==================== block 1
Figure 1. The metal 2 layer (block 1).
Drawn at 6 px/um.
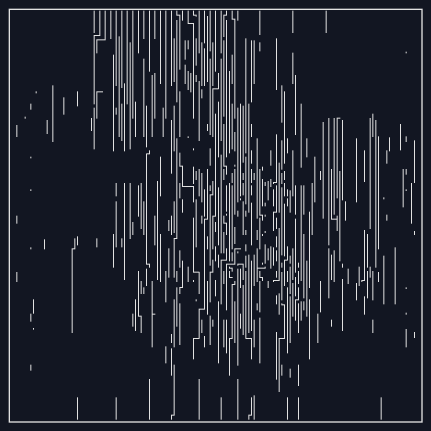

### config.mk
export PLATFORM = sky130hd
export DESIGN_NAME = irq_controller
export DESIGN_NICKNAME = d
export VERILOG_FILES = /design/src/rtl/irq_controller.sv
export SDC_FILE = /design/constraint.sdc
export NUM_CORES = 1
export LEC_CHECK = 0
export CAP_MARGIN = 20
export CORE_MARGIN = 2
export CORE_UTILIZATION = 35
export DETAILED_ROUTE_END_ITERATION = 8
export PLACE_DENSITY = 0.93
export SLEW_MARGIN = 40
export SYNTH_ARGS = -nofsm -noshare
export SYNTH_HDL_FRONTEND = slang
export SYNTH_SLANG_ARGS = --single-unit
### constraint.sdc
create_clock -name clk -period 1.7 [get_ports clk]
set_input_delay 0.34 -clock clk [delete_from_list [all_inputs] [get_ports clk]]
set_output_delay 0.34 -clock clk [all_outputs]
set_load 0.005 [all_outputs]
### src/rtl/irq_controller.sv
// Memory-mapped interrupt controller: edge capture, mask, fixed priority,
// and a request / acknowledge / end-of-interrupt handshake with the CPU.
module irq_controller #(
  parameter int              BITS    = 32,
  parameter int              NUM_SRC = 4,
  parameter logic [BITS-1:0] BASE    = 32'hF0000100
) (
  input  logic               clk,
  input  logic               reset,
  input  logic               we,
  input  logic               re,
  input  logic [BITS-1:0]    memAddr,
  input  logic [BITS-1:0]    dataBusIn,
  input  logic [NUM_SRC-1:0] irqIn,
  input  logic               intAck,
  output logic               intr,
  output logic [BITS-1:0]    dataBusOut
);

  typedef enum logic [1:0] {
    IDLE,
    REQ,
    SERV
  } state_t;

  localparam logic [BITS-1:0] A_PEND = BASE;
  localparam logic [BITS-1:0] A_MASK = BASE + BITS'(4);
  localparam logic [BITS-1:0] A_ID   = BASE + BITS'(8);
  localparam logic [BITS-1:0] A_EOI  = BASE + BITS'(12);
  localparam logic [BITS-1:0] A_OVR  = BASE + BITS'(16);

  state_t             state, state_n;
  logic [NUM_SRC-1:0] pend, pend_n;
  logic [NUM_SRC-1:0] mask;
  logic [NUM_SRC-1:0] ovr, ovr_n;
  logic [NUM_SRC-1:0] irq_prev;
  logic [NUM_SRC-1:0] rise, elig;
  logic [NUM_SRC-1:0] ack_clr, pend_clr, ovr_clr;
  logic [3:0]         cur_src, cur_n, lo_idx;
  logic               cur_elig, any_elig, ack;
  logic               rd, valid;
  logic               hit_pend, hit_mask, hit_id, hit_eoi, hit_ovr;
  logic               unused;

  assign unused = ^dataBusIn;

  assign hit_pend = memAddr == A_PEND;
  assign hit_mask = memAddr == A_MASK;
  assign hit_id   = memAddr == A_ID;
  assign hit_eoi  = memAddr == A_EOI;
  assign hit_ovr  = memAddr == A_OVR;
  assign rd       = re & ~we;

  assign rise     = irqIn & ~irq_prev;
  assign elig     = pend & mask;
  assign any_elig = |elig;
  assign ack      = (state == REQ) & intAck;
  assign valid    = (state == REQ) | (state == SERV);

  assign pend_clr = (we & hit_pend) ? dataBusIn[NUM_SRC-1:0] : '0;
  assign ovr_clr  = (we & hit_ovr) ? dataBusIn[NUM_SRC-1:0] : '0;

  always_comb begin
    lo_idx   = '0;
    cur_elig = 1'b0;
    ack_clr  = '0;
    for (int i = NUM_SRC - 1; i >= 0; i--) begin
      if (elig[i]) lo_idx = 4'(i);
      if (cur_src == 4'(i)) begin
        cur_elig   = elig[i];
        ack_clr[i] = ack;
      end
    end
  end

  // Sets take priority over any clear landing in the same cycle.
  assign pend_n = (pend & ~pend_clr & ~ack_clr) | rise;
  assign ovr_n  = (ovr & ~ovr_clr) | (rise & pend);

  always_comb begin
    state_n = state;
    cur_n   = cur_src;
    case (state)
      IDLE: begin
        if (any_elig) begin
          cur_n   = lo_idx;
          state_n = REQ;
        end
      end
      REQ: begin
        if (intAck)         state_n = SERV;
        else if (!cur_elig) state_n = IDLE;
      end
      SERV: begin
        if (we && hit_eoi) state_n = IDLE;
      end
      default: state_n = IDLE;
    endcase
  end

  always_ff @(posedge clk) begin
    if (!reset) begin
      state    <= IDLE;
      pend     <= '0;
      mask     <= '0;
      ovr      <= '0;
      irq_prev <= '0;
      cur_src  <= '0;
      intr     <= 1'b0;
    end else begin
      state    <= state_n;
      pend     <= pend_n;
      ovr      <= ovr_n;
      irq_prev <= irqIn;
      cur_src  <= cur_n;
      intr     <= state_n == REQ;
      if (we && hit_mask) mask <= dataBusIn[NUM_SRC-1:0];
    end
  end

  always_comb begin
    dataBusOut = '0;
    if (rd) begin
      unique case (1'b1)
        hit_pend: dataBusOut = {{(BITS-NUM_SRC){1'b0}}, pend};
        hit_mask: dataBusOut = {{(BITS-NUM_SRC){1'b0}}, mask};
        hit_id:   dataBusOut = {valid, {(BITS-5){1'b0}},
                                (valid ? cur_src : 4'd0)};
        hit_ovr:  dataBusOut = {{(BITS-NUM_SRC){1'b0}}, ovr};
        default:  dataBusOut = '0;
      endcase
    end
  end

endmodule

==================== block 2
[src/rtl/item_assembler_pkg.sv]
// Shared types and constants for the item assembler.
// Holds the state encoding, the error codes and the byte-count helper.
package item_assembler_pkg;

    typedef enum logic [2:0] {
        S_HDR,
        S_PAYLOAD,
        S_CSUM,
        S_OUT,
        S_ERR
    } state_e;

    localparam logic [1:0] ERR_NONE     = 2'b00;
    localparam logic [1:0] ERR_BAD_TYPE = 2'b01;
    localparam logic [1:0] ERR_CSUM     = 2'b10;

    // A header whose type field is zero is line padding.
    localparam logic [6:0] PAD_TYPE = 7'd0;

    function automatic int n_bytes_f(input int w);
        return (w + 7) / 8;
    endfunction

endpackage

[src/rtl/item_assembler.sv]
// Assembles WIDTH-bit items from a framed byte stream (header, payload
// bytes little-endian, optional checksum byte) and hands each item to the
// distributor write port. Single output buffer: the input stalls (full=1)
// while an assembled item waits.
// Ports: CLK, RST_N (async, active low); din/wr_en/full byte input side;
// dout/bcast/dout_wr_en/dout_full distributor side; err/err_code sticky
// framing error; item_count items delivered since reset (wraps).
// Build option: define ITEM_ASSEMBLER_CHECKSUM_EN to expect and verify a
// trailing mod-256 checksum byte per frame.
module item_assembler
    import item_assembler_pkg::*;
#(
    parameter int WIDTH     = 56,
    parameter int ITEM_TYPE = 1
) (
    input  logic             CLK,
    input  logic             RST_N,
    input  logic [7:0]       din,
    input  logic             wr_en,
    output logic             full,
    output logic [WIDTH-1:0] dout,
    output logic             bcast,
    output logic             dout_wr_en,
    input  logic             dout_full,
    output logic             err,
    output logic [1:0]       err_code,
    output logic [15:0]      item_count
);

    localparam int N_BYTES = n_bytes_f(WIDTH);
    localparam int CNT_W   = (N_BYTES > 1) ? $clog2(N_BYTES) : 1;
    localparam int WB      = 8 * N_BYTES;

    localparam logic [CNT_W-1:0] LAST_IDX  = CNT_W'(N_BYTES - 1);
    localparam logic [6:0]       TYPE_VAL  = 7'(ITEM_TYPE);

    state_e             state_q, state_d;
    logic [CNT_W-1:0]   cnt_q, cnt_d;
    logic [WIDTH-1:0]   dout_q, dout_d;
    logic               bcast_q, bcast_d;
    logic [1:0]         err_code_q, err_code_d;
    logic [15:0]        item_count_q, item_count_d;
`ifdef ITEM_ASSEMBLER_CHECKSUM_EN
    logic [7:0]         sum_q, sum_d;
`endif

    logic               accept;
    logic [CNT_W+2:0]   shamt;
    logic [WB-1:0]      ins;
    logic [WB-1:0]      msk;

    assign full       = (state_q == S_OUT) || (state_q == S_ERR);
    assign dout_wr_en = (state_q == S_OUT) && !dout_full;
    assign err        = (state_q == S_ERR);
    assign err_code   = err_code_q;
    assign dout       = dout_q;
    assign bcast      = bcast_q;
    assign item_count = item_count_q;

    assign accept = wr_en && !full;

    // Byte lane k sits at bit 8k; lanes above WIDTH fall off the slice.
    assign shamt = {cnt_q, 3'b000};
    assign ins   = WB'(din) << shamt;
    assign msk   = WB'(8'hFF) << shamt;

    always_comb begin
        state_d      = state_q;
        cnt_d        = cnt_q;
        dout_d       = dout_q;
        bcast_d      = bcast_q;
        err_code_d   = err_code_q;
        item_count_d = item_count_q;
`ifdef ITEM_ASSEMBLER_CHECKSUM_EN
        sum_d        = sum_q;
`endif
        unique case (state_q)
            S_HDR: begin
                if (accept && din[6:0] != PAD_TYPE) begin
                    if (din[6:0] == TYPE_VAL) begin
                        bcast_d = din[7];
                        cnt_d   = '0;
`ifdef ITEM_ASSEMBLER_CHECKSUM_EN
                        sum_d   = din;
`endif
                        state_d = S_PAYLOAD;
                    end else begin
                        err_code_d = ERR_BAD_TYPE;
                        state_d    = S_ERR;
                    end
                end
            end
            S_PAYLOAD: begin
                if (accept) begin
                    dout_d = (dout_q & ~msk[WIDTH-1:0])
                           | ins[WIDTH-1:0];
`ifdef ITEM_ASSEMBLER_CHECKSUM_EN
                    sum_d  = sum_q + din;
`endif
                    if (cnt_q == LAST_IDX) begin
`ifdef ITEM_ASSEMBLER_CHECKSUM_EN
                        state_d = S_CSUM;
`else
                        state_d = S_OUT;
`endif
                    end else begin
                        cnt_d = cnt_q + 1'b1;
                    end
                end
            end
`ifdef ITEM_ASSEMBLER_CHECKSUM_EN
            S_CSUM: begin
                if (accept) begin
                    if (din == sum_q) begin
                        state_d = S_OUT;
                    end else begin
                        err_code_d = ERR_CSUM;
                        state_d    = S_ERR;
                    end
                end
            end
`endif
            S_OUT: begin
                if (dout_wr_en) begin
                    item_count_d = item_count_q + 16'd1;
                    state_d      = S_HDR;
                end
            end
            S_ERR: begin
                state_d = S_ERR;
            end
            default: begin
                state_d = S_ERR;
            end
        endcase
    end

    always_ff @(posedge CLK or negedge RST_N) begin
        if (!RST_N) begin
            state_q      <= S_HDR;
            cnt_q        <= '0;
            dout_q       <= '0;
            bcast_q      <= 1'b0;
            err_code_q   <= ERR_NONE;
            item_count_q <= '0;
`ifdef ITEM_ASSEMBLER_CHECKSUM_EN
            sum_q        <= '0;
`endif
        end else begin
            state_q      <= state_d;
            cnt_q        <= cnt_d;
            dout_q       <= dout_d;
            bcast_q      <= bcast_d;
            err_code_q   <= err_code_d;
            item_count_q <= item_count_d;
`ifdef ITEM_ASSEMBLER_CHECKSUM_EN
            sum_q        <= sum_d;
`endif
        end
    end

endmodule

[config.mk]
export PLATFORM = sky130hd
export DESIGN_NAME = item_assembler
export DESIGN_NICKNAME = d
export VERILOG_FILES = /design/src/rtl/item_assembler_pkg.sv /design/src/rtl/item_assembler.sv
export SDC_FILE = /design/constraint.sdc
export NUM_CORES = 1
export LEC_CHECK = 0
export ABC_AREA = 1
export CAP_MARGIN = 10
export CORE_ASPECT_RATIO = 1.1
export CORE_UTILIZATION = 40
export CTS_BUF_LIST = sky130_fd_sc_hd__clkbuf_16
export DETAILED_ROUTE_END_ITERATION = 8
export MAX_ROUTING_LAYER = met4
export PLACE_DENSITY = 0.67
export SETUP_SLACK_MARGIN = 0.1
export SYNTH_ARGS = -nofsm -noshare
export SYNTH_HDL_FRONTEND = slang
export SYNTH_SLANG_ARGS = --single-unit
[constraint.sdc]
create_clock -name CLK -period 2.37 [get_ports CLK]
set_input_delay 0.5925 -clock CLK [delete_from_list [all_inputs] [get_ports CLK]]
set_output_delay 0.5925 -clock CLK [all_outputs]
set_load 0.01 [all_outputs]
==================== block 3
==> src/rtl/multicycle_control_pkg.sv <==
// Shared encodings for the multicycle RV32I control FSM, its ALU decoder and the
// datapath units (sign-extension unit uses immSel_e / immSelFor).
package multicycle_control_pkg;

  localparam logic [6:0] OP_LW  = 7'b0000011;
  localparam logic [6:0] OP_SW  = 7'b0100011;
  localparam logic [6:0] OP_R   = 7'b0110011;
  localparam logic [6:0] OP_I   = 7'b0010011;
  localparam logic [6:0] OP_BEQ = 7'b1100011;
  localparam logic [6:0] OP_JAL = 7'b1101111;

  typedef enum logic [3:0] {
    S_FETCH, S_DECODE, S_MEMADR, S_MEMREAD, S_MEMWB, S_MEMWRITE,
    S_EXECUTER, S_EXECUTEI, S_ALUWB, S_BEQ, S_JAL, S_HALT
  } ctrlState_e;

  typedef enum logic [2:0] {
    ALU_ADD = 3'b000, ALU_SUB = 3'b001, ALU_AND = 3'b010,
    ALU_OR  = 3'b011, ALU_SLT = 3'b101
  } aluControl_e;

  typedef enum logic [1:0] {
    RES_ALUOUT = 2'b00, RES_MEMDATA = 2'b01, RES_ALURESULT = 2'b10
  } resultSrc_e;

  typedef enum logic [1:0] {
    SRCA_PC = 2'b00, SRCA_OLDPC = 2'b01, SRCA_RS1 = 2'b10
  } aluSrcA_e;

  typedef enum logic [1:0] {
    SRCB_RS2 = 2'b00, SRCB_IMM = 2'b01, SRCB_FOUR = 2'b10
  } aluSrcB_e;

  typedef enum logic [1:0] {
    IMM_I = 2'b00, IMM_S = 2'b01, IMM_B = 2'b10, IMM_J = 2'b11
  } immSel_e;

  typedef enum logic [1:0] {
    ALUOP_ADD = 2'b00, ALUOP_SUB = 2'b01, ALUOP_FUNCT = 2'b10
  } aluOp_e;

  // fetchWrite/branch/jump are qualified later by memReady, zero and reset.
  typedef struct packed {
    logic        adrSrc;
    logic        memWrite;
    logic        regWrite;
    logic        fetchWrite;
    logic        branch;
    logic        jump;
    resultSrc_e  resultSrc;
    aluSrcA_e    aluSrcA;
    aluSrcB_e    aluSrcB;
    aluOp_e      aluOp;
  } ctrlWord_t;

  function automatic ctrlWord_t stateControls(input ctrlState_e s);
    ctrlWord_t c;
    c.adrSrc     = 1'b0;
    c.memWrite   = 1'b0;
    c.regWrite   = 1'b0;
    c.fetchWrite = 1'b0;
    c.branch     = 1'b0;
    c.jump       = 1'b0;
    c.resultSrc  = RES_ALUOUT;
    c.aluSrcA    = SRCA_PC;
    c.aluSrcB    = SRCB_RS2;
    c.aluOp      = ALUOP_ADD;
    case (s)
      S_FETCH: begin
        c.aluSrcB    = SRCB_FOUR;
        c.resultSrc  = RES_ALURESULT;
        c.fetchWrite = 1'b1;
      end
      S_DECODE: begin
        c.aluSrcA = SRCA_OLDPC;
        c.aluSrcB = SRCB_IMM;
      end
      S_MEMADR: begin
        c.aluSrcA = SRCA_RS1;
        c.aluSrcB = SRCB_IMM;
      end
      S_MEMREAD:  c.adrSrc = 1'b1;
      S_MEMWB: begin
        c.resultSrc = RES_MEMDATA;
        c.regWrite  = 1'b1;
      end
      S_MEMWRITE: begin
        c.adrSrc   = 1'b1;
        c.memWrite = 1'b1;
      end
      S_EXECUTER: begin
        c.aluSrcA = SRCA_RS1;
        c.aluOp   = ALUOP_FUNCT;
      end
      S_EXECUTEI: begin
        c.aluSrcA = SRCA_RS1;
        c.aluSrcB = SRCB_IMM;
        c.aluOp   = ALUOP_FUNCT;
      end
      S_ALUWB:    c.regWrite = 1'b1;
      S_BEQ: begin
        c.aluSrcA = SRCA_RS1;
        c.aluOp   = ALUOP_SUB;
        c.branch  = 1'b1;
      end
      S_JAL: begin
        c.aluSrcA = SRCA_OLDPC;
        c.aluSrcB = SRCB_FOUR;
        c.jump    = 1'b1;
      end
      default: ;
    endcase
    return c;
  endfunction

  function automatic immSel_e immSelFor(input logic [6:0] opcode);
    case (opcode)
      OP_SW:   return IMM_S;
      OP_BEQ:  return IMM_B;
      OP_JAL:  return IMM_J;
      default: return IMM_I;
    endcase
  endfunction

endpackage

==> src/rtl/multicycle_control_if.sv <==
// Instruction fields in, datapath controls out; master is the control FSM side.
// o_illegal exists only with MULTICYCLE_CTRL_ILLEGAL_TRAP_EN defined.
interface multicycle_control_if;

  logic [6:0] i_opcode;
  logic [2:0] i_funct3;
  logic       i_funct7b5;
  logic       i_zero;
  logic       i_memReady;

  logic       o_pcWrite;
  logic       o_adrSrc;
  logic       o_memWrite;
  logic       o_irWrite;
  logic       o_regWrite;
  logic [1:0] o_resultSrc;
  logic [1:0] o_aluSrcA;
  logic [1:0] o_aluSrcB;
  logic [2:0] o_aluControl;
  logic [1:0] o_immediateSelect;
`ifdef MULTICYCLE_CTRL_ILLEGAL_TRAP_EN
  logic       o_illegal;
`endif

  modport master (
    input  i_opcode, i_funct3, i_funct7b5, i_zero, i_memReady,
    output o_pcWrite, o_adrSrc, o_memWrite, o_irWrite, o_regWrite,
           o_resultSrc, o_aluSrcA, o_aluSrcB, o_aluControl, o_immediateSelect
`ifdef MULTICYCLE_CTRL_ILLEGAL_TRAP_EN
    , output o_illegal
`endif
  );

  modport slave (
    output i_opcode, i_funct3, i_funct7b5, i_zero, i_memReady,
    input  o_pcWrite, o_adrSrc, o_memWrite, o_irWrite, o_regWrite,
           o_resultSrc, o_aluSrcA, o_aluSrcB, o_aluControl, o_immediateSelect
`ifdef MULTICYCLE_CTRL_ILLEGAL_TRAP_EN
    , input o_illegal
`endif
  );

endinterface

==> src/rtl/multicycle_control_alu_decoder.sv <==
// Maps the FSM's ALU operation class plus funct fields onto the ALU control code.
module multicycle_control_alu_decoder
  import multicycle_control_pkg::*;
(
  input  aluOp_e      i_aluOp,
  input  logic [2:0]  i_funct3,
  input  logic        i_funct7b5,
  input  logic        i_opcodeB5,
  output aluControl_e o_aluControl
);

  // Opcode bit 5 separates R-type from I-type, so addi never becomes a subtract.
  always_comb begin
    o_aluControl = ALU_ADD;
    case (i_aluOp)
      ALUOP_SUB: o_aluControl = ALU_SUB;
      ALUOP_FUNCT: begin
        case (i_funct3)
          3'b000:  o_aluControl = (i_opcodeB5 && i_funct7b5) ? ALU_SUB : ALU_ADD;
          3'b010:  o_aluControl = ALU_SLT;
          3'b110:  o_aluControl = ALU_OR;
          3'b111:  o_aluControl = ALU_AND;
          default: o_aluControl = ALU_ADD;
        endcase
      end
      default: o_aluControl = ALU_ADD;
    endcase
  end

endmodule

==> src/rtl/multicycle_control.sv <==
// Main control FSM for the multicycle RV32I datapath (lw, sw, R, I-ALU, beq, jal).
// Define MULTICYCLE_CTRL_ILLEGAL_TRAP_EN to trap unknown opcodes in a sticky HALT state.
module multicycle_control
  import multicycle_control_pkg::*;
(
  input logic                  i_clk,
  input logic                  i_rst,
  multicycle_control_if.master bus
);

`ifdef MULTICYCLE_CTRL_ILLEGAL_TRAP_EN
  localparam ctrlState_e IllegalNext = S_HALT;
`else
  localparam ctrlState_e IllegalNext = S_FETCH;
`endif

  ctrlState_e  state_q, state_d;
  ctrlWord_t   ctrl_q;
  aluControl_e aluControl;

  always_comb begin
    state_d = state_q;
    case (state_q)
      S_FETCH:    if (bus.i_memReady) state_d = S_DECODE;
      S_DECODE: begin
        case (bus.i_opcode)
          OP_LW, OP_SW: state_d = S_MEMADR;
          OP_R:         state_d = S_EXECUTER;
          OP_I:         state_d = S_EXECUTEI;
          OP_BEQ:       state_d = S_BEQ;
          OP_JAL:       state_d = S_JAL;
          default:      state_d = IllegalNext;
        endcase
      end
      S_MEMADR:   state_d = (bus.i_opcode == OP_LW) ? S_MEMREAD : S_MEMWRITE;
      S_MEMREAD:  if (bus.i_memReady) state_d = S_MEMWB;
      S_MEMWRITE: if (bus.i_memReady) state_d = S_FETCH;
      S_EXECUTER, S_EXECUTEI, S_JAL: state_d = S_ALUWB;
      S_MEMWB, S_ALUWB, S_BEQ:       state_d = S_FETCH;
      S_HALT:     state_d = S_HALT;
      default:    state_d = S_FETCH;
    endcase
  end

  // Controls are registered from the next state so they are glitch-free Moore outputs.
  always_ff @(posedge i_clk or posedge i_rst) begin
    if (i_rst) begin
      state_q <= S_FETCH;
      ctrl_q  <= stateControls(S_FETCH);
    end else begin
      state_q <= state_d;
      ctrl_q  <= stateControls(state_d);
    end
  end

  multicycle_control_alu_decoder u_aluDecoder (
    .i_aluOp      (ctrl_q.aluOp),
    .i_funct3     (bus.i_funct3),
    .i_funct7b5   (bus.i_funct7b5),
    .i_opcodeB5   (bus.i_opcode[5]),
    .o_aluControl (aluControl)
  );

  // Reset must silence every enable at once, including FETCH's memReady-driven loads.
  assign bus.o_irWrite  = ~i_rst & ctrl_q.fetchWrite & bus.i_memReady;
  assign bus.o_pcWrite  = ~i_rst & ((ctrl_q.fetchWrite & bus.i_memReady)
                                  | (ctrl_q.branch & bus.i_zero)
                                  | ctrl_q.jump);
  assign bus.o_memWrite = ~i_rst & ctrl_q.memWrite;
  assign bus.o_regWrite = ~i_rst & ctrl_q.regWrite;

  assign bus.o_adrSrc          = ctrl_q.adrSrc;
  assign bus.o_resultSrc       = ctrl_q.resultSrc;
  assign bus.o_aluSrcA         = ctrl_q.aluSrcA;
  assign bus.o_aluSrcB         = ctrl_q.aluSrcB;
  assign bus.o_aluControl      = aluControl;
  assign bus.o_immediateSelect = immSelFor(bus.i_opcode);

`ifdef MULTICYCLE_CTRL_ILLEGAL_TRAP_EN
  assign bus.o_illegal = (state_q == S_HALT);
`endif

endmodule

==> src/flat_wrapper.sv <==
// flat-port wrapper written by rule: the top's interface ports become plain ports
module multicycle_control_flat import multicycle_control_pkg::*;
  (i_clk, i_rst, bus_i_opcode, bus_i_funct3, bus_i_funct7b5, bus_i_zero, bus_i_memReady, bus_o_pcWrite, bus_o_adrSrc, bus_o_memWrite, bus_o_irWrite, bus_o_regWrite, bus_o_resultSrc, bus_o_aluSrcA, bus_o_aluSrcB, bus_o_aluControl, bus_o_immediateSelect);
  multicycle_control_if bus_i ();
  input logic i_clk;
  input logic i_rst;
  input wire logic [$bits(bus_i.i_opcode)-1:0] bus_i_opcode;
  input wire logic [$bits(bus_i.i_funct3)-1:0] bus_i_funct3;
  input wire logic [$bits(bus_i.i_funct7b5)-1:0] bus_i_funct7b5;
  input wire logic [$bits(bus_i.i_zero)-1:0] bus_i_zero;
  input wire logic [$bits(bus_i.i_memReady)-1:0] bus_i_memReady;
  output wire logic [$bits(bus_i.o_pcWrite)-1:0] bus_o_pcWrite;
  output wire logic [$bits(bus_i.o_adrSrc)-1:0] bus_o_adrSrc;
  output wire logic [$bits(bus_i.o_memWrite)-1:0] bus_o_memWrite;
  output wire logic [$bits(bus_i.o_irWrite)-1:0] bus_o_irWrite;
  output wire logic [$bits(bus_i.o_regWrite)-1:0] bus_o_regWrite;
  output wire logic [$bits(bus_i.o_resultSrc)-1:0] bus_o_resultSrc;
  output wire logic [$bits(bus_i.o_aluSrcA)-1:0] bus_o_aluSrcA;
  output wire logic [$bits(bus_i.o_aluSrcB)-1:0] bus_o_aluSrcB;
  output wire logic [$bits(bus_i.o_aluControl)-1:0] bus_o_aluControl;
  output wire logic [$bits(bus_i.o_immediateSelect)-1:0] bus_o_immediateSelect;
  assign bus_i.i_opcode = bus_i_opcode;
  assign bus_i.i_funct3 = bus_i_funct3;
  assign bus_i.i_funct7b5 = bus_i_funct7b5;
  assign bus_i.i_zero = bus_i_zero;
  assign bus_i.i_memReady = bus_i_memReady;
  assign bus_o_pcWrite = bus_i.o_pcWrite;
  assign bus_o_adrSrc = bus_i.o_adrSrc;
  assign bus_o_memWrite = bus_i.o_memWrite;
  assign bus_o_irWrite = bus_i.o_irWrite;
  assign bus_o_regWrite = bus_i.o_regWrite;
  assign bus_o_resultSrc = bus_i.o_resultSrc;
  assign bus_o_aluSrcA = bus_i.o_aluSrcA;
  assign bus_o_aluSrcB = bus_i.o_aluSrcB;
  assign bus_o_aluControl = bus_i.o_aluControl;
  assign bus_o_immediateSelect = bus_i.o_immediateSelect;
  multicycle_control u_core (.i_clk(i_clk), .i_rst(i_rst), .bus(bus_i));
endmodule
==> config.mk <==
export PLATFORM = sky130hd
export DESIGN_NAME = multicycle_control_flat
export DESIGN_NICKNAME = d
export VERILOG_FILES = /design/src/rtl/multicycle_control_pkg.sv /design/src/rtl/multicycle_control_if.sv /design/src/rtl/multicycle_control_alu_decoder.sv /design/src/rtl/multicycle_control.sv /design/src/flat_wrapper.sv
export SDC_FILE = /design/constraint.sdc
export NUM_CORES = 1
export LEC_CHECK = 0
export CORE_MARGIN = 2
export CORE_UTILIZATION = 49
export CTS_BUF_LIST = sky130_fd_sc_hd__clkbuf_8 sky130_fd_sc_hd__clkbuf_16
export DETAILED_ROUTE_END_ITERATION = 10
export PLACE_DENSITY = 0.83
export RECOVER_POWER = 50
export SLEW_MARGIN = 15
export SYNTH_ARGS = -nofsm -noshare
export SYNTH_HDL_FRONTEND = slang
export SYNTH_SLANG_ARGS = --single-unit
==> constraint.sdc <==
create_clock -name i_clk -period 3.95 [get_ports i_clk]
set_input_delay 0.79 -clock i_clk [delete_from_list [all_inputs] [get_ports i_clk]]
set_output_delay 0.79 -clock i_clk [all_outputs]
set_load 0.005 [all_outputs]
Figure 2. Placement view (block 1).
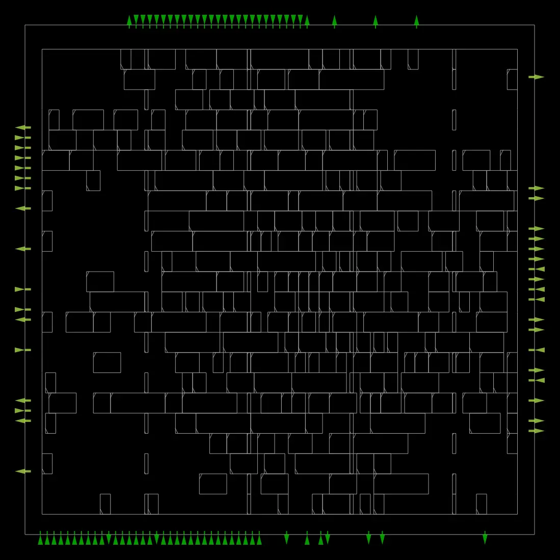
row cnt: 23
Post-Route Utilization: 55.90%
# fillers: 361
tap cells: 50
Non-Filler Instances: 302

Figure 3. Port wiring (block 1).
Drawn at 4 px/um.
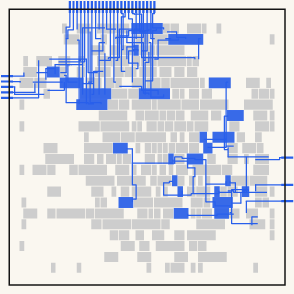
- blue: `memAddr` (bits 32; direction input; edge 24 top, 5 left, 3 right; end cells 25; buffers 36; wire 913 um)

Notes on Figure 1 above:
- share of all routed wire: 53%
- longest straight run: 24.5 um

==> flow_summary_export.csv, block 1 <==
group,metric,value,unit
placed_design,dp.cells,293,
status,failed_checks,"setup timing",
die,initCoreUtil,36.44,%
status,status,"complete, but fails checks",
clock_network,clock_latency,0.27,ns
cells_and_area,regArea,420.4,sq um
cells_and_area,logic_area,0.001045,sq mm
pwr,p_total,1.116,mW
critical_path,worstSetupStartpoint,"memAddr[23]",
logic_synthesis,ys_sh_simple,26.44,%
pwr,p_per_area,499.3,mW/mm^2
logic_synthesis,ys_seq_share,28.84,%
cells_and_area,area_delta_synth_final,53.39,%
clock_network,cts_tree,"yes",
cells_and_area,nets,330,
routing,dr.pass1.iters,9,
critical_path,crit_buf_inv,3,
critical_path,critPathTopFamily,"simple AND/OR/NAND/NOR gates",
die,die_y,68.54,um
routing,drt_wl_total,4246,um
cells_and_area,sh_seq_area,18.80,%
logic_synthesis,xor_area_share,0,%
final_timing,setup_viol,5,
final_timing,rsz0062_at_grt,"yes",
cells_and_area,num-multi-input-gates,146,
routing,drc_errors,0,
pwr,comb_cell_power,0.259,mW
placed_design,port_buffers,50,
pwr,combPwrFrac,23.2,%
final_timing,worst_slack,-0.2537,ns
Figure 4. Metal layers overlaid (block 2).
Drawn at 3 px/um. Only two layers are drawn.
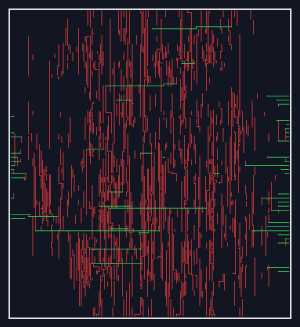
- green: M3 (wire length 369 um)
- red: M2 (wire length 4,530 um)

==> flow_summary_export.csv, block 2 <==
group,metric,value,unit
clock_network,clock_latency,0.33,ns
routing,dr.pass1.iters,4,
pwr,p_total,3.408,mW
logic_synthesis,ys_cells,397,
status,status,"complete, no violations",
final_timing,finClkSkew,0.007754,ns
pwr,pg_seq,1.48,mW
logic_synthesis,topCellsByArea,"dfrtp_1 55%, o21ai_0 9.1%, o21ai_1 6.3%, nand2_1 5.3%, nand3_1 4.6%",
die,taps,114,
critical_path,crit_buf_inv,3,
clock_network,h-tree-depth,3,
routing,initialDrtViolationCount,141,
final_timing,worst_pin_slew,0.5986,ns
cells_and_area,num-multi-input-gates,267,
pwr,internal-power,2.496,mW
critical_path,reg2reg_to,"dout[2]$_DFFE_PN0P_",
pwr,p_leak,2.244,nW
critical_path,cp_common_cell,"inv_1",
cells_and_area,buffers,106,
cells_and_area,regArea,0.002003,sq mm
critical_path,critical-path-max-stage-delay,0.53,ns
Figure 5. I/O pins on the die edge (block 3).
Drawn at 10 px/um. Pins as bars across the die edge, other pins in gray.
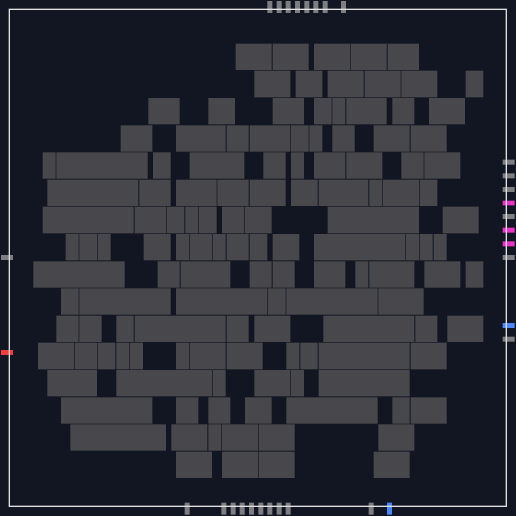
- blue: `bus_o_aluSrcA` (pins 2; direction output; edge 1 bottom, 1 right)
- magenta: `bus_o_aluControl` (pins 3; direction output; edge right)
- red: `bus_o_adrSrc` (pins 1; direction output; edge left)
- all pins by edge: 11 bottom, 10 right, 8 top, 2 left

==> flow_summary_export.csv, block 3 <==
group,metric,value,unit
cells_and_area,non_clock_inverter_count,8,
clock_network,cts_root_buf,"clkbuf_8",
critical_path,crit_fanout,4,
pwr,clk-power,0.124,mW
final_timing,worst_slack,0.6917,ns
routing,via_count,853,
clock_network,cts_buffer_depth,2,
routing,initialDrtViolationCount,17,
final_timing,maxSlewViolCount,0,
job,maxCapViolCount,0,
cells_and_area,nets,149,
clock_network,cts_resized,0,
die,row_count,16,
cells_and_area,largest_class,"logic gates",
logic_synthesis,ys_seq_elements,17,
status,status,"complete, no violations",
logic_synthesis,yosysChipArea,0.001017,sq mm
global_route,grt_util_all_layers,17.82,%
cells_and_area,logic_area,481.7,sq um
routing,wl_met1,862,um
cells_and_area,final_util,67.47,%
die,core_area,0.001962,sq mm

==================== block 4
Figure 6. The metal 2 layer (block 4).
Drawn at 12 px/um.
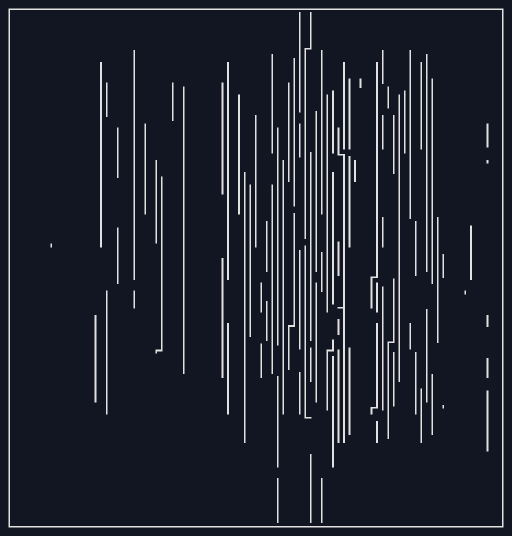

`src/rtl/cpu_phase_controller.sv`:
```
// 8-phase instruction sequencer for the 5-bit-address RISC core.
// Drives the address mux select plus memory, register-load and halt controls.
module cpu_phase_controller #(
    parameter int OPCODE_WIDTH = 3,
    parameter int PHASE_WIDTH  = 3
) (
    input  logic                    clk,
    input  logic                    n_rst,
    input  logic                    en,
    input  logic [OPCODE_WIDTH-1:0] opcode,
    input  logic                    zero,
    output logic                    sel,
    output logic                    rd,
    output logic                    wr,
    output logic                    ld_ir,
    output logic                    ld_ac,
    output logic                    ld_pc,
    output logic                    inc_pc,
    output logic                    data_e,
    output logic                    halt,
    output logic [PHASE_WIDTH-1:0]  phase
);

    // phase      | meaning
    // INST_ADDR  | PC drives the address mux
    // INST_FETCH | instruction read from memory
    // INST_LOAD  | IR captures the instruction
    // IDLE       | IR load held, opcode settles
    // OP_ADDR    | PC increments, HLT detected here
    // OP_FETCH   | operand read for ALU ops
    // ALU_OP     | SKZ skip, JMP load, STO drives bus
    // STORE      | ACC load, STO write strobe
    typedef enum logic [PHASE_WIDTH-1:0] {
        INST_ADDR,
        INST_FETCH,
        INST_LOAD,
        IDLE,
        OP_ADDR,
        OP_FETCH,
        ALU_OP,
        STORE
    } phase_t;

    localparam logic [OPCODE_WIDTH-1:0] OP_HLT = OPCODE_WIDTH'(0);
    localparam logic [OPCODE_WIDTH-1:0] OP_SKZ = OPCODE_WIDTH'(1);
    localparam logic [OPCODE_WIDTH-1:0] OP_ADD = OPCODE_WIDTH'(2);
    localparam logic [OPCODE_WIDTH-1:0] OP_AND = OPCODE_WIDTH'(3);
    localparam logic [OPCODE_WIDTH-1:0] OP_XOR = OPCODE_WIDTH'(4);
    localparam logic [OPCODE_WIDTH-1:0] OP_LDA = OPCODE_WIDTH'(5);
    localparam logic [OPCODE_WIDTH-1:0] OP_STO = OPCODE_WIDTH'(6);
    localparam logic [OPCODE_WIDTH-1:0] OP_JMP = OPCODE_WIDTH'(7);

    phase_t phase_q, phase_d;
    logic   halted_q, halted_d;

    logic is_alu, is_skz, is_sto, is_jmp, is_hlt;
    logic ld_ir_raw, inc_pc_raw, ld_pc_raw, ld_ac_raw, wr_raw;

    assign is_hlt = (opcode == OP_HLT);
    assign is_skz = (opcode == OP_SKZ);
    assign is_sto = (opcode == OP_STO);
    assign is_jmp = (opcode == OP_JMP);
    assign is_alu = (opcode == OP_ADD) || (opcode == OP_AND) ||
                    (opcode == OP_XOR) || (opcode == OP_LDA);

    always_ff @(posedge clk or negedge n_rst) begin
        if (!n_rst) begin
            phase_q  <= INST_ADDR;
            halted_q <= 1'b0;
        end else begin
            phase_q  <= phase_d;
            halted_q <= halted_d;
        end
    end

    always_comb begin
        phase_d  = phase_q;
        halted_d = halted_q;
        if (en && !halted_q) begin
            phase_d = phase_t'(phase_q + 1'b1);
            if (phase_q == OP_ADDR && is_hlt) begin
                halted_d = 1'b1;
            end
        end
    end

    // Opcode is only looked at from OP_ADDR onward, so an unsettled IR
    // during the fetch phases cannot leak into any output.
    always_comb begin
        sel        = 1'b0;
        rd         = 1'b0;
        data_e     = 1'b0;
        halt       = 1'b0;
        ld_ir_raw  = 1'b0;
        inc_pc_raw = 1'b0;
        ld_pc_raw  = 1'b0;
        ld_ac_raw  = 1'b0;
        wr_raw     = 1'b0;
        if (halted_q) begin
            halt = 1'b1;
        end else begin
            case (phase_q)
                INST_ADDR: begin
                    sel = 1'b1;
                end
                INST_FETCH: begin
                    sel = 1'b1;
                    rd  = 1'b1;
                end
                INST_LOAD, IDLE: begin
                    sel       = 1'b1;
                    rd        = 1'b1;
                    ld_ir_raw = 1'b1;
                end
                OP_ADDR: begin
                    inc_pc_raw = 1'b1;
                end
                OP_FETCH: begin
                    rd = is_alu;
                end
                ALU_OP: begin
                    rd         = is_alu;
                    inc_pc_raw = is_skz & zero;
                    ld_pc_raw  = is_jmp;
                    data_e     = is_sto;
                end
                STORE: begin
                    rd        = is_alu;
                    ld_ac_raw = is_alu;
                    ld_pc_raw = is_jmp;
                    data_e    = is_sto;
                    wr_raw    = is_sto;
                end
                default: begin
                    sel = 1'b0;
                end
            endcase
        end
    end

    // Strobes are gated by en so a stall never repeats one.
    assign ld_ir  = ld_ir_raw  & en;
    assign inc_pc = inc_pc_raw & en;
    assign ld_pc  = ld_pc_raw  & en;
    assign ld_ac  = ld_ac_raw  & en;
    assign wr     = wr_raw     & en;
    assign phase  = phase_q;

endmodule

```
`config.mk`:
```
export PLATFORM = sky130hd
export DESIGN_NAME = cpu_phase_controller
export DESIGN_NICKNAME = d
export VERILOG_FILES = /design/src/rtl/cpu_phase_controller.sv
export SDC_FILE = /design/constraint.sdc
export NUM_CORES = 1
export LEC_CHECK = 0
export ABC_AREA = 0
export CAP_MARGIN = 10
export CORE_AREA = 2 2 39 41
export DETAILED_ROUTE_END_ITERATION = 6
export DIE_AREA = 0 0 41 43
export SLEW_MARGIN = 20
export SYNTH_ARGS = -nofsm -noshare
export SYNTH_HDL_FRONTEND = slang
export SYNTH_SLANG_ARGS = --single-unit
```
`constraint.sdc`:
```
create_clock -name clk -period 1.5 [get_ports clk]
set_input_delay 0.3 -clock clk [delete_from_list [all_inputs] [get_ports clk]]
set_output_delay 0.3 -clock clk [all_outputs]
set_load 0.005 [all_outputs]
```
==================== block 5
<file path="src/rtl/bisect_pkg.sv">
// Shared types and constants for the bisection square-root sequencer.
// Adder latency is clamped to its legal range before use.
package bisect_pkg;

  typedef enum logic [2:0] {
    IDLE,
    MID,
    SQ,
    CMP,
    DONE
  } state_e;

  localparam int DW_DEF = 8;
  localparam int RW_DEF = DW_DEF / 2;

  function automatic int add_lat_chk(input int lat);
    return (lat < 1) ? 1 : lat;
  endfunction

endpackage

</file>
<file path="src/rtl/bisect_sqrt_ctrl_if.sv">
// Request/result bundle plus shared-adder port of the sqrt sequencer.
// slave = the controller, master = register logic / adder side.
interface bisect_sqrt_ctrl_if
  import bisect_pkg::*;
#(
  parameter int DW = DW_DEF
) ();
  localparam int RW = DW / 2;

  logic          start;
  logic [DW-1:0] target;
  logic          busy;
  logic          done;
  logic [RW-1:0] root;
  logic [DW-1:0] add_a;
  logic [DW-1:0] add_b;
  logic [DW-1:0] add_sum;

  modport slave (
    input  start, target, add_sum,
    output busy, done, root, add_a, add_b
  );

  modport master (
    output start, target, add_sum,
    input  busy, done, root, add_a, add_b
  );
endinterface

</file>
<file path="src/rtl/bisect_add_issue.sv">
// Holds adder operands for ADD_LAT+1 cycles and flags the capture cycle.
// A new request on the capture edge chains straight into the next op.
module bisect_add_issue
  import bisect_pkg::*;
#(
  parameter int DW      = DW_DEF,
  parameter int ADD_LAT = 1
) (
  input  logic          clock,
  input  logic          reset,
  input  logic          req_i,
  input  logic [DW-1:0] a_i,
  input  logic [DW-1:0] b_i,
  input  logic [DW-1:0] add_sum_i,
  output logic [DW-1:0] add_a_o,
  output logic [DW-1:0] add_b_o,
  output logic          sum_valid_o,
  output logic [DW-1:0] sum_o
);
  localparam int CW = (ADD_LAT < 2) ? 1 : $clog2(ADD_LAT + 1);
  localparam logic [CW-1:0] LAST = CW'(ADD_LAT);

  logic [DW-1:0] a_q, b_q;
  logic [CW-1:0] cnt_q;
  logic          act_q;

  always_ff @(posedge clock or negedge reset) begin
    if (!reset) begin
      a_q   <= '0;
      b_q   <= '0;
      cnt_q <= '0;
      act_q <= 1'b0;
    end else if (req_i) begin
      a_q   <= a_i;
      b_q   <= b_i;
      cnt_q <= '0;
      act_q <= 1'b1;
    end else if (act_q) begin
      if (cnt_q == LAST) begin
        a_q   <= '0;
        b_q   <= '0;
        act_q <= 1'b0;
      end else begin
        cnt_q <= cnt_q + CW'(1);
      end
    end
  end

  assign add_a_o     = a_q;
  assign add_b_o     = b_q;
  assign sum_valid_o = act_q && (cnt_q == LAST);
  assign sum_o       = add_sum_i;
endmodule

</file>
<file path="src/rtl/bisect_sqrt_ctrl.sv">
// floor(sqrt(N)) by bisection; every add, including mid*mid built by
// repeated addition, is sequenced onto the external shared adder.
module bisect_sqrt_ctrl
  import bisect_pkg::*;
#(
  parameter int DW      = DW_DEF,
  parameter int ADD_LAT = 1
) (
  input  logic clock,
  input  logic reset,
  bisect_sqrt_ctrl_if.slave bus
);
  localparam int RW  = DW / 2;
  localparam int LAT = add_lat_chk(ADD_LAT);
  localparam logic [RW:0] HI0 = {1'b1, {RW{1'b0}}};

  state_e        state_q;
  logic [DW-1:0] n_q, acc_q;
  logic [RW-1:0] lo_q, mid_q, cnt_q, root_q;
  logic [RW:0]   hi_q;
  logic          busy_q, done_q;

  logic          req;
  logic [DW-1:0] op_a, op_b, sum_w;
  logic          sv;
  logic [RW-1:0] mid_w, lo_d;
  logic [RW:0]   hi_d;
  logic          le, fin;

  bisect_add_issue #(.DW(DW), .ADD_LAT(LAT)) u_issue (
    .clock       (clock),
    .reset       (reset),
    .req_i       (req),
    .a_i         (op_a),
    .b_i         (op_b),
    .add_sum_i   (bus.add_sum),
    .add_a_o     (bus.add_a),
    .add_b_o     (bus.add_b),
    .sum_valid_o (sv),
    .sum_o       (sum_w)
  );

  assign mid_w = sum_w[RW:1];
  assign le    = (acc_q <= n_q);
  assign lo_d  = le ? mid_q : lo_q;
  assign hi_d  = le ? hi_q : {1'b0, mid_q};
  assign fin   = (hi_d - {1'b0, lo_d}) == (RW + 1)'(1);

  // Next op is issued on the edge that captures the current sum.
  always_comb begin
    req  = 1'b0;
    op_a = '0;
    op_b = '0;
    unique case (state_q)
      IDLE: if (bus.start) begin
        req  = 1'b1;
        op_b = DW'(HI0);
      end
      MID: if (sv) begin
        req  = 1'b1;
        op_b = DW'(mid_w);
      end
      SQ: if (sv && cnt_q != RW'(1)) begin
        req  = 1'b1;
        op_a = sum_w;
        op_b = DW'(mid_q);
      end
      CMP: if (!fin) begin
        req  = 1'b1;
        op_a = DW'(lo_d);
        op_b = DW'(hi_d);
      end
      default: ;
    endcase
  end

  always_ff @(posedge clock or negedge reset) begin
    if (!reset) begin
      state_q <= IDLE;
      n_q     <= '0;
      acc_q   <= '0;
      lo_q    <= '0;
      hi_q    <= '0;
      mid_q   <= '0;
      cnt_q   <= '0;
      root_q  <= '0;
      busy_q  <= 1'b0;
      done_q  <= 1'b0;
    end else begin
      unique case (state_q)
        IDLE: if (bus.start) begin
          n_q     <= bus.target;
          lo_q    <= '0;
          hi_q    <= HI0;
          busy_q  <= 1'b1;
          state_q <= MID;
        end
        MID: if (sv) begin
          mid_q   <= mid_w;
          cnt_q   <= mid_w;
          acc_q   <= '0;
          state_q <= SQ;
        end
        SQ: if (sv) begin
          acc_q <= sum_w;
          cnt_q <= cnt_q - RW'(1);
          if (cnt_q == RW'(1)) state_q <= CMP;
        end
        CMP: begin
          lo_q <= lo_d;
          hi_q <= hi_d;
          if (fin) begin
            root_q  <= lo_d;
            done_q  <= 1'b1;
            busy_q  <= 1'b0;
            state_q <= DONE;
          end else begin
            state_q <= MID;
          end
        end
        DONE: begin
          done_q  <= 1'b0;
          state_q <= IDLE;
        end
        default: state_q <= IDLE;
      endcase
    end
  end

  assign bus.busy = busy_q;
  assign bus.done = done_q;
  assign bus.root = root_q;
endmodule
</file>
<file path="src/flat_wrapper.sv">
// flat-port wrapper written by rule: the top's interface ports become plain ports
module bisect_sqrt_ctrl_flat import bisect_pkg::*;
#(
  parameter int DW      = DW_DEF,
  parameter int ADD_LAT = 1
)
  (clock, reset, bus_start, bus_target, bus_add_sum, bus_busy, bus_done, bus_root, bus_add_a, bus_add_b);
  bisect_sqrt_ctrl_if #(.DW(DW)) bus_i ();
  input  logic clock;
  input  logic reset;
  input wire logic [$bits(bus_i.start)-1:0] bus_start;
  input wire logic [$bits(bus_i.target)-1:0] bus_target;
  input wire logic [$bits(bus_i.add_sum)-1:0] bus_add_sum;
  output wire logic [$bits(bus_i.busy)-1:0] bus_busy;
  output wire logic [$bits(bus_i.done)-1:0] bus_done;
  output wire logic [$bits(bus_i.root)-1:0] bus_root;
  output wire logic [$bits(bus_i.add_a)-1:0] bus_add_a;
  output wire logic [$bits(bus_i.add_b)-1:0] bus_add_b;
  assign bus_i.start = bus_start;
  assign bus_i.target = bus_target;
  assign bus_i.add_sum = bus_add_sum;
  assign bus_busy = bus_i.busy;
  assign bus_done = bus_i.done;
  assign bus_root = bus_i.root;
  assign bus_add_a = bus_i.add_a;
  assign bus_add_b = bus_i.add_b;
  bisect_sqrt_ctrl #(.DW(DW), .ADD_LAT(ADD_LAT)) u_core (.clock(clock), .reset(reset), .bus(bus_i));
endmodule
</file>
<file path="config.mk">
export PLATFORM = sky130hd
export DESIGN_NAME = bisect_sqrt_ctrl_flat
export DESIGN_NICKNAME = d
export VERILOG_FILES = /design/src/rtl/bisect_pkg.sv /design/src/rtl/bisect_sqrt_ctrl_if.sv /design/src/rtl/bisect_add_issue.sv /design/src/rtl/bisect_sqrt_ctrl.sv /design/src/flat_wrapper.sv
export SDC_FILE = /design/constraint.sdc
export NUM_CORES = 1
export LEC_CHECK = 0
export ABC_CLOCK_PERIOD_IN_PS = 12700
export CAP_MARGIN = 5
export CORE_ASPECT_RATIO = 0.6
export CORE_MARGIN = 2
export CORE_UTILIZATION = 28
export CTS_BUF_LIST = sky130_fd_sc_hd__clkbuf_4
export DETAILED_ROUTE_END_ITERATION = 8
export SETUP_SLACK_MARGIN = 0.05
export SYNTH_ARGS = -nofsm -noshare
export SYNTH_HDL_FRONTEND = slang
export SYNTH_HIERARCHICAL = 1
export SYNTH_SLANG_ARGS = --single-unit
</file>
<file path="constraint.sdc">
create_clock -name clock -period 12.7 [get_ports clock]
set_input_delay 3.175 -clock clock [delete_from_list [all_inputs] [get_ports clock]]
set_output_delay 3.175 -clock clock [all_outputs]
set_load 0.005 [all_outputs]
</file>
==================== block 6
**src/rtl/password_check_fsm_pkg.sv**
```systemverilog
// Shared door-lock definitions: keypad codes, controller state encoding and
// default delays that the motor sequencer also uses.
package door_lock_pkg;

    localparam logic [3:0] KEY_CLEAR = 4'hA;
    localparam logic [3:0] KEY_ENTER = 4'hB;

    typedef enum logic [1:0] {
        S_ENTRY   = 2'd0,
        S_OPEN    = 2'd1,
        S_RELEASE = 2'd2,
        S_LOCK    = 2'd3
    } state_t;

    localparam int unsigned DEF_LOCKOUT_DELAY = 240_000_000;
    localparam int unsigned DEF_ENTRY_TIMEOUT = 120_000_000;

    function automatic logic is_digit(input logic [3:0] code);
        return code <= 4'd9;
    endfunction

endpackage

```
**src/rtl/password_check_fsm_if.sv**
```systemverilog
// Keypad, sequencer and status signals of the password controller.
interface password_check_fsm_if;

    logic       KEY_VALID;
    logic [3:0] KEY_CODE;
    logic       SEQ_DONE;
    logic       PW_OK;
    logic       FAIL_PULSE;
    logic       LOCKED;
    logic [2:0] DIGIT_CNT;
    logic [1:0] TRY_CNT;

    modport master (
        output KEY_VALID, KEY_CODE, SEQ_DONE,
        input  PW_OK, FAIL_PULSE, LOCKED, DIGIT_CNT, TRY_CNT
    );

    modport slave (
        input  KEY_VALID, KEY_CODE, SEQ_DONE,
        output PW_OK, FAIL_PULSE, LOCKED, DIGIT_CNT, TRY_CNT
    );

endinterface

```
**src/rtl/password_check_fsm_key_entry_buffer.sv**
```systemverilog
// Digit shift register with a saturating count and a sticky overflow flag;
// the newest digit lands in the least significant nibble.
module key_entry_buffer #(
    parameter int PW_LEN = 4
) (
    input  logic                clk,
    input  logic                rst_n,
    input  logic                push,
    input  logic                clear,
    input  logic [3:0]          digit,
    output logic [4*PW_LEN-1:0] buffer,
    output logic [2:0]          count,
    output logic                overflow
);

    logic [4*PW_LEN-1:0] buffer_q, buffer_d, shifted;
    logic [2:0]          count_q, count_d;
    logic                overflow_q, overflow_d;
    logic                full;

    assign full = (count_q == 3'(PW_LEN));

    genvar gi;
    generate
        for (gi = 0; gi < PW_LEN; gi++) begin : g_shift
            if (gi == 0) begin : g_lsd
                assign shifted[3:0] = digit;
            end else begin : g_upper
                assign shifted[gi*4 +: 4] = buffer_q[(gi-1)*4 +: 4];
            end
        end
    endgenerate

    always_comb begin
        buffer_d   = buffer_q;
        count_d    = count_q;
        overflow_d = overflow_q;
        if (clear) begin
            buffer_d   = '0;
            count_d    = '0;
            overflow_d = 1'b0;
        end else if (push) begin
            // A full buffer keeps its contents; the extra digit only poisons the entry.
            if (full) begin
                overflow_d = 1'b1;
            end else begin
                buffer_d = shifted;
                count_d  = count_q + 3'd1;
            end
        end
    end

    always_ff @(posedge clk) begin
        if (!rst_n) begin
            buffer_q   <= '0;
            count_q    <= '0;
            overflow_q <= 1'b0;
        end else begin
            buffer_q   <= buffer_d;
            count_q    <= count_d;
            overflow_q <= overflow_d;
        end
    end

    assign buffer   = buffer_q;
    assign count    = count_q;
    assign overflow = overflow_q;

endmodule

```
**src/rtl/password_check_fsm.sv**
```systemverilog
// Door-lock password controller: collects keypad digits, checks them against
// a fixed code, hands unlock to the motor sequencer and enforces lockout.
module password_check_fsm
    import door_lock_pkg::*;
#(
    parameter int                  PW_LEN        = 4,
    parameter logic [4*PW_LEN-1:0] PASSWORD      = 16'h1234,
    parameter int                  MAX_TRIES     = 3,
    parameter int unsigned         LOCKOUT_DELAY = DEF_LOCKOUT_DELAY,
    parameter int unsigned         ENTRY_TIMEOUT = DEF_ENTRY_TIMEOUT
) (
    input  logic                  CLK,
    input  logic                  RESET,
    password_check_fsm_if.slave   bus
);

    state_t              state_q, state_d;
    logic [1:0]          try_cnt_q, try_cnt_d, try_inc;
    logic [31:0]         delay_q, delay_d;
    logic                pw_ok_q, pw_ok_d;
    logic                fail_pulse_q, fail_pulse_d;
    logic                locked_q, locked_d;
    logic                buf_push, buf_clear;
    logic [4*PW_LEN-1:0] buf_value;
    logic [2:0]          digit_cnt;
    logic                overflow;
    logic                code_match;

    key_entry_buffer #(.PW_LEN(PW_LEN)) u_entry (
        .clk      (CLK),
        .rst_n    (RESET),
        .push     (buf_push),
        .clear    (buf_clear),
        .digit    (bus.KEY_CODE),
        .buffer   (buf_value),
        .count    (digit_cnt),
        .overflow (overflow)
    );

    assign try_inc    = try_cnt_q + 2'd1;
    assign code_match = (digit_cnt == 3'(PW_LEN)) && !overflow && (buf_value == PASSWORD);

    always_comb begin
        state_d      = state_q;
        try_cnt_d    = try_cnt_q;
        delay_d      = delay_q;
        fail_pulse_d = 1'b0;
        buf_push     = 1'b0;
        buf_clear    = 1'b0;
        case (state_q)
            S_ENTRY: begin
                if (bus.KEY_VALID) begin
                    // A key always wins over a coinciding timeout and restarts the idle count.
                    delay_d = '0;
                    if (is_digit(bus.KEY_CODE)) begin
                        buf_push = 1'b1;
                    end else if (bus.KEY_CODE == KEY_CLEAR) begin
                        buf_clear = 1'b1;
                    end else if (bus.KEY_CODE == KEY_ENTER && digit_cnt != 3'd0) begin
                        buf_clear = 1'b1;
                        if (code_match) begin
                            try_cnt_d = '0;
                            state_d   = S_OPEN;
                        end else begin
                            fail_pulse_d = 1'b1;
                            try_cnt_d    = try_inc;
                            if (try_inc == 2'(MAX_TRIES)) begin
                                state_d = S_LOCK;
                            end
                        end
                    end
                end else if (digit_cnt != 3'd0) begin
                    if (delay_q == 32'(ENTRY_TIMEOUT - 1)) begin
                        buf_clear = 1'b1;
                        delay_d   = '0;
                    end else begin
                        delay_d = delay_q + 32'd1;
                    end
                end else begin
                    delay_d = '0;
                end
            end
            S_OPEN: begin
                if (bus.SEQ_DONE) state_d = S_RELEASE;
            end
            S_RELEASE: begin
                if (!bus.SEQ_DONE) state_d = S_ENTRY;
                delay_d = '0;
            end
            S_LOCK: begin
                if (delay_q == 32'(LOCKOUT_DELAY - 1)) begin
                    state_d   = S_ENTRY;
                    try_cnt_d = '0;
                    delay_d   = '0;
                end else begin
                    delay_d = delay_q + 32'd1;
                end
            end
            default: state_d = S_ENTRY;
        endcase
        pw_ok_d  = (state_d == S_OPEN);
        locked_d = (state_d == S_LOCK);
    end

    always_ff @(posedge CLK) begin
        if (!RESET) begin
            state_q      <= S_ENTRY;
            try_cnt_q    <= '0;
            delay_q      <= '0;
            pw_ok_q      <= 1'b0;
            fail_pulse_q <= 1'b0;
            locked_q     <= 1'b0;
        end else begin
            state_q      <= state_d;
            try_cnt_q    <= try_cnt_d;
            delay_q      <= delay_d;
            pw_ok_q      <= pw_ok_d;
            fail_pulse_q <= fail_pulse_d;
            locked_q     <= locked_d;
        end
    end

    assign bus.PW_OK      = pw_ok_q;
    assign bus.FAIL_PULSE = fail_pulse_q;
    assign bus.LOCKED     = locked_q;
    assign bus.DIGIT_CNT  = digit_cnt;
    assign bus.TRY_CNT    = try_cnt_q;

endmodule
```
**src/flat_wrapper.sv**
```systemverilog
// flat-port wrapper written by rule: the top's interface ports become plain ports
module password_check_fsm_flat import door_lock_pkg::*;
#(
    parameter int                  PW_LEN        = 4,
    parameter logic [4*PW_LEN-1:0] PASSWORD      = 16'h1234,
    parameter int                  MAX_TRIES     = 3,
    parameter int unsigned         LOCKOUT_DELAY = DEF_LOCKOUT_DELAY,
    parameter int unsigned         ENTRY_TIMEOUT = DEF_ENTRY_TIMEOUT
)
  (CLK, RESET, bus_KEY_VALID, bus_KEY_CODE, bus_SEQ_DONE, bus_PW_OK, bus_FAIL_PULSE, bus_LOCKED, bus_DIGIT_CNT, bus_TRY_CNT);
  password_check_fsm_if bus_i ();
  input  logic CLK;
  input  logic RESET;
  input wire logic [$bits(bus_i.KEY_VALID)-1:0] bus_KEY_VALID;
  input wire logic [$bits(bus_i.KEY_CODE)-1:0] bus_KEY_CODE;
  input wire logic [$bits(bus_i.SEQ_DONE)-1:0] bus_SEQ_DONE;
  output wire logic [$bits(bus_i.PW_OK)-1:0] bus_PW_OK;
  output wire logic [$bits(bus_i.FAIL_PULSE)-1:0] bus_FAIL_PULSE;
  output wire logic [$bits(bus_i.LOCKED)-1:0] bus_LOCKED;
  output wire logic [$bits(bus_i.DIGIT_CNT)-1:0] bus_DIGIT_CNT;
  output wire logic [$bits(bus_i.TRY_CNT)-1:0] bus_TRY_CNT;
  assign bus_i.KEY_VALID = bus_KEY_VALID;
  assign bus_i.KEY_CODE = bus_KEY_CODE;
  assign bus_i.SEQ_DONE = bus_SEQ_DONE;
  assign bus_PW_OK = bus_i.PW_OK;
  assign bus_FAIL_PULSE = bus_i.FAIL_PULSE;
  assign bus_LOCKED = bus_i.LOCKED;
  assign bus_DIGIT_CNT = bus_i.DIGIT_CNT;
  assign bus_TRY_CNT = bus_i.TRY_CNT;
  password_check_fsm #(.PW_LEN(PW_LEN), .PASSWORD(PASSWORD), .MAX_TRIES(MAX_TRIES), .LOCKOUT_DELAY(LOCKOUT_DELAY), .ENTRY_TIMEOUT(ENTRY_TIMEOUT)) u_core (.CLK(CLK), .RESET(RESET), .bus(bus_i));
endmodule
```
**config.mk**
```make
export PLATFORM = sky130hd
export DESIGN_NAME = password_check_fsm_flat
export DESIGN_NICKNAME = d
export VERILOG_FILES = /design/src/rtl/password_check_fsm_pkg.sv /design/src/rtl/password_check_fsm_if.sv /design/src/rtl/password_check_fsm_key_entry_buffer.sv /design/src/rtl/password_check_fsm.sv /design/src/flat_wrapper.sv
export SDC_FILE = /design/constraint.sdc
export NUM_CORES = 1
export LEC_CHECK = 0
export ABC_AREA = 1
export CORE_ASPECT_RATIO = 2
export CORE_MARGIN = 10
export CORE_UTILIZATION = 65
export CTS_CLUSTER_SIZE = 20
export DETAILED_ROUTE_END_ITERATION = 7
export HOLD_SLACK_MARGIN = 0.1
export MAX_ROUTING_LAYER = met4
export PLACE_DENSITY = 0.88
export SETUP_SLACK_MARGIN = 0.15
export SLEW_MARGIN = 10
export SYNTH_ARGS = -nofsm -noshare
export SYNTH_HDL_FRONTEND = slang
export SYNTH_SLANG_ARGS = --single-unit
```
**constraint.sdc**
```tcl
create_clock -name CLK -period 2.45 [get_ports CLK]
set_clock_uncertainty 0.15 [all_clocks]
set_input_delay 0.3675 -clock CLK [delete_from_list [all_inputs] [get_ports CLK]]
set_output_delay 0.3675 -clock CLK [all_outputs]
set_load 0.01 [all_outputs]
```
==================== block 7
--- src/rtl/flappy_pkg.sv ---
// Shared constants, state type and gap helper
// for the flappy game blocks.
package flappy_pkg;

  localparam int SCREEN_W  = 640;
  localparam int BIRD_X    = 100;
  localparam int SPRITE_W  = 34;
  localparam int SPRITE_H  = 24;
  localparam int TICK_BITS = 20;

  localparam logic [15:0] LFSR_MASK = 16'hB400;
  localparam logic [15:0] LFSR_SEED = 16'hACE1;

  typedef enum logic [1:0] {
    IDLE,
    RUN,
    FROZEN
  } state_e;

  // Folds an 8-bit random value into 0..rng.
  function automatic logic [7:0] gap_off(
    input logic [7:0] r,
    input logic [7:0] rng
  );
    return (r > rng) ? 8'(r - rng - 8'd1) : r;
  endfunction

endpackage

--- src/rtl/lfsr16.sv ---
// Free-running 16-bit Galois LFSR,
// shared by the randomised blocks.
module lfsr16
  import flappy_pkg::*;
(
  input  logic        clk,
  input  logic        reset,
  output logic [15:0] q
);

  logic [15:0] q_q;
  logic [15:0] q_d;

  assign q_d = q_q[0] ? ((q_q >> 1) ^ LFSR_MASK)
                      : (q_q >> 1);

  always_ff @(posedge clk) begin
    if (reset) begin
      q_q <= LFSR_SEED;
    end else begin
      q_q <= q_d;
    end
  end

  assign q = q_q;

endmodule

--- src/rtl/pipe_field.sv ---
// Pipe obstacle generator: scrolls, respawns,
// scores passed pipes and flags bird overlap.
module pipe_field #(
  parameter int NUM_PIPES    = 3,
  parameter int SCREEN_W     = flappy_pkg::SCREEN_W,
  parameter int PIPE_W       = 52,
  parameter int PIPE_SPACING = 220,
  parameter int GAP_H        = 120,
  parameter int GAP_MIN_Y    = 60,
  parameter int GAP_MAX_Y    = 300,
  parameter int SCROLL_SPEED = 2,
  parameter int TICK_BITS    = flappy_pkg::TICK_BITS
) (
  input  logic                     clk,
  input  logic                     reset,
  input  logic                     alive,
  input  logic [9:0]               bird_y,
  output logic                     collision,
  output logic [11*NUM_PIPES-1:0]  pipe_x,
  output logic [10*NUM_PIPES-1:0]  gap_y,
  output logic [7:0]               score
);

  localparam int RANGE = GAP_MAX_Y - GAP_MIN_Y;

  localparam logic [11:0] SPD  = 12'(SCROLL_SPEED);
  localparam logic [11:0] WRAP = 12'(NUM_PIPES * PIPE_SPACING);
  localparam logic [11:0] PW   = 12'(PIPE_W);
  localparam logic [11:0] BX   = 12'(flappy_pkg::BIRD_X);
  localparam logic [11:0] BXR  =
    12'(flappy_pkg::BIRD_X + flappy_pkg::SPRITE_W);
  localparam logic [11:0] SH   = 12'(flappy_pkg::SPRITE_H);
  localparam logic [11:0] GH   = 12'(GAP_H);
  localparam logic [9:0]  GMIN = 10'(GAP_MIN_Y);
  localparam logic [9:0]  GRST = 10'(GAP_MIN_Y + RANGE / 2);
  localparam logic [7:0]  RNG  = 8'(RANGE);

  flappy_pkg::state_e state_q;

  logic [TICK_BITS-1:0] tick_q;
  logic [7:0]           score_q;
  logic [7:0]           score_d;
  logic                 coll_q;
  logic [15:0]          lfsr;
  logic [NUM_PIPES-1:0] hit;
  logic [NUM_PIPES-1:0] pass;
  logic                 adv;
  logic [9:0]           gap_new;
  logic                 unused_lfsr;

  lfsr16 u_lfsr (
    .clk   (clk),
    .reset (reset),
    .q     (lfsr)
  );

  assign unused_lfsr = ^lfsr[15:8];

  assign adv = (state_q == flappy_pkg::RUN) && alive
            && (tick_q == '0);

  // Every pipe respawning on this step shares one gap.
  assign gap_new = GMIN
    + {2'b00, flappy_pkg::gap_off(lfsr[7:0], RNG)};

  for (genvar k = 0; k < NUM_PIPES; k++) begin : g_pipe
    logic [10:0] x_q;
    logic [9:0]  g_q;
    logic [11:0] xe;
    logic [11:0] xr;
    logic [11:0] ge;
    logic [11:0] by;
    logic [10:0] x_nx;
    logic        wrap;

    assign xe   = {1'b0, x_q};
    assign xr   = xe + PW;
    assign ge   = {2'b00, g_q};
    assign by   = {2'b00, bird_y};
    assign wrap = xe < SPD;
    assign x_nx = 11'(wrap ? xe - SPD + WRAP : xe - SPD);

    // A respawning pipe is far left of the bird already.
    assign pass[k] = (xr > BX) && (xr - SPD <= BX);

    assign hit[k] = (BX < xr) && (xe < BXR)
                 && ((by < ge) || (by + SH > ge + GH));

    always_ff @(posedge clk) begin
      if (reset) begin
        x_q <= 11'(SCREEN_W + k * PIPE_SPACING);
        g_q <= GRST;
      end else if (adv) begin
        x_q <= x_nx;
        if (wrap) begin
          g_q <= gap_new;
        end
      end
    end

    assign pipe_x[11*k +: 11] = x_q;
    assign gap_y[10*k +: 10]  = g_q;
  end

  always_comb begin
    logic [2:0] npass;
    logic [8:0] tot;
    npass = '0;
    for (int k = 0; k < NUM_PIPES; k++) begin
      npass = npass + 3'(pass[k]);
    end
    tot     = {1'b0, score_q} + {6'b0, npass};
    score_d = tot[8] ? 8'hFF : tot[7:0];
  end

  always_ff @(posedge clk) begin
    if (reset) begin
      state_q <= flappy_pkg::IDLE;
      tick_q  <= '0;
      score_q <= '0;
      coll_q  <= 1'b0;
    end else begin
      tick_q <= tick_q + TICK_BITS'(1);
      unique case (state_q)
        flappy_pkg::IDLE: begin
          coll_q <= 1'b0;
          if (alive) begin
            state_q <= flappy_pkg::RUN;
          end
        end
        flappy_pkg::RUN: begin
          coll_q <= |hit;
          if (!alive) begin
            state_q <= flappy_pkg::FROZEN;
          end else if (tick_q == '0) begin
            score_q <= score_d;
          end
        end
        flappy_pkg::FROZEN: begin
        end
        default: state_q <= flappy_pkg::IDLE;
      endcase
    end
  end

  assign collision = coll_q;
  assign score     = score_q;

endmodule

--- config.mk ---
export PLATFORM = sky130hd
export DESIGN_NAME = pipe_field
export DESIGN_NICKNAME = d
export VERILOG_FILES = /design/src/rtl/flappy_pkg.sv /design/src/rtl/lfsr16.sv /design/src/rtl/pipe_field.sv
export SDC_FILE = /design/constraint.sdc
export NUM_CORES = 1
export LEC_CHECK = 0
export ABC_AREA = 1
export CORE_MARGIN = 5
export CORE_UTILIZATION = 40
export DETAILED_ROUTE_END_ITERATION = 16
export GPL_TIMING_DRIVEN = 0
export PLACE_DENSITY = 0.61
export RECOVER_POWER = 50
export SYNTH_ARGS = -nofsm -noshare
export SYNTH_HDL_FRONTEND = slang
export SYNTH_SLANG_ARGS = --single-unit
--- constraint.sdc ---
create_clock -name clk -period 6.6 [get_ports clk]
set_input_delay 0.66 -clock clk [delete_from_list [all_inputs] [get_ports clk]]
set_output_delay 0.66 -clock clk [all_outputs]
set_load 0.01 [all_outputs]
Figure 7. Port wiring (block 4).
Drawn at 6 px/um.
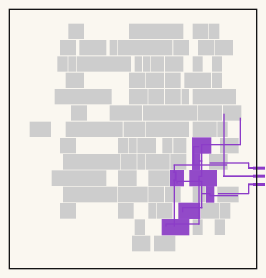
- purple: `opcode` (bits 3; direction input; edge right; end cells 7; buffers 3; wire 105 um)

Notes on Figure 6 above:
- share of all routed wire: 58%
- nets with wire on the layer: 80
- main direction: vertical
- wire length on this layer: 799 um
- longest straight run: 24.0 um

==> flow_summary_export.csv, block 4 <==
group,metric,value,unit
clock_network,hold_buffers,0,
routing,via_count,462,
pwr,switching_power,0.6221,mW
final_timing,maxSlewViolCount,0,
routing,initialDrtViolationCount,9,
status,status,"complete, but fails checks",
clock_network,h-tree-depth,1,
pwr,p_per_area,1905,mW/mm^2
critical_path,regToRegSetupSlack,0.37,ns
critical_path,r2r_start,"phase[1]$_DFFE_PN0P_",
status,failed_checks,"setup timing",
critical_path,end_kind,"output pin",
cells_and_area,largest_class,"logic gates",
logic_synthesis,ys.flop_type,"dfrtp_1",
final_timing,whs,0.2675,ns
cells_and_area,non_clock_inverter_count,4,
final_timing,rsz0062_at_grt,"yes",
clock_network,clock_latency,0.23,ns
final_timing,setup_viol,8,
final_timing,worst_slack,-0.3372,ns
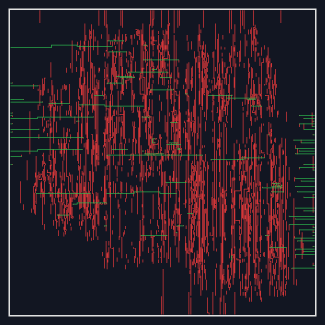
Figure 8: block 7, metal layers overlaid.
Drawn at 2 px/um. Only two layers are drawn.
- red: M2 (wire length 9,860 um)
- green: M3 (wire length 924 um)

Figure 9. Hierarchy map of the flops (block 7).
Drawn at 2 px/um. Other sequential cells in the stronger gray, the rest of the logic in the fainter gray.
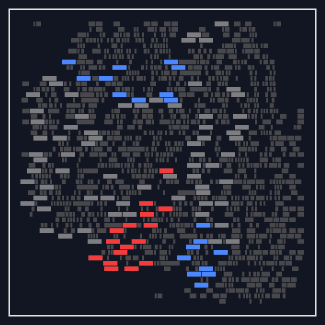
- blue: `g_pipe[2]` (placed flops 19)
- red: `u_lfsr` (placed flops 16; where bottom middle)
- not colored: 69

==> flow_summary_export.csv, block 7 <==
group,metric,value,unit
clock_network,path_clk_slew,0.07,ns
cells_and_area,largest_register,"g_pipe.x_q",
die,core_area,0.02010,sq mm
final_timing,maxSlewViolCount,0,
critical_path,worstSetupStartpoint,"g_pipe[0].x_q[2]$_SDFFE_PP0P_",
clock_network,hold_buffers,0,
pwr,p_leak,4.394,nW
placed_design,port_buffers,78,
final_timing,fin_crit,3.991,ns
status,status,"complete, no violations",
cells_and_area,num-multi-input-gates,867,
cells_and_area,non_clock_inverter_count,170,
global_route,grt_util_all_layers,18.79,%
clock_network,cts_resized,0,
cells_and_area,final_util,47.50,%
pwr,pg_seq,0.663,mW
Figure 10. Metal layers overlaid (block 5).
Drawn at 2 px/um. Only two layers are drawn.
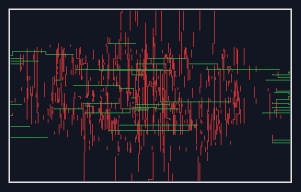
- red: M2 (wire length 2,830 um)
- green: M3 (wire length 648 um)

Figure 11. The metal 2 layer (block 5).
Drawn at 4 px/um.
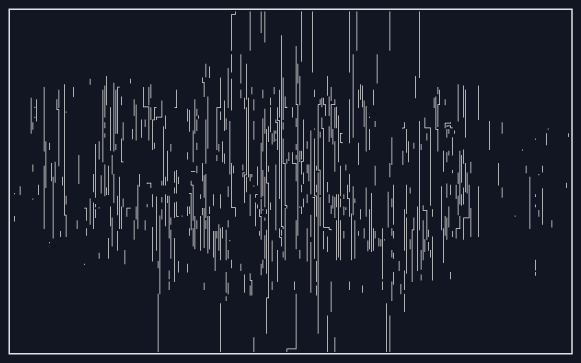
- main direction: vertical
- longest straight run: 47.8 um
- share of all routed wire: 38%
- nets with wire on the layer: 308
- wire length on this layer: 2,830 um

==> flow_summary_export.csv, block 5 <==
group,metric,value,unit
cells_and_area,non_clock_inverter_count,23,
logic_synthesis,ys_top_cells_by_count,"60 x dfrtp_1, 43 x nand2_1, 24 x a22o_1",
status,status,"complete, no violations",
logic_synthesis,netlist_instances,310,
routing,drc_errors,0,
critical_path,critPathTopFamily,"AND-OR/OR-AND gates",
die,initCoreUtil,29.15,%
routing,via_count,2301,
pwr,pg_seq,0.308,mW
pwr,p_per_area,252.1,mW/mm^2
critical_path,cp.depth,17,
final_timing,setup_tns,0,ns
critical_path,required,13.03,ns
logic_synthesis,yosysWarningCount,6,
cells_and_area,buffer_area_share,10.94,%
clock_network,path_clk_slew,0.10,ns
die,die_w,140.3,um
logic_synthesis,avgSynthCellArea,10.07,sq um
cells_and_area,regArea,0.001501,sq mm
logic_synthesis,top_area_cell,"dfrtp_1",
die,num_io_pins,41,
critical_path,critical-path-max-stage-delay,0.85,ns
cells_and_area,stdcell_area,0.003752,sq mm
clock_network,h-tree-depth,3,
cells_and_area,n_clock_buffer,10,
min_path,worstHoldStart,"u_core/lo_q[1]$_DFFE_PN0P_",
logic_synthesis,top_logic_kind,"AND-OR/OR-AND gates",
Figure 12. Metal layers overlaid (block 6).
Drawn at 3 px/um. Only two layers are drawn.
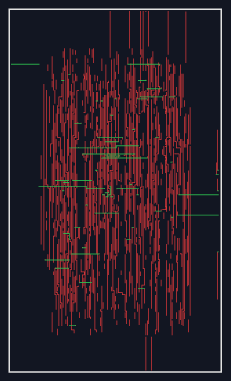
- green: M3 (wire length 245 um)
- red: M2 (wire length 4,740 um)

Figure 13. I/O pins on the die edge (block 6).
Drawn at 4 px/um. Pins as bars across the die edge, other pins in gray.
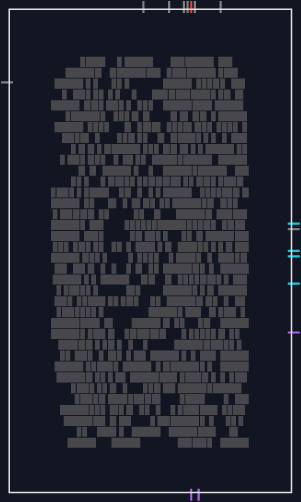
- cyan: `bus_KEY_CODE` (pins 4; direction input; edge right)
- red: `bus_PW_OK` (pins 1; direction output; edge top)
- purple: `bus_DIGIT_CNT` (pins 3; direction output; edge 2 bottom, 1 right)

==> flow_summary_export.csv, block 6 <==
group,metric,value,unit
pwr,internal-power,1.453,mW
cells_and_area,buffers,22,
pwr,comb_cell_power,0.112,mW
routing,top_layer,"met4",
pwr,clkPwrFrac,42.8,%
cells_and_area,num-multi-input-gates,342,
cells_and_area,largest_class,"logic gates",
die,num_io_pins,16,
critical_path,start_kind,"flip-flop",
status,status,"complete, no violations",
final_timing,hold_viol,0,
logic_synthesis,ys_seq_elements,59,
pwr,power.group.top,"registers",
global_route,grt_busiest_layer,"met2",
global_route,use_met2,40.38,%
critical_path,worst-endpoint-arrival,2.15,ns
min_path,hold_class,"reg2reg",
cells_and_area,area_delta_synth_final,11.76,%
placed_design,pre_cts_ws,0.2313,ns

==================== block 8
Figure 14. I/O pins on the die edge (block 8).
Drawn at 4 px/um. Pins as bars across the die edge, other pins in gray.
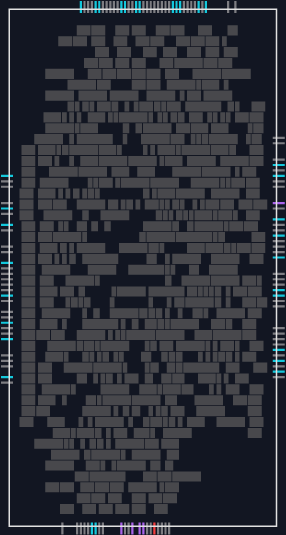

**config.mk**
```make
export PLATFORM = sky130hd
export DESIGN_NAME = stage_transition_ctrl
export DESIGN_NICKNAME = d
export VERILOG_FILES = /design/src/rtl/stage_transition_ctrl.sv
export SDC_FILE = /design/constraint.sdc
export NUM_CORES = 1
export LEC_CHECK = 0
export CORE_ASPECT_RATIO = 2
export CORE_MARGIN = 2
export CORE_UTILIZATION = 45
export DETAILED_ROUTE_END_ITERATION = 16
export GPL_TIMING_DRIVEN = 0
export PLACE_DENSITY = 0.85
export SYNTH_ARGS = -nofsm -noshare
export SYNTH_HDL_FRONTEND = slang
export SYNTH_SLANG_ARGS = --single-unit
```
**constraint.sdc**
```tcl
create_clock -name clk -period 3 [get_ports clk]
set_clock_uncertainty 0.05 [all_clocks]
set_input_delay 0.6 -clock clk [delete_from_list [all_inputs] [get_ports clk]]
set_output_delay 0.6 -clock clk [all_outputs]
set_load 0.02 [all_outputs]
```
**src/rtl/stage_transition_ctrl.sv**
```systemverilog
// Stage-change sequencer: latches a door hit, fades out, swaps stage/entry X, fades in, then cools down.
// Optional macro STAGE_FADE_EN builds the fade phases; without it the sequence is IDLE -> SWAP -> COOLDOWN.
module stage_transition_ctrl #(
   parameter int unsigned FADE_STEP_FRAMES = 2,
   parameter int unsigned COOLDOWN_FRAMES  = 8,
   parameter logic [4:0]  START_STAGE      = 5'd0,
   parameter logic [31:0] START_POSX       = 32'd32
) (
   input  logic        clk,
   input  logic        reset,
   input  logic        frame_tick,
   input  logic        door0_hit,
   input  logic [4:0]  door0_stage,
   input  logic [31:0] door0_posx,
   input  logic        door1_hit,
   input  logic [4:0]  door1_stage,
   input  logic [31:0] door1_posx,
   output logic [4:0]  stage_code,
   output logic        posx_load,
   output logic [31:0] posx_value,
   output logic [3:0]  fade_level,
   output logic        busy,
   output logic        freeze
);

   localparam logic [2:0] IDLE     = 3'd0;
   localparam logic [2:0] SWAP     = 3'd2;
   localparam logic [2:0] COOLDOWN = 3'd4;
`ifdef STAGE_FADE_EN
   localparam logic [2:0] FADE_OUT = 3'd1;
   localparam logic [2:0] FADE_IN  = 3'd3;
   localparam int STEP_W = (FADE_STEP_FRAMES < 2) ? 1 : $clog2(FADE_STEP_FRAMES);
   localparam logic [STEP_W-1:0] STEP_LAST = STEP_W'(FADE_STEP_FRAMES - 1);
`endif
   localparam int COOL_W = $clog2(COOLDOWN_FRAMES + 1);
   localparam logic [COOL_W-1:0] COOL_MAX = COOL_W'(COOLDOWN_FRAMES);

   logic [2:0]        state, stateNext;
   logic [COOL_W-1:0] coolCnt;
   logic [4:0]        latStage;
   logic [31:0]       latPosx;
   logic              anyHit;

   assign anyHit = door0_hit | door1_hit;

`ifdef STAGE_FADE_EN
   logic [STEP_W-1:0] stepCnt;
   logic              stepDone;
   assign stepDone = frame_tick && (stepCnt == STEP_LAST);
`else
   assign fade_level = 4'd0;
`endif

   always_comb begin
      stateNext = state;
      case (state)
         IDLE: if (anyHit) begin
`ifdef STAGE_FADE_EN
            stateNext = FADE_OUT;
`else
            stateNext = SWAP;
`endif
         end
`ifdef STAGE_FADE_EN
         FADE_OUT: if (stepDone && fade_level == 4'd15) stateNext = SWAP;
         SWAP:     stateNext = FADE_IN;
         FADE_IN:  if (stepDone && fade_level == 4'd0) stateNext = COOLDOWN;
`else
         SWAP:     stateNext = COOLDOWN;
`endif
         // the player still standing in the entry door must not re-trigger
         COOLDOWN: if (coolCnt == COOL_MAX && !anyHit) stateNext = IDLE;
         default:  stateNext = IDLE;
      endcase
   end

   always_ff @(posedge clk) begin
      if (reset) begin
         state      <= IDLE;
         stage_code <= START_STAGE;
         posx_value <= START_POSX;
         posx_load  <= 1'b0;
         busy       <= 1'b0;
         freeze     <= 1'b0;
         coolCnt    <= '0;
         latStage   <= '0;
         latPosx    <= '0;
`ifdef STAGE_FADE_EN
         stepCnt    <= '0;
         fade_level <= 4'd0;
`endif
      end else begin
         state     <= stateNext;
         busy      <= (stateNext != IDLE);
         freeze    <= (stateNext != IDLE) && (stateNext != COOLDOWN);
         posx_load <= 1'b0;
         case (state)
            IDLE: if (anyHit) begin
               latStage <= door0_hit ? door0_stage : door1_stage;
               latPosx  <= door0_hit ? door0_posx  : door1_posx;
`ifdef STAGE_FADE_EN
               // a tick on the entry edge is already the first tick of FADE_OUT
               if (frame_tick) begin
                  if (STEP_LAST == '0) fade_level <= 4'd1;
                  else                 stepCnt    <= STEP_W'(1);
               end
`endif
            end
`ifdef STAGE_FADE_EN
            FADE_OUT: if (frame_tick) begin
               if (stepDone) begin
                  stepCnt <= '0;
                  if (fade_level != 4'd15) fade_level <= fade_level + 4'd1;
               end else begin
                  stepCnt <= stepCnt + STEP_W'(1);
               end
            end
            SWAP: begin
               stage_code <= latStage;
               posx_value <= latPosx;
               posx_load  <= 1'b1;
               if (frame_tick) begin
                  if (STEP_LAST == '0) fade_level <= 4'd14;
                  else                 stepCnt    <= STEP_W'(1);
               end
            end
            FADE_IN: if (frame_tick) begin
               if (stepDone) begin
                  stepCnt <= '0;
                  if (fade_level != 4'd0) fade_level <= fade_level - 4'd1;
               end else begin
                  stepCnt <= stepCnt + STEP_W'(1);
               end
            end
`else
            SWAP: begin
               stage_code <= latStage;
               posx_value <= latPosx;
               posx_load  <= 1'b1;
               coolCnt    <= frame_tick ? COOL_W'(1) : '0;
            end
`endif
            COOLDOWN: begin
               if (stateNext == IDLE)                     coolCnt <= '0;
               else if (frame_tick && coolCnt != COOL_MAX) coolCnt <= coolCnt + COOL_W'(1);
            end
            default: ;
         endcase
      end
   end

endmodule

```
==================== block 9
<file path="config.mk">
export PLATFORM = sky130hd
export DESIGN_NAME = ahb_rr_ctrl
export DESIGN_NICKNAME = d
export VERILOG_FILES = /design/src/rtl/ahb_rr_ctrl.sv
export SDC_FILE = /design/constraint.sdc
export NUM_CORES = 1
export LEC_CHECK = 0
export CAP_MARGIN = 25
export CORE_AREA = 8 8 170 172
export DETAILED_ROUTE_END_ITERATION = 16
export DIE_AREA = 0 0 178 180
export PLACE_DENSITY = 0.67
export SYNTH_ARGS = -nofsm -noshare
export SYNTH_HDL_FRONTEND = slang
export SYNTH_SLANG_ARGS = --single-unit
</file>
<file path="constraint.sdc">
create_clock -name clk -period 4 [get_ports clk]
set_input_delay 1 -clock clk [delete_from_list [all_inputs] [get_ports clk]]
set_output_delay 1 -clock clk [all_outputs]
set_load 0.01 [all_outputs]
</file>
<file path="src/rtl/ahb_rr_ctrl.sv">
// Round-robin arbitrated single-transfer AHB controller for NumReq valid/ack requesters.
// A slot holds the address phase, D slot the data phase; both advance on ready.
module ahb_rr_ctrl #(
  parameter int   DataWidth = 32,
  parameter int   AddrWidth = 32,
  parameter int   NumReq    = 4,
  parameter logic NonSec    = 1'b1
) (
  input  logic                          clk,
  input  logic                          nReset,
  input  logic [NumReq-1:0]             reqValid,
  input  logic [NumReq*AddrWidth-1:0]   reqAddr,
  input  logic [NumReq-1:0]             reqWrite,
  input  logic [NumReq*3-1:0]           reqSize,
  input  logic [NumReq*DataWidth-1:0]   reqWData,
  input  logic [NumReq*DataWidth/8-1:0] reqWStrb,
  output logic [NumReq-1:0]             reqAck,
  output logic [NumReq-1:0]             respValid,
  output logic [DataWidth-1:0]          respData,
  output logic                          respErr,
  output logic [AddrWidth-1:0]          addr,
  output logic [2:0]                    size,
  output logic                          write,
  output logic [1:0]                    trans,
  output logic [2:0]                    burst,
  output logic                          mastLock,
  output logic                          nonSec,
  output logic [DataWidth-1:0]          wData,
  output logic [DataWidth/8-1:0]        wStrb,
  input  logic [DataWidth-1:0]          rData,
  input  logic                          ready,
  input  logic                          resp
);

  localparam int StrbW = DataWidth / 8;
  localparam int OwnW  = (NumReq > 1) ? $clog2(NumReq) : 1;

  logic                 aValid_q, aValid_d;
  logic [OwnW-1:0]      aOwner_q, aOwner_d;
  logic [AddrWidth-1:0] aAddr_q, aAddr_d;
  logic [2:0]           aSize_q, aSize_d;
  logic                 aWrite_q, aWrite_d;
  logic [DataWidth-1:0] aWData_q, aWData_d;
  logic [StrbW-1:0]     aWStrb_q, aWStrb_d;
  logic                 dValid_q, dValid_d;
  logic [OwnW-1:0]      dOwner_q, dOwner_d;
  logic                 dWrite_q, dWrite_d;
  logic [DataWidth-1:0] dWData_q, dWData_d;
  logic [StrbW-1:0]     dWStrb_q, dWStrb_d;
  logic [OwnW-1:0]      last_q, last_d;
  logic [NumReq-1:0]    respValid_q, respValid_d;
  logic [DataWidth-1:0] respData_q, respData_d;
  logic                 respErr_q, respErr_d;

  logic                 addrAcc, dataDone, errCancel, aLoad, winFound;
  logic [OwnW-1:0]      winIdx;
  logic [NumReq-1:0]    cand;

  assign addrAcc   = aValid_q & ready;
  assign dataDone  = dValid_q & ready;
  // First cycle of an ERROR response: abandon the pending address phase so IDLE goes out next.
  assign errCancel = dValid_q & resp & ~ready & aValid_q;
  assign aLoad     = ~aValid_q | addrAcc;

  always_comb begin
    reqAck = '0;
    for (int i = 0; i < NumReq; i++) begin
      reqAck[i] = addrAcc && (aOwner_q == OwnW'(i));
    end
    cand = reqValid & ~reqAck;
  end

  always_comb begin
    winFound = 1'b0;
    winIdx   = '0;
    for (int i = 1; i <= NumReq; i++) begin
      int k;
      k = int'(last_q) + i;
      if (k >= NumReq) k = k - NumReq;
      if (!winFound && cand[k]) begin
        winFound = 1'b1;
        winIdx   = OwnW'(k);
      end
    end
  end

  always_comb begin
    int w;
    w           = int'(winIdx);
    aValid_d    = aValid_q;
    aOwner_d    = aOwner_q;
    aAddr_d     = aAddr_q;
    aSize_d     = aSize_q;
    aWrite_d    = aWrite_q;
    aWData_d    = aWData_q;
    aWStrb_d    = aWStrb_q;
    last_d      = last_q;
    dValid_d    = dValid_q;
    dOwner_d    = dOwner_q;
    dWrite_d    = dWrite_q;
    dWData_d    = dWData_q;
    dWStrb_d    = dWStrb_q;
    respValid_d = '0;
    respData_d  = respData_q;
    respErr_d   = respErr_q;

    if (errCancel) begin
      aValid_d = 1'b0;
    end else if (aLoad) begin
      aValid_d = winFound;
      if (winFound) begin
        aOwner_d = winIdx;
        aAddr_d  = reqAddr[w*AddrWidth +: AddrWidth];
        aSize_d  = reqSize[w*3 +: 3];
        aWrite_d = reqWrite[w];
        aWData_d = reqWData[w*DataWidth +: DataWidth];
        aWStrb_d = reqWStrb[w*StrbW +: StrbW];
        last_d   = winIdx;
      end
    end

    if (addrAcc) begin
      dValid_d = 1'b1;
      dOwner_d = aOwner_q;
      dWrite_d = aWrite_q;
      dWData_d = aWData_q;
      dWStrb_d = aWStrb_q;
    end else if (dataDone) begin
      dValid_d = 1'b0;
    end

    if (dataDone) begin
      respValid_d[dOwner_q] = 1'b1;
      respData_d            = dWrite_q ? '0 : rData;
      respErr_d             = resp;
    end
  end

  always_ff @(posedge clk or negedge nReset) begin
    if (!nReset) begin
      aValid_q    <= 1'b0;
      aOwner_q    <= '0;
      aAddr_q     <= '0;
      aSize_q     <= '0;
      aWrite_q    <= 1'b0;
      aWData_q    <= '0;
      aWStrb_q    <= '0;
      dValid_q    <= 1'b0;
      dOwner_q    <= '0;
      dWrite_q    <= 1'b0;
      dWData_q    <= '0;
      dWStrb_q    <= '0;
      last_q      <= OwnW'(NumReq - 1);
      respValid_q <= '0;
      respData_q  <= '0;
      respErr_q   <= 1'b0;
    end else begin
      aValid_q    <= aValid_d;
      aOwner_q    <= aOwner_d;
      aAddr_q     <= aAddr_d;
      aSize_q     <= aSize_d;
      aWrite_q    <= aWrite_d;
      aWData_q    <= aWData_d;
      aWStrb_q    <= aWStrb_d;
      dValid_q    <= dValid_d;
      dOwner_q    <= dOwner_d;
      dWrite_q    <= dWrite_d;
      dWData_q    <= dWData_d;
      dWStrb_q    <= dWStrb_d;
      last_q      <= last_d;
      respValid_q <= respValid_d;
      respData_q  <= respData_d;
      respErr_q   <= respErr_d;
    end
  end

  assign trans     = aValid_q ? 2'b10 : 2'b00;
  assign addr      = aAddr_q;
  assign size      = aSize_q;
  assign write     = aWrite_q;
  assign burst     = 3'b000;
  assign mastLock  = 1'b0;
  assign nonSec    = NonSec;
  assign wData     = dWData_q;
  assign wStrb     = dWStrb_q;
  assign respValid = respValid_q;
  assign respData  = respData_q;
  assign respErr   = respErr_q;

endmodule

</file>
==================== block 10
File: src/rtl/sort_pkg.sv
// Shared definitions for the four-input byte sorter and its upstream feeder.
// Holds the default operand width, the short-group pad value and the byte type.
package sort_pkg;

  localparam int DW_DEF = 8;

  localparam logic [DW_DEF-1:0] PAD_DEF = 8'hFF;

  typedef logic [DW_DEF-1:0] byte_t;

endpackage

File: src/rtl/quad_slot_buf.sv
// Four-slot fill buffer: collects bytes into a group and can hold one completed
// group while the output register is occupied.
module quad_slot_buf
  import sort_pkg::*;
#(
  parameter int            DW  = DW_DEF,
  parameter logic [DW-1:0] PAD = PAD_DEF
) (
  input  logic                 clk,
  input  logic                 rst_n,
  input  logic                 wr_en_i,
  input  logic [DW-1:0]        wr_data_i,
  input  logic                 wr_last_i,
  input  logic                 hold_i,
  input  logic                 pop_i,
  output logic                 done_o,
  output logic                 full_o,
  output logic [3:0][DW-1:0]   grp_word_o,
  output logic [2:0]           grp_cnt_o
);

  logic [DW-1:0]       slot_q [4];
  logic [1:0]          fcnt_q, fcnt_d;
  logic                full_q, full_d;
  logic [2:0]          cnt_q, cnt_d;
  logic [3:0][DW-1:0]  merged;
  logic [3:0]          slot_we;

  assign done_o = wr_en_i && ((fcnt_q == 2'd3) || wr_last_i);
  assign full_o = full_q;

  // Group as it would look if closed by the byte on wr_data_i this cycle.
  always_comb begin
    merged  = '0;
    slot_we = '0;
    for (int i = 0; i < 4; i++) begin
      if (i < int'(fcnt_q)) begin
        merged[i] = slot_q[i];
      end else if (i == int'(fcnt_q)) begin
        merged[i] = wr_data_i;
      end else begin
        merged[i] = PAD;
      end
      slot_we[i] = wr_en_i &&
                   ((i == int'(fcnt_q)) || (done_o && hold_i && (i > int'(fcnt_q))));
    end
  end

  always_comb begin
    for (int i = 0; i < 4; i++) begin
      grp_word_o[i] = full_q ? slot_q[i] : merged[i];
    end
    grp_cnt_o = full_q ? cnt_q : ({1'b0, fcnt_q} + 3'd1);
  end

  always_comb begin
    fcnt_d = fcnt_q;
    full_d = full_q;
    cnt_d  = cnt_q;
    if (wr_en_i) begin
      fcnt_d = done_o ? 2'd0 : (fcnt_q + 2'd1);
    end
    if (done_o && hold_i) begin
      full_d = 1'b1;
      cnt_d  = {1'b0, fcnt_q} + 3'd1;
    end else if (pop_i) begin
      full_d = 1'b0;
    end
  end

  always_ff @(posedge clk or negedge rst_n) begin
    if (!rst_n) begin
      fcnt_q <= 2'd0;
      full_q <= 1'b0;
      cnt_q  <= 3'd0;
    end else begin
      fcnt_q <= fcnt_d;
      full_q <= full_d;
      cnt_q  <= cnt_d;
    end
  end

  for (genvar gi = 0; gi < 4; gi++) begin : g_slot
    always_ff @(posedge clk or negedge rst_n) begin
      if (!rst_n) begin
        slot_q[gi] <= '0;
      end else if (slot_we[gi]) begin
        slot_q[gi] <= merged[gi];
      end
    end
  end

endmodule

File: src/rtl/quad_gather.sv
// Packs a byte stream into four-operand groups for the sorter, double-buffered.
// Define QUAD_GATHER_PAD_EN to allow in_last to close short, PAD-filled groups.
module quad_gather
  import sort_pkg::*;
#(
  parameter int            DW  = DW_DEF,
  parameter logic [DW-1:0] PAD = PAD_DEF
) (
  input  logic          clk,
  input  logic          rst_n,
  input  logic [DW-1:0] in_data,
  input  logic          in_valid,
  output logic          in_ready,
  input  logic          in_last,
  output logic [DW-1:0] a,
  output logic [DW-1:0] b,
  output logic [DW-1:0] c,
  output logic [DW-1:0] d,
  output logic          grp_valid,
  input  logic          grp_ready,
  output logic [2:0]    grp_cnt
);

  logic                out_free;
  logic                accept;
  logic                grp_last;
  logic                buf_done;
  logic                buf_full;
  logic                load;
  logic [3:0][DW-1:0]  buf_word;
  logic [2:0]          buf_cnt;

  logic [3:0][DW-1:0]  grp_q, grp_d;
  logic                grp_valid_q, grp_valid_d;

  assign out_free = !grp_valid_q || grp_ready;
  assign in_ready = !buf_full;
  assign accept   = in_valid && in_ready;
  // A held group and a freshly completed one are mutually exclusive: no accept while full.
  assign load     = (buf_done || buf_full) && out_free;

`ifdef QUAD_GATHER_PAD_EN
  assign grp_last = in_last;
`else
  logic unused_in_last;
  assign grp_last       = 1'b0;
  assign unused_in_last = in_last;
`endif

  quad_slot_buf #(
    .DW  (DW),
    .PAD (PAD)
  ) u_slot_buf (
    .clk        (clk),
    .rst_n      (rst_n),
    .wr_en_i    (accept),
    .wr_data_i  (in_data),
    .wr_last_i  (grp_last),
    .hold_i     (!out_free),
    .pop_i      (buf_full && out_free),
    .done_o     (buf_done),
    .full_o     (buf_full),
    .grp_word_o (buf_word),
    .grp_cnt_o  (buf_cnt)
  );

  always_comb begin
    grp_d       = grp_q;
    grp_valid_d = grp_valid_q;
    if (load) begin
      grp_d       = buf_word;
      grp_valid_d = 1'b1;
    end else if (grp_ready) begin
      grp_valid_d = 1'b0;
    end
  end

  always_ff @(posedge clk or negedge rst_n) begin
    if (!rst_n) begin
      grp_q       <= '0;
      grp_valid_q <= 1'b0;
    end else begin
      grp_q       <= grp_d;
      grp_valid_q <= grp_valid_d;
    end
  end

`ifdef QUAD_GATHER_PAD_EN
  logic [2:0] cnt_q, cnt_d;

  always_comb begin
    cnt_d = cnt_q;
    if (load) begin
      cnt_d = buf_cnt;
    end
  end

  always_ff @(posedge clk or negedge rst_n) begin
    if (!rst_n) begin
      cnt_q <= 3'd0;
    end else begin
      cnt_q <= cnt_d;
    end
  end

  assign grp_cnt = cnt_q;
`else
  logic [2:0] unused_buf_cnt;
  assign unused_buf_cnt = buf_cnt;
  assign grp_cnt        = 3'd4;
`endif

  assign a         = grp_q[0];
  assign b         = grp_q[1];
  assign c         = grp_q[2];
  assign d         = grp_q[3];
  assign grp_valid = grp_valid_q;

endmodule

File: config.mk
export PLATFORM = sky130hd
export DESIGN_NAME = quad_gather
export DESIGN_NICKNAME = d
export VERILOG_FILES = /design/src/rtl/sort_pkg.sv /design/src/rtl/quad_slot_buf.sv /design/src/rtl/quad_gather.sv
export SDC_FILE = /design/constraint.sdc
export NUM_CORES = 1
export LEC_CHECK = 0
export CORE_UTILIZATION = 47
export DETAILED_ROUTE_END_ITERATION = 6
export GPL_TIMING_DRIVEN = 0
export PLACE_DENSITY = 0.71
export RECOVER_POWER = 25
export SLEW_MARGIN = 15
export SYNTH_ARGS = -nofsm -noshare
export SYNTH_HDL_FRONTEND = slang
export SYNTH_SLANG_ARGS = --single-unit
export TNS_END_PERCENT = 10
File: constraint.sdc
create_clock -name clk -period 2.8 [get_ports clk]
set_clock_uncertainty 0.05 [all_clocks]
set_input_delay 0.56 -clock clk [delete_from_list [all_inputs] [get_ports clk]]
set_output_delay 0.56 -clock clk [all_outputs]
set_load 0.02 [all_outputs]
==================== block 11
`src/rtl/pic_inta_sequencer_pkg.sv`:
```
// Shared definitions for the PIC in-service sequencer: OCW2 command codes,
// sequencer states and the rotating-priority rank helper.
package pic_pkg;

  localparam int         NUM_IR       = 8;
  localparam logic [2:0] LOW_PRI_RST  = 3'd7;
  localparam logic [2:0] SPURIOUS_LVL = 3'd7;

  // OCW2 {R,SL,EOI} field
  typedef enum logic [2:0] {
    OCW2_ROT_AEOI_CLR = 3'b000,
    OCW2_NS_EOI       = 3'b001,
    OCW2_NOP          = 3'b010,
    OCW2_SP_EOI       = 3'b011,
    OCW2_ROT_AEOI_SET = 3'b100,
    OCW2_ROT_NS_EOI   = 3'b101,
    OCW2_SET_PRI      = 3'b110,
    OCW2_ROT_SP_EOI   = 3'b111
  } ocw2_cmd_e;

  typedef enum logic [1:0] {
    IDLE     = 2'd0,
    INT_PEND = 2'd1,
    ACK1     = 2'd2
  } seq_state_e;

  // Rank 0 is the highest priority: the level just above the lowest one.
  function automatic logic [2:0] prio_rank(input logic [2:0] lvl, input logic [2:0] lowest);
    return lvl - lowest - 3'd1;
  endfunction

endpackage

```
`src/rtl/pic_inta_sequencer_rot_prio_enc.sv`:
```
// Rotating priority encoder: finds the highest-priority set bit of vec when
// level (lowest_pri+1) mod 8 ranks highest and lowest_pri ranks lowest.
module pic_rot_prio_enc (
  input  logic [7:0] vec,
  input  logic [2:0] lowest_pri,
  output logic       valid,
  output logic [2:0] level
);

  logic [7:0] rot_vec;
  logic [2:0] first_rank;

  // Rotate so bit 0 of rot_vec is the currently highest-priority level.
  genvar gi;
  generate
    for (gi = 0; gi < 8; gi++) begin : g_rot
      assign rot_vec[gi] = vec[lowest_pri + 3'(gi) + 3'd1];
    end
  endgenerate

  // Lowest set index of the rotated vector is the winning rank.
  always_comb begin
    first_rank = 3'd0;
    for (int k = 7; k >= 0; k--) begin
      if (rot_vec[k]) first_rank = 3'(k);
    end
  end

  assign valid = |rot_vec;
  assign level = lowest_pri + first_rank + 3'd1;

endmodule

```
`src/rtl/pic_inta_sequencer.sv`:
```
// PIC in-service control: ISR, rotating priority, INT generation, the
// two-pulse INTA handshake, OCW2 EOI/rotate commands and AEOI.
module pic_inta_sequencer
  import pic_pkg::*;
(
  input  logic       clk,
  input  logic       reset,
  input  logic       init,
  input  logic [7:0] irr,
  input  logic [7:0] imr,
  input  logic       aeoi_mode,
  input  logic [4:0] vector_base,
  input  logic       inta,
  input  logic       ocw2_wr,
  input  logic [2:0] ocw2_cmd,
  input  logic [2:0] ocw2_level,
  output logic       int_out,
  output logic [7:0] irr_clear,
  output logic [7:0] isr,
  output logic [7:0] vector,
  output logic       vector_valid,
  output logic [2:0] lowest_pri
);

  seq_state_e state_reg;
  logic [7:0] isr_reg;
  logic [2:0] lowest_pri_reg;
  logic       rotate_aeoi_reg;
  logic [2:0] grant_reg;
  logic       spurious_reg;

  logic       req_valid, isr_valid;
  logic [2:0] req_lvl, isr_lvl;
  logic       qualify;
  logic       first_ack, second_ack, aeoi_act;
  logic [7:0] ocw2_clr, aeoi_clr, isr_set, isr_next;
  logic       ocw2_pri_wr;
  logic [2:0] ocw2_pri_val, lowest_pri_next;
  logic       rotate_aeoi_next;

  pic_rot_prio_enc u_req_enc (
    .vec        (irr & ~imr),
    .lowest_pri (lowest_pri_reg),
    .valid      (req_valid),
    .level      (req_lvl)
  );

  pic_rot_prio_enc u_isr_enc (
    .vec        (isr_reg),
    .lowest_pri (lowest_pri_reg),
    .valid      (isr_valid),
    .level      (isr_lvl)
  );

  // Fully nested: a request must strictly outrank the highest level in service.
  assign qualify = req_valid &&
                   (!isr_valid || (prio_rank(req_lvl, lowest_pri_reg) < prio_rank(isr_lvl, lowest_pri_reg)));

  assign first_ack  = (state_reg == INT_PEND) && inta;
  assign second_ack = (state_reg == ACK1) && inta;
  assign aeoi_act   = second_ack && aeoi_mode && !spurious_reg;

  // Decode OCW2 into ISR clears, a priority write and the rotate-in-AEOI flag.
  always_comb begin
    ocw2_clr         = 8'h00;
    ocw2_pri_wr      = 1'b0;
    ocw2_pri_val     = 3'd0;
    rotate_aeoi_next = rotate_aeoi_reg;
    if (ocw2_wr) begin
      case (ocw2_cmd_e'(ocw2_cmd))
        OCW2_NS_EOI: if (isr_valid) ocw2_clr = 8'b1 << isr_lvl;
        OCW2_SP_EOI: ocw2_clr = 8'b1 << ocw2_level;
        OCW2_ROT_NS_EOI: begin
          if (isr_valid) begin
            ocw2_clr     = 8'b1 << isr_lvl;
            ocw2_pri_wr  = 1'b1;
            ocw2_pri_val = isr_lvl;
          end
        end
        OCW2_ROT_SP_EOI: begin
          ocw2_clr     = 8'b1 << ocw2_level;
          ocw2_pri_wr  = 1'b1;
          ocw2_pri_val = ocw2_level;
        end
        OCW2_ROT_AEOI_SET: rotate_aeoi_next = 1'b1;
        OCW2_ROT_AEOI_CLR: rotate_aeoi_next = 1'b0;
        OCW2_SET_PRI: begin
          ocw2_pri_wr  = 1'b1;
          ocw2_pri_val = ocw2_level;
        end
        default: ;
      endcase
    end
  end

  // Merge ISR updates (a grant beats a same-bit clear) and pick the priority write (OCW2 beats AEOI rotate).
  always_comb begin
    aeoi_clr = aeoi_act ? (8'b1 << grant_reg) : 8'h00;
    isr_set  = (first_ack && qualify) ? (8'b1 << req_lvl) : 8'h00;
    isr_next = (isr_reg & ~(ocw2_clr | aeoi_clr)) | isr_set;
    if (ocw2_pri_wr)
      lowest_pri_next = ocw2_pri_val;
    else if (aeoi_act && rotate_aeoi_reg)
      lowest_pri_next = grant_reg;
    else
      lowest_pri_next = lowest_pri_reg;
  end

  // Handshake sequencer with registered outputs and state.
  always_ff @(posedge clk) begin
    if (reset || init) begin
      state_reg       <= IDLE;
      isr_reg         <= 8'h00;
      lowest_pri_reg  <= LOW_PRI_RST;
      rotate_aeoi_reg <= 1'b0;
      grant_reg       <= 3'd0;
      spurious_reg    <= 1'b0;
      int_out         <= 1'b0;
      irr_clear       <= 8'h00;
      vector          <= 8'h00;
      vector_valid    <= 1'b0;
    end else begin
      isr_reg         <= isr_next;
      lowest_pri_reg  <= lowest_pri_next;
      rotate_aeoi_reg <= rotate_aeoi_next;
      irr_clear       <= 8'h00;
      vector_valid    <= 1'b0;
      case (state_reg)
        IDLE: begin
          if (qualify) begin
            state_reg <= INT_PEND;
            int_out   <= 1'b1;
          end
        end
        INT_PEND: begin
          if (inta) begin
            state_reg <= ACK1;
            if (qualify) begin
              grant_reg    <= req_lvl;
              spurious_reg <= 1'b0;
              irr_clear    <= 8'b1 << req_lvl;
            end else begin
              grant_reg    <= SPURIOUS_LVL;
              spurious_reg <= 1'b1;
            end
          end else if (!qualify) begin
            state_reg <= IDLE;
            int_out   <= 1'b0;
          end
        end
        ACK1: begin
          if (inta) begin
            state_reg    <= IDLE;
            int_out      <= 1'b0;
            vector       <= {vector_base, grant_reg};
            vector_valid <= 1'b1;
          end
        end
        default: begin
          state_reg <= IDLE;
          int_out   <= 1'b0;
        end
      endcase
    end
  end

  assign isr        = isr_reg;
  assign lowest_pri = lowest_pri_reg;

endmodule

```
`config.mk`:
```
export PLATFORM = sky130hd
export DESIGN_NAME = pic_inta_sequencer
export DESIGN_NICKNAME = d
export VERILOG_FILES = /design/src/rtl/pic_inta_sequencer_pkg.sv /design/src/rtl/pic_inta_sequencer_rot_prio_enc.sv /design/src/rtl/pic_inta_sequencer.sv
export SDC_FILE = /design/constraint.sdc
export NUM_CORES = 1
export LEC_CHECK = 0
export CORE_ASPECT_RATIO = 1.75
export CORE_MARGIN = 2
export CORE_UTILIZATION = 53
export CTS_CLUSTER_DIAMETER = 80
export DETAILED_ROUTE_END_ITERATION = 16
export PLACE_DENSITY = 0.86
export SYNTH_ARGS = -nofsm -noshare
export SYNTH_HDL_FRONTEND = slang
export SYNTH_SLANG_ARGS = --single-unit
```
`constraint.sdc`:
```
create_clock -name clk -period 6.1 [get_ports clk]
set_clock_uncertainty 0.1 [all_clocks]
set_input_delay 0.61 -clock clk [delete_from_list [all_inputs] [get_ports clk]]
set_output_delay 0.61 -clock clk [all_outputs]
set_load 0.02 [all_outputs]
```
Figure 15. Metal layers overlaid (block 9).
Drawn at 1.5 px/um. Only two layers are drawn.
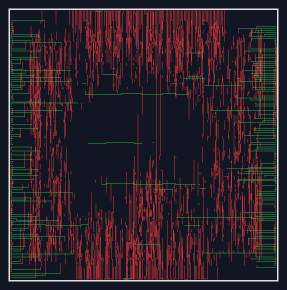
- green: M3 (wire length 2,950 um)
- red: M2 (wire length 15,000 um)

Figure 16. Placement view (block 9).
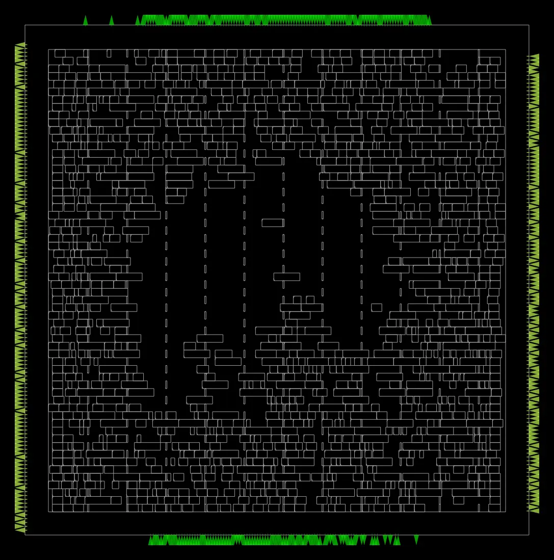
# fillers: 2,424
flop share of the area: 28.83%

==> flow_summary_export.csv, block 9 <==
group,metric,value,unit
status,status,"complete, no violations",
die,core_area,0.02635,sq mm
logic_synthesis,ys.flop_type,"dfrtp_1",
pwr,clk-power,1.63,mW
logic_synthesis,ys_seq_elements,154,
cells_and_area,ff_count,154,
min_path,min_delay_path_depth,2,
pwr,combPwrFrac,48.9,%
placed_design,hpwl,23200,um
clock_network,cts_tree,"yes",
clock_network,post_cts_buffers,0,
final_timing,worst_slack,0.5265,ns
critical_path,rr_worst_depth,6,
final_timing,whs,0.4815,ns
critical_path,end_kind,"output pin",
die,initCoreUtil,30.56,%
final_timing,finClkSkew,0.01424,ns
critical_path,critical-path-max-stage-delay,0.58,ns
pwr,comb_cell_power,4.15,mW
global_route,grt_pass1_wl,47180,um
critical_path,start_kind,"input port",
logic_synthesis,avgSynthCellArea,10.85,sq um
clock_network,cts_buffer_depth,2,
critical_path,regToRegSetupSlack,1.36,ns
logic_synthesis,netlist_instances,742,
final_timing,rsz0062_at_grt,"no",
cells_and_area,most-common-layout-cells,"440 x clkdlybuf4s50_1, 152 x dfrtp_1, 111 x nand2_1, 108 x mux2i_1, 40 x nor2_1",
clock_network,cts_resized,0,
Figure 17. The metal 2 layer (block 10).
Drawn at 6 px/um.
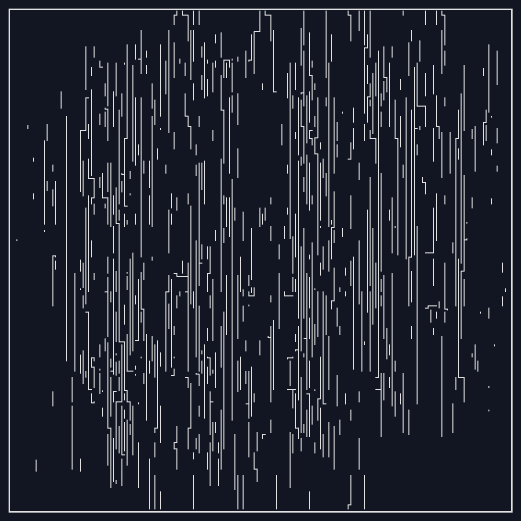
- main direction: vertical
- longest straight run: 54.4 um
- share of all routed wire: 44%
- nets with wire on the layer: 310
- wire length on this layer: 3,150 um

==> flow_summary_export.csv, block 10 <==
group,metric,value,unit
status,status,"complete, no violations",
global_route,antenna_found_initial,0,
logic_synthesis,top_cell_area_share,54.51,%
logic_synthesis,ys_seq_share,54.51,%
cells_and_area,final_util,61.21,%
logic_synthesis,synth-edff-count,0,
cells_and_area,nFillCells,546,
global_route,grt_busiest_layer,"met1",
logic_synthesis,ys_cells,289,
logic_synthesis,avgSynthCellArea,10.80,sq um
logic_synthesis,synthMuxAreaShare,8.337,%
logic_synthesis,netlist_instances,289,
cells_and_area,stdcell_count,428,
final_timing,maxSlewViolCount,0,
critical_path,critical-path-max-stage-delay,0.62,ns
logic_synthesis,top_logic_kind,"AND-OR/OR-AND gates",
Figure 18. Metal layers overlaid (block 11).
Drawn at 3 px/um. Only two layers are drawn.
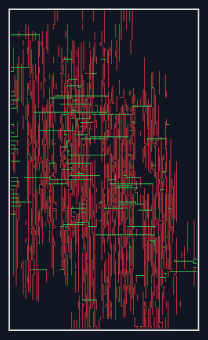
- red: M2 (wire length 5,130 um)
- green: M3 (wire length 434 um)

==> flow_summary_export.csv, block 11 <==
group,metric,value,unit
logic_synthesis,top_area_cell,"dfxtp_1",
cells_and_area,stdcell_count,475,
placed_design,port_buffers,61,
pwr,switching_power,0.1867,mW
pwr,internal-power,0.4411,mW
final_timing,rsz0062_at_grt,"no",
clock_network,path_clk_slew,0.07,ns
die,core_area,0.005833,sq mm
routing,via_count,3073,
global_route,use_met1,26.08,%
final_timing,hold_viol,0,
cells_and_area,largest_class,"logic gates",
final_timing,worst_slack,0.5392,ns
pwr,swShare,29.74,%
cells_and_area,buffers,70,
placed_design,pre_cts_ws,0.5458,ns
logic_synthesis,most_common_cell,"dfxtp_1",
cells_and_area,num-multi-input-gates,274,
cells_and_area,nets,440,
cells_and_area,clock_area_share,2.712,%
status,status,"complete, no violations",
critical_path,r2r_start,"lowest_pri[0]$_SDFFE_PP1P_",
Figure 19. Metal layers overlaid (block 8).
Drawn at 3 px/um. Only two layers are drawn.
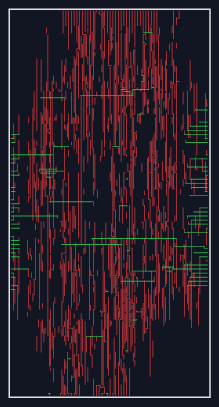
- green: M3 (wire length 413 um)
- red: M2 (wire length 5,250 um)

About Figure 14:
- purple: `stage_code` (pins 5; direction output; edge 4 bottom, 1 right)
- cyan: `door0_posx` (pins 32; direction input; edge 12 top, 10 right, 8 left, 2 bottom)
- red: `freeze` (pins 1; direction output; edge bottom)
- all pins by edge: 37 top, 35 right, 29 left, 22 bottom

==> flow_summary_export.csv, block 8 <==
group,metric,value,unit
logic_synthesis,ys_seq_share,47.95,%
logic_synthesis,syn_area,0.003507,sq mm
cells_and_area,non_clock_inverter_count,2,
cells_and_area,ff_count,84,
logic_synthesis,synth.cellmix.adderShare,0.7135,%
status,status,"complete, no violations",
critical_path,start_kind,"input port",
pwr,comb_cell_power,0.384,mW
cells_and_area,comb-cell-share,32.74,%
routing,wl_met2,5248,um
die,initCoreUtil,46.14,%
global_route,globalRouteOverflowTotal,0,
clock_network,cts_sinks,84,
final_timing,worst_pin_slew,0.7164,ns
routing,ant_nets,0,
cells_and_area,logic_area,0.001664,sq mm
clock_network,clock_latency,0.34,ns
critical_path,worstSetupStartpoint,"reset",
pwr,combPwrFrac,15.0,%
min_path,whs_endpoint,"stage_code[2]$_SDFFE_PP0P_",
critical_path,crit_slowest_cell,"clkdlybuf4s50_1",
pwr,switching_power,0.6364,mW
job,tool_warnings,27,
final_timing,whs,0.4029,ns
routing,met3_length,412,um
logic_synthesis,top_logic_kind,"AND-OR/OR-AND gates",
pwr,p_leak,1.896,nW

==> layout pictures side by side <==
Port wiring.
panel A
Drawn at 3 px/um.
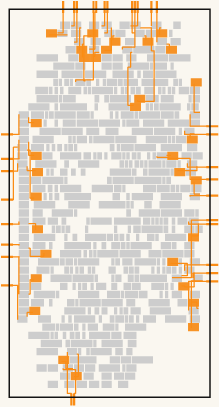
panel B
Drawn at 3 px/um.
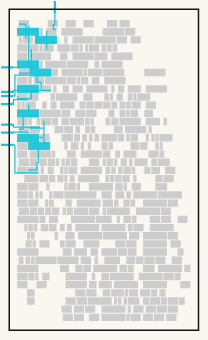
panel C
Drawn at 3 px/um.
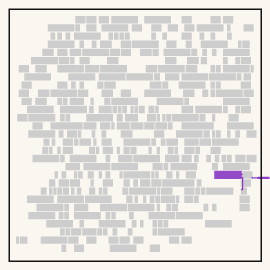
panel D
Drawn at 1.5 px/um.
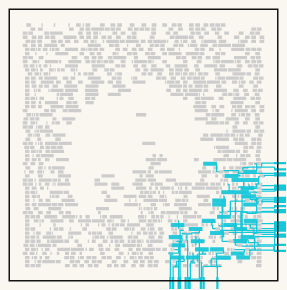
block 8: panel A
block 11: panel B
block 9: panel D
block 10: panel C

Key to panel C:
- purple: `grp_valid` (bits 1; direction output; edge right; end cells 1; buffers 1; wire 8.50 um)


==================== block 12
Figure 20. Port wiring (block 12).
Drawn at 4 px/um.
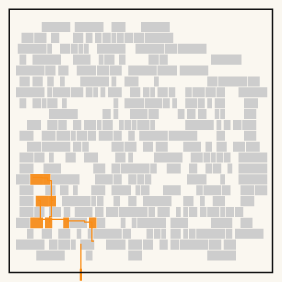

==> src/rtl/troco_pkg.sv <==
// Shared types and coin constants for the change dispenser.
package troco_pkg;

  typedef enum logic [2:0] {IDLE, SELECT, PULSE, GAP, DONE} state_e;
  typedef enum logic [1:0] {NONE, C25, C50, C100} coin_e;

  localparam int unsigned UNIT_25 = 1;
  localparam int unsigned UNIT_50 = 2;
  localparam int unsigned UNIT_1  = 4;

  function automatic int unsigned coin_units(input coin_e c);
    case (c)
      C25:     return UNIT_25;
      C50:     return UNIT_50;
      C100:    return UNIT_1;
      default: return 0;
    endcase
  endfunction

endpackage

==> src/rtl/dispensa_troco_contador_pulso.sv <==
// Loadable down-counter that holds at zero; times eject pulses and gaps.
module contador_pulso #(
  parameter int unsigned W = 16
) (
  input  logic         i_clk,
  input  logic         i_rst,
  input  logic         i_load,
  input  logic [W-1:0] i_load_val,
  output logic         o_zero
);

  logic [W-1:0] r_cnt;

  always_ff @(posedge i_clk) begin
    if (i_rst)              r_cnt <= '0;
    else if (i_load)        r_cnt <= i_load_val;
    else if (r_cnt != '0)   r_cnt <= r_cnt - W'(1);
  end

  assign o_zero = (r_cnt == '0);

endmodule

==> src/rtl/dispensa_troco.sv <==
// Greedy change dispenser: pays an amount in 25c units as timed solenoid
// pulses (R$1, 50c, 25c), tracking per-coin stock and flagging shortages.
module dispensa_troco
  import troco_pkg::*;
#(
  parameter int unsigned AMT_W        = 4,
  parameter int unsigned STOCK_W      = 4,
  parameter int unsigned STOCK_INIT   = 8,
  parameter int unsigned PULSE_CYCLES = 50000,
  parameter int unsigned GAP_CYCLES   = 50000
) (
  input  logic             i_clk,
  input  logic             i_rst,
  input  logic             i_troco_valid,
  input  logic [AMT_W-1:0] i_troco_units,
  output logic             o_ready,
  input  logic             i_refill,
  output logic             o_eject_1,
  output logic             o_eject_50,
  output logic             o_eject_25,
  output logic             o_busy,
  output logic             o_done,
  output logic             o_falta,
  output logic [AMT_W-1:0] o_restante
);

  localparam int unsigned MAXC = (PULSE_CYCLES > GAP_CYCLES) ? PULSE_CYCLES : GAP_CYCLES;
  localparam int unsigned TW   = $clog2(MAXC + 1);
  localparam logic [TW-1:0] PULSE_LD = TW'(PULSE_CYCLES - 1);
  localparam logic [TW-1:0] GAP_LD   = TW'(GAP_CYCLES - 1);

  state_e             r_state, w_next;
  coin_e              r_coin, w_pick;
  logic [AMT_W-1:0]   r_rem;
  logic [STOCK_W-1:0] r_stock_1, r_stock_50, r_stock_25;
  logic               w_launch, w_load, w_zero;
  logic [TW-1:0]      w_load_val;

  contador_pulso #(.W(TW)) u_timer (
    .i_clk      (i_clk),
    .i_rst      (i_rst),
    .i_load     (w_load),
    .i_load_val (w_load_val),
    .o_zero     (w_zero)
  );

  always_comb begin
    w_pick = NONE;
    if (r_rem >= AMT_W'(UNIT_1) && r_stock_1 != '0)        w_pick = C100;
    else if (r_rem >= AMT_W'(UNIT_50) && r_stock_50 != '0) w_pick = C50;
    else if (r_rem != '0 && r_stock_25 != '0)             w_pick = C25;
  end

  always_ff @(posedge i_clk) begin
    if (i_rst) r_state <= IDLE;
    else       r_state <= w_next;
  end

  // At the end of a gap the next coin launches straight into PULSE; SELECT is
  // only revisited to finish (DONE) or to abort on shortage.
  always_comb begin
    w_next     = r_state;
    w_launch   = 1'b0;
    w_load     = 1'b0;
    w_load_val = PULSE_LD;
    unique case (r_state)
      IDLE:   if (i_troco_valid) w_next = (i_troco_units == '0) ? DONE : SELECT;
      SELECT: begin
        if (w_pick != NONE) begin
          w_next   = PULSE;
          w_launch = 1'b1;
          w_load   = 1'b1;
        end else if (r_rem == '0) begin
          w_next = DONE;
        end else begin
          w_next = IDLE;
        end
      end
      PULSE:  if (w_zero) begin
        w_next     = GAP;
        w_load     = 1'b1;
        w_load_val = GAP_LD;
      end
      GAP:    if (w_zero) begin
        if (w_pick != NONE) begin
          w_next   = PULSE;
          w_launch = 1'b1;
          w_load   = 1'b1;
        end else begin
          w_next = SELECT;
        end
      end
      DONE:   w_next = IDLE;
      default: w_next = IDLE;
    endcase
  end

  always_ff @(posedge i_clk) begin
    if (i_rst) begin
      r_rem      <= '0;
      r_coin     <= NONE;
      r_stock_1  <= STOCK_W'(STOCK_INIT);
      r_stock_50 <= STOCK_W'(STOCK_INIT);
      r_stock_25 <= STOCK_W'(STOCK_INIT);
    end else begin
      if (r_state == IDLE && i_troco_valid) r_rem <= i_troco_units;
      if (r_state == IDLE && i_refill) begin
        r_stock_1  <= '1;
        r_stock_50 <= '1;
        r_stock_25 <= '1;
      end
      if (w_launch) begin
        r_coin <= w_pick;
        r_rem  <= r_rem - AMT_W'(coin_units(w_pick));
        if (w_pick == C100) r_stock_1  <= r_stock_1  - STOCK_W'(1);
        if (w_pick == C50)  r_stock_50 <= r_stock_50 - STOCK_W'(1);
        if (w_pick == C25)  r_stock_25 <= r_stock_25 - STOCK_W'(1);
      end
    end
  end

  always_comb begin
    o_ready    = (r_state == IDLE);
    o_busy     = (r_state == SELECT) || (r_state == PULSE) || (r_state == GAP);
    o_eject_1  = (r_state == PULSE) && (r_coin == C100);
    o_eject_50 = (r_state == PULSE) && (r_coin == C50);
    o_eject_25 = (r_state == PULSE) && (r_coin == C25);
    o_done     = (r_state == DONE);
    o_falta    = (r_state == SELECT) && (w_pick == NONE) && (r_rem != '0);
    o_restante = r_rem;
  end

endmodule

==> config.mk <==
export PLATFORM = sky130hd
export DESIGN_NAME = dispensa_troco
export DESIGN_NICKNAME = d
export VERILOG_FILES = /design/src/rtl/troco_pkg.sv /design/src/rtl/dispensa_troco_contador_pulso.sv /design/src/rtl/dispensa_troco.sv
export SDC_FILE = /design/constraint.sdc
export NUM_CORES = 1
export LEC_CHECK = 0
export ABC_AREA = 0
export CORE_UTILIZATION = 55
export CTS_CLUSTER_SIZE = 8
export DETAILED_ROUTE_END_ITERATION = 16
export GPL_ROUTABILITY_DRIVEN = 0
export PLACE_DENSITY = 0.78
export SLEW_MARGIN = 40
export SYNTH_ARGS = -nofsm -noshare
export SYNTH_HDL_FRONTEND = slang
export SYNTH_SLANG_ARGS = --single-unit
==> constraint.sdc <==
create_clock -name i_clk -period 4.6 [get_ports i_clk]
set_clock_uncertainty 0.05 [all_clocks]
set_input_delay 1.38 -clock i_clk [delete_from_list [all_inputs] [get_ports i_clk]]
set_output_delay 1.38 -clock i_clk [all_outputs]
set_load 0.02 [all_outputs]
==================== block 13
--- src/rtl/fir_pkg.sv ---
// Shared defaults and width helpers for the decimating accumulator.
package fir_pkg;

    localparam int DATA_W_DEF = 9;
    localparam int DECIM_DEF  = 4;

    // Accumulator must hold DECIM full-scale samples without wrapping.
    function automatic int acc_width(input int data_w, input int decim);
        return data_w + $clog2(decim);
    endfunction

    localparam int ACC_W_DEF = acc_width(DATA_W_DEF, DECIM_DEF);

endpackage

--- src/rtl/fir_decimator_if.sv ---
// Sample input stream and decimated output stream of fir_decimator.
//
// Handshake: in_valid qualifies in_data in the same cycle and is never
// back-pressured. out_valid means the output FIFO is non-empty; a transfer
// happens on every rising clk edge where out_valid && out_ready. out_data
// holds the oldest entry and only changes after a transfer or when the
// FIFO goes from empty to non-empty.
interface fir_decimator_if
    import fir_pkg::*;
#(
    parameter int DATA_W = DATA_W_DEF
);
    logic                     in_valid;
    logic signed [DATA_W-1:0] in_data;
    logic                     out_valid;
    logic                     out_ready;
    logic signed [DATA_W-1:0] out_data;

    // Driver / consumer side (testbench or upstream logic).
    modport master (
        output in_valid, in_data, out_ready,
        input  out_valid, out_data
    );

    // Decimator side.
    modport slave (
        input  in_valid, in_data, out_ready,
        output out_valid, out_data
    );
endinterface

--- src/rtl/fir_sync_fifo.sv ---
// Small synchronous FIFO; a push into a full FIFO is accepted only when a
// pop happens in the same cycle. Reads 0 while empty.
module fir_sync_fifo
    import fir_pkg::*;
#(
    parameter int WIDTH = DATA_W_DEF,
    parameter int DEPTH = 4,
    localparam int PTR_W = $clog2(DEPTH),
    localparam int LVL_W = $clog2(DEPTH + 1)
) (
    input  logic             clk,
    input  logic             rst,
    input  logic             clear,
    input  logic             push,
    input  logic [WIDTH-1:0] wr_data,
    input  logic             pop,
    output logic [WIDTH-1:0] rd_data,
    output logic [LVL_W-1:0] level,
    output logic             full,
    output logic             empty
);
    logic [WIDTH-1:0] mem_q [DEPTH];
    logic [PTR_W-1:0] wr_ptr_q, wr_ptr_d;
    logic [PTR_W-1:0] rd_ptr_q, rd_ptr_d;
    logic [LVL_W-1:0] level_q, level_d;
    logic             push_ok;
    logic             pop_ok;

    assign full    = (level_q == LVL_W'(DEPTH));
    assign empty   = (level_q == '0);
    assign level   = level_q;
    assign rd_data = empty ? '0 : mem_q[rd_ptr_q];

    // Accept/reject decisions and next pointer/level values; clear wins.
    always_comb begin
        pop_ok   = !clear && pop && !empty;
        push_ok  = !clear && push && (!full || pop_ok);
        wr_ptr_d = wr_ptr_q;
        rd_ptr_d = rd_ptr_q;
        level_d  = level_q;
        if (clear) begin
            wr_ptr_d = '0;
            rd_ptr_d = '0;
            level_d  = '0;
        end else begin
            if (push_ok) begin
                wr_ptr_d = (wr_ptr_q == PTR_W'(DEPTH - 1)) ? '0 : wr_ptr_q + PTR_W'(1);
            end
            if (pop_ok) begin
                rd_ptr_d = (rd_ptr_q == PTR_W'(DEPTH - 1)) ? '0 : rd_ptr_q + PTR_W'(1);
            end
            case ({push_ok, pop_ok})
                2'b10:   level_d = level_q + LVL_W'(1);
                2'b01:   level_d = level_q - LVL_W'(1);
                default: level_d = level_q;
            endcase
        end
    end

    // Pointer and occupancy registers.
    always_ff @(posedge clk) begin
        if (rst) begin
            wr_ptr_q <= '0;
            rd_ptr_q <= '0;
            level_q  <= '0;
        end else begin
            wr_ptr_q <= wr_ptr_d;
            rd_ptr_q <= rd_ptr_d;
            level_q  <= level_d;
        end
    end

    // Storage; contents are don't-care outside the occupied window.
    always_ff @(posedge clk) begin
        if (push_ok) begin
            mem_q[wr_ptr_q] <= wr_data;
        end
    end
endmodule

--- src/rtl/fir_decimator.sv ---
// Integrate-and-dump decimator: sums DECIM accepted samples, rounds the sum
// by 2^log2(DECIM) (half toward +inf) and queues the result in a FIFO.
module fir_decimator
    import fir_pkg::*;
#(
    parameter int DATA_W = DATA_W_DEF,
    parameter int DECIM  = DECIM_DEF,
    parameter int DEPTH  = 4,
    localparam int SHIFT = $clog2(DECIM),
    localparam int ACC_W = acc_width(DATA_W, DECIM),
    localparam int LVL_W = $clog2(DEPTH + 1)
) (
    input  logic             clk,
    input  logic             rst,
    input  logic             clear,
    fir_decimator_if.slave   bus,
    output logic             overflow,
    output logic [LVL_W-1:0] level
);
    logic signed [ACC_W-1:0]  acc_q, acc_d;
    logic        [SHIFT-1:0]  phase_q, phase_d;
    logic                     overflow_q, overflow_d;
    logic signed [ACC_W-1:0]  sample_ext;
    logic signed [ACC_W-1:0]  sum;
    logic        [DATA_W-1:0] dump_data;
    logic                     dump;
    logic                     pop;
    logic                     fifo_full;
    logic                     fifo_empty;
    logic        [DATA_W-1:0] fifo_rd_data;

    assign pop           = bus.out_valid && bus.out_ready;
    assign bus.out_valid = !fifo_empty;
    assign bus.out_data  = fifo_rd_data;
    assign overflow      = overflow_q;

    // Adding 2^(S-1) before an arithmetic shift by S is the same as taking
    // the upper bits and adding bit S-1; the result always fits DATA_W.
    always_comb begin
        sample_ext = {{SHIFT{bus.in_data[DATA_W-1]}}, bus.in_data};
        sum        = acc_q + sample_ext;
        dump_data  = sum[ACC_W-1:SHIFT] + DATA_W'(sum[SHIFT-1]);
    end

    // Phase/accumulator sequencing; clear discards the sample in flight.
    always_comb begin
        acc_d      = acc_q;
        phase_d    = phase_q;
        overflow_d = overflow_q;
        dump       = 1'b0;
        if (clear) begin
            acc_d      = '0;
            phase_d    = '0;
            overflow_d = 1'b0;
        end else if (bus.in_valid) begin
            if (phase_q == SHIFT'(DECIM - 1)) begin
                dump    = 1'b1;
                acc_d   = '0;
                phase_d = '0;
                if (fifo_full && !pop) begin
                    overflow_d = 1'b1;
                end
            end else begin
                acc_d   = sum;
                phase_d = phase_q + SHIFT'(1);
            end
        end
    end

    // Datapath registers.
    always_ff @(posedge clk) begin
        if (rst) begin
            acc_q      <= '0;
            phase_q    <= '0;
            overflow_q <= 1'b0;
        end else begin
            acc_q      <= acc_d;
            phase_q    <= phase_d;
            overflow_q <= overflow_d;
        end
    end

    fir_sync_fifo #(
        .WIDTH (DATA_W),
        .DEPTH (DEPTH)
    ) u_fifo (
        .clk     (clk),
        .rst     (rst),
        .clear   (clear),
        .push    (dump),
        .wr_data (dump_data),
        .pop     (pop),
        .rd_data (fifo_rd_data),
        .level   (level),
        .full    (fifo_full),
        .empty   (fifo_empty)
    );
endmodule

--- src/flat_wrapper.sv ---
// flat-port wrapper written by rule: the top's interface ports become plain ports
module fir_decimator_flat import fir_pkg::*;
#(
    parameter int DATA_W = DATA_W_DEF,
    parameter int DECIM  = DECIM_DEF,
    parameter int DEPTH  = 4,
    localparam int SHIFT = $clog2(DECIM),
    localparam int ACC_W = acc_width(DATA_W, DECIM),
    localparam int LVL_W = $clog2(DEPTH + 1)
)
  (clk, rst, clear, overflow, level, bus_in_valid, bus_in_data, bus_out_ready, bus_out_valid, bus_out_data);
  fir_decimator_if #(.DATA_W(DATA_W)) bus_i ();
  input  logic clk;
  input  logic rst;
  input  logic clear;
  output logic overflow;
  output logic [LVL_W-1:0] level;
  input wire logic [$bits(bus_i.in_valid)-1:0] bus_in_valid;
  input wire logic [$bits(bus_i.in_data)-1:0] bus_in_data;
  input wire logic [$bits(bus_i.out_ready)-1:0] bus_out_ready;
  output wire logic [$bits(bus_i.out_valid)-1:0] bus_out_valid;
  output wire logic [$bits(bus_i.out_data)-1:0] bus_out_data;
  assign bus_i.in_valid = bus_in_valid;
  assign bus_i.in_data = bus_in_data;
  assign bus_i.out_ready = bus_out_ready;
  assign bus_out_valid = bus_i.out_valid;
  assign bus_out_data = bus_i.out_data;
  fir_decimator #(.DATA_W(DATA_W), .DECIM(DECIM), .DEPTH(DEPTH)) u_core (.clk(clk), .rst(rst), .clear(clear), .bus(bus_i), .overflow(overflow), .level(level));
endmodule
--- config.mk ---
export PLATFORM = sky130hd
export DESIGN_NAME = fir_decimator_flat
export DESIGN_NICKNAME = d
export VERILOG_FILES = /design/src/rtl/fir_pkg.sv /design/src/rtl/fir_decimator_if.sv /design/src/rtl/fir_sync_fifo.sv /design/src/rtl/fir_decimator.sv /design/src/flat_wrapper.sv
export SDC_FILE = /design/constraint.sdc
export NUM_CORES = 1
export LEC_CHECK = 0
export CAP_MARGIN = 20
export CORE_MARGIN = 2
export CORE_UTILIZATION = 50
export CTS_CLUSTER_SIZE = 24
export DETAILED_ROUTE_END_ITERATION = 8
export PLACE_DENSITY_LB_ADDON = 0.3
export SLEW_MARGIN = 5
export SYNTH_ARGS = -nofsm -noshare
export SYNTH_HDL_FRONTEND = slang
export SYNTH_SLANG_ARGS = --single-unit
--- constraint.sdc ---
create_clock -name clk -period 2.4 [get_ports clk]
set_input_delay 0.24 -clock clk [delete_from_list [all_inputs] [get_ports clk]]
set_output_delay 0.24 -clock clk [all_outputs]
set_load 0.005 [all_outputs]
==================== block 14
<file path="src/rtl/vga_pkg.sv">
// Shared timing types, standard mode constants and helpers for the VGA raster generator.
package vga_pkg;

    localparam int TW = 16;
    typedef logic [TW-1:0] tval_t;

    // One axis of raster timing, all counts in pixels (H) or lines (V).
    typedef struct packed {
        tval_t active;
        tval_t fp;
        tval_t sync;
        tval_t bp;
    } vga_timing_t;

    localparam vga_timing_t VGA_640x480_H = '{active: 16'd640, fp: 16'd16, sync: 16'd96, bp: 16'd48};
    localparam vga_timing_t VGA_640x480_V = '{active: 16'd480, fp: 16'd10, sync: 16'd2,  bp: 16'd33};

    // Full period of one axis.
    function automatic tval_t total(input vga_timing_t t);
        return t.active + t.fp + t.sync + t.bp;
    endfunction

endpackage

</file>
<file path="src/rtl/vga_axis_timer.sv">
// One raster axis: wrapping position counter plus active/sync decode of the
// value the counter will hold after this clock, so the parent can register
// the decodes and have them line up with the counter.
module vga_axis_timer
    import vga_pkg::*;
#(
    parameter int W = 10
) (
    input  logic        clk,
    input  logic        rst,
    input  logic        step,
    input  vga_timing_t timing,
    output logic [W-1:0] cnt,
    output logic        wrap,
    output logic        active,
    output logic        sync
);

    tval_t        last;
    tval_t        sync_lo;
    tval_t        sync_hi;
    tval_t        nxt_w;
    logic [W-1:0] cnt_nxt;

    // Next count, wrap strobe and decodes of the next count.
    always_comb begin
        last    = total(timing) - tval_t'(1);
        sync_lo = timing.active + timing.fp;
        sync_hi = sync_lo + timing.sync;
        wrap    = step && (tval_t'(cnt) == last);
        cnt_nxt = cnt;
        if (wrap) begin
            cnt_nxt = '0;
        end else if (step) begin
            cnt_nxt = cnt + W'(1);
        end
        nxt_w  = tval_t'(cnt_nxt);
        active = (nxt_w < timing.active);
        sync   = (nxt_w >= sync_lo) && (nxt_w < sync_hi);
    end

    // Position register.
    always_ff @(posedge clk or posedge rst) begin
        if (rst) begin
            cnt <= '0;
        end else begin
            cnt <= cnt_nxt;
        end
    end

endmodule

</file>
<file path="src/rtl/vga_timing_gen.sv">
// Raster timing generator: pixel-rate divider, H/V position counters,
// frame counter and registered, zero-skew video/sync outputs.
module vga_timing_gen
    import vga_pkg::*;
#(
    parameter int pA       = 10,
    parameter int fA       = 32,
    parameter int CLK_DIV  = 2,
    parameter int H_ACTIVE = 640,
    parameter int H_FP     = 16,
    parameter int H_SYNC   = 96,
    parameter int H_BP     = 48,
    parameter int V_ACTIVE = 480,
    parameter int V_FP     = 10,
    parameter int V_SYNC   = 2,
    parameter int V_BP     = 33,
    parameter bit SYNC_POL = 1'b0
) (
    input  logic          clk,
    input  logic          rst,
    output logic          pix_tick,
    output logic [pA-1:0] pix_x,
    output logic [pA-1:0] pix_y,
    output logic          pix_v,
    output logic [fA-1:0] frame_id,
    output logic          frame_start,
    output logic          hsync,
    output logic          vsync
);

    localparam int H_TOTAL = H_ACTIVE + H_FP + H_SYNC + H_BP;
    localparam int V_TOTAL = V_ACTIVE + V_FP + V_SYNC + V_BP;
    localparam int DIV_W   = (CLK_DIV > 1) ? $clog2(CLK_DIV) : 1;

    localparam vga_timing_t H_T = '{active: tval_t'(H_ACTIVE), fp: tval_t'(H_FP),
                                    sync: tval_t'(H_SYNC), bp: tval_t'(H_BP)};
    localparam vga_timing_t V_T = '{active: tval_t'(V_ACTIVE), fp: tval_t'(V_FP),
                                    sync: tval_t'(V_SYNC), bp: tval_t'(V_BP)};

    generate
        if (H_TOTAL - 1 >= (1 << pA)) begin : g_h_width_chk
            $error("vga_timing_gen: H_TOTAL-1 does not fit in pA bits");
        end
        if (V_TOTAL - 1 >= (1 << pA)) begin : g_v_width_chk
            $error("vga_timing_gen: V_TOTAL-1 does not fit in pA bits");
        end
        if (CLK_DIV < 1) begin : g_div_chk
            $error("vga_timing_gen: CLK_DIV must be at least 1");
        end
    endgenerate

    logic [DIV_W-1:0] div;
    logic             h_wrap, h_act, h_sync;
    logic             v_wrap, v_act, v_sync;

    // With CLK_DIV=1 div never leaves 0, so the tick decodes as constant 1.
    assign pix_tick = (div == DIV_W'(CLK_DIV - 1));

    vga_axis_timer #(.W(pA)) u_h (
        .clk    (clk),
        .rst    (rst),
        .step   (pix_tick),
        .timing (H_T),
        .cnt    (pix_x),
        .wrap   (h_wrap),
        .active (h_act),
        .sync   (h_sync)
    );

    vga_axis_timer #(.W(pA)) u_v (
        .clk    (clk),
        .rst    (rst),
        .step   (h_wrap),
        .timing (V_T),
        .cnt    (pix_y),
        .wrap   (v_wrap),
        .active (v_act),
        .sync   (v_sync)
    );

    // Divider, frame counter and output flops; v_wrap already implies h_wrap.
    always_ff @(posedge clk or posedge rst) begin
        if (rst) begin
            div         <= '0;
            pix_v       <= 1'b1;
            hsync       <= ~SYNC_POL;
            vsync       <= ~SYNC_POL;
            frame_id    <= '0;
            frame_start <= 1'b0;
        end else begin
            div         <= pix_tick ? '0 : div + DIV_W'(1);
            pix_v       <= h_act && v_act;
            hsync       <= h_sync ? SYNC_POL : ~SYNC_POL;
            vsync       <= v_sync ? SYNC_POL : ~SYNC_POL;
            frame_start <= v_wrap;
            if (v_wrap) begin
                frame_id <= frame_id + fA'(1);
            end
        end
    end

endmodule
</file>
<file path="config.mk">
export PLATFORM = sky130hd
export DESIGN_NAME = vga_timing_gen
export DESIGN_NICKNAME = d
export VERILOG_FILES = /design/src/rtl/vga_pkg.sv /design/src/rtl/vga_axis_timer.sv /design/src/rtl/vga_timing_gen.sv
export SDC_FILE = /design/constraint.sdc
export NUM_CORES = 1
export LEC_CHECK = 0
export CAP_MARGIN = 10
export CELL_PAD_IN_SITES_DETAIL_PLACEMENT = 0
export CELL_PAD_IN_SITES_GLOBAL_PLACEMENT = 1
export CORE_UTILIZATION = 43
export CTS_BUF_LIST = sky130_fd_sc_hd__clkbuf_16
export DETAILED_ROUTE_END_ITERATION = 10
export GPL_TIMING_DRIVEN = 1
export HOLD_SLACK_MARGIN = 0.03
export PLACE_DENSITY = 0.84
export SLEW_MARGIN = 20
export SYNTH_ARGS = -nofsm -noshare
export SYNTH_HDL_FRONTEND = slang
export SYNTH_SLANG_ARGS = --single-unit
</file>
<file path="constraint.sdc">
create_clock -name clk -period 4.1 [get_ports clk]
set_input_delay 0.82 -clock clk [delete_from_list [all_inputs] [get_ports clk]]
set_output_delay 0.82 -clock clk [all_outputs]
set_load 0.02 [all_outputs]
</file>
Figure 21. Port wiring (block 13).
Drawn at 3 px/um.
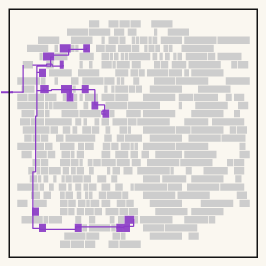
- purple: `bus_in_valid` (bits 1; direction input; edge left; end cells 17; buffers 2; wire 180 um)

==> flow_summary_export.csv, block 13 <==
group,metric,value,unit
status,status,"complete, no violations",
clock_network,cts_inserted_buffers,9,
critical_path,critPathTopFamily,"simple AND/OR/NAND/NOR gates",
critical_path,end_kind,"flip-flop",
final_timing,hold_viol,0,
cells_and_area,largest_reg_flops,36,
routing,initialDrtViolationCount,102,
critical_path,crit_path_end,"u_core.u_fifo.mem_q[3][8]$_DFFE_PP_",
die,die_y,82.16,um
global_route,globalRouteOverflowTotal,0,
clock_network,cts_sinks,59,
critical_path,crit_type,"in2reg",
die,die_w,82.16,um
global_route,antenna_found_initial,0,
pwr,pg_seq,1.12,mW
final_timing,fin_crit,2.399,ns
global_route,grt_pass1_wl,9611,um
final_timing,finClkSkew,0.01060,ns
logic_synthesis,most_common_cell,"edfxtp_1",
logic_synthesis,ys_sh_simple,15.20,%
global_route,use_met3,5.217,%
critical_path,r2r_start,"u_core.acc_q[1]$_SDFFE_PP0P_",
min_path,hold_class,"in2reg",
clock_network,hold_buffers,0,
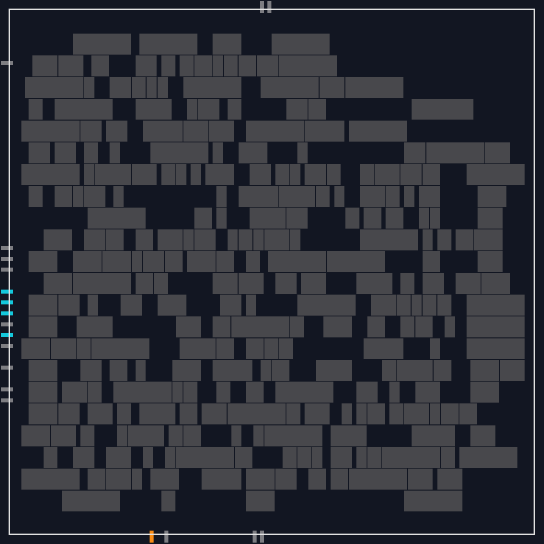
Figure 22: block 12, I/O pins on the die edge.
Drawn at 8 px/um. Pins as bars across the die edge, other pins in gray.
- cyan: `o_restante` (pins 4; direction output; edge left)
- orange: `i_troco_valid` (pins 1; direction input; edge bottom)

Figure 23. The metal 2 layer (block 12).
Drawn at 8 px/um.
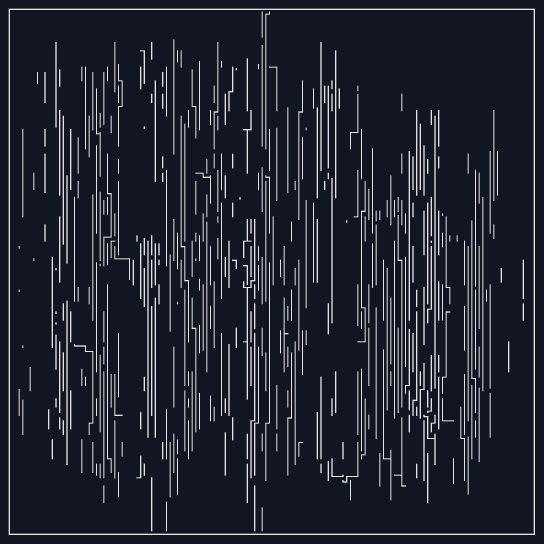
- longest straight run: 34.0 um
- main direction: vertical
- wire length on this layer: 2,350 um
- nets with wire on the layer: 234
- share of all routed wire: 49%

## Picture notes: Figure 20
- orange: `i_troco_valid` (bits 1; direction input; edge bottom; end cells 8; buffers 1; wire 48.2 um)

==> flow_summary_export.csv, block 12 <==
group,metric,value,unit
final_timing,whs,0.4496,ns
cells_and_area,largest_register,"u_timer.r_cnt",
final_timing,fmax,0.2331,GHz
die,die_w,65.46,um
pwr,swShare,47.38,%
status,status,"complete, no violations",
placed_design,dpl_cell_area,0.002394,sq mm
logic_synthesis,ys_sh_simple,31.41,%
clock_network,cts_sinks,37,
clock_network,clock_latency,0.29,ns
routing,drc_errors,0,
min_path,hold_class,"reg2reg",
critical_path,rr_worst_depth,8,
logic_synthesis,most_common_cell,"dfxtp_1",
critical_path,required,3.17,ns
critical_path,crit_slowest_cell,"clkdlybuf4s50_1",
cells_and_area,largest_reg_flops,16,
logic_synthesis,ys_cells,260,
Figure 24. Port wiring (block 14).
Drawn at 3 px/um.
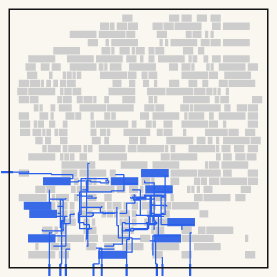
- blue: `pix_x` (bits 10; direction output; edge 9 bottom, 1 left; end cells 10; buffers 10; wire 628 um)

==> flow_summary_export.csv, block 14 <==
group,metric,value,unit
placed_design,port_buffers,58,
critical_path,rr_worst_depth,6,
logic_synthesis,ys_cells,296,
pwr,swShare,19.24,%
cells_and_area,layout_top_cell,"clkdlybuf4s50_1",
pwr,internal-power,1.089,mW
logic_synthesis,most_common_cell,"dfrtp_1",
final_timing,worst_pin_slew,0.8063,ns
die,taps,96,
final_timing,fin_crit_sh,68.32,%
status,status,"complete, no violations",
die,die_area,0.007337,sq mm
critical_path,start_kind,"flip-flop",
logic_synthesis,top_logic_kind,"simple AND/OR/NAND/NOR gates",
final_timing,finClkSkew,0.004970,ns
critical_path,crit_type,"reg2reg",
pwr,clkPwrFrac,57.3,%
final_timing,worst_slack,1.299,ns
critical_path,critPathTopFamily,"simple AND/OR/NAND/NOR gates",
final_timing,setup_tns,0,ns
routing,wl_met1,3198,um

==================== block 15
Figure 25. Port wiring (block 15).
Drawn at 2 px/um.
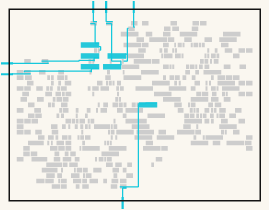

## config.mk

```make
export PLATFORM = sky130hd
export DESIGN_NAME = sine_rom_arbiter
export DESIGN_NICKNAME = d
export VERILOG_FILES = /design/src/rtl/nco_pkg.sv /design/src/rtl/rr_arbiter.sv /design/src/rtl/sine_rom_arbiter.sv
export SDC_FILE = /design/constraint.sdc
export NUM_CORES = 1
export LEC_CHECK = 0
export CAP_MARGIN = 20
export CORE_ASPECT_RATIO = 0.75
export CORE_MARGIN = 3
export CORE_UTILIZATION = 25
export DETAILED_ROUTE_END_ITERATION = 8
export PLACE_DENSITY = 0.49
export SYNTH_ARGS = -nofsm -noshare
export SYNTH_HDL_FRONTEND = slang
export SYNTH_SLANG_ARGS = --single-unit
```

## constraint.sdc

```tcl
create_clock -name clk -period 4.3 [get_ports clk]
set_clock_uncertainty 0.15 [all_clocks]
set_input_delay 0.645 -clock clk [delete_from_list [all_inputs] [get_ports clk]]
set_output_delay 0.645 -clock clk [all_outputs]
set_load 0.005 [all_outputs]
```

## src/rtl/nco_pkg.sv

```systemverilog
// Shared types and the quarter-wave phase fold for the NCO sine path.
package nco_pkg;

    localparam int PHASE_W  = 8;
    localparam int QTR_AW   = 6;
    localparam int DATA_W   = 16;
    localparam int TAG_CH_W = 3;
    localparam logic [DATA_W-1:0] FULL_SCALE = 16'h7FFF;

    typedef enum logic [1:0] {
        Q0 = 2'd0,
        Q1 = 2'd1,
        Q2 = 2'd2,
        Q3 = 2'd3
    } quadrant_e;

    typedef struct packed {
        logic [QTR_AW-1:0] addr;
        logic              sign;
        logic              fullscale;
    } fold_t;

    typedef struct packed {
        logic [TAG_CH_W-1:0] ch;
        logic                sign;
        logic                fullscale;
        logic                valid;
    } pipe_tag_t;

    function automatic fold_t fold_phase(input logic [PHASE_W-1:0] phase);
        quadrant_e         q;
        logic [QTR_AW-1:0] idx;
        logic              odd_q;
        fold_t             f;
        q     = quadrant_e'(phase[PHASE_W-1 -: 2]);
        idx   = phase[QTR_AW-1:0];
        odd_q = (q == Q1) || (q == Q3);
        f.sign = (q == Q2) || (q == Q3);
        // 64-idx in 6 bits; the idx==0 peak is outside the table and bypasses the ROM
        f.addr      = odd_q ? (QTR_AW'(0) - idx) : idx;
        f.fullscale = odd_q && (idx == '0);
        return f;
    endfunction

endpackage

```

## src/rtl/rr_arbiter.sv

```systemverilog
// Round-robin arbiter: one-hot grant starting the search at a rotating pointer.
module rr_arbiter #(
    parameter int NUM_CH = 4,
    parameter int IDX_W  = $clog2(NUM_CH)
) (
    input  logic              clk,
    input  logic              rst_n,
    input  logic [NUM_CH-1:0] req,
    output logic [NUM_CH-1:0] grant,
    output logic [IDX_W-1:0]  grant_idx,
    output logic              grant_vld
);

    logic [IDX_W-1:0] ptr_q, ptr_d;
    logic [IDX_W-1:0] cand_idx;
    int unsigned      cand;

    always_comb begin
        grant     = '0;
        grant_idx = '0;
        grant_vld = 1'b0;
        cand      = 0;
        cand_idx  = '0;
        for (int i = 0; i < NUM_CH; i++) begin
            cand = 32'(ptr_q) + 32'(i);
            if (cand >= 32'(NUM_CH)) cand = cand - 32'(NUM_CH);
            cand_idx = IDX_W'(cand);
            if (!grant_vld && req[cand_idx]) begin
                grant_vld        = 1'b1;
                grant[cand_idx]  = 1'b1;
                grant_idx        = cand_idx;
            end
        end
    end

    always_comb begin
        ptr_d = ptr_q;
        if (grant_vld) begin
            ptr_d = (grant_idx == IDX_W'(NUM_CH - 1)) ? '0 : grant_idx + 1'b1;
        end
    end

    always_ff @(posedge clk or negedge rst_n) begin
        if (!rst_n) ptr_q <= '0;
        else        ptr_q <= ptr_d;
    end

endmodule

```

## src/rtl/sine_rom_arbiter.sv

```systemverilog
// Shares one quarter-wave sine ROM among NUM_CH NCO channels with a fixed
// three-cycle accept-to-response pipeline.
module sine_rom_arbiter
    import nco_pkg::*;
#(
    parameter int NUM_CH = 4,
    parameter int CH_W   = $clog2(NUM_CH)
) (
    input  logic                      clk,
    input  logic                      rst,
    input  logic [NUM_CH-1:0]         req_valid,
    input  logic [NUM_CH*PHASE_W-1:0] req_phase,
    output logic [NUM_CH-1:0]         req_ready,
    output logic                      rom_en,
    output logic [QTR_AW-1:0]         rom_addr,
    input  logic [DATA_W-1:0]         rom_data,
    output logic                      rsp_valid,
    output logic [CH_W-1:0]           rsp_ch,
    output logic [DATA_W-1:0]         rsp_data
);

    logic [NUM_CH-1:0]  grant;
    logic [CH_W-1:0]    grant_idx;
    logic               grant_vld;
    logic               accept;
    logic [PHASE_W-1:0] acc_phase;
    fold_t              acc_fold;

    pipe_tag_t          tag_a_q, tag_a_d, tag_b_q, tag_b_d;
    logic               rom_en_q, rom_en_d;
    logic [QTR_AW-1:0]  rom_addr_q, rom_addr_d;
    logic               rsp_valid_q, rsp_valid_d;
    logic [CH_W-1:0]    rsp_ch_q, rsp_ch_d;
    logic [DATA_W-1:0]  rsp_data_q, rsp_data_d;
    logic [DATA_W-1:0]  mag;
    logic               unused_tag_ch;

    rr_arbiter #(
        .NUM_CH (NUM_CH),
        .IDX_W  (CH_W)
    ) u_arb (
        .clk       (clk),
        .rst_n     (rst),
        .req       (req_valid),
        .grant     (grant),
        .grant_idx (grant_idx),
        .grant_vld (grant_vld)
    );

    // Grant is purely combinational, so it must be masked while reset is held
    assign req_ready = rst ? grant : '0;
    assign accept    = rst & grant_vld;
    assign acc_phase = req_phase[int'(grant_idx) * PHASE_W +: PHASE_W];
    assign acc_fold  = fold_phase(acc_phase);

    always_comb begin
        tag_a_d           = '0;
        tag_a_d.ch        = TAG_CH_W'(grant_idx);
        tag_a_d.sign      = acc_fold.sign;
        tag_a_d.fullscale = acc_fold.fullscale;
        tag_a_d.valid     = accept;
        rom_en_d          = accept & ~acc_fold.fullscale;
        rom_addr_d        = accept ? acc_fold.addr : rom_addr_q;
        tag_b_d           = tag_a_q;
    end

    always_comb begin
        mag         = tag_b_q.fullscale ? FULL_SCALE : rom_data;
        rsp_valid_d = tag_b_q.valid;
        rsp_ch_d    = rsp_ch_q;
        rsp_data_d  = rsp_data_q;
        if (tag_b_q.valid) begin
            rsp_ch_d   = tag_b_q.ch[CH_W-1:0];
            rsp_data_d = tag_b_q.sign ? ('0 - mag) : mag;
        end
    end

    always_ff @(posedge clk or negedge rst) begin
        if (!rst) begin
            tag_a_q     <= '0;
            tag_b_q     <= '0;
            rom_en_q    <= 1'b0;
            rom_addr_q  <= '0;
            rsp_valid_q <= 1'b0;
            rsp_ch_q    <= '0;
            rsp_data_q  <= '0;
        end else begin
            tag_a_q     <= tag_a_d;
            tag_b_q     <= tag_b_d;
            rom_en_q    <= rom_en_d;
            rom_addr_q  <= rom_addr_d;
            rsp_valid_q <= rsp_valid_d;
            rsp_ch_q    <= rsp_ch_d;
            rsp_data_q  <= rsp_data_d;
        end
    end

    assign rom_en        = rom_en_q;
    assign rom_addr      = rom_addr_q;
    assign rsp_valid     = rsp_valid_q;
    assign rsp_ch        = rsp_ch_q;
    assign rsp_data      = rsp_data_q;
    assign unused_tag_ch = ^tag_b_q.ch;

endmodule

```

==================== block 16
File: src/rtl/sudoku_pkg.sv
// Shared types and defaults for the sudoku solve sequencer: FSM states,
// outcome codes and group-index sizing.
package sudoku_pkg;

  localparam int unsigned NGROUPS_DEF = 27;
  localparam int unsigned IDX_W       = 5;
  localparam int unsigned STATUS_W    = 3;

  typedef enum logic [1:0] {
    ST_IDLE  = 2'd0,
    ST_ISSUE = 2'd1,
    ST_EVAL  = 2'd2,
    ST_DONE  = 2'd3
  } state_e;

  typedef enum logic [STATUS_W-1:0] {
    STAT_NONE     = 3'd0,
    STAT_SOLVED   = 3'd1,
    STAT_STUCK    = 3'd2,
    STAT_CONFLICT = 3'd3,
    STAT_LIMIT    = 3'd4,
    STAT_ABORTED  = 3'd5
  } status_e;

endpackage

File: src/rtl/sudoku_solve_sequencer.sv
// Sequences constraint-propagation passes over all sudoku groups and decides
// when a solve ends (solved, stuck, conflict, pass limit or abort).
module sudoku_solve_sequencer
  import sudoku_pkg::*;
#(
  parameter int unsigned NGROUPS = NGROUPS_DEF,
  parameter int unsigned PW      = 8
) (
  input  logic                wb_clk_i,
  input  logic                wb_rst_n_i,
  input  logic                start_i,
  input  logic                abort_i,
  input  logic [PW-1:0]       max_pass_i,
  output logic                grp_req_o,
  output logic [IDX_W-1:0]    grp_idx_o,
  input  logic                grp_ack_i,
  input  logic                grp_changed_i,
  input  logic                grp_conflict_i,
  input  logic                solved_i,
  output logic                busy_o,
  output logic                done_o,
  output logic [STATUS_W-1:0] status_o,
  output logic [PW-1:0]       pass_cnt_o,
  output logic                irq_o
);

  localparam logic [IDX_W-1:0] LAST_IDX = IDX_W'(NGROUPS - 1);

  state_e           state_q, state_d;
  status_e          status_q, status_d;
  logic             req_q, req_d;
  logic [IDX_W-1:0] idx_q, idx_d;
  logic             busy_q, busy_d;
  logic             done_q, done_d;
  logic [PW-1:0]    pass_q, pass_d;
  logic             irq_q, irq_d;
  logic [PW-1:0]    max_q, max_d;
  logic             chg_q, chg_d;
  logic             abort_q, abort_d;
  logic [PW-1:0]    pass_inc;

  always_ff @(posedge wb_clk_i or negedge wb_rst_n_i) begin
    if (!wb_rst_n_i) begin
      state_q  <= ST_IDLE;
      status_q <= STAT_NONE;
      req_q    <= 1'b0;
      idx_q    <= '0;
      busy_q   <= 1'b0;
      done_q   <= 1'b0;
      pass_q   <= '0;
      irq_q    <= 1'b0;
      max_q    <= '0;
      chg_q    <= 1'b0;
      abort_q  <= 1'b0;
    end else begin
      state_q  <= state_d;
      status_q <= status_d;
      req_q    <= req_d;
      idx_q    <= idx_d;
      busy_q   <= busy_d;
      done_q   <= done_d;
      pass_q   <= pass_d;
      irq_q    <= irq_d;
      max_q    <= max_d;
      chg_q    <= chg_d;
      abort_q  <= abort_d;
    end
  end

  always_comb begin
    state_d  = state_q;
    status_d = status_q;
    req_d    = req_q;
    idx_d    = idx_q;
    busy_d   = busy_q;
    done_d   = done_q;
    pass_d   = pass_q;
    irq_d    = 1'b0;
    max_d    = max_q;
    chg_d    = chg_q;
    abort_d  = abort_q;
    // Pass counter sticks at all-ones rather than wrapping.
    pass_inc = (pass_q == {PW{1'b1}}) ? pass_q : pass_q + PW'(1);

    case (state_q)
      ST_IDLE, ST_DONE: begin
        if (start_i) begin
          state_d  = ST_ISSUE;
          status_d = STAT_NONE;
          req_d    = 1'b1;
          idx_d    = '0;
          busy_d   = 1'b1;
          done_d   = 1'b0;
          pass_d   = '0;
          max_d    = max_pass_i;
          chg_d    = 1'b0;
          abort_d  = 1'b0;
        end
      end

      ST_ISSUE: begin
        if (abort_i) abort_d = 1'b1;
        if (grp_ack_i) begin
          chg_d = chg_q | grp_changed_i;
          if (grp_conflict_i || abort_q || abort_i) begin
            state_d  = ST_DONE;
            status_d = grp_conflict_i ? STAT_CONFLICT : STAT_ABORTED;
            req_d    = 1'b0;
            busy_d   = 1'b0;
            done_d   = 1'b1;
            irq_d    = 1'b1;
            abort_d  = 1'b0;
          end else if (idx_q == LAST_IDX) begin
            state_d = ST_EVAL;
            req_d   = 1'b0;
          end else begin
            idx_d = idx_q + IDX_W'(1);
          end
        end
      end

      ST_EVAL: begin
        pass_d = pass_inc;
        if (abort_i || solved_i || !chg_q ||
            ((max_q != '0) && (pass_inc == max_q))) begin
          state_d = ST_DONE;
          busy_d  = 1'b0;
          done_d  = 1'b1;
          irq_d   = 1'b1;
          abort_d = 1'b0;
          if (abort_i)       status_d = STAT_ABORTED;
          else if (solved_i) status_d = STAT_SOLVED;
          else if (!chg_q)   status_d = STAT_STUCK;
          else               status_d = STAT_LIMIT;
        end else begin
          state_d = ST_ISSUE;
          req_d   = 1'b1;
          idx_d   = '0;
          chg_d   = 1'b0;
        end
      end

      default: state_d = ST_IDLE;
    endcase
  end

  assign grp_req_o  = req_q;
  assign grp_idx_o  = idx_q;
  assign busy_o     = busy_q;
  assign done_o     = done_q;
  assign status_o   = status_q;
  assign pass_cnt_o = pass_q;
  assign irq_o      = irq_q;

endmodule
File: config.mk
export PLATFORM = sky130hd
export DESIGN_NAME = sudoku_solve_sequencer
export DESIGN_NICKNAME = d
export VERILOG_FILES = /design/src/rtl/sudoku_pkg.sv /design/src/rtl/sudoku_solve_sequencer.sv
export SDC_FILE = /design/constraint.sdc
export NUM_CORES = 1
export LEC_CHECK = 0
export ABC_CLOCK_PERIOD_IN_PS = 5100
export CAP_MARGIN = 20
export CORE_AREA = 2 2 110 69
export CTS_BUF_LIST = sky130_fd_sc_hd__clkbuf_8
export DETAILED_ROUTE_END_ITERATION = 10
export DIE_AREA = 0 0 112 71
export GPL_ROUTABILITY_DRIVEN = 0
export MAX_ROUTING_LAYER = met4
export SLEW_MARGIN = 25
export SYNTH_ARGS = -nofsm -noshare
export SYNTH_HDL_FRONTEND = slang
export SYNTH_SLANG_ARGS = --single-unit
File: constraint.sdc
create_clock -name wb_clk_i -period 5.1 [get_ports wb_clk_i]
set_input_delay 1.02 -clock wb_clk_i [delete_from_list [all_inputs] [get_ports wb_clk_i]]
set_output_delay 1.02 -clock wb_clk_i [all_outputs]
set_load 0.05 [all_outputs]
==================== block 17
==> src/rtl/load_store_unit_pkg.sv <==
// rtl/load_store_unit_pkg.sv - shared types and helpers for the load/store unit
package load_store_unit_pkg;

    typedef logic [31:0] cpu_word;

    typedef enum logic [1:0] {
        MEM_B       = 2'b00,
        MEM_H       = 2'b01,
        MEM_W       = 2'b10,
        MEM_ILLEGAL = 2'b11
    } mem_size_e;

    typedef enum logic {
        LSU_IDLE   = 1'b0,
        LSU_SECOND = 1'b1
    } lsu_state_e;

    localparam int unsigned DEFAULT_MEM_BYTES = 131072;

    // Illegal size reports 4 so range math stays sane; it faults anyway.
    function automatic logic [2:0] size_bytes(input mem_size_e size);
        case (size)
            MEM_B:   return 3'd1;
            MEM_H:   return 3'd2;
            default: return 3'd4;
        endcase
    endfunction

endpackage

==> src/rtl/load_store_unit_if.sv <==
// rtl/load_store_unit_if.sv - core request/response and RAM port 2 bundle
interface load_store_unit_if;
    import load_store_unit_pkg::*;

    logic      req_valid;
    logic      req_is_store;
    mem_size_e req_size;
    logic      req_signed;
    cpu_word   req_addr;
    cpu_word   req_wdata;
    logic      req_ready;
    logic      resp_valid;
    cpu_word   resp_rdata;
    logic      resp_fault;
    cpu_word   mem_addr;
    logic      mem_is_store;
    cpu_word   mem_wdata;
    cpu_word   mem_rdata;

    modport slave (
        input  req_valid, req_is_store, req_size, req_signed, req_addr, req_wdata,
        input  mem_rdata,
        output req_ready, resp_valid, resp_rdata, resp_fault,
        output mem_addr, mem_is_store, mem_wdata
    );

    modport master (
        output req_valid, req_is_store, req_size, req_signed, req_addr, req_wdata,
        output mem_rdata,
        input  req_ready, resp_valid, resp_rdata, resp_fault,
        input  mem_addr, mem_is_store, mem_wdata
    );

endinterface

==> src/rtl/load_store_unit_byte_lane_merge.sv <==
// rtl/load_store_unit_byte_lane_merge.sv - byte-lane extract/extend or insert by offset and count
module load_store_unit_byte_lane_merge
    import load_store_unit_pkg::*;
#(
    parameter bit INSERT = 1'b0
) (
    input  cpu_word    word,
    input  cpu_word    data,
    input  logic [1:0] offset,
    input  logic [2:0] count,
    input  logic       sign_ext,
    output cpu_word    result
);

    cpu_word shifted_word;
    cpu_word shifted_data;
    cpu_word extracted;
    cpu_word merged;
    logic    sign_bit;

    always_comb begin
        shifted_word = word >> {offset, 3'b000};
        shifted_data = data << {offset, 3'b000};
        sign_bit     = 1'b0;
        for (int i = 0; i < 4; i++) begin
            if (i == int'(count) - 1) begin
                sign_bit = shifted_word[8*i+7];
            end
        end
        // Lanes past byte 3 fall off; the caller covers them with a second access.
        for (int i = 0; i < 4; i++) begin
            extracted[8*i +: 8] = (i < int'(count)) ? shifted_word[8*i +: 8]
                                                    : {8{sign_ext & sign_bit}};
            merged[8*i +: 8]    = (i >= int'(offset) && i < int'(offset) + int'(count))
                                  ? shifted_data[8*i +: 8] : word[8*i +: 8];
        end
        result = INSERT ? merged : extracted;
    end

endmodule

==> src/rtl/load_store_unit.sv <==
// rtl/load_store_unit.sv - byte/half/word access to a word RAM with split unaligned accesses
module load_store_unit
    import load_store_unit_pkg::*;
#(
    parameter int unsigned MEM_BYTES = DEFAULT_MEM_BYTES
) (
    input  logic               clk,
    input  logic               rst_n,
    load_store_unit_if.slave   bus
);

    lsu_state_e state;
    cpu_word    lo_bytes;

    logic [1:0]  offset;
    logic [2:0]  nbytes;
    logic [2:0]  lo_cnt;
    logic [2:0]  hi_cnt;
    logic        crossing;
    logic        fault;
    logic [32:0] end_addr;
    cpu_word     word_a;
    cpu_word     combined;
    cpu_word     load_word;
    cpu_word     load_result;
    cpu_word     store_data;
    logic [1:0]  store_off;
    logic [2:0]  store_cnt;
    logic        in_second;

    assign in_second = (state == LSU_SECOND);
    assign offset    = bus.req_addr[1:0];
    assign nbytes    = size_bytes(bus.req_size);
    assign crossing  = ({1'b0, offset} + nbytes) > 3'd4;
    assign lo_cnt    = 3'd4 - {1'b0, offset};
    assign hi_cnt    = {1'b0, offset} + nbytes - 3'd4;
    assign word_a    = {bus.req_addr[31:2], 2'b00};

    // 33-bit sum so an access wrapping past the top of the address space faults.
    assign end_addr = {1'b0, bus.req_addr} + 33'(nbytes) - 33'd1;
    assign fault    = (bus.req_size == MEM_ILLEGAL) || (end_addr >= 33'(MEM_BYTES));

    // Second half of a split load: latched low bytes sit below the new word's bytes.
    assign combined  = lo_bytes | (bus.mem_rdata << {lo_cnt, 3'b000});
    assign load_word = in_second ? combined : bus.mem_rdata;

    load_store_unit_byte_lane_merge #(.INSERT(1'b0)) u_load_extract (
        .word     (load_word),
        .data     ('0),
        .offset   (in_second ? 2'd0 : offset),
        .count    (nbytes),
        .sign_ext (bus.req_signed),
        .result   (load_result)
    );

    assign store_data = in_second ? (bus.req_wdata >> {lo_cnt, 3'b000}) : bus.req_wdata;
    assign store_off  = in_second ? 2'd0 : offset;
    assign store_cnt  = in_second ? hi_cnt : nbytes;

    load_store_unit_byte_lane_merge #(.INSERT(1'b1)) u_store_merge (
        .word     (bus.mem_rdata),
        .data     (store_data),
        .offset   (store_off),
        .count    (store_cnt),
        .sign_ext (1'b0),
        .result   (bus.mem_wdata)
    );

    always_comb begin
        bus.req_ready    = 1'b0;
        bus.resp_valid   = 1'b0;
        bus.resp_fault   = 1'b0;
        bus.resp_rdata   = '0;
        bus.mem_addr     = '0;
        bus.mem_is_store = 1'b0;
        if (rst_n) begin
            case (state)
                LSU_IDLE: begin
                    bus.req_ready = 1'b1;
                    if (bus.req_valid) begin
                        if (fault) begin
                            bus.resp_valid = 1'b1;
                            bus.resp_fault = 1'b1;
                        end else begin
                            bus.mem_addr     = word_a;
                            bus.mem_is_store = bus.req_is_store;
                            if (crossing) begin
                                bus.req_ready = 1'b0;
                            end else if (!bus.req_is_store) begin
                                bus.resp_valid = 1'b1;
                                bus.resp_rdata = load_result;
                            end
                        end
                    end
                end
                LSU_SECOND: begin
                    bus.req_ready = 1'b1;
                    if (bus.req_valid) begin
                        bus.mem_addr     = word_a + 32'd4;
                        bus.mem_is_store = bus.req_is_store;
                        if (!bus.req_is_store) begin
                            bus.resp_valid = 1'b1;
                            bus.resp_rdata = load_result;
                        end
                    end
                end
                default: ;
            endcase
        end
    end

    always_ff @(posedge clk or negedge rst_n) begin
        if (!rst_n) begin
            state    <= LSU_IDLE;
            lo_bytes <= '0;
        end else begin
            case (state)
                LSU_IDLE: begin
                    if (bus.req_valid && !fault && crossing) begin
                        state <= LSU_SECOND;
                        if (!bus.req_is_store) begin
                            lo_bytes <= bus.mem_rdata >> {offset, 3'b000};
                        end
                    end
                end
                default: state <= LSU_IDLE;
            endcase
        end
    end

endmodule

==> src/flat_wrapper.sv <==
// flat-port wrapper written by rule: the top's interface ports become plain ports
module load_store_unit_flat import load_store_unit_pkg::*;
#(
    parameter int unsigned MEM_BYTES = DEFAULT_MEM_BYTES
)
  (clk, rst_n, bus_req_valid, bus_req_is_store, bus_req_size, bus_req_signed, bus_req_addr, bus_req_wdata, bus_mem_rdata, bus_req_ready, bus_resp_valid, bus_resp_rdata, bus_resp_fault, bus_mem_addr, bus_mem_is_store, bus_mem_wdata);
  load_store_unit_if bus_i ();
  input  logic clk;
  input  logic rst_n;
  input wire logic [$bits(bus_i.req_valid)-1:0] bus_req_valid;
  input wire logic [$bits(bus_i.req_is_store)-1:0] bus_req_is_store;
  input wire logic [$bits(bus_i.req_size)-1:0] bus_req_size;
  input wire logic [$bits(bus_i.req_signed)-1:0] bus_req_signed;
  input wire logic [$bits(bus_i.req_addr)-1:0] bus_req_addr;
  input wire logic [$bits(bus_i.req_wdata)-1:0] bus_req_wdata;
  input wire logic [$bits(bus_i.mem_rdata)-1:0] bus_mem_rdata;
  output wire logic [$bits(bus_i.req_ready)-1:0] bus_req_ready;
  output wire logic [$bits(bus_i.resp_valid)-1:0] bus_resp_valid;
  output wire logic [$bits(bus_i.resp_rdata)-1:0] bus_resp_rdata;
  output wire logic [$bits(bus_i.resp_fault)-1:0] bus_resp_fault;
  output wire logic [$bits(bus_i.mem_addr)-1:0] bus_mem_addr;
  output wire logic [$bits(bus_i.mem_is_store)-1:0] bus_mem_is_store;
  output wire logic [$bits(bus_i.mem_wdata)-1:0] bus_mem_wdata;
  assign bus_i.req_valid = bus_req_valid;
  assign bus_i.req_is_store = bus_req_is_store;
  assign bus_i.req_size = bus_req_size;
  assign bus_i.req_signed = bus_req_signed;
  assign bus_i.req_addr = bus_req_addr;
  assign bus_i.req_wdata = bus_req_wdata;
  assign bus_i.mem_rdata = bus_mem_rdata;
  assign bus_req_ready = bus_i.req_ready;
  assign bus_resp_valid = bus_i.resp_valid;
  assign bus_resp_rdata = bus_i.resp_rdata;
  assign bus_resp_fault = bus_i.resp_fault;
  assign bus_mem_addr = bus_i.mem_addr;
  assign bus_mem_is_store = bus_i.mem_is_store;
  assign bus_mem_wdata = bus_i.mem_wdata;
  load_store_unit #(.MEM_BYTES(MEM_BYTES)) u_core (.clk(clk), .rst_n(rst_n), .bus(bus_i));
endmodule
==> config.mk <==
export PLATFORM = sky130hd
export DESIGN_NAME = load_store_unit_flat
export DESIGN_NICKNAME = d
export VERILOG_FILES = /design/src/rtl/load_store_unit_pkg.sv /design/src/rtl/load_store_unit_if.sv /design/src/rtl/load_store_unit_byte_lane_merge.sv /design/src/rtl/load_store_unit.sv /design/src/flat_wrapper.sv
export SDC_FILE = /design/constraint.sdc
export NUM_CORES = 1
export LEC_CHECK = 0
export CAP_MARGIN = 20
export CORE_MARGIN = 2
export CORE_UTILIZATION = 40
export CTS_CLUSTER_DIAMETER = 40
export DETAILED_ROUTE_END_ITERATION = 12
export GPL_TIMING_DRIVEN = 0
export PLACE_DENSITY = 0.66
export RECOVER_POWER = 25
export SYNTH_ARGS = -nofsm -noshare
export SYNTH_HDL_FRONTEND = slang
export SYNTH_HIERARCHICAL = 1
export SYNTH_SLANG_ARGS = --single-unit
==> constraint.sdc <==
create_clock -name clk -period 9.17 [get_ports clk]
set_input_delay 2.2925 -clock clk [delete_from_list [all_inputs] [get_ports clk]]
set_output_delay 2.2925 -clock clk [all_outputs]
set_load 0.05 [all_outputs]
Figure 26. Placement view (block 15).
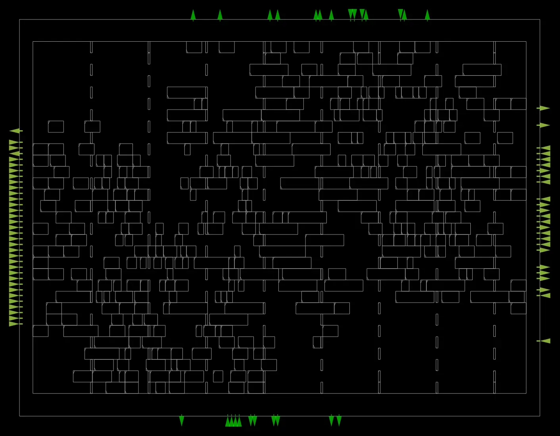
flop count: 38
flop share of the area: 25.36%

Figure 27. Metal layers overlaid (block 15).
Drawn at 2 px/um. Only two layers are drawn.
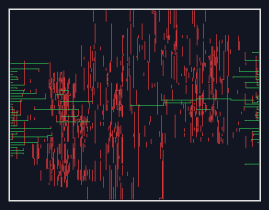
- green: M3 (wire length 473 um)
- red: M2 (wire length 3,070 um)

About Figure 25:
- cyan: `rom_addr` (bits 6; direction output; edge 3 top, 2 left, 1 bottom; end cells 6; buffers 6; wire 257 um)

==> flow_summary_export.csv, block 15 <==
group,metric,value,unit
clock_network,clock_latency,0.28,ns
clock_network,hold_buffers,0,
global_route,use_met2,18.21,%
final_timing,worst_pin_slew,0.8655,ns
cells_and_area,antennaDiodeCount,0,
routing,wl_met1,3924,um
cells_and_area,largest_reg_flops,16,
critical_path,end_kind,"output pin",
die,row_count,31,
status,status,"complete, no violations",
clock_network,cts_inserted_buffers,5,
cells_and_area,stdcell_area,0.003750,sq mm
final_timing,setup_viol,0,
final_timing,hold_viol,0,
die,die_y,95.04,um
routing,drt_wl_total,7488,um
critical_path,critPathTopFamily,"buffers and inverters",
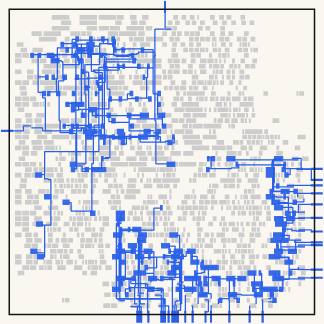
Figure 28: block 17, port wiring.
Drawn at 2 px/um.
- blue: `bus_req_addr` (bits 32; direction input; edge 19 bottom, 11 right, 1 top, 1 left; end cells 240; buffers 44; wire 3,180 um)

==> flow_summary_export.csv, block 17 <==
group,metric,value,unit
cells_and_area,sh_seq_area,7.427,%
job,maxCapViolCount,1,
status,status,"complete, but fails checks",
final_timing,whs,0.5071,ns
logic_synthesis,ys_top_cells_by_count,"129 x a21oi_1, 98 x nand2_1, 93 x nor2_1",
logic_synthesis,synthMuxAreaShare,15.43,%
logic_synthesis,netlist_instances,1216,
critical_path,rr_worst_depth,7,
final_timing,maxSlewViolCount,39,
critical_path,critical-path-max-stage-delay,0.79,ns
cells_and_area,buffer_area_share,19.87,%
critical_path,r2r_start,"u_core/in_second$_DFF_PN0_",
critical_path,crit_path_end,"bus_mem_wdata[24]",
logic_synthesis,ys_cells,1216,
status,failed_checks,"capacitance limit, slew limit",
final_timing,worst_slack,0.1337,ns
cells_and_area,regArea,825.8,sq um
clock_network,clock_latency,0.29,ns
logic_synthesis,top_logic_kind,"AND-OR/OR-AND gates",
cells_and_area,clock_area_share,1.283,%
final_timing,finClkSkew,0.006534,ns
critical_path,crit_type,"in2out",
logic_synthesis,top_area_cell,"ha_1",
Figure 29. Port wiring (block 16).
Drawn at 2 px/um.
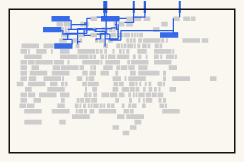
- blue: `grp_idx_o` (bits 5; direction output; edge top; end cells 5; buffers 5; wire 250 um)

==> flow_summary_export.csv, block 16 <==
group,metric,value,unit
pwr,clk-power,0.244,mW
logic_synthesis,topCellsByArea,"dfrtp_1 39%, a21oi_1 4.7%, mux2_2 4.4%, ha_1 3.1%, mux2_4 3.0%",
critical_path,critPathTopFamily,"simple AND/OR/NAND/NOR gates",
clock_network,clock_latency,0.29,ns
status,status,"complete, no violations",
global_route,grt_pass1_vias,1668,
routing,initialDrtViolationCount,165,
logic_synthesis,top_logic_kind,"AND-OR/OR-AND gates",
clock_network,post_cts_buffers,0,
global_route,use_met1,22.25,%
min_path,hold_class,"reg2reg",
global_route,grt_busiest_layer,"met1",
logic_synthesis,async_flop_share,100.0,%
pwr,p_per_area,620.3,mW/mm^2
global_route,antenna_found_initial,0,
clock_network,cts_tree,"yes",
final_timing,maxSlewViolCount,0,
routing,via_count,1788,
critical_path,critical-path-max-stage-delay,0.51,ns
logic_synthesis,fp_nets,232,
pwr,p_leak,1.034,nW
pwr,power.group.top,"combinational cells",
pwr,swShare,46.08,%
logic_synthesis,netlist_instances,211,
cells_and_area,most-common-layout-cells,"35 x clkdlybuf4s50_1, 32 x dfrtp_1, 19 x a21oi_1, 16 x nor2_1, 15 x nand2_1",
final_timing,max_slew_margin,45.18,%
clock_network,h-tree-depth,2,
critical_path,crit_slowest_cell,"dfrtp_1",

==> gallery <==
I/O pins on the die edge.
Plate I
Drawn at 4 px/um. Pins as bars across the die edge, other pins in gray.
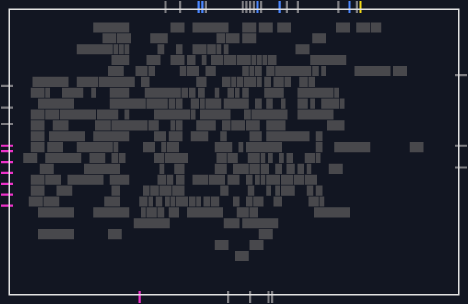
Plate II
Drawn at 4 px/um. Pins as bars across the die edge, other pins in gray.
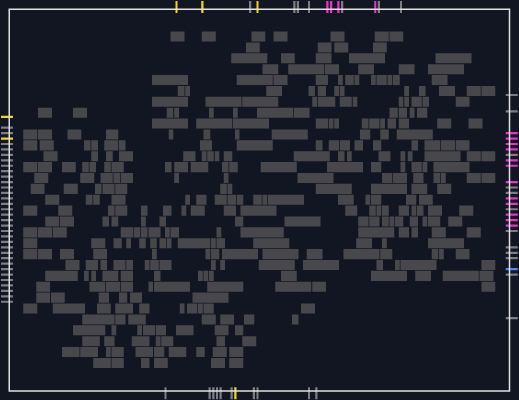
Plate III
Drawn at 3 px/um. Pins as bars across the die edge, other pins in gray.
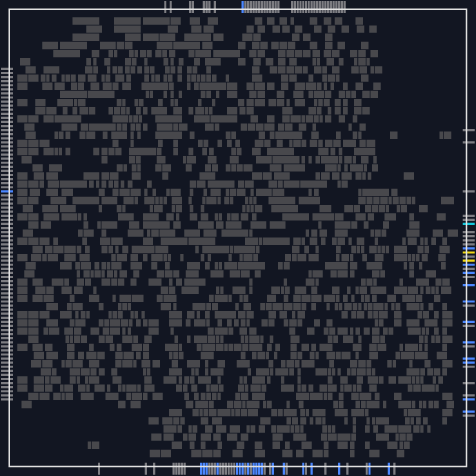
| from | picture |
|---|---|
| block 15 | Plate II |
| block 16 | Plate I |
| block 17 | Plate III |
- largest die: Plate III
- smallest die: Plate I

Key to Plate I:
- magenta: `max_pass_i` (pins 8; direction input; edge 7 left, 1 bottom)
- blue: `grp_idx_o` (pins 5; direction output; edge top)
- yellow: `grp_req_o` (pins 1; direction output; edge top)
- all pins by edge: 18 top, 10 left, 5 bottom, 3 right


==================== block 18
### src/rtl/imem_loader_pkg.sv
`default_nettype none
// ============================================================================
// Module   : imem_loader_pkg
// Brief    : Shared state encoding and word/address constants for the
//            instruction memory loader and its byte packer.
// Revision : 1.0 - initial release
// ============================================================================
package imem_loader_pkg;

  // Loader FSM encoding, kept as plain constants for legacy tool flows
  typedef logic [1:0] state_t;
  localparam state_t ST_IDLE  = 2'd0;
  localparam state_t ST_LOAD  = 2'd1;
  localparam state_t ST_WRITE = 2'd2;
  localparam state_t ST_DONE  = 2'd3;

  // Bytes packed into one instruction word
  localparam int unsigned BYTES_PER_WORD = 4;

  // Byte-address increment between consecutive instruction words
  localparam logic [31:0] WORD_ADDR_STEP = 32'd4;

endpackage : imem_loader_pkg
`default_nettype wire

### src/rtl/imem_byte_packer.sv
`default_nettype none
// ============================================================================
// Module   : imem_byte_packer
// Brief    : Little-endian byte-to-word packer. Each enabled byte lands in
//            the lane selected by a 2-bit counter; word_full flags the byte
//            that completes the current word.
// Revision : 1.0 - initial release
// ============================================================================
module imem_byte_packer
  import imem_loader_pkg::*;
(
  input  logic        clk,
  input  logic        rst,
  input  logic        clear,
  input  logic        byte_en,
  input  logic [7:0]  byte_data,
  output logic [31:0] word,
  output logic        word_full
);

  localparam logic [1:0] LAST_LANE = 2'(BYTES_PER_WORD - 1);

  logic [1:0] lane;

  // The completing byte is the one arriving while the last lane is selected
  assign word_full = byte_en && (lane == LAST_LANE);

  // Lane counter and lane register; clear only rewinds the lane, so the
  // unwritten bytes of a new partial word keep whatever was there before
  always_ff @(posedge clk) begin
    if (!rst) begin
      lane <= 2'd0;
      word <= 32'd0;
    end else if (clear) begin
      lane <= 2'd0;
    end else if (byte_en) begin
      word[{lane, 3'b000} +: 8] <= byte_data;
      lane                      <= lane + 2'd1;
    end
  end

endmodule : imem_byte_packer
`default_nettype wire

### src/rtl/imem_loader.sv
`default_nettype none
// ============================================================================
// Module   : imem_loader
// Brief    : Streams bytes over a valid/ready handshake, packs them into
//            32-bit little-endian words and writes them to the instruction
//            memory at consecutive word-aligned addresses starting at 0.
// Revision : 1.0 - initial release
// ============================================================================
module imem_loader
  import imem_loader_pkg::*;
#(
  parameter int DEPTH_WORDS = 1024,
  parameter int LEN_W       = 16
) (
  input  logic             clk,
  input  logic             rst,
  input  logic             start,
  input  logic [LEN_W-1:0] len_words,
  input  logic             byte_valid,
  input  logic [7:0]       byte_data,
  output logic             byte_ready,
  output logic             we,
  output logic [31:0]      wa,
  output logic [31:0]      wd,
  output logic             busy,
  output logic             done,
  output logic             err
);

  localparam logic [31:0] DEPTH_LIMIT = 32'(DEPTH_WORDS);

  state_t           state;
  logic [LEN_W-1:0] len_q;
  logic [LEN_W-1:0] count;
  logic [LEN_W-1:0] count_inc;
  logic             can_start;
  logic             len_zero;
  logic             len_too_big;
  logic             start_load;
  logic             byte_en;
  logic             word_full;

  // Handshake and status are decoded from the state register only, so the
  // write strobe never depends combinationally on byte_valid
  assign byte_ready = (state == ST_LOAD);
  assign we         = (state == ST_WRITE);
  assign busy       = (state == ST_LOAD) || (state == ST_WRITE);
  assign byte_en    = byte_valid && byte_ready;

  assign can_start   = (state == ST_IDLE) || (state == ST_DONE);
  assign len_zero    = (len_words == '0);
  assign len_too_big = (32'(len_words) > DEPTH_LIMIT);
  assign start_load  = start && can_start && !len_zero && !len_too_big;
  assign count_inc   = count + 1'b1;

  imem_byte_packer u_packer (
    .clk       (clk),
    .rst       (rst),
    .clear     (start_load),
    .byte_en   (byte_en),
    .byte_data (byte_data),
    .word      (wd),
    .word_full (word_full)
  );

  // Load sequencer: start decode, byte collection, one-cycle write, address
  // and word counting
  always_ff @(posedge clk) begin
    if (!rst) begin
      state <= ST_IDLE;
      wa    <= 32'd0;
      len_q <= '0;
      count <= '0;
      done  <= 1'b0;
      err   <= 1'b0;
    end else begin
      case (state)
        ST_IDLE, ST_DONE: begin
          if (start) begin
            if (len_zero) begin
              state <= ST_DONE;
              done  <= 1'b1;
              err   <= 1'b0;
            end else if (len_too_big) begin
              // Rejected load leaves the state untouched
              done <= 1'b0;
              err  <= 1'b1;
            end else begin
              state <= ST_LOAD;
              len_q <= len_words;
              wa    <= 32'd0;
              count <= '0;
              done  <= 1'b0;
              err   <= 1'b0;
            end
          end
        end
        ST_LOAD: begin
          if (word_full) begin
            state <= ST_WRITE;
          end
        end
        ST_WRITE: begin
          count <= count_inc;
          if (count_inc == len_q) begin
            // Last word written; wa keeps the final address
            state <= ST_DONE;
            done  <= 1'b1;
          end else begin
            wa    <= wa + WORD_ADDR_STEP;
            state <= ST_LOAD;
          end
        end
        default: begin
          state <= ST_IDLE;
        end
      endcase
    end
  end

endmodule : imem_loader
`default_nettype wire

### config.mk
export PLATFORM = sky130hd
export DESIGN_NAME = imem_loader
export DESIGN_NICKNAME = d
export VERILOG_FILES = /design/src/rtl/imem_loader_pkg.sv /design/src/rtl/imem_byte_packer.sv /design/src/rtl/imem_loader.sv
export SDC_FILE = /design/constraint.sdc
export NUM_CORES = 1
export LEC_CHECK = 0
export ABC_AREA = 1
export ABC_CLOCK_PERIOD_IN_PS = 2800
export CAP_MARGIN = 5
export CORE_MARGIN = 4
export CORE_UTILIZATION = 50
export CTS_CLUSTER_DIAMETER = 50
export DETAILED_ROUTE_END_ITERATION = 7
export PLACE_DENSITY = 0.77
export SYNTH_ARGS = -nofsm -noshare
export SYNTH_HDL_FRONTEND = slang
export SYNTH_SLANG_ARGS = --single-unit
### constraint.sdc
create_clock -name clk -period 2.8 [get_ports clk]
set_input_delay 0.56 -clock clk [delete_from_list [all_inputs] [get_ports clk]]
set_output_delay 0.56 -clock clk [all_outputs]
set_load 0.005 [all_outputs]
==================== block 19
==> src/rtl/decode_queue.sv <==
// decode_queue: RV32I decode stage feeding a DEPTH-entry decoded-instruction FIFO.
// Optional macro DECODE_BYPASS_EN: words arriving at an empty queue skip the FIFO.
module decode_queue #(
    parameter int XLEN  = 32,
    parameter int DEPTH = 4,
    parameter int OPW   = 6
) (
    input  logic            clk,
    input  logic            rst_n,
    input  logic            rdy,
    input  logic            flush,
    input  logic            if_valid,
    input  logic [XLEN-1:0] if_ins,
    input  logic [XLEN-1:0] if_pc,
    output logic            if_ready,
    output logic            dec_valid,
    input  logic            dec_ready,
    output logic [OPW-1:0]  dec_opcode,
    output logic [6:0]      dec_ophead,
    output logic [XLEN-1:0] dec_imm,
    output logic [4:0]      dec_rs1,
    output logic [4:0]      dec_rs2,
    output logic [4:0]      dec_rd,
    output logic [XLEN-1:0] dec_pc,
    output logic            dec_illegal
);
    localparam int AW = $clog2(DEPTH);

    localparam logic [OPW-1:0] OP_LUI   = OPW'(1);
    localparam logic [OPW-1:0] OP_AUIPC = OPW'(2);
    localparam logic [OPW-1:0] OP_JAL   = OPW'(3);
    localparam logic [OPW-1:0] OP_JALR  = OPW'(4);
    localparam logic [OPW-1:0] OP_BEQ   = OPW'(5);
    localparam logic [OPW-1:0] OP_BNE   = OPW'(6);
    localparam logic [OPW-1:0] OP_BLT   = OPW'(7);
    localparam logic [OPW-1:0] OP_BGE   = OPW'(8);
    localparam logic [OPW-1:0] OP_BLTU  = OPW'(9);
    localparam logic [OPW-1:0] OP_BGEU  = OPW'(10);
    localparam logic [OPW-1:0] OP_LB    = OPW'(11);
    localparam logic [OPW-1:0] OP_LH    = OPW'(12);
    localparam logic [OPW-1:0] OP_LW    = OPW'(13);
    localparam logic [OPW-1:0] OP_LBU   = OPW'(14);
    localparam logic [OPW-1:0] OP_LHU   = OPW'(15);
    localparam logic [OPW-1:0] OP_SB    = OPW'(16);
    localparam logic [OPW-1:0] OP_SH    = OPW'(17);
    localparam logic [OPW-1:0] OP_SW    = OPW'(18);
    localparam logic [OPW-1:0] OP_ADDI  = OPW'(19);
    localparam logic [OPW-1:0] OP_SLTI  = OPW'(20);
    localparam logic [OPW-1:0] OP_SLTIU = OPW'(21);
    localparam logic [OPW-1:0] OP_XORI  = OPW'(22);
    localparam logic [OPW-1:0] OP_ORI   = OPW'(23);
    localparam logic [OPW-1:0] OP_ANDI  = OPW'(24);
    localparam logic [OPW-1:0] OP_SLLI  = OPW'(25);
    localparam logic [OPW-1:0] OP_SRLI  = OPW'(26);
    localparam logic [OPW-1:0] OP_SRAI  = OPW'(27);
    localparam logic [OPW-1:0] OP_ADD   = OPW'(28);
    localparam logic [OPW-1:0] OP_SUB   = OPW'(29);
    localparam logic [OPW-1:0] OP_SLL   = OPW'(30);
    localparam logic [OPW-1:0] OP_SLT   = OPW'(31);
    localparam logic [OPW-1:0] OP_SLTU  = OPW'(32);
    localparam logic [OPW-1:0] OP_XOR   = OPW'(33);
    localparam logic [OPW-1:0] OP_SRL   = OPW'(34);
    localparam logic [OPW-1:0] OP_SRA   = OPW'(35);
    localparam logic [OPW-1:0] OP_OR    = OPW'(36);
    localparam logic [OPW-1:0] OP_AND   = OPW'(37);

    typedef struct packed {
        logic [OPW-1:0]  opcode;
        logic [6:0]      ophead;
        logic [XLEN-1:0] imm;
        logic [4:0]      rs1;
        logic [4:0]      rs2;
        logic [4:0]      rd;
        logic [XLEN-1:0] pc;
        logic            illegal;
    } entry_t;

    function automatic entry_t decode(input logic [XLEN-1:0] ins,
                                      input logic [XLEN-1:0] pc);
        entry_t e;
        logic [2:0] f3;
        logic [6:0] f7;
        logic use_rs1, use_rs2, use_rd;
        f3 = ins[14:12];
        f7 = ins[31:25];
        e = '0;
        e.ophead = ins[6:0];
        e.pc = pc;
        use_rs1 = 1'b0;
        use_rs2 = 1'b0;
        use_rd = 1'b0;
        case (ins[6:0])
            7'h37, 7'h17: begin
                e.opcode = (ins[5]) ? OP_LUI : OP_AUIPC;
                e.imm = XLEN'($signed({ins[31:12], 12'b0}));
                use_rd = 1'b1;
            end
            7'h6f: begin
                e.opcode = OP_JAL;
                e.imm = XLEN'($signed({ins[31], ins[19:12], ins[20],
                                       ins[30:21], 1'b0}));
                use_rd = 1'b1;
            end
            7'h67: begin
                e.opcode = (f3 == 3'd0) ? OP_JALR : '0;
                e.imm = XLEN'($signed(ins[31:20]));
                use_rs1 = 1'b1;
                use_rd = 1'b1;
            end
            7'h63: begin
                case (f3)
                    3'd0: e.opcode = OP_BEQ;
                    3'd1: e.opcode = OP_BNE;
                    3'd4: e.opcode = OP_BLT;
                    3'd5: e.opcode = OP_BGE;
                    3'd6: e.opcode = OP_BLTU;
                    3'd7: e.opcode = OP_BGEU;
                    default: e.opcode = '0;
                endcase
                e.imm = XLEN'($signed({ins[31], ins[7], ins[30:25],
                                       ins[11:8], 1'b0}));
                use_rs1 = 1'b1;
                use_rs2 = 1'b1;
            end
            7'h03: begin
                case (f3)
                    3'd0: e.opcode = OP_LB;
                    3'd1: e.opcode = OP_LH;
                    3'd2: e.opcode = OP_LW;
                    3'd4: e.opcode = OP_LBU;
                    3'd5: e.opcode = OP_LHU;
                    default: e.opcode = '0;
                endcase
                e.imm = XLEN'($signed(ins[31:20]));
                use_rs1 = 1'b1;
                use_rd = 1'b1;
            end
            7'h23: begin
                case (f3)
                    3'd0: e.opcode = OP_SB;
                    3'd1: e.opcode = OP_SH;
                    3'd2: e.opcode = OP_SW;
                    default: e.opcode = '0;
                endcase
                e.imm = XLEN'($signed({ins[31:25], ins[11:7]}));
                use_rs1 = 1'b1;
                use_rs2 = 1'b1;
            end
            7'h13: begin
                e.imm = XLEN'($signed(ins[31:20]));
                case (f3)
                    3'd0: e.opcode = OP_ADDI;
                    3'd2: e.opcode = OP_SLTI;
                    3'd3: e.opcode = OP_SLTIU;
                    3'd4: e.opcode = OP_XORI;
                    3'd6: e.opcode = OP_ORI;
                    3'd7: e.opcode = OP_ANDI;
                    3'd1: e.opcode = (f7 == 7'h00) ? OP_SLLI : '0;
                    default: begin
                        if (f7 == 7'h00) e.opcode = OP_SRLI;
                        else if (f7 == 7'h20) e.opcode = OP_SRAI;
                        else e.opcode = '0;
                    end
                endcase
                // shifts carry a 5-bit shamt, never sign-extended
                if (f3 == 3'd1 || f3 == 3'd5) e.imm = XLEN'(ins[24:20]);
                use_rs1 = 1'b1;
                use_rd = 1'b1;
            end
            7'h33: begin
                case ({f7, f3})
                    {7'h00, 3'd0}: e.opcode = OP_ADD;
                    {7'h20, 3'd0}: e.opcode = OP_SUB;
                    {7'h00, 3'd1}: e.opcode = OP_SLL;
                    {7'h00, 3'd2}: e.opcode = OP_SLT;
                    {7'h00, 3'd3}: e.opcode = OP_SLTU;
                    {7'h00, 3'd4}: e.opcode = OP_XOR;
                    {7'h00, 3'd5}: e.opcode = OP_SRL;
                    {7'h20, 3'd5}: e.opcode = OP_SRA;
                    {7'h00, 3'd6}: e.opcode = OP_OR;
                    {7'h00, 3'd7}: e.opcode = OP_AND;
                    default: e.opcode = '0;
                endcase
                use_rs1 = 1'b1;
                use_rs2 = 1'b1;
                use_rd = 1'b1;
            end
            default: e.opcode = '0;
        endcase
        e.illegal = (e.opcode == '0);
        if (e.illegal) e.imm = '0;
        e.rs1 = (use_rs1 && !e.illegal) ? ins[19:15] : 5'd0;
        e.rs2 = (use_rs2 && !e.illegal) ? ins[24:20] : 5'd0;
        e.rd = (use_rd && !e.illegal) ? ins[11:7] : 5'd0;
        return e;
    endfunction

    entry_t         mem [DEPTH];
    entry_t         in_e;
    entry_t         out_e;
    logic [AW-1:0]  head;
    logic [AW-1:0]  tail;
    logic [AW:0]    count;
    logic           full;
    logic           empty;
    logic           push;
    logic           pop;
    logic           bypass;

    assign in_e = decode(if_ins, if_pc);
    assign full = (count == (AW+1)'(DEPTH));
    assign empty = (count == '0);

`ifdef DECODE_BYPASS_EN
    assign bypass = empty & if_valid & dec_ready & rdy & !flush & rst_n;
`else
    assign bypass = 1'b0;
`endif

    assign if_ready = rst_n & rdy & !full;
    assign dec_valid = (rdy & !empty) | bypass;
    assign push = if_valid & if_ready & !bypass;
    assign pop = rdy & !empty & dec_ready;

    always_ff @(posedge clk or negedge rst_n) begin
        if (!rst_n) begin
            head <= '0;
            tail <= '0;
            count <= '0;
        end else if (rdy) begin
            if (flush) begin
                head <= '0;
                tail <= '0;
                count <= '0;
            end else begin
                if (push) tail <= tail + AW'(1);
                if (pop) head <= head + AW'(1);
                case ({push, pop})
                    2'b10: count <= count + (AW+1)'(1);
                    2'b01: count <= count - (AW+1)'(1);
                    default: count <= count;
                endcase
            end
        end
    end

    always_ff @(posedge clk) begin
        if (push && !flush) mem[tail] <= in_e;
    end

    always_comb begin
        out_e = '0;
        if (bypass) out_e = in_e;
        else if (!empty) out_e = mem[head];
    end

    assign dec_opcode = out_e.opcode;
    assign dec_ophead = out_e.ophead;
    assign dec_imm = out_e.imm;
    assign dec_rs1 = out_e.rs1;
    assign dec_rs2 = out_e.rs2;
    assign dec_rd = out_e.rd;
    assign dec_pc = out_e.pc;
    assign dec_illegal = out_e.illegal;

endmodule

==> config.mk <==
export PLATFORM = sky130hd
export DESIGN_NAME = decode_queue
export DESIGN_NICKNAME = d
export VERILOG_FILES = /design/src/rtl/decode_queue.sv
export SDC_FILE = /design/constraint.sdc
export NUM_CORES = 1
export LEC_CHECK = 0
export ABC_AREA = 1
export ABC_CLOCK_PERIOD_IN_PS = 16100
export CORE_AREA = 2 2 169 171
export CTS_CLUSTER_SIZE = 30
export DETAILED_ROUTE_END_ITERATION = 8
export DIE_AREA = 0 0 171 173
export GPL_TIMING_DRIVEN = 0
export PLACE_DENSITY = 0.84
export SYNTH_ARGS = -nofsm -noshare
export SYNTH_HDL_FRONTEND = slang
export SYNTH_SLANG_ARGS = --single-unit
==> constraint.sdc <==
create_clock -name clk -period 16.1 [get_ports clk]
set_input_delay 3.22 -clock clk [delete_from_list [all_inputs] [get_ports clk]]
set_output_delay 3.22 -clock clk [all_outputs]
set_load 0.02 [all_outputs]

## Gallery

Port wiring.
(a)
Drawn at 2 px/um.
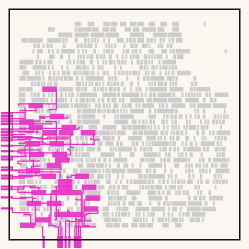
(b)
Drawn at 1.5 px/um.
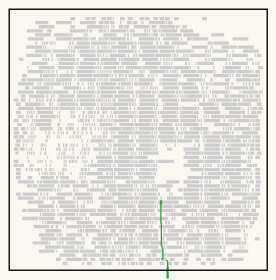
| picture | from |
|---|---|
| (a) | block 18 |
| (b) | block 19 |
- most cells: (b)

Key to (b):
- green: `dec_illegal` (bits 1; direction output; edge bottom; end cells 1; buffers 1; wire 46.4 um)

Figure 30. Placement view (block 18).
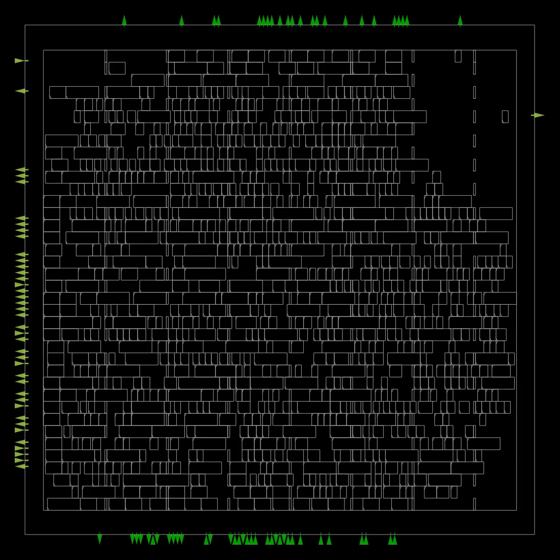
Post-Route Utilization: 64.42%
tap cells: 140

Figure 31. Metal layers overlaid (block 18).
Drawn at 2 px/um. Only two layers are drawn.
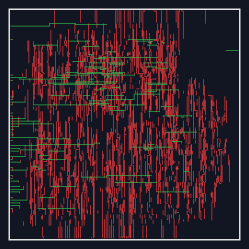
- red: M2 (wire length 7,000 um)
- green: M3 (wire length 1,030 um)

==> flow_summary_export.csv, block 18 <==
group,metric,value,unit
job,maxCapViolCount,0,
pwr,internal-power,2.485,mW
final_timing,worst_pin_slew,0.6381,ns
global_route,grt_busiest_layer,"met2",
global_route,use_met1,33.43,%
min_path,whs_endpoint,"done$_SDFFE_PN0P_",
pwr,comb_cell_power,0.839,mW
final_timing,max_slew_margin,57.33,%
cells_and_area,largest_reg_flops,32,
logic_synthesis,ys_top_cells_by_count,"177 x nand2_1, 129 x nor2_1, 100 x dfxtp_1",
clock_network,cts_root_buf,"clkbuf_16",
logic_synthesis,most_common_cell,"nand2_1",
logic_synthesis,top_area_cell,"dfxtp_1",
pwr,p_leak,2.742,nW
critical_path,timing.critical_path.cells,"ha_1, nand2_1, nor2_4, nand3_1, nand3_1, nand2_1, nor2_1, nand3_1, nor2_2, nand3_4, nand2_2, buf_4, nand2_1, a21oi_1",
placed_design,pre_cts_ws,0.1482,ns
status,status,"complete, no violations",
placed_design,dp.cells,1091,
critical_path,worst-endpoint-arrival,2.76,ns
min_path,hold_class,"reg2reg",
final_timing,rsz0062_at_grt,"no",
critical_path,crit_path_end,"wa[29]$_SDFFE_PN0P_",
critical_path,crit_fanout,11,
critical_path,required,3.07,ns
logic_synthesis,netlist_instances,874,
logic_synthesis,ys_sh_simple,36.22,%
cells_and_area,largest_class,"logic gates",
routing,vias_per_cell,5.362,
logic_synthesis,yosysChipArea,0.005665,sq mm
cells_and_area,non_clock_inverter_count,98,
Figure 32. Metal layers overlaid (block 19).
Drawn at 1.5 px/um. Only two layers are drawn.
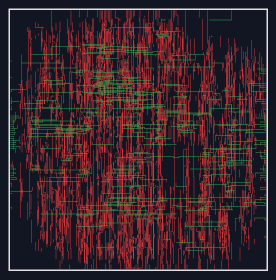
- red: M2 (wire length 20.4 mm)
- green: M3 (wire length 3,990 um)

Figure 33. Placement view (block 19).
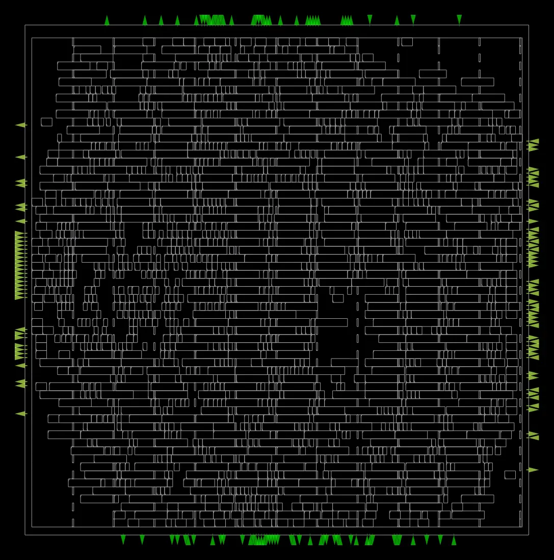
flop count: 379
Non-Filler Instances: 2,096
row cnt: 61

==> flow_summary_export.csv, block 19 <==
group,metric,value,unit
pwr,p_per_area,164.1,mW/mm^2
pwr,clkPwrFrac,25.1,%
routing,met3_length,3991,um
status,status,"complete, no violations",
pwr,p_total,3.219,mW
placed_design,hpwl,27390,um
pwr,swShare,37.42,%
placed_design,gp_congestion,0.9247,
global_route,grt_pass1_wl,63430,um
critical_path,crit_type,"in2out",
critical_path,critPathTopFamily,"buffers and inverters",
cells_and_area,largest_reg_flops,372,
critical_path,crit_fanout,8,
clock_network,clock_latency,0.53,ns
critical_path,cp_common_cell,"clkdlybuf4s50_1",
routing,ant_nets,0,
clock_network,hold_buffers,0,
cells_and_area,buffers,252,
critical_path,crit_buf_inv,2,
die,initCoreUtil,58.35,%
final_timing,setup_tns,0,ns


==> layout pictures side by side <==
Placement view.
shot_01.png
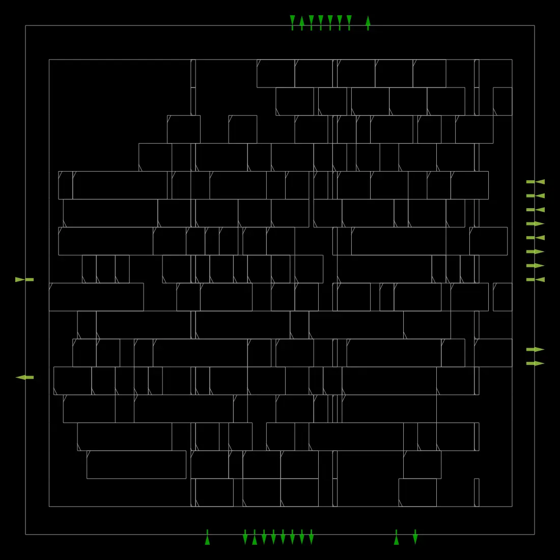
shot_02.png
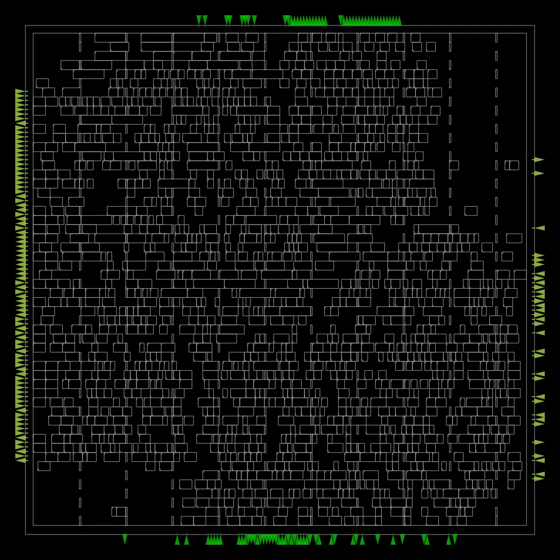
shot_03.png
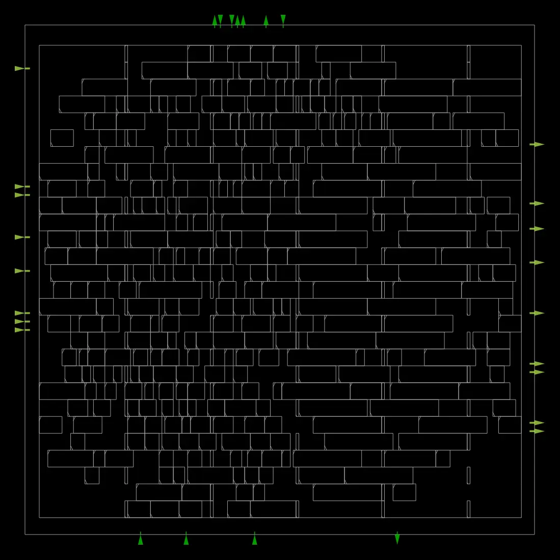
shot_04.png
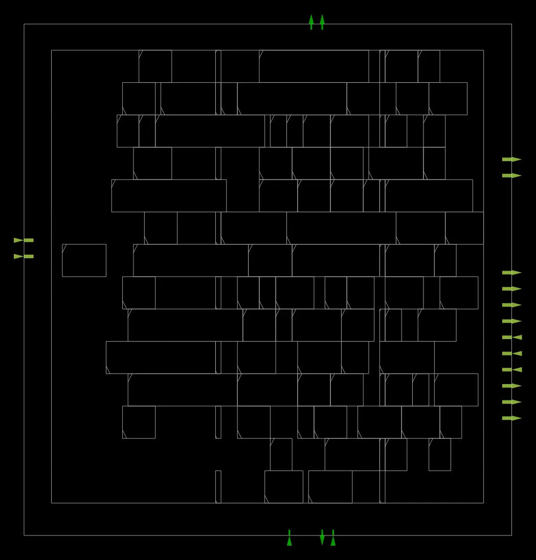
shot_05.png
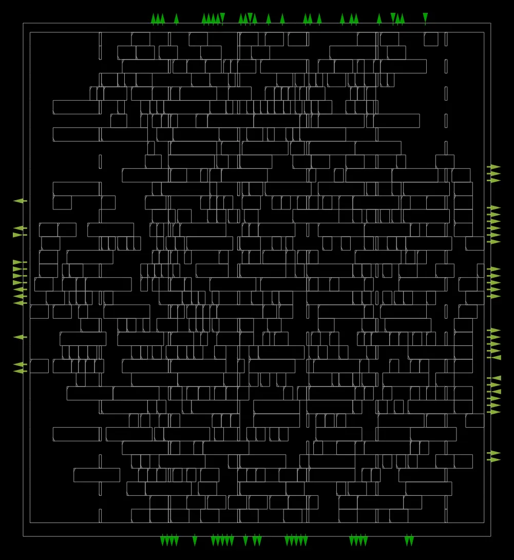
shot_06.png
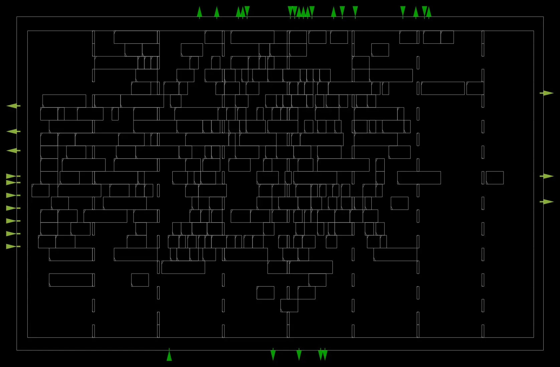
| from | picture |
|---|---|
| block 4 | shot_04.png |
| block 16 | shot_06.png |
| block 17 | shot_02.png |
| block 3 | shot_01.png |
| block 2 | shot_05.png |
| block 13 | shot_03.png |
- lowest utilization: shot_06.png
- most sequential cells: shot_05.png


## Gallery

Placement view.
picture 1
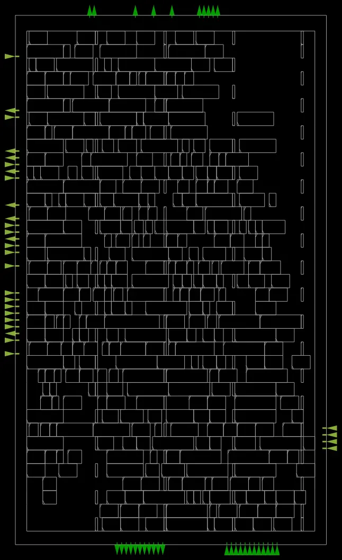
picture 2
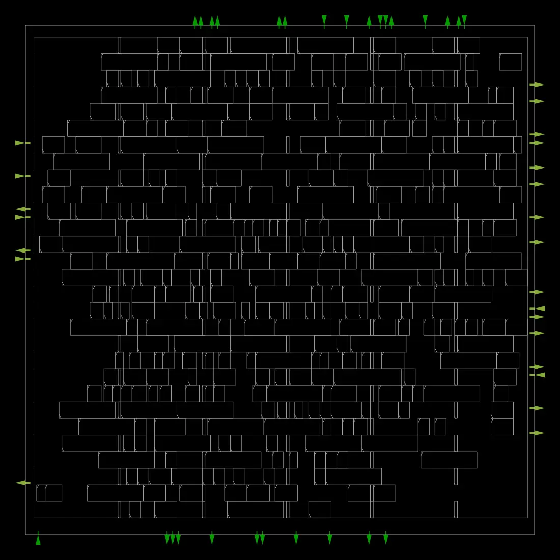
picture 3
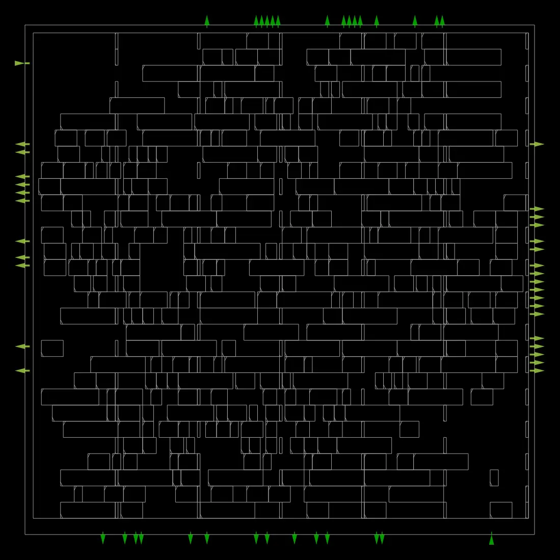
picture 4
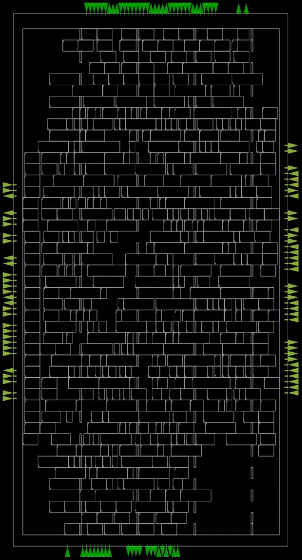
picture 5
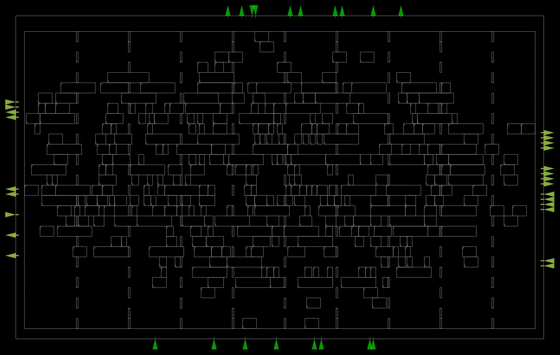
picture 6
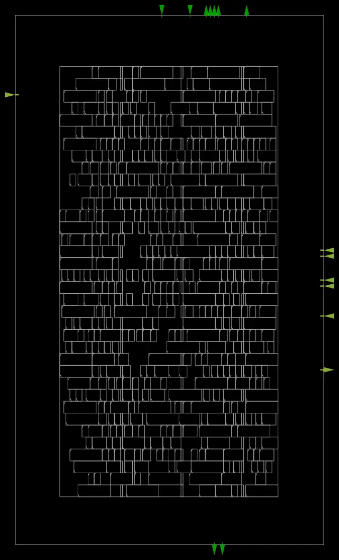
Of these, lowest utilization: picture 5
Of these, most sequential cells: picture 4
block 11: picture 1
block 14: picture 3
block 6: picture 6
block 10: picture 2
block 5: picture 5
block 8: picture 4

No activity file was given, so power comes from the tool's default toggle rates.
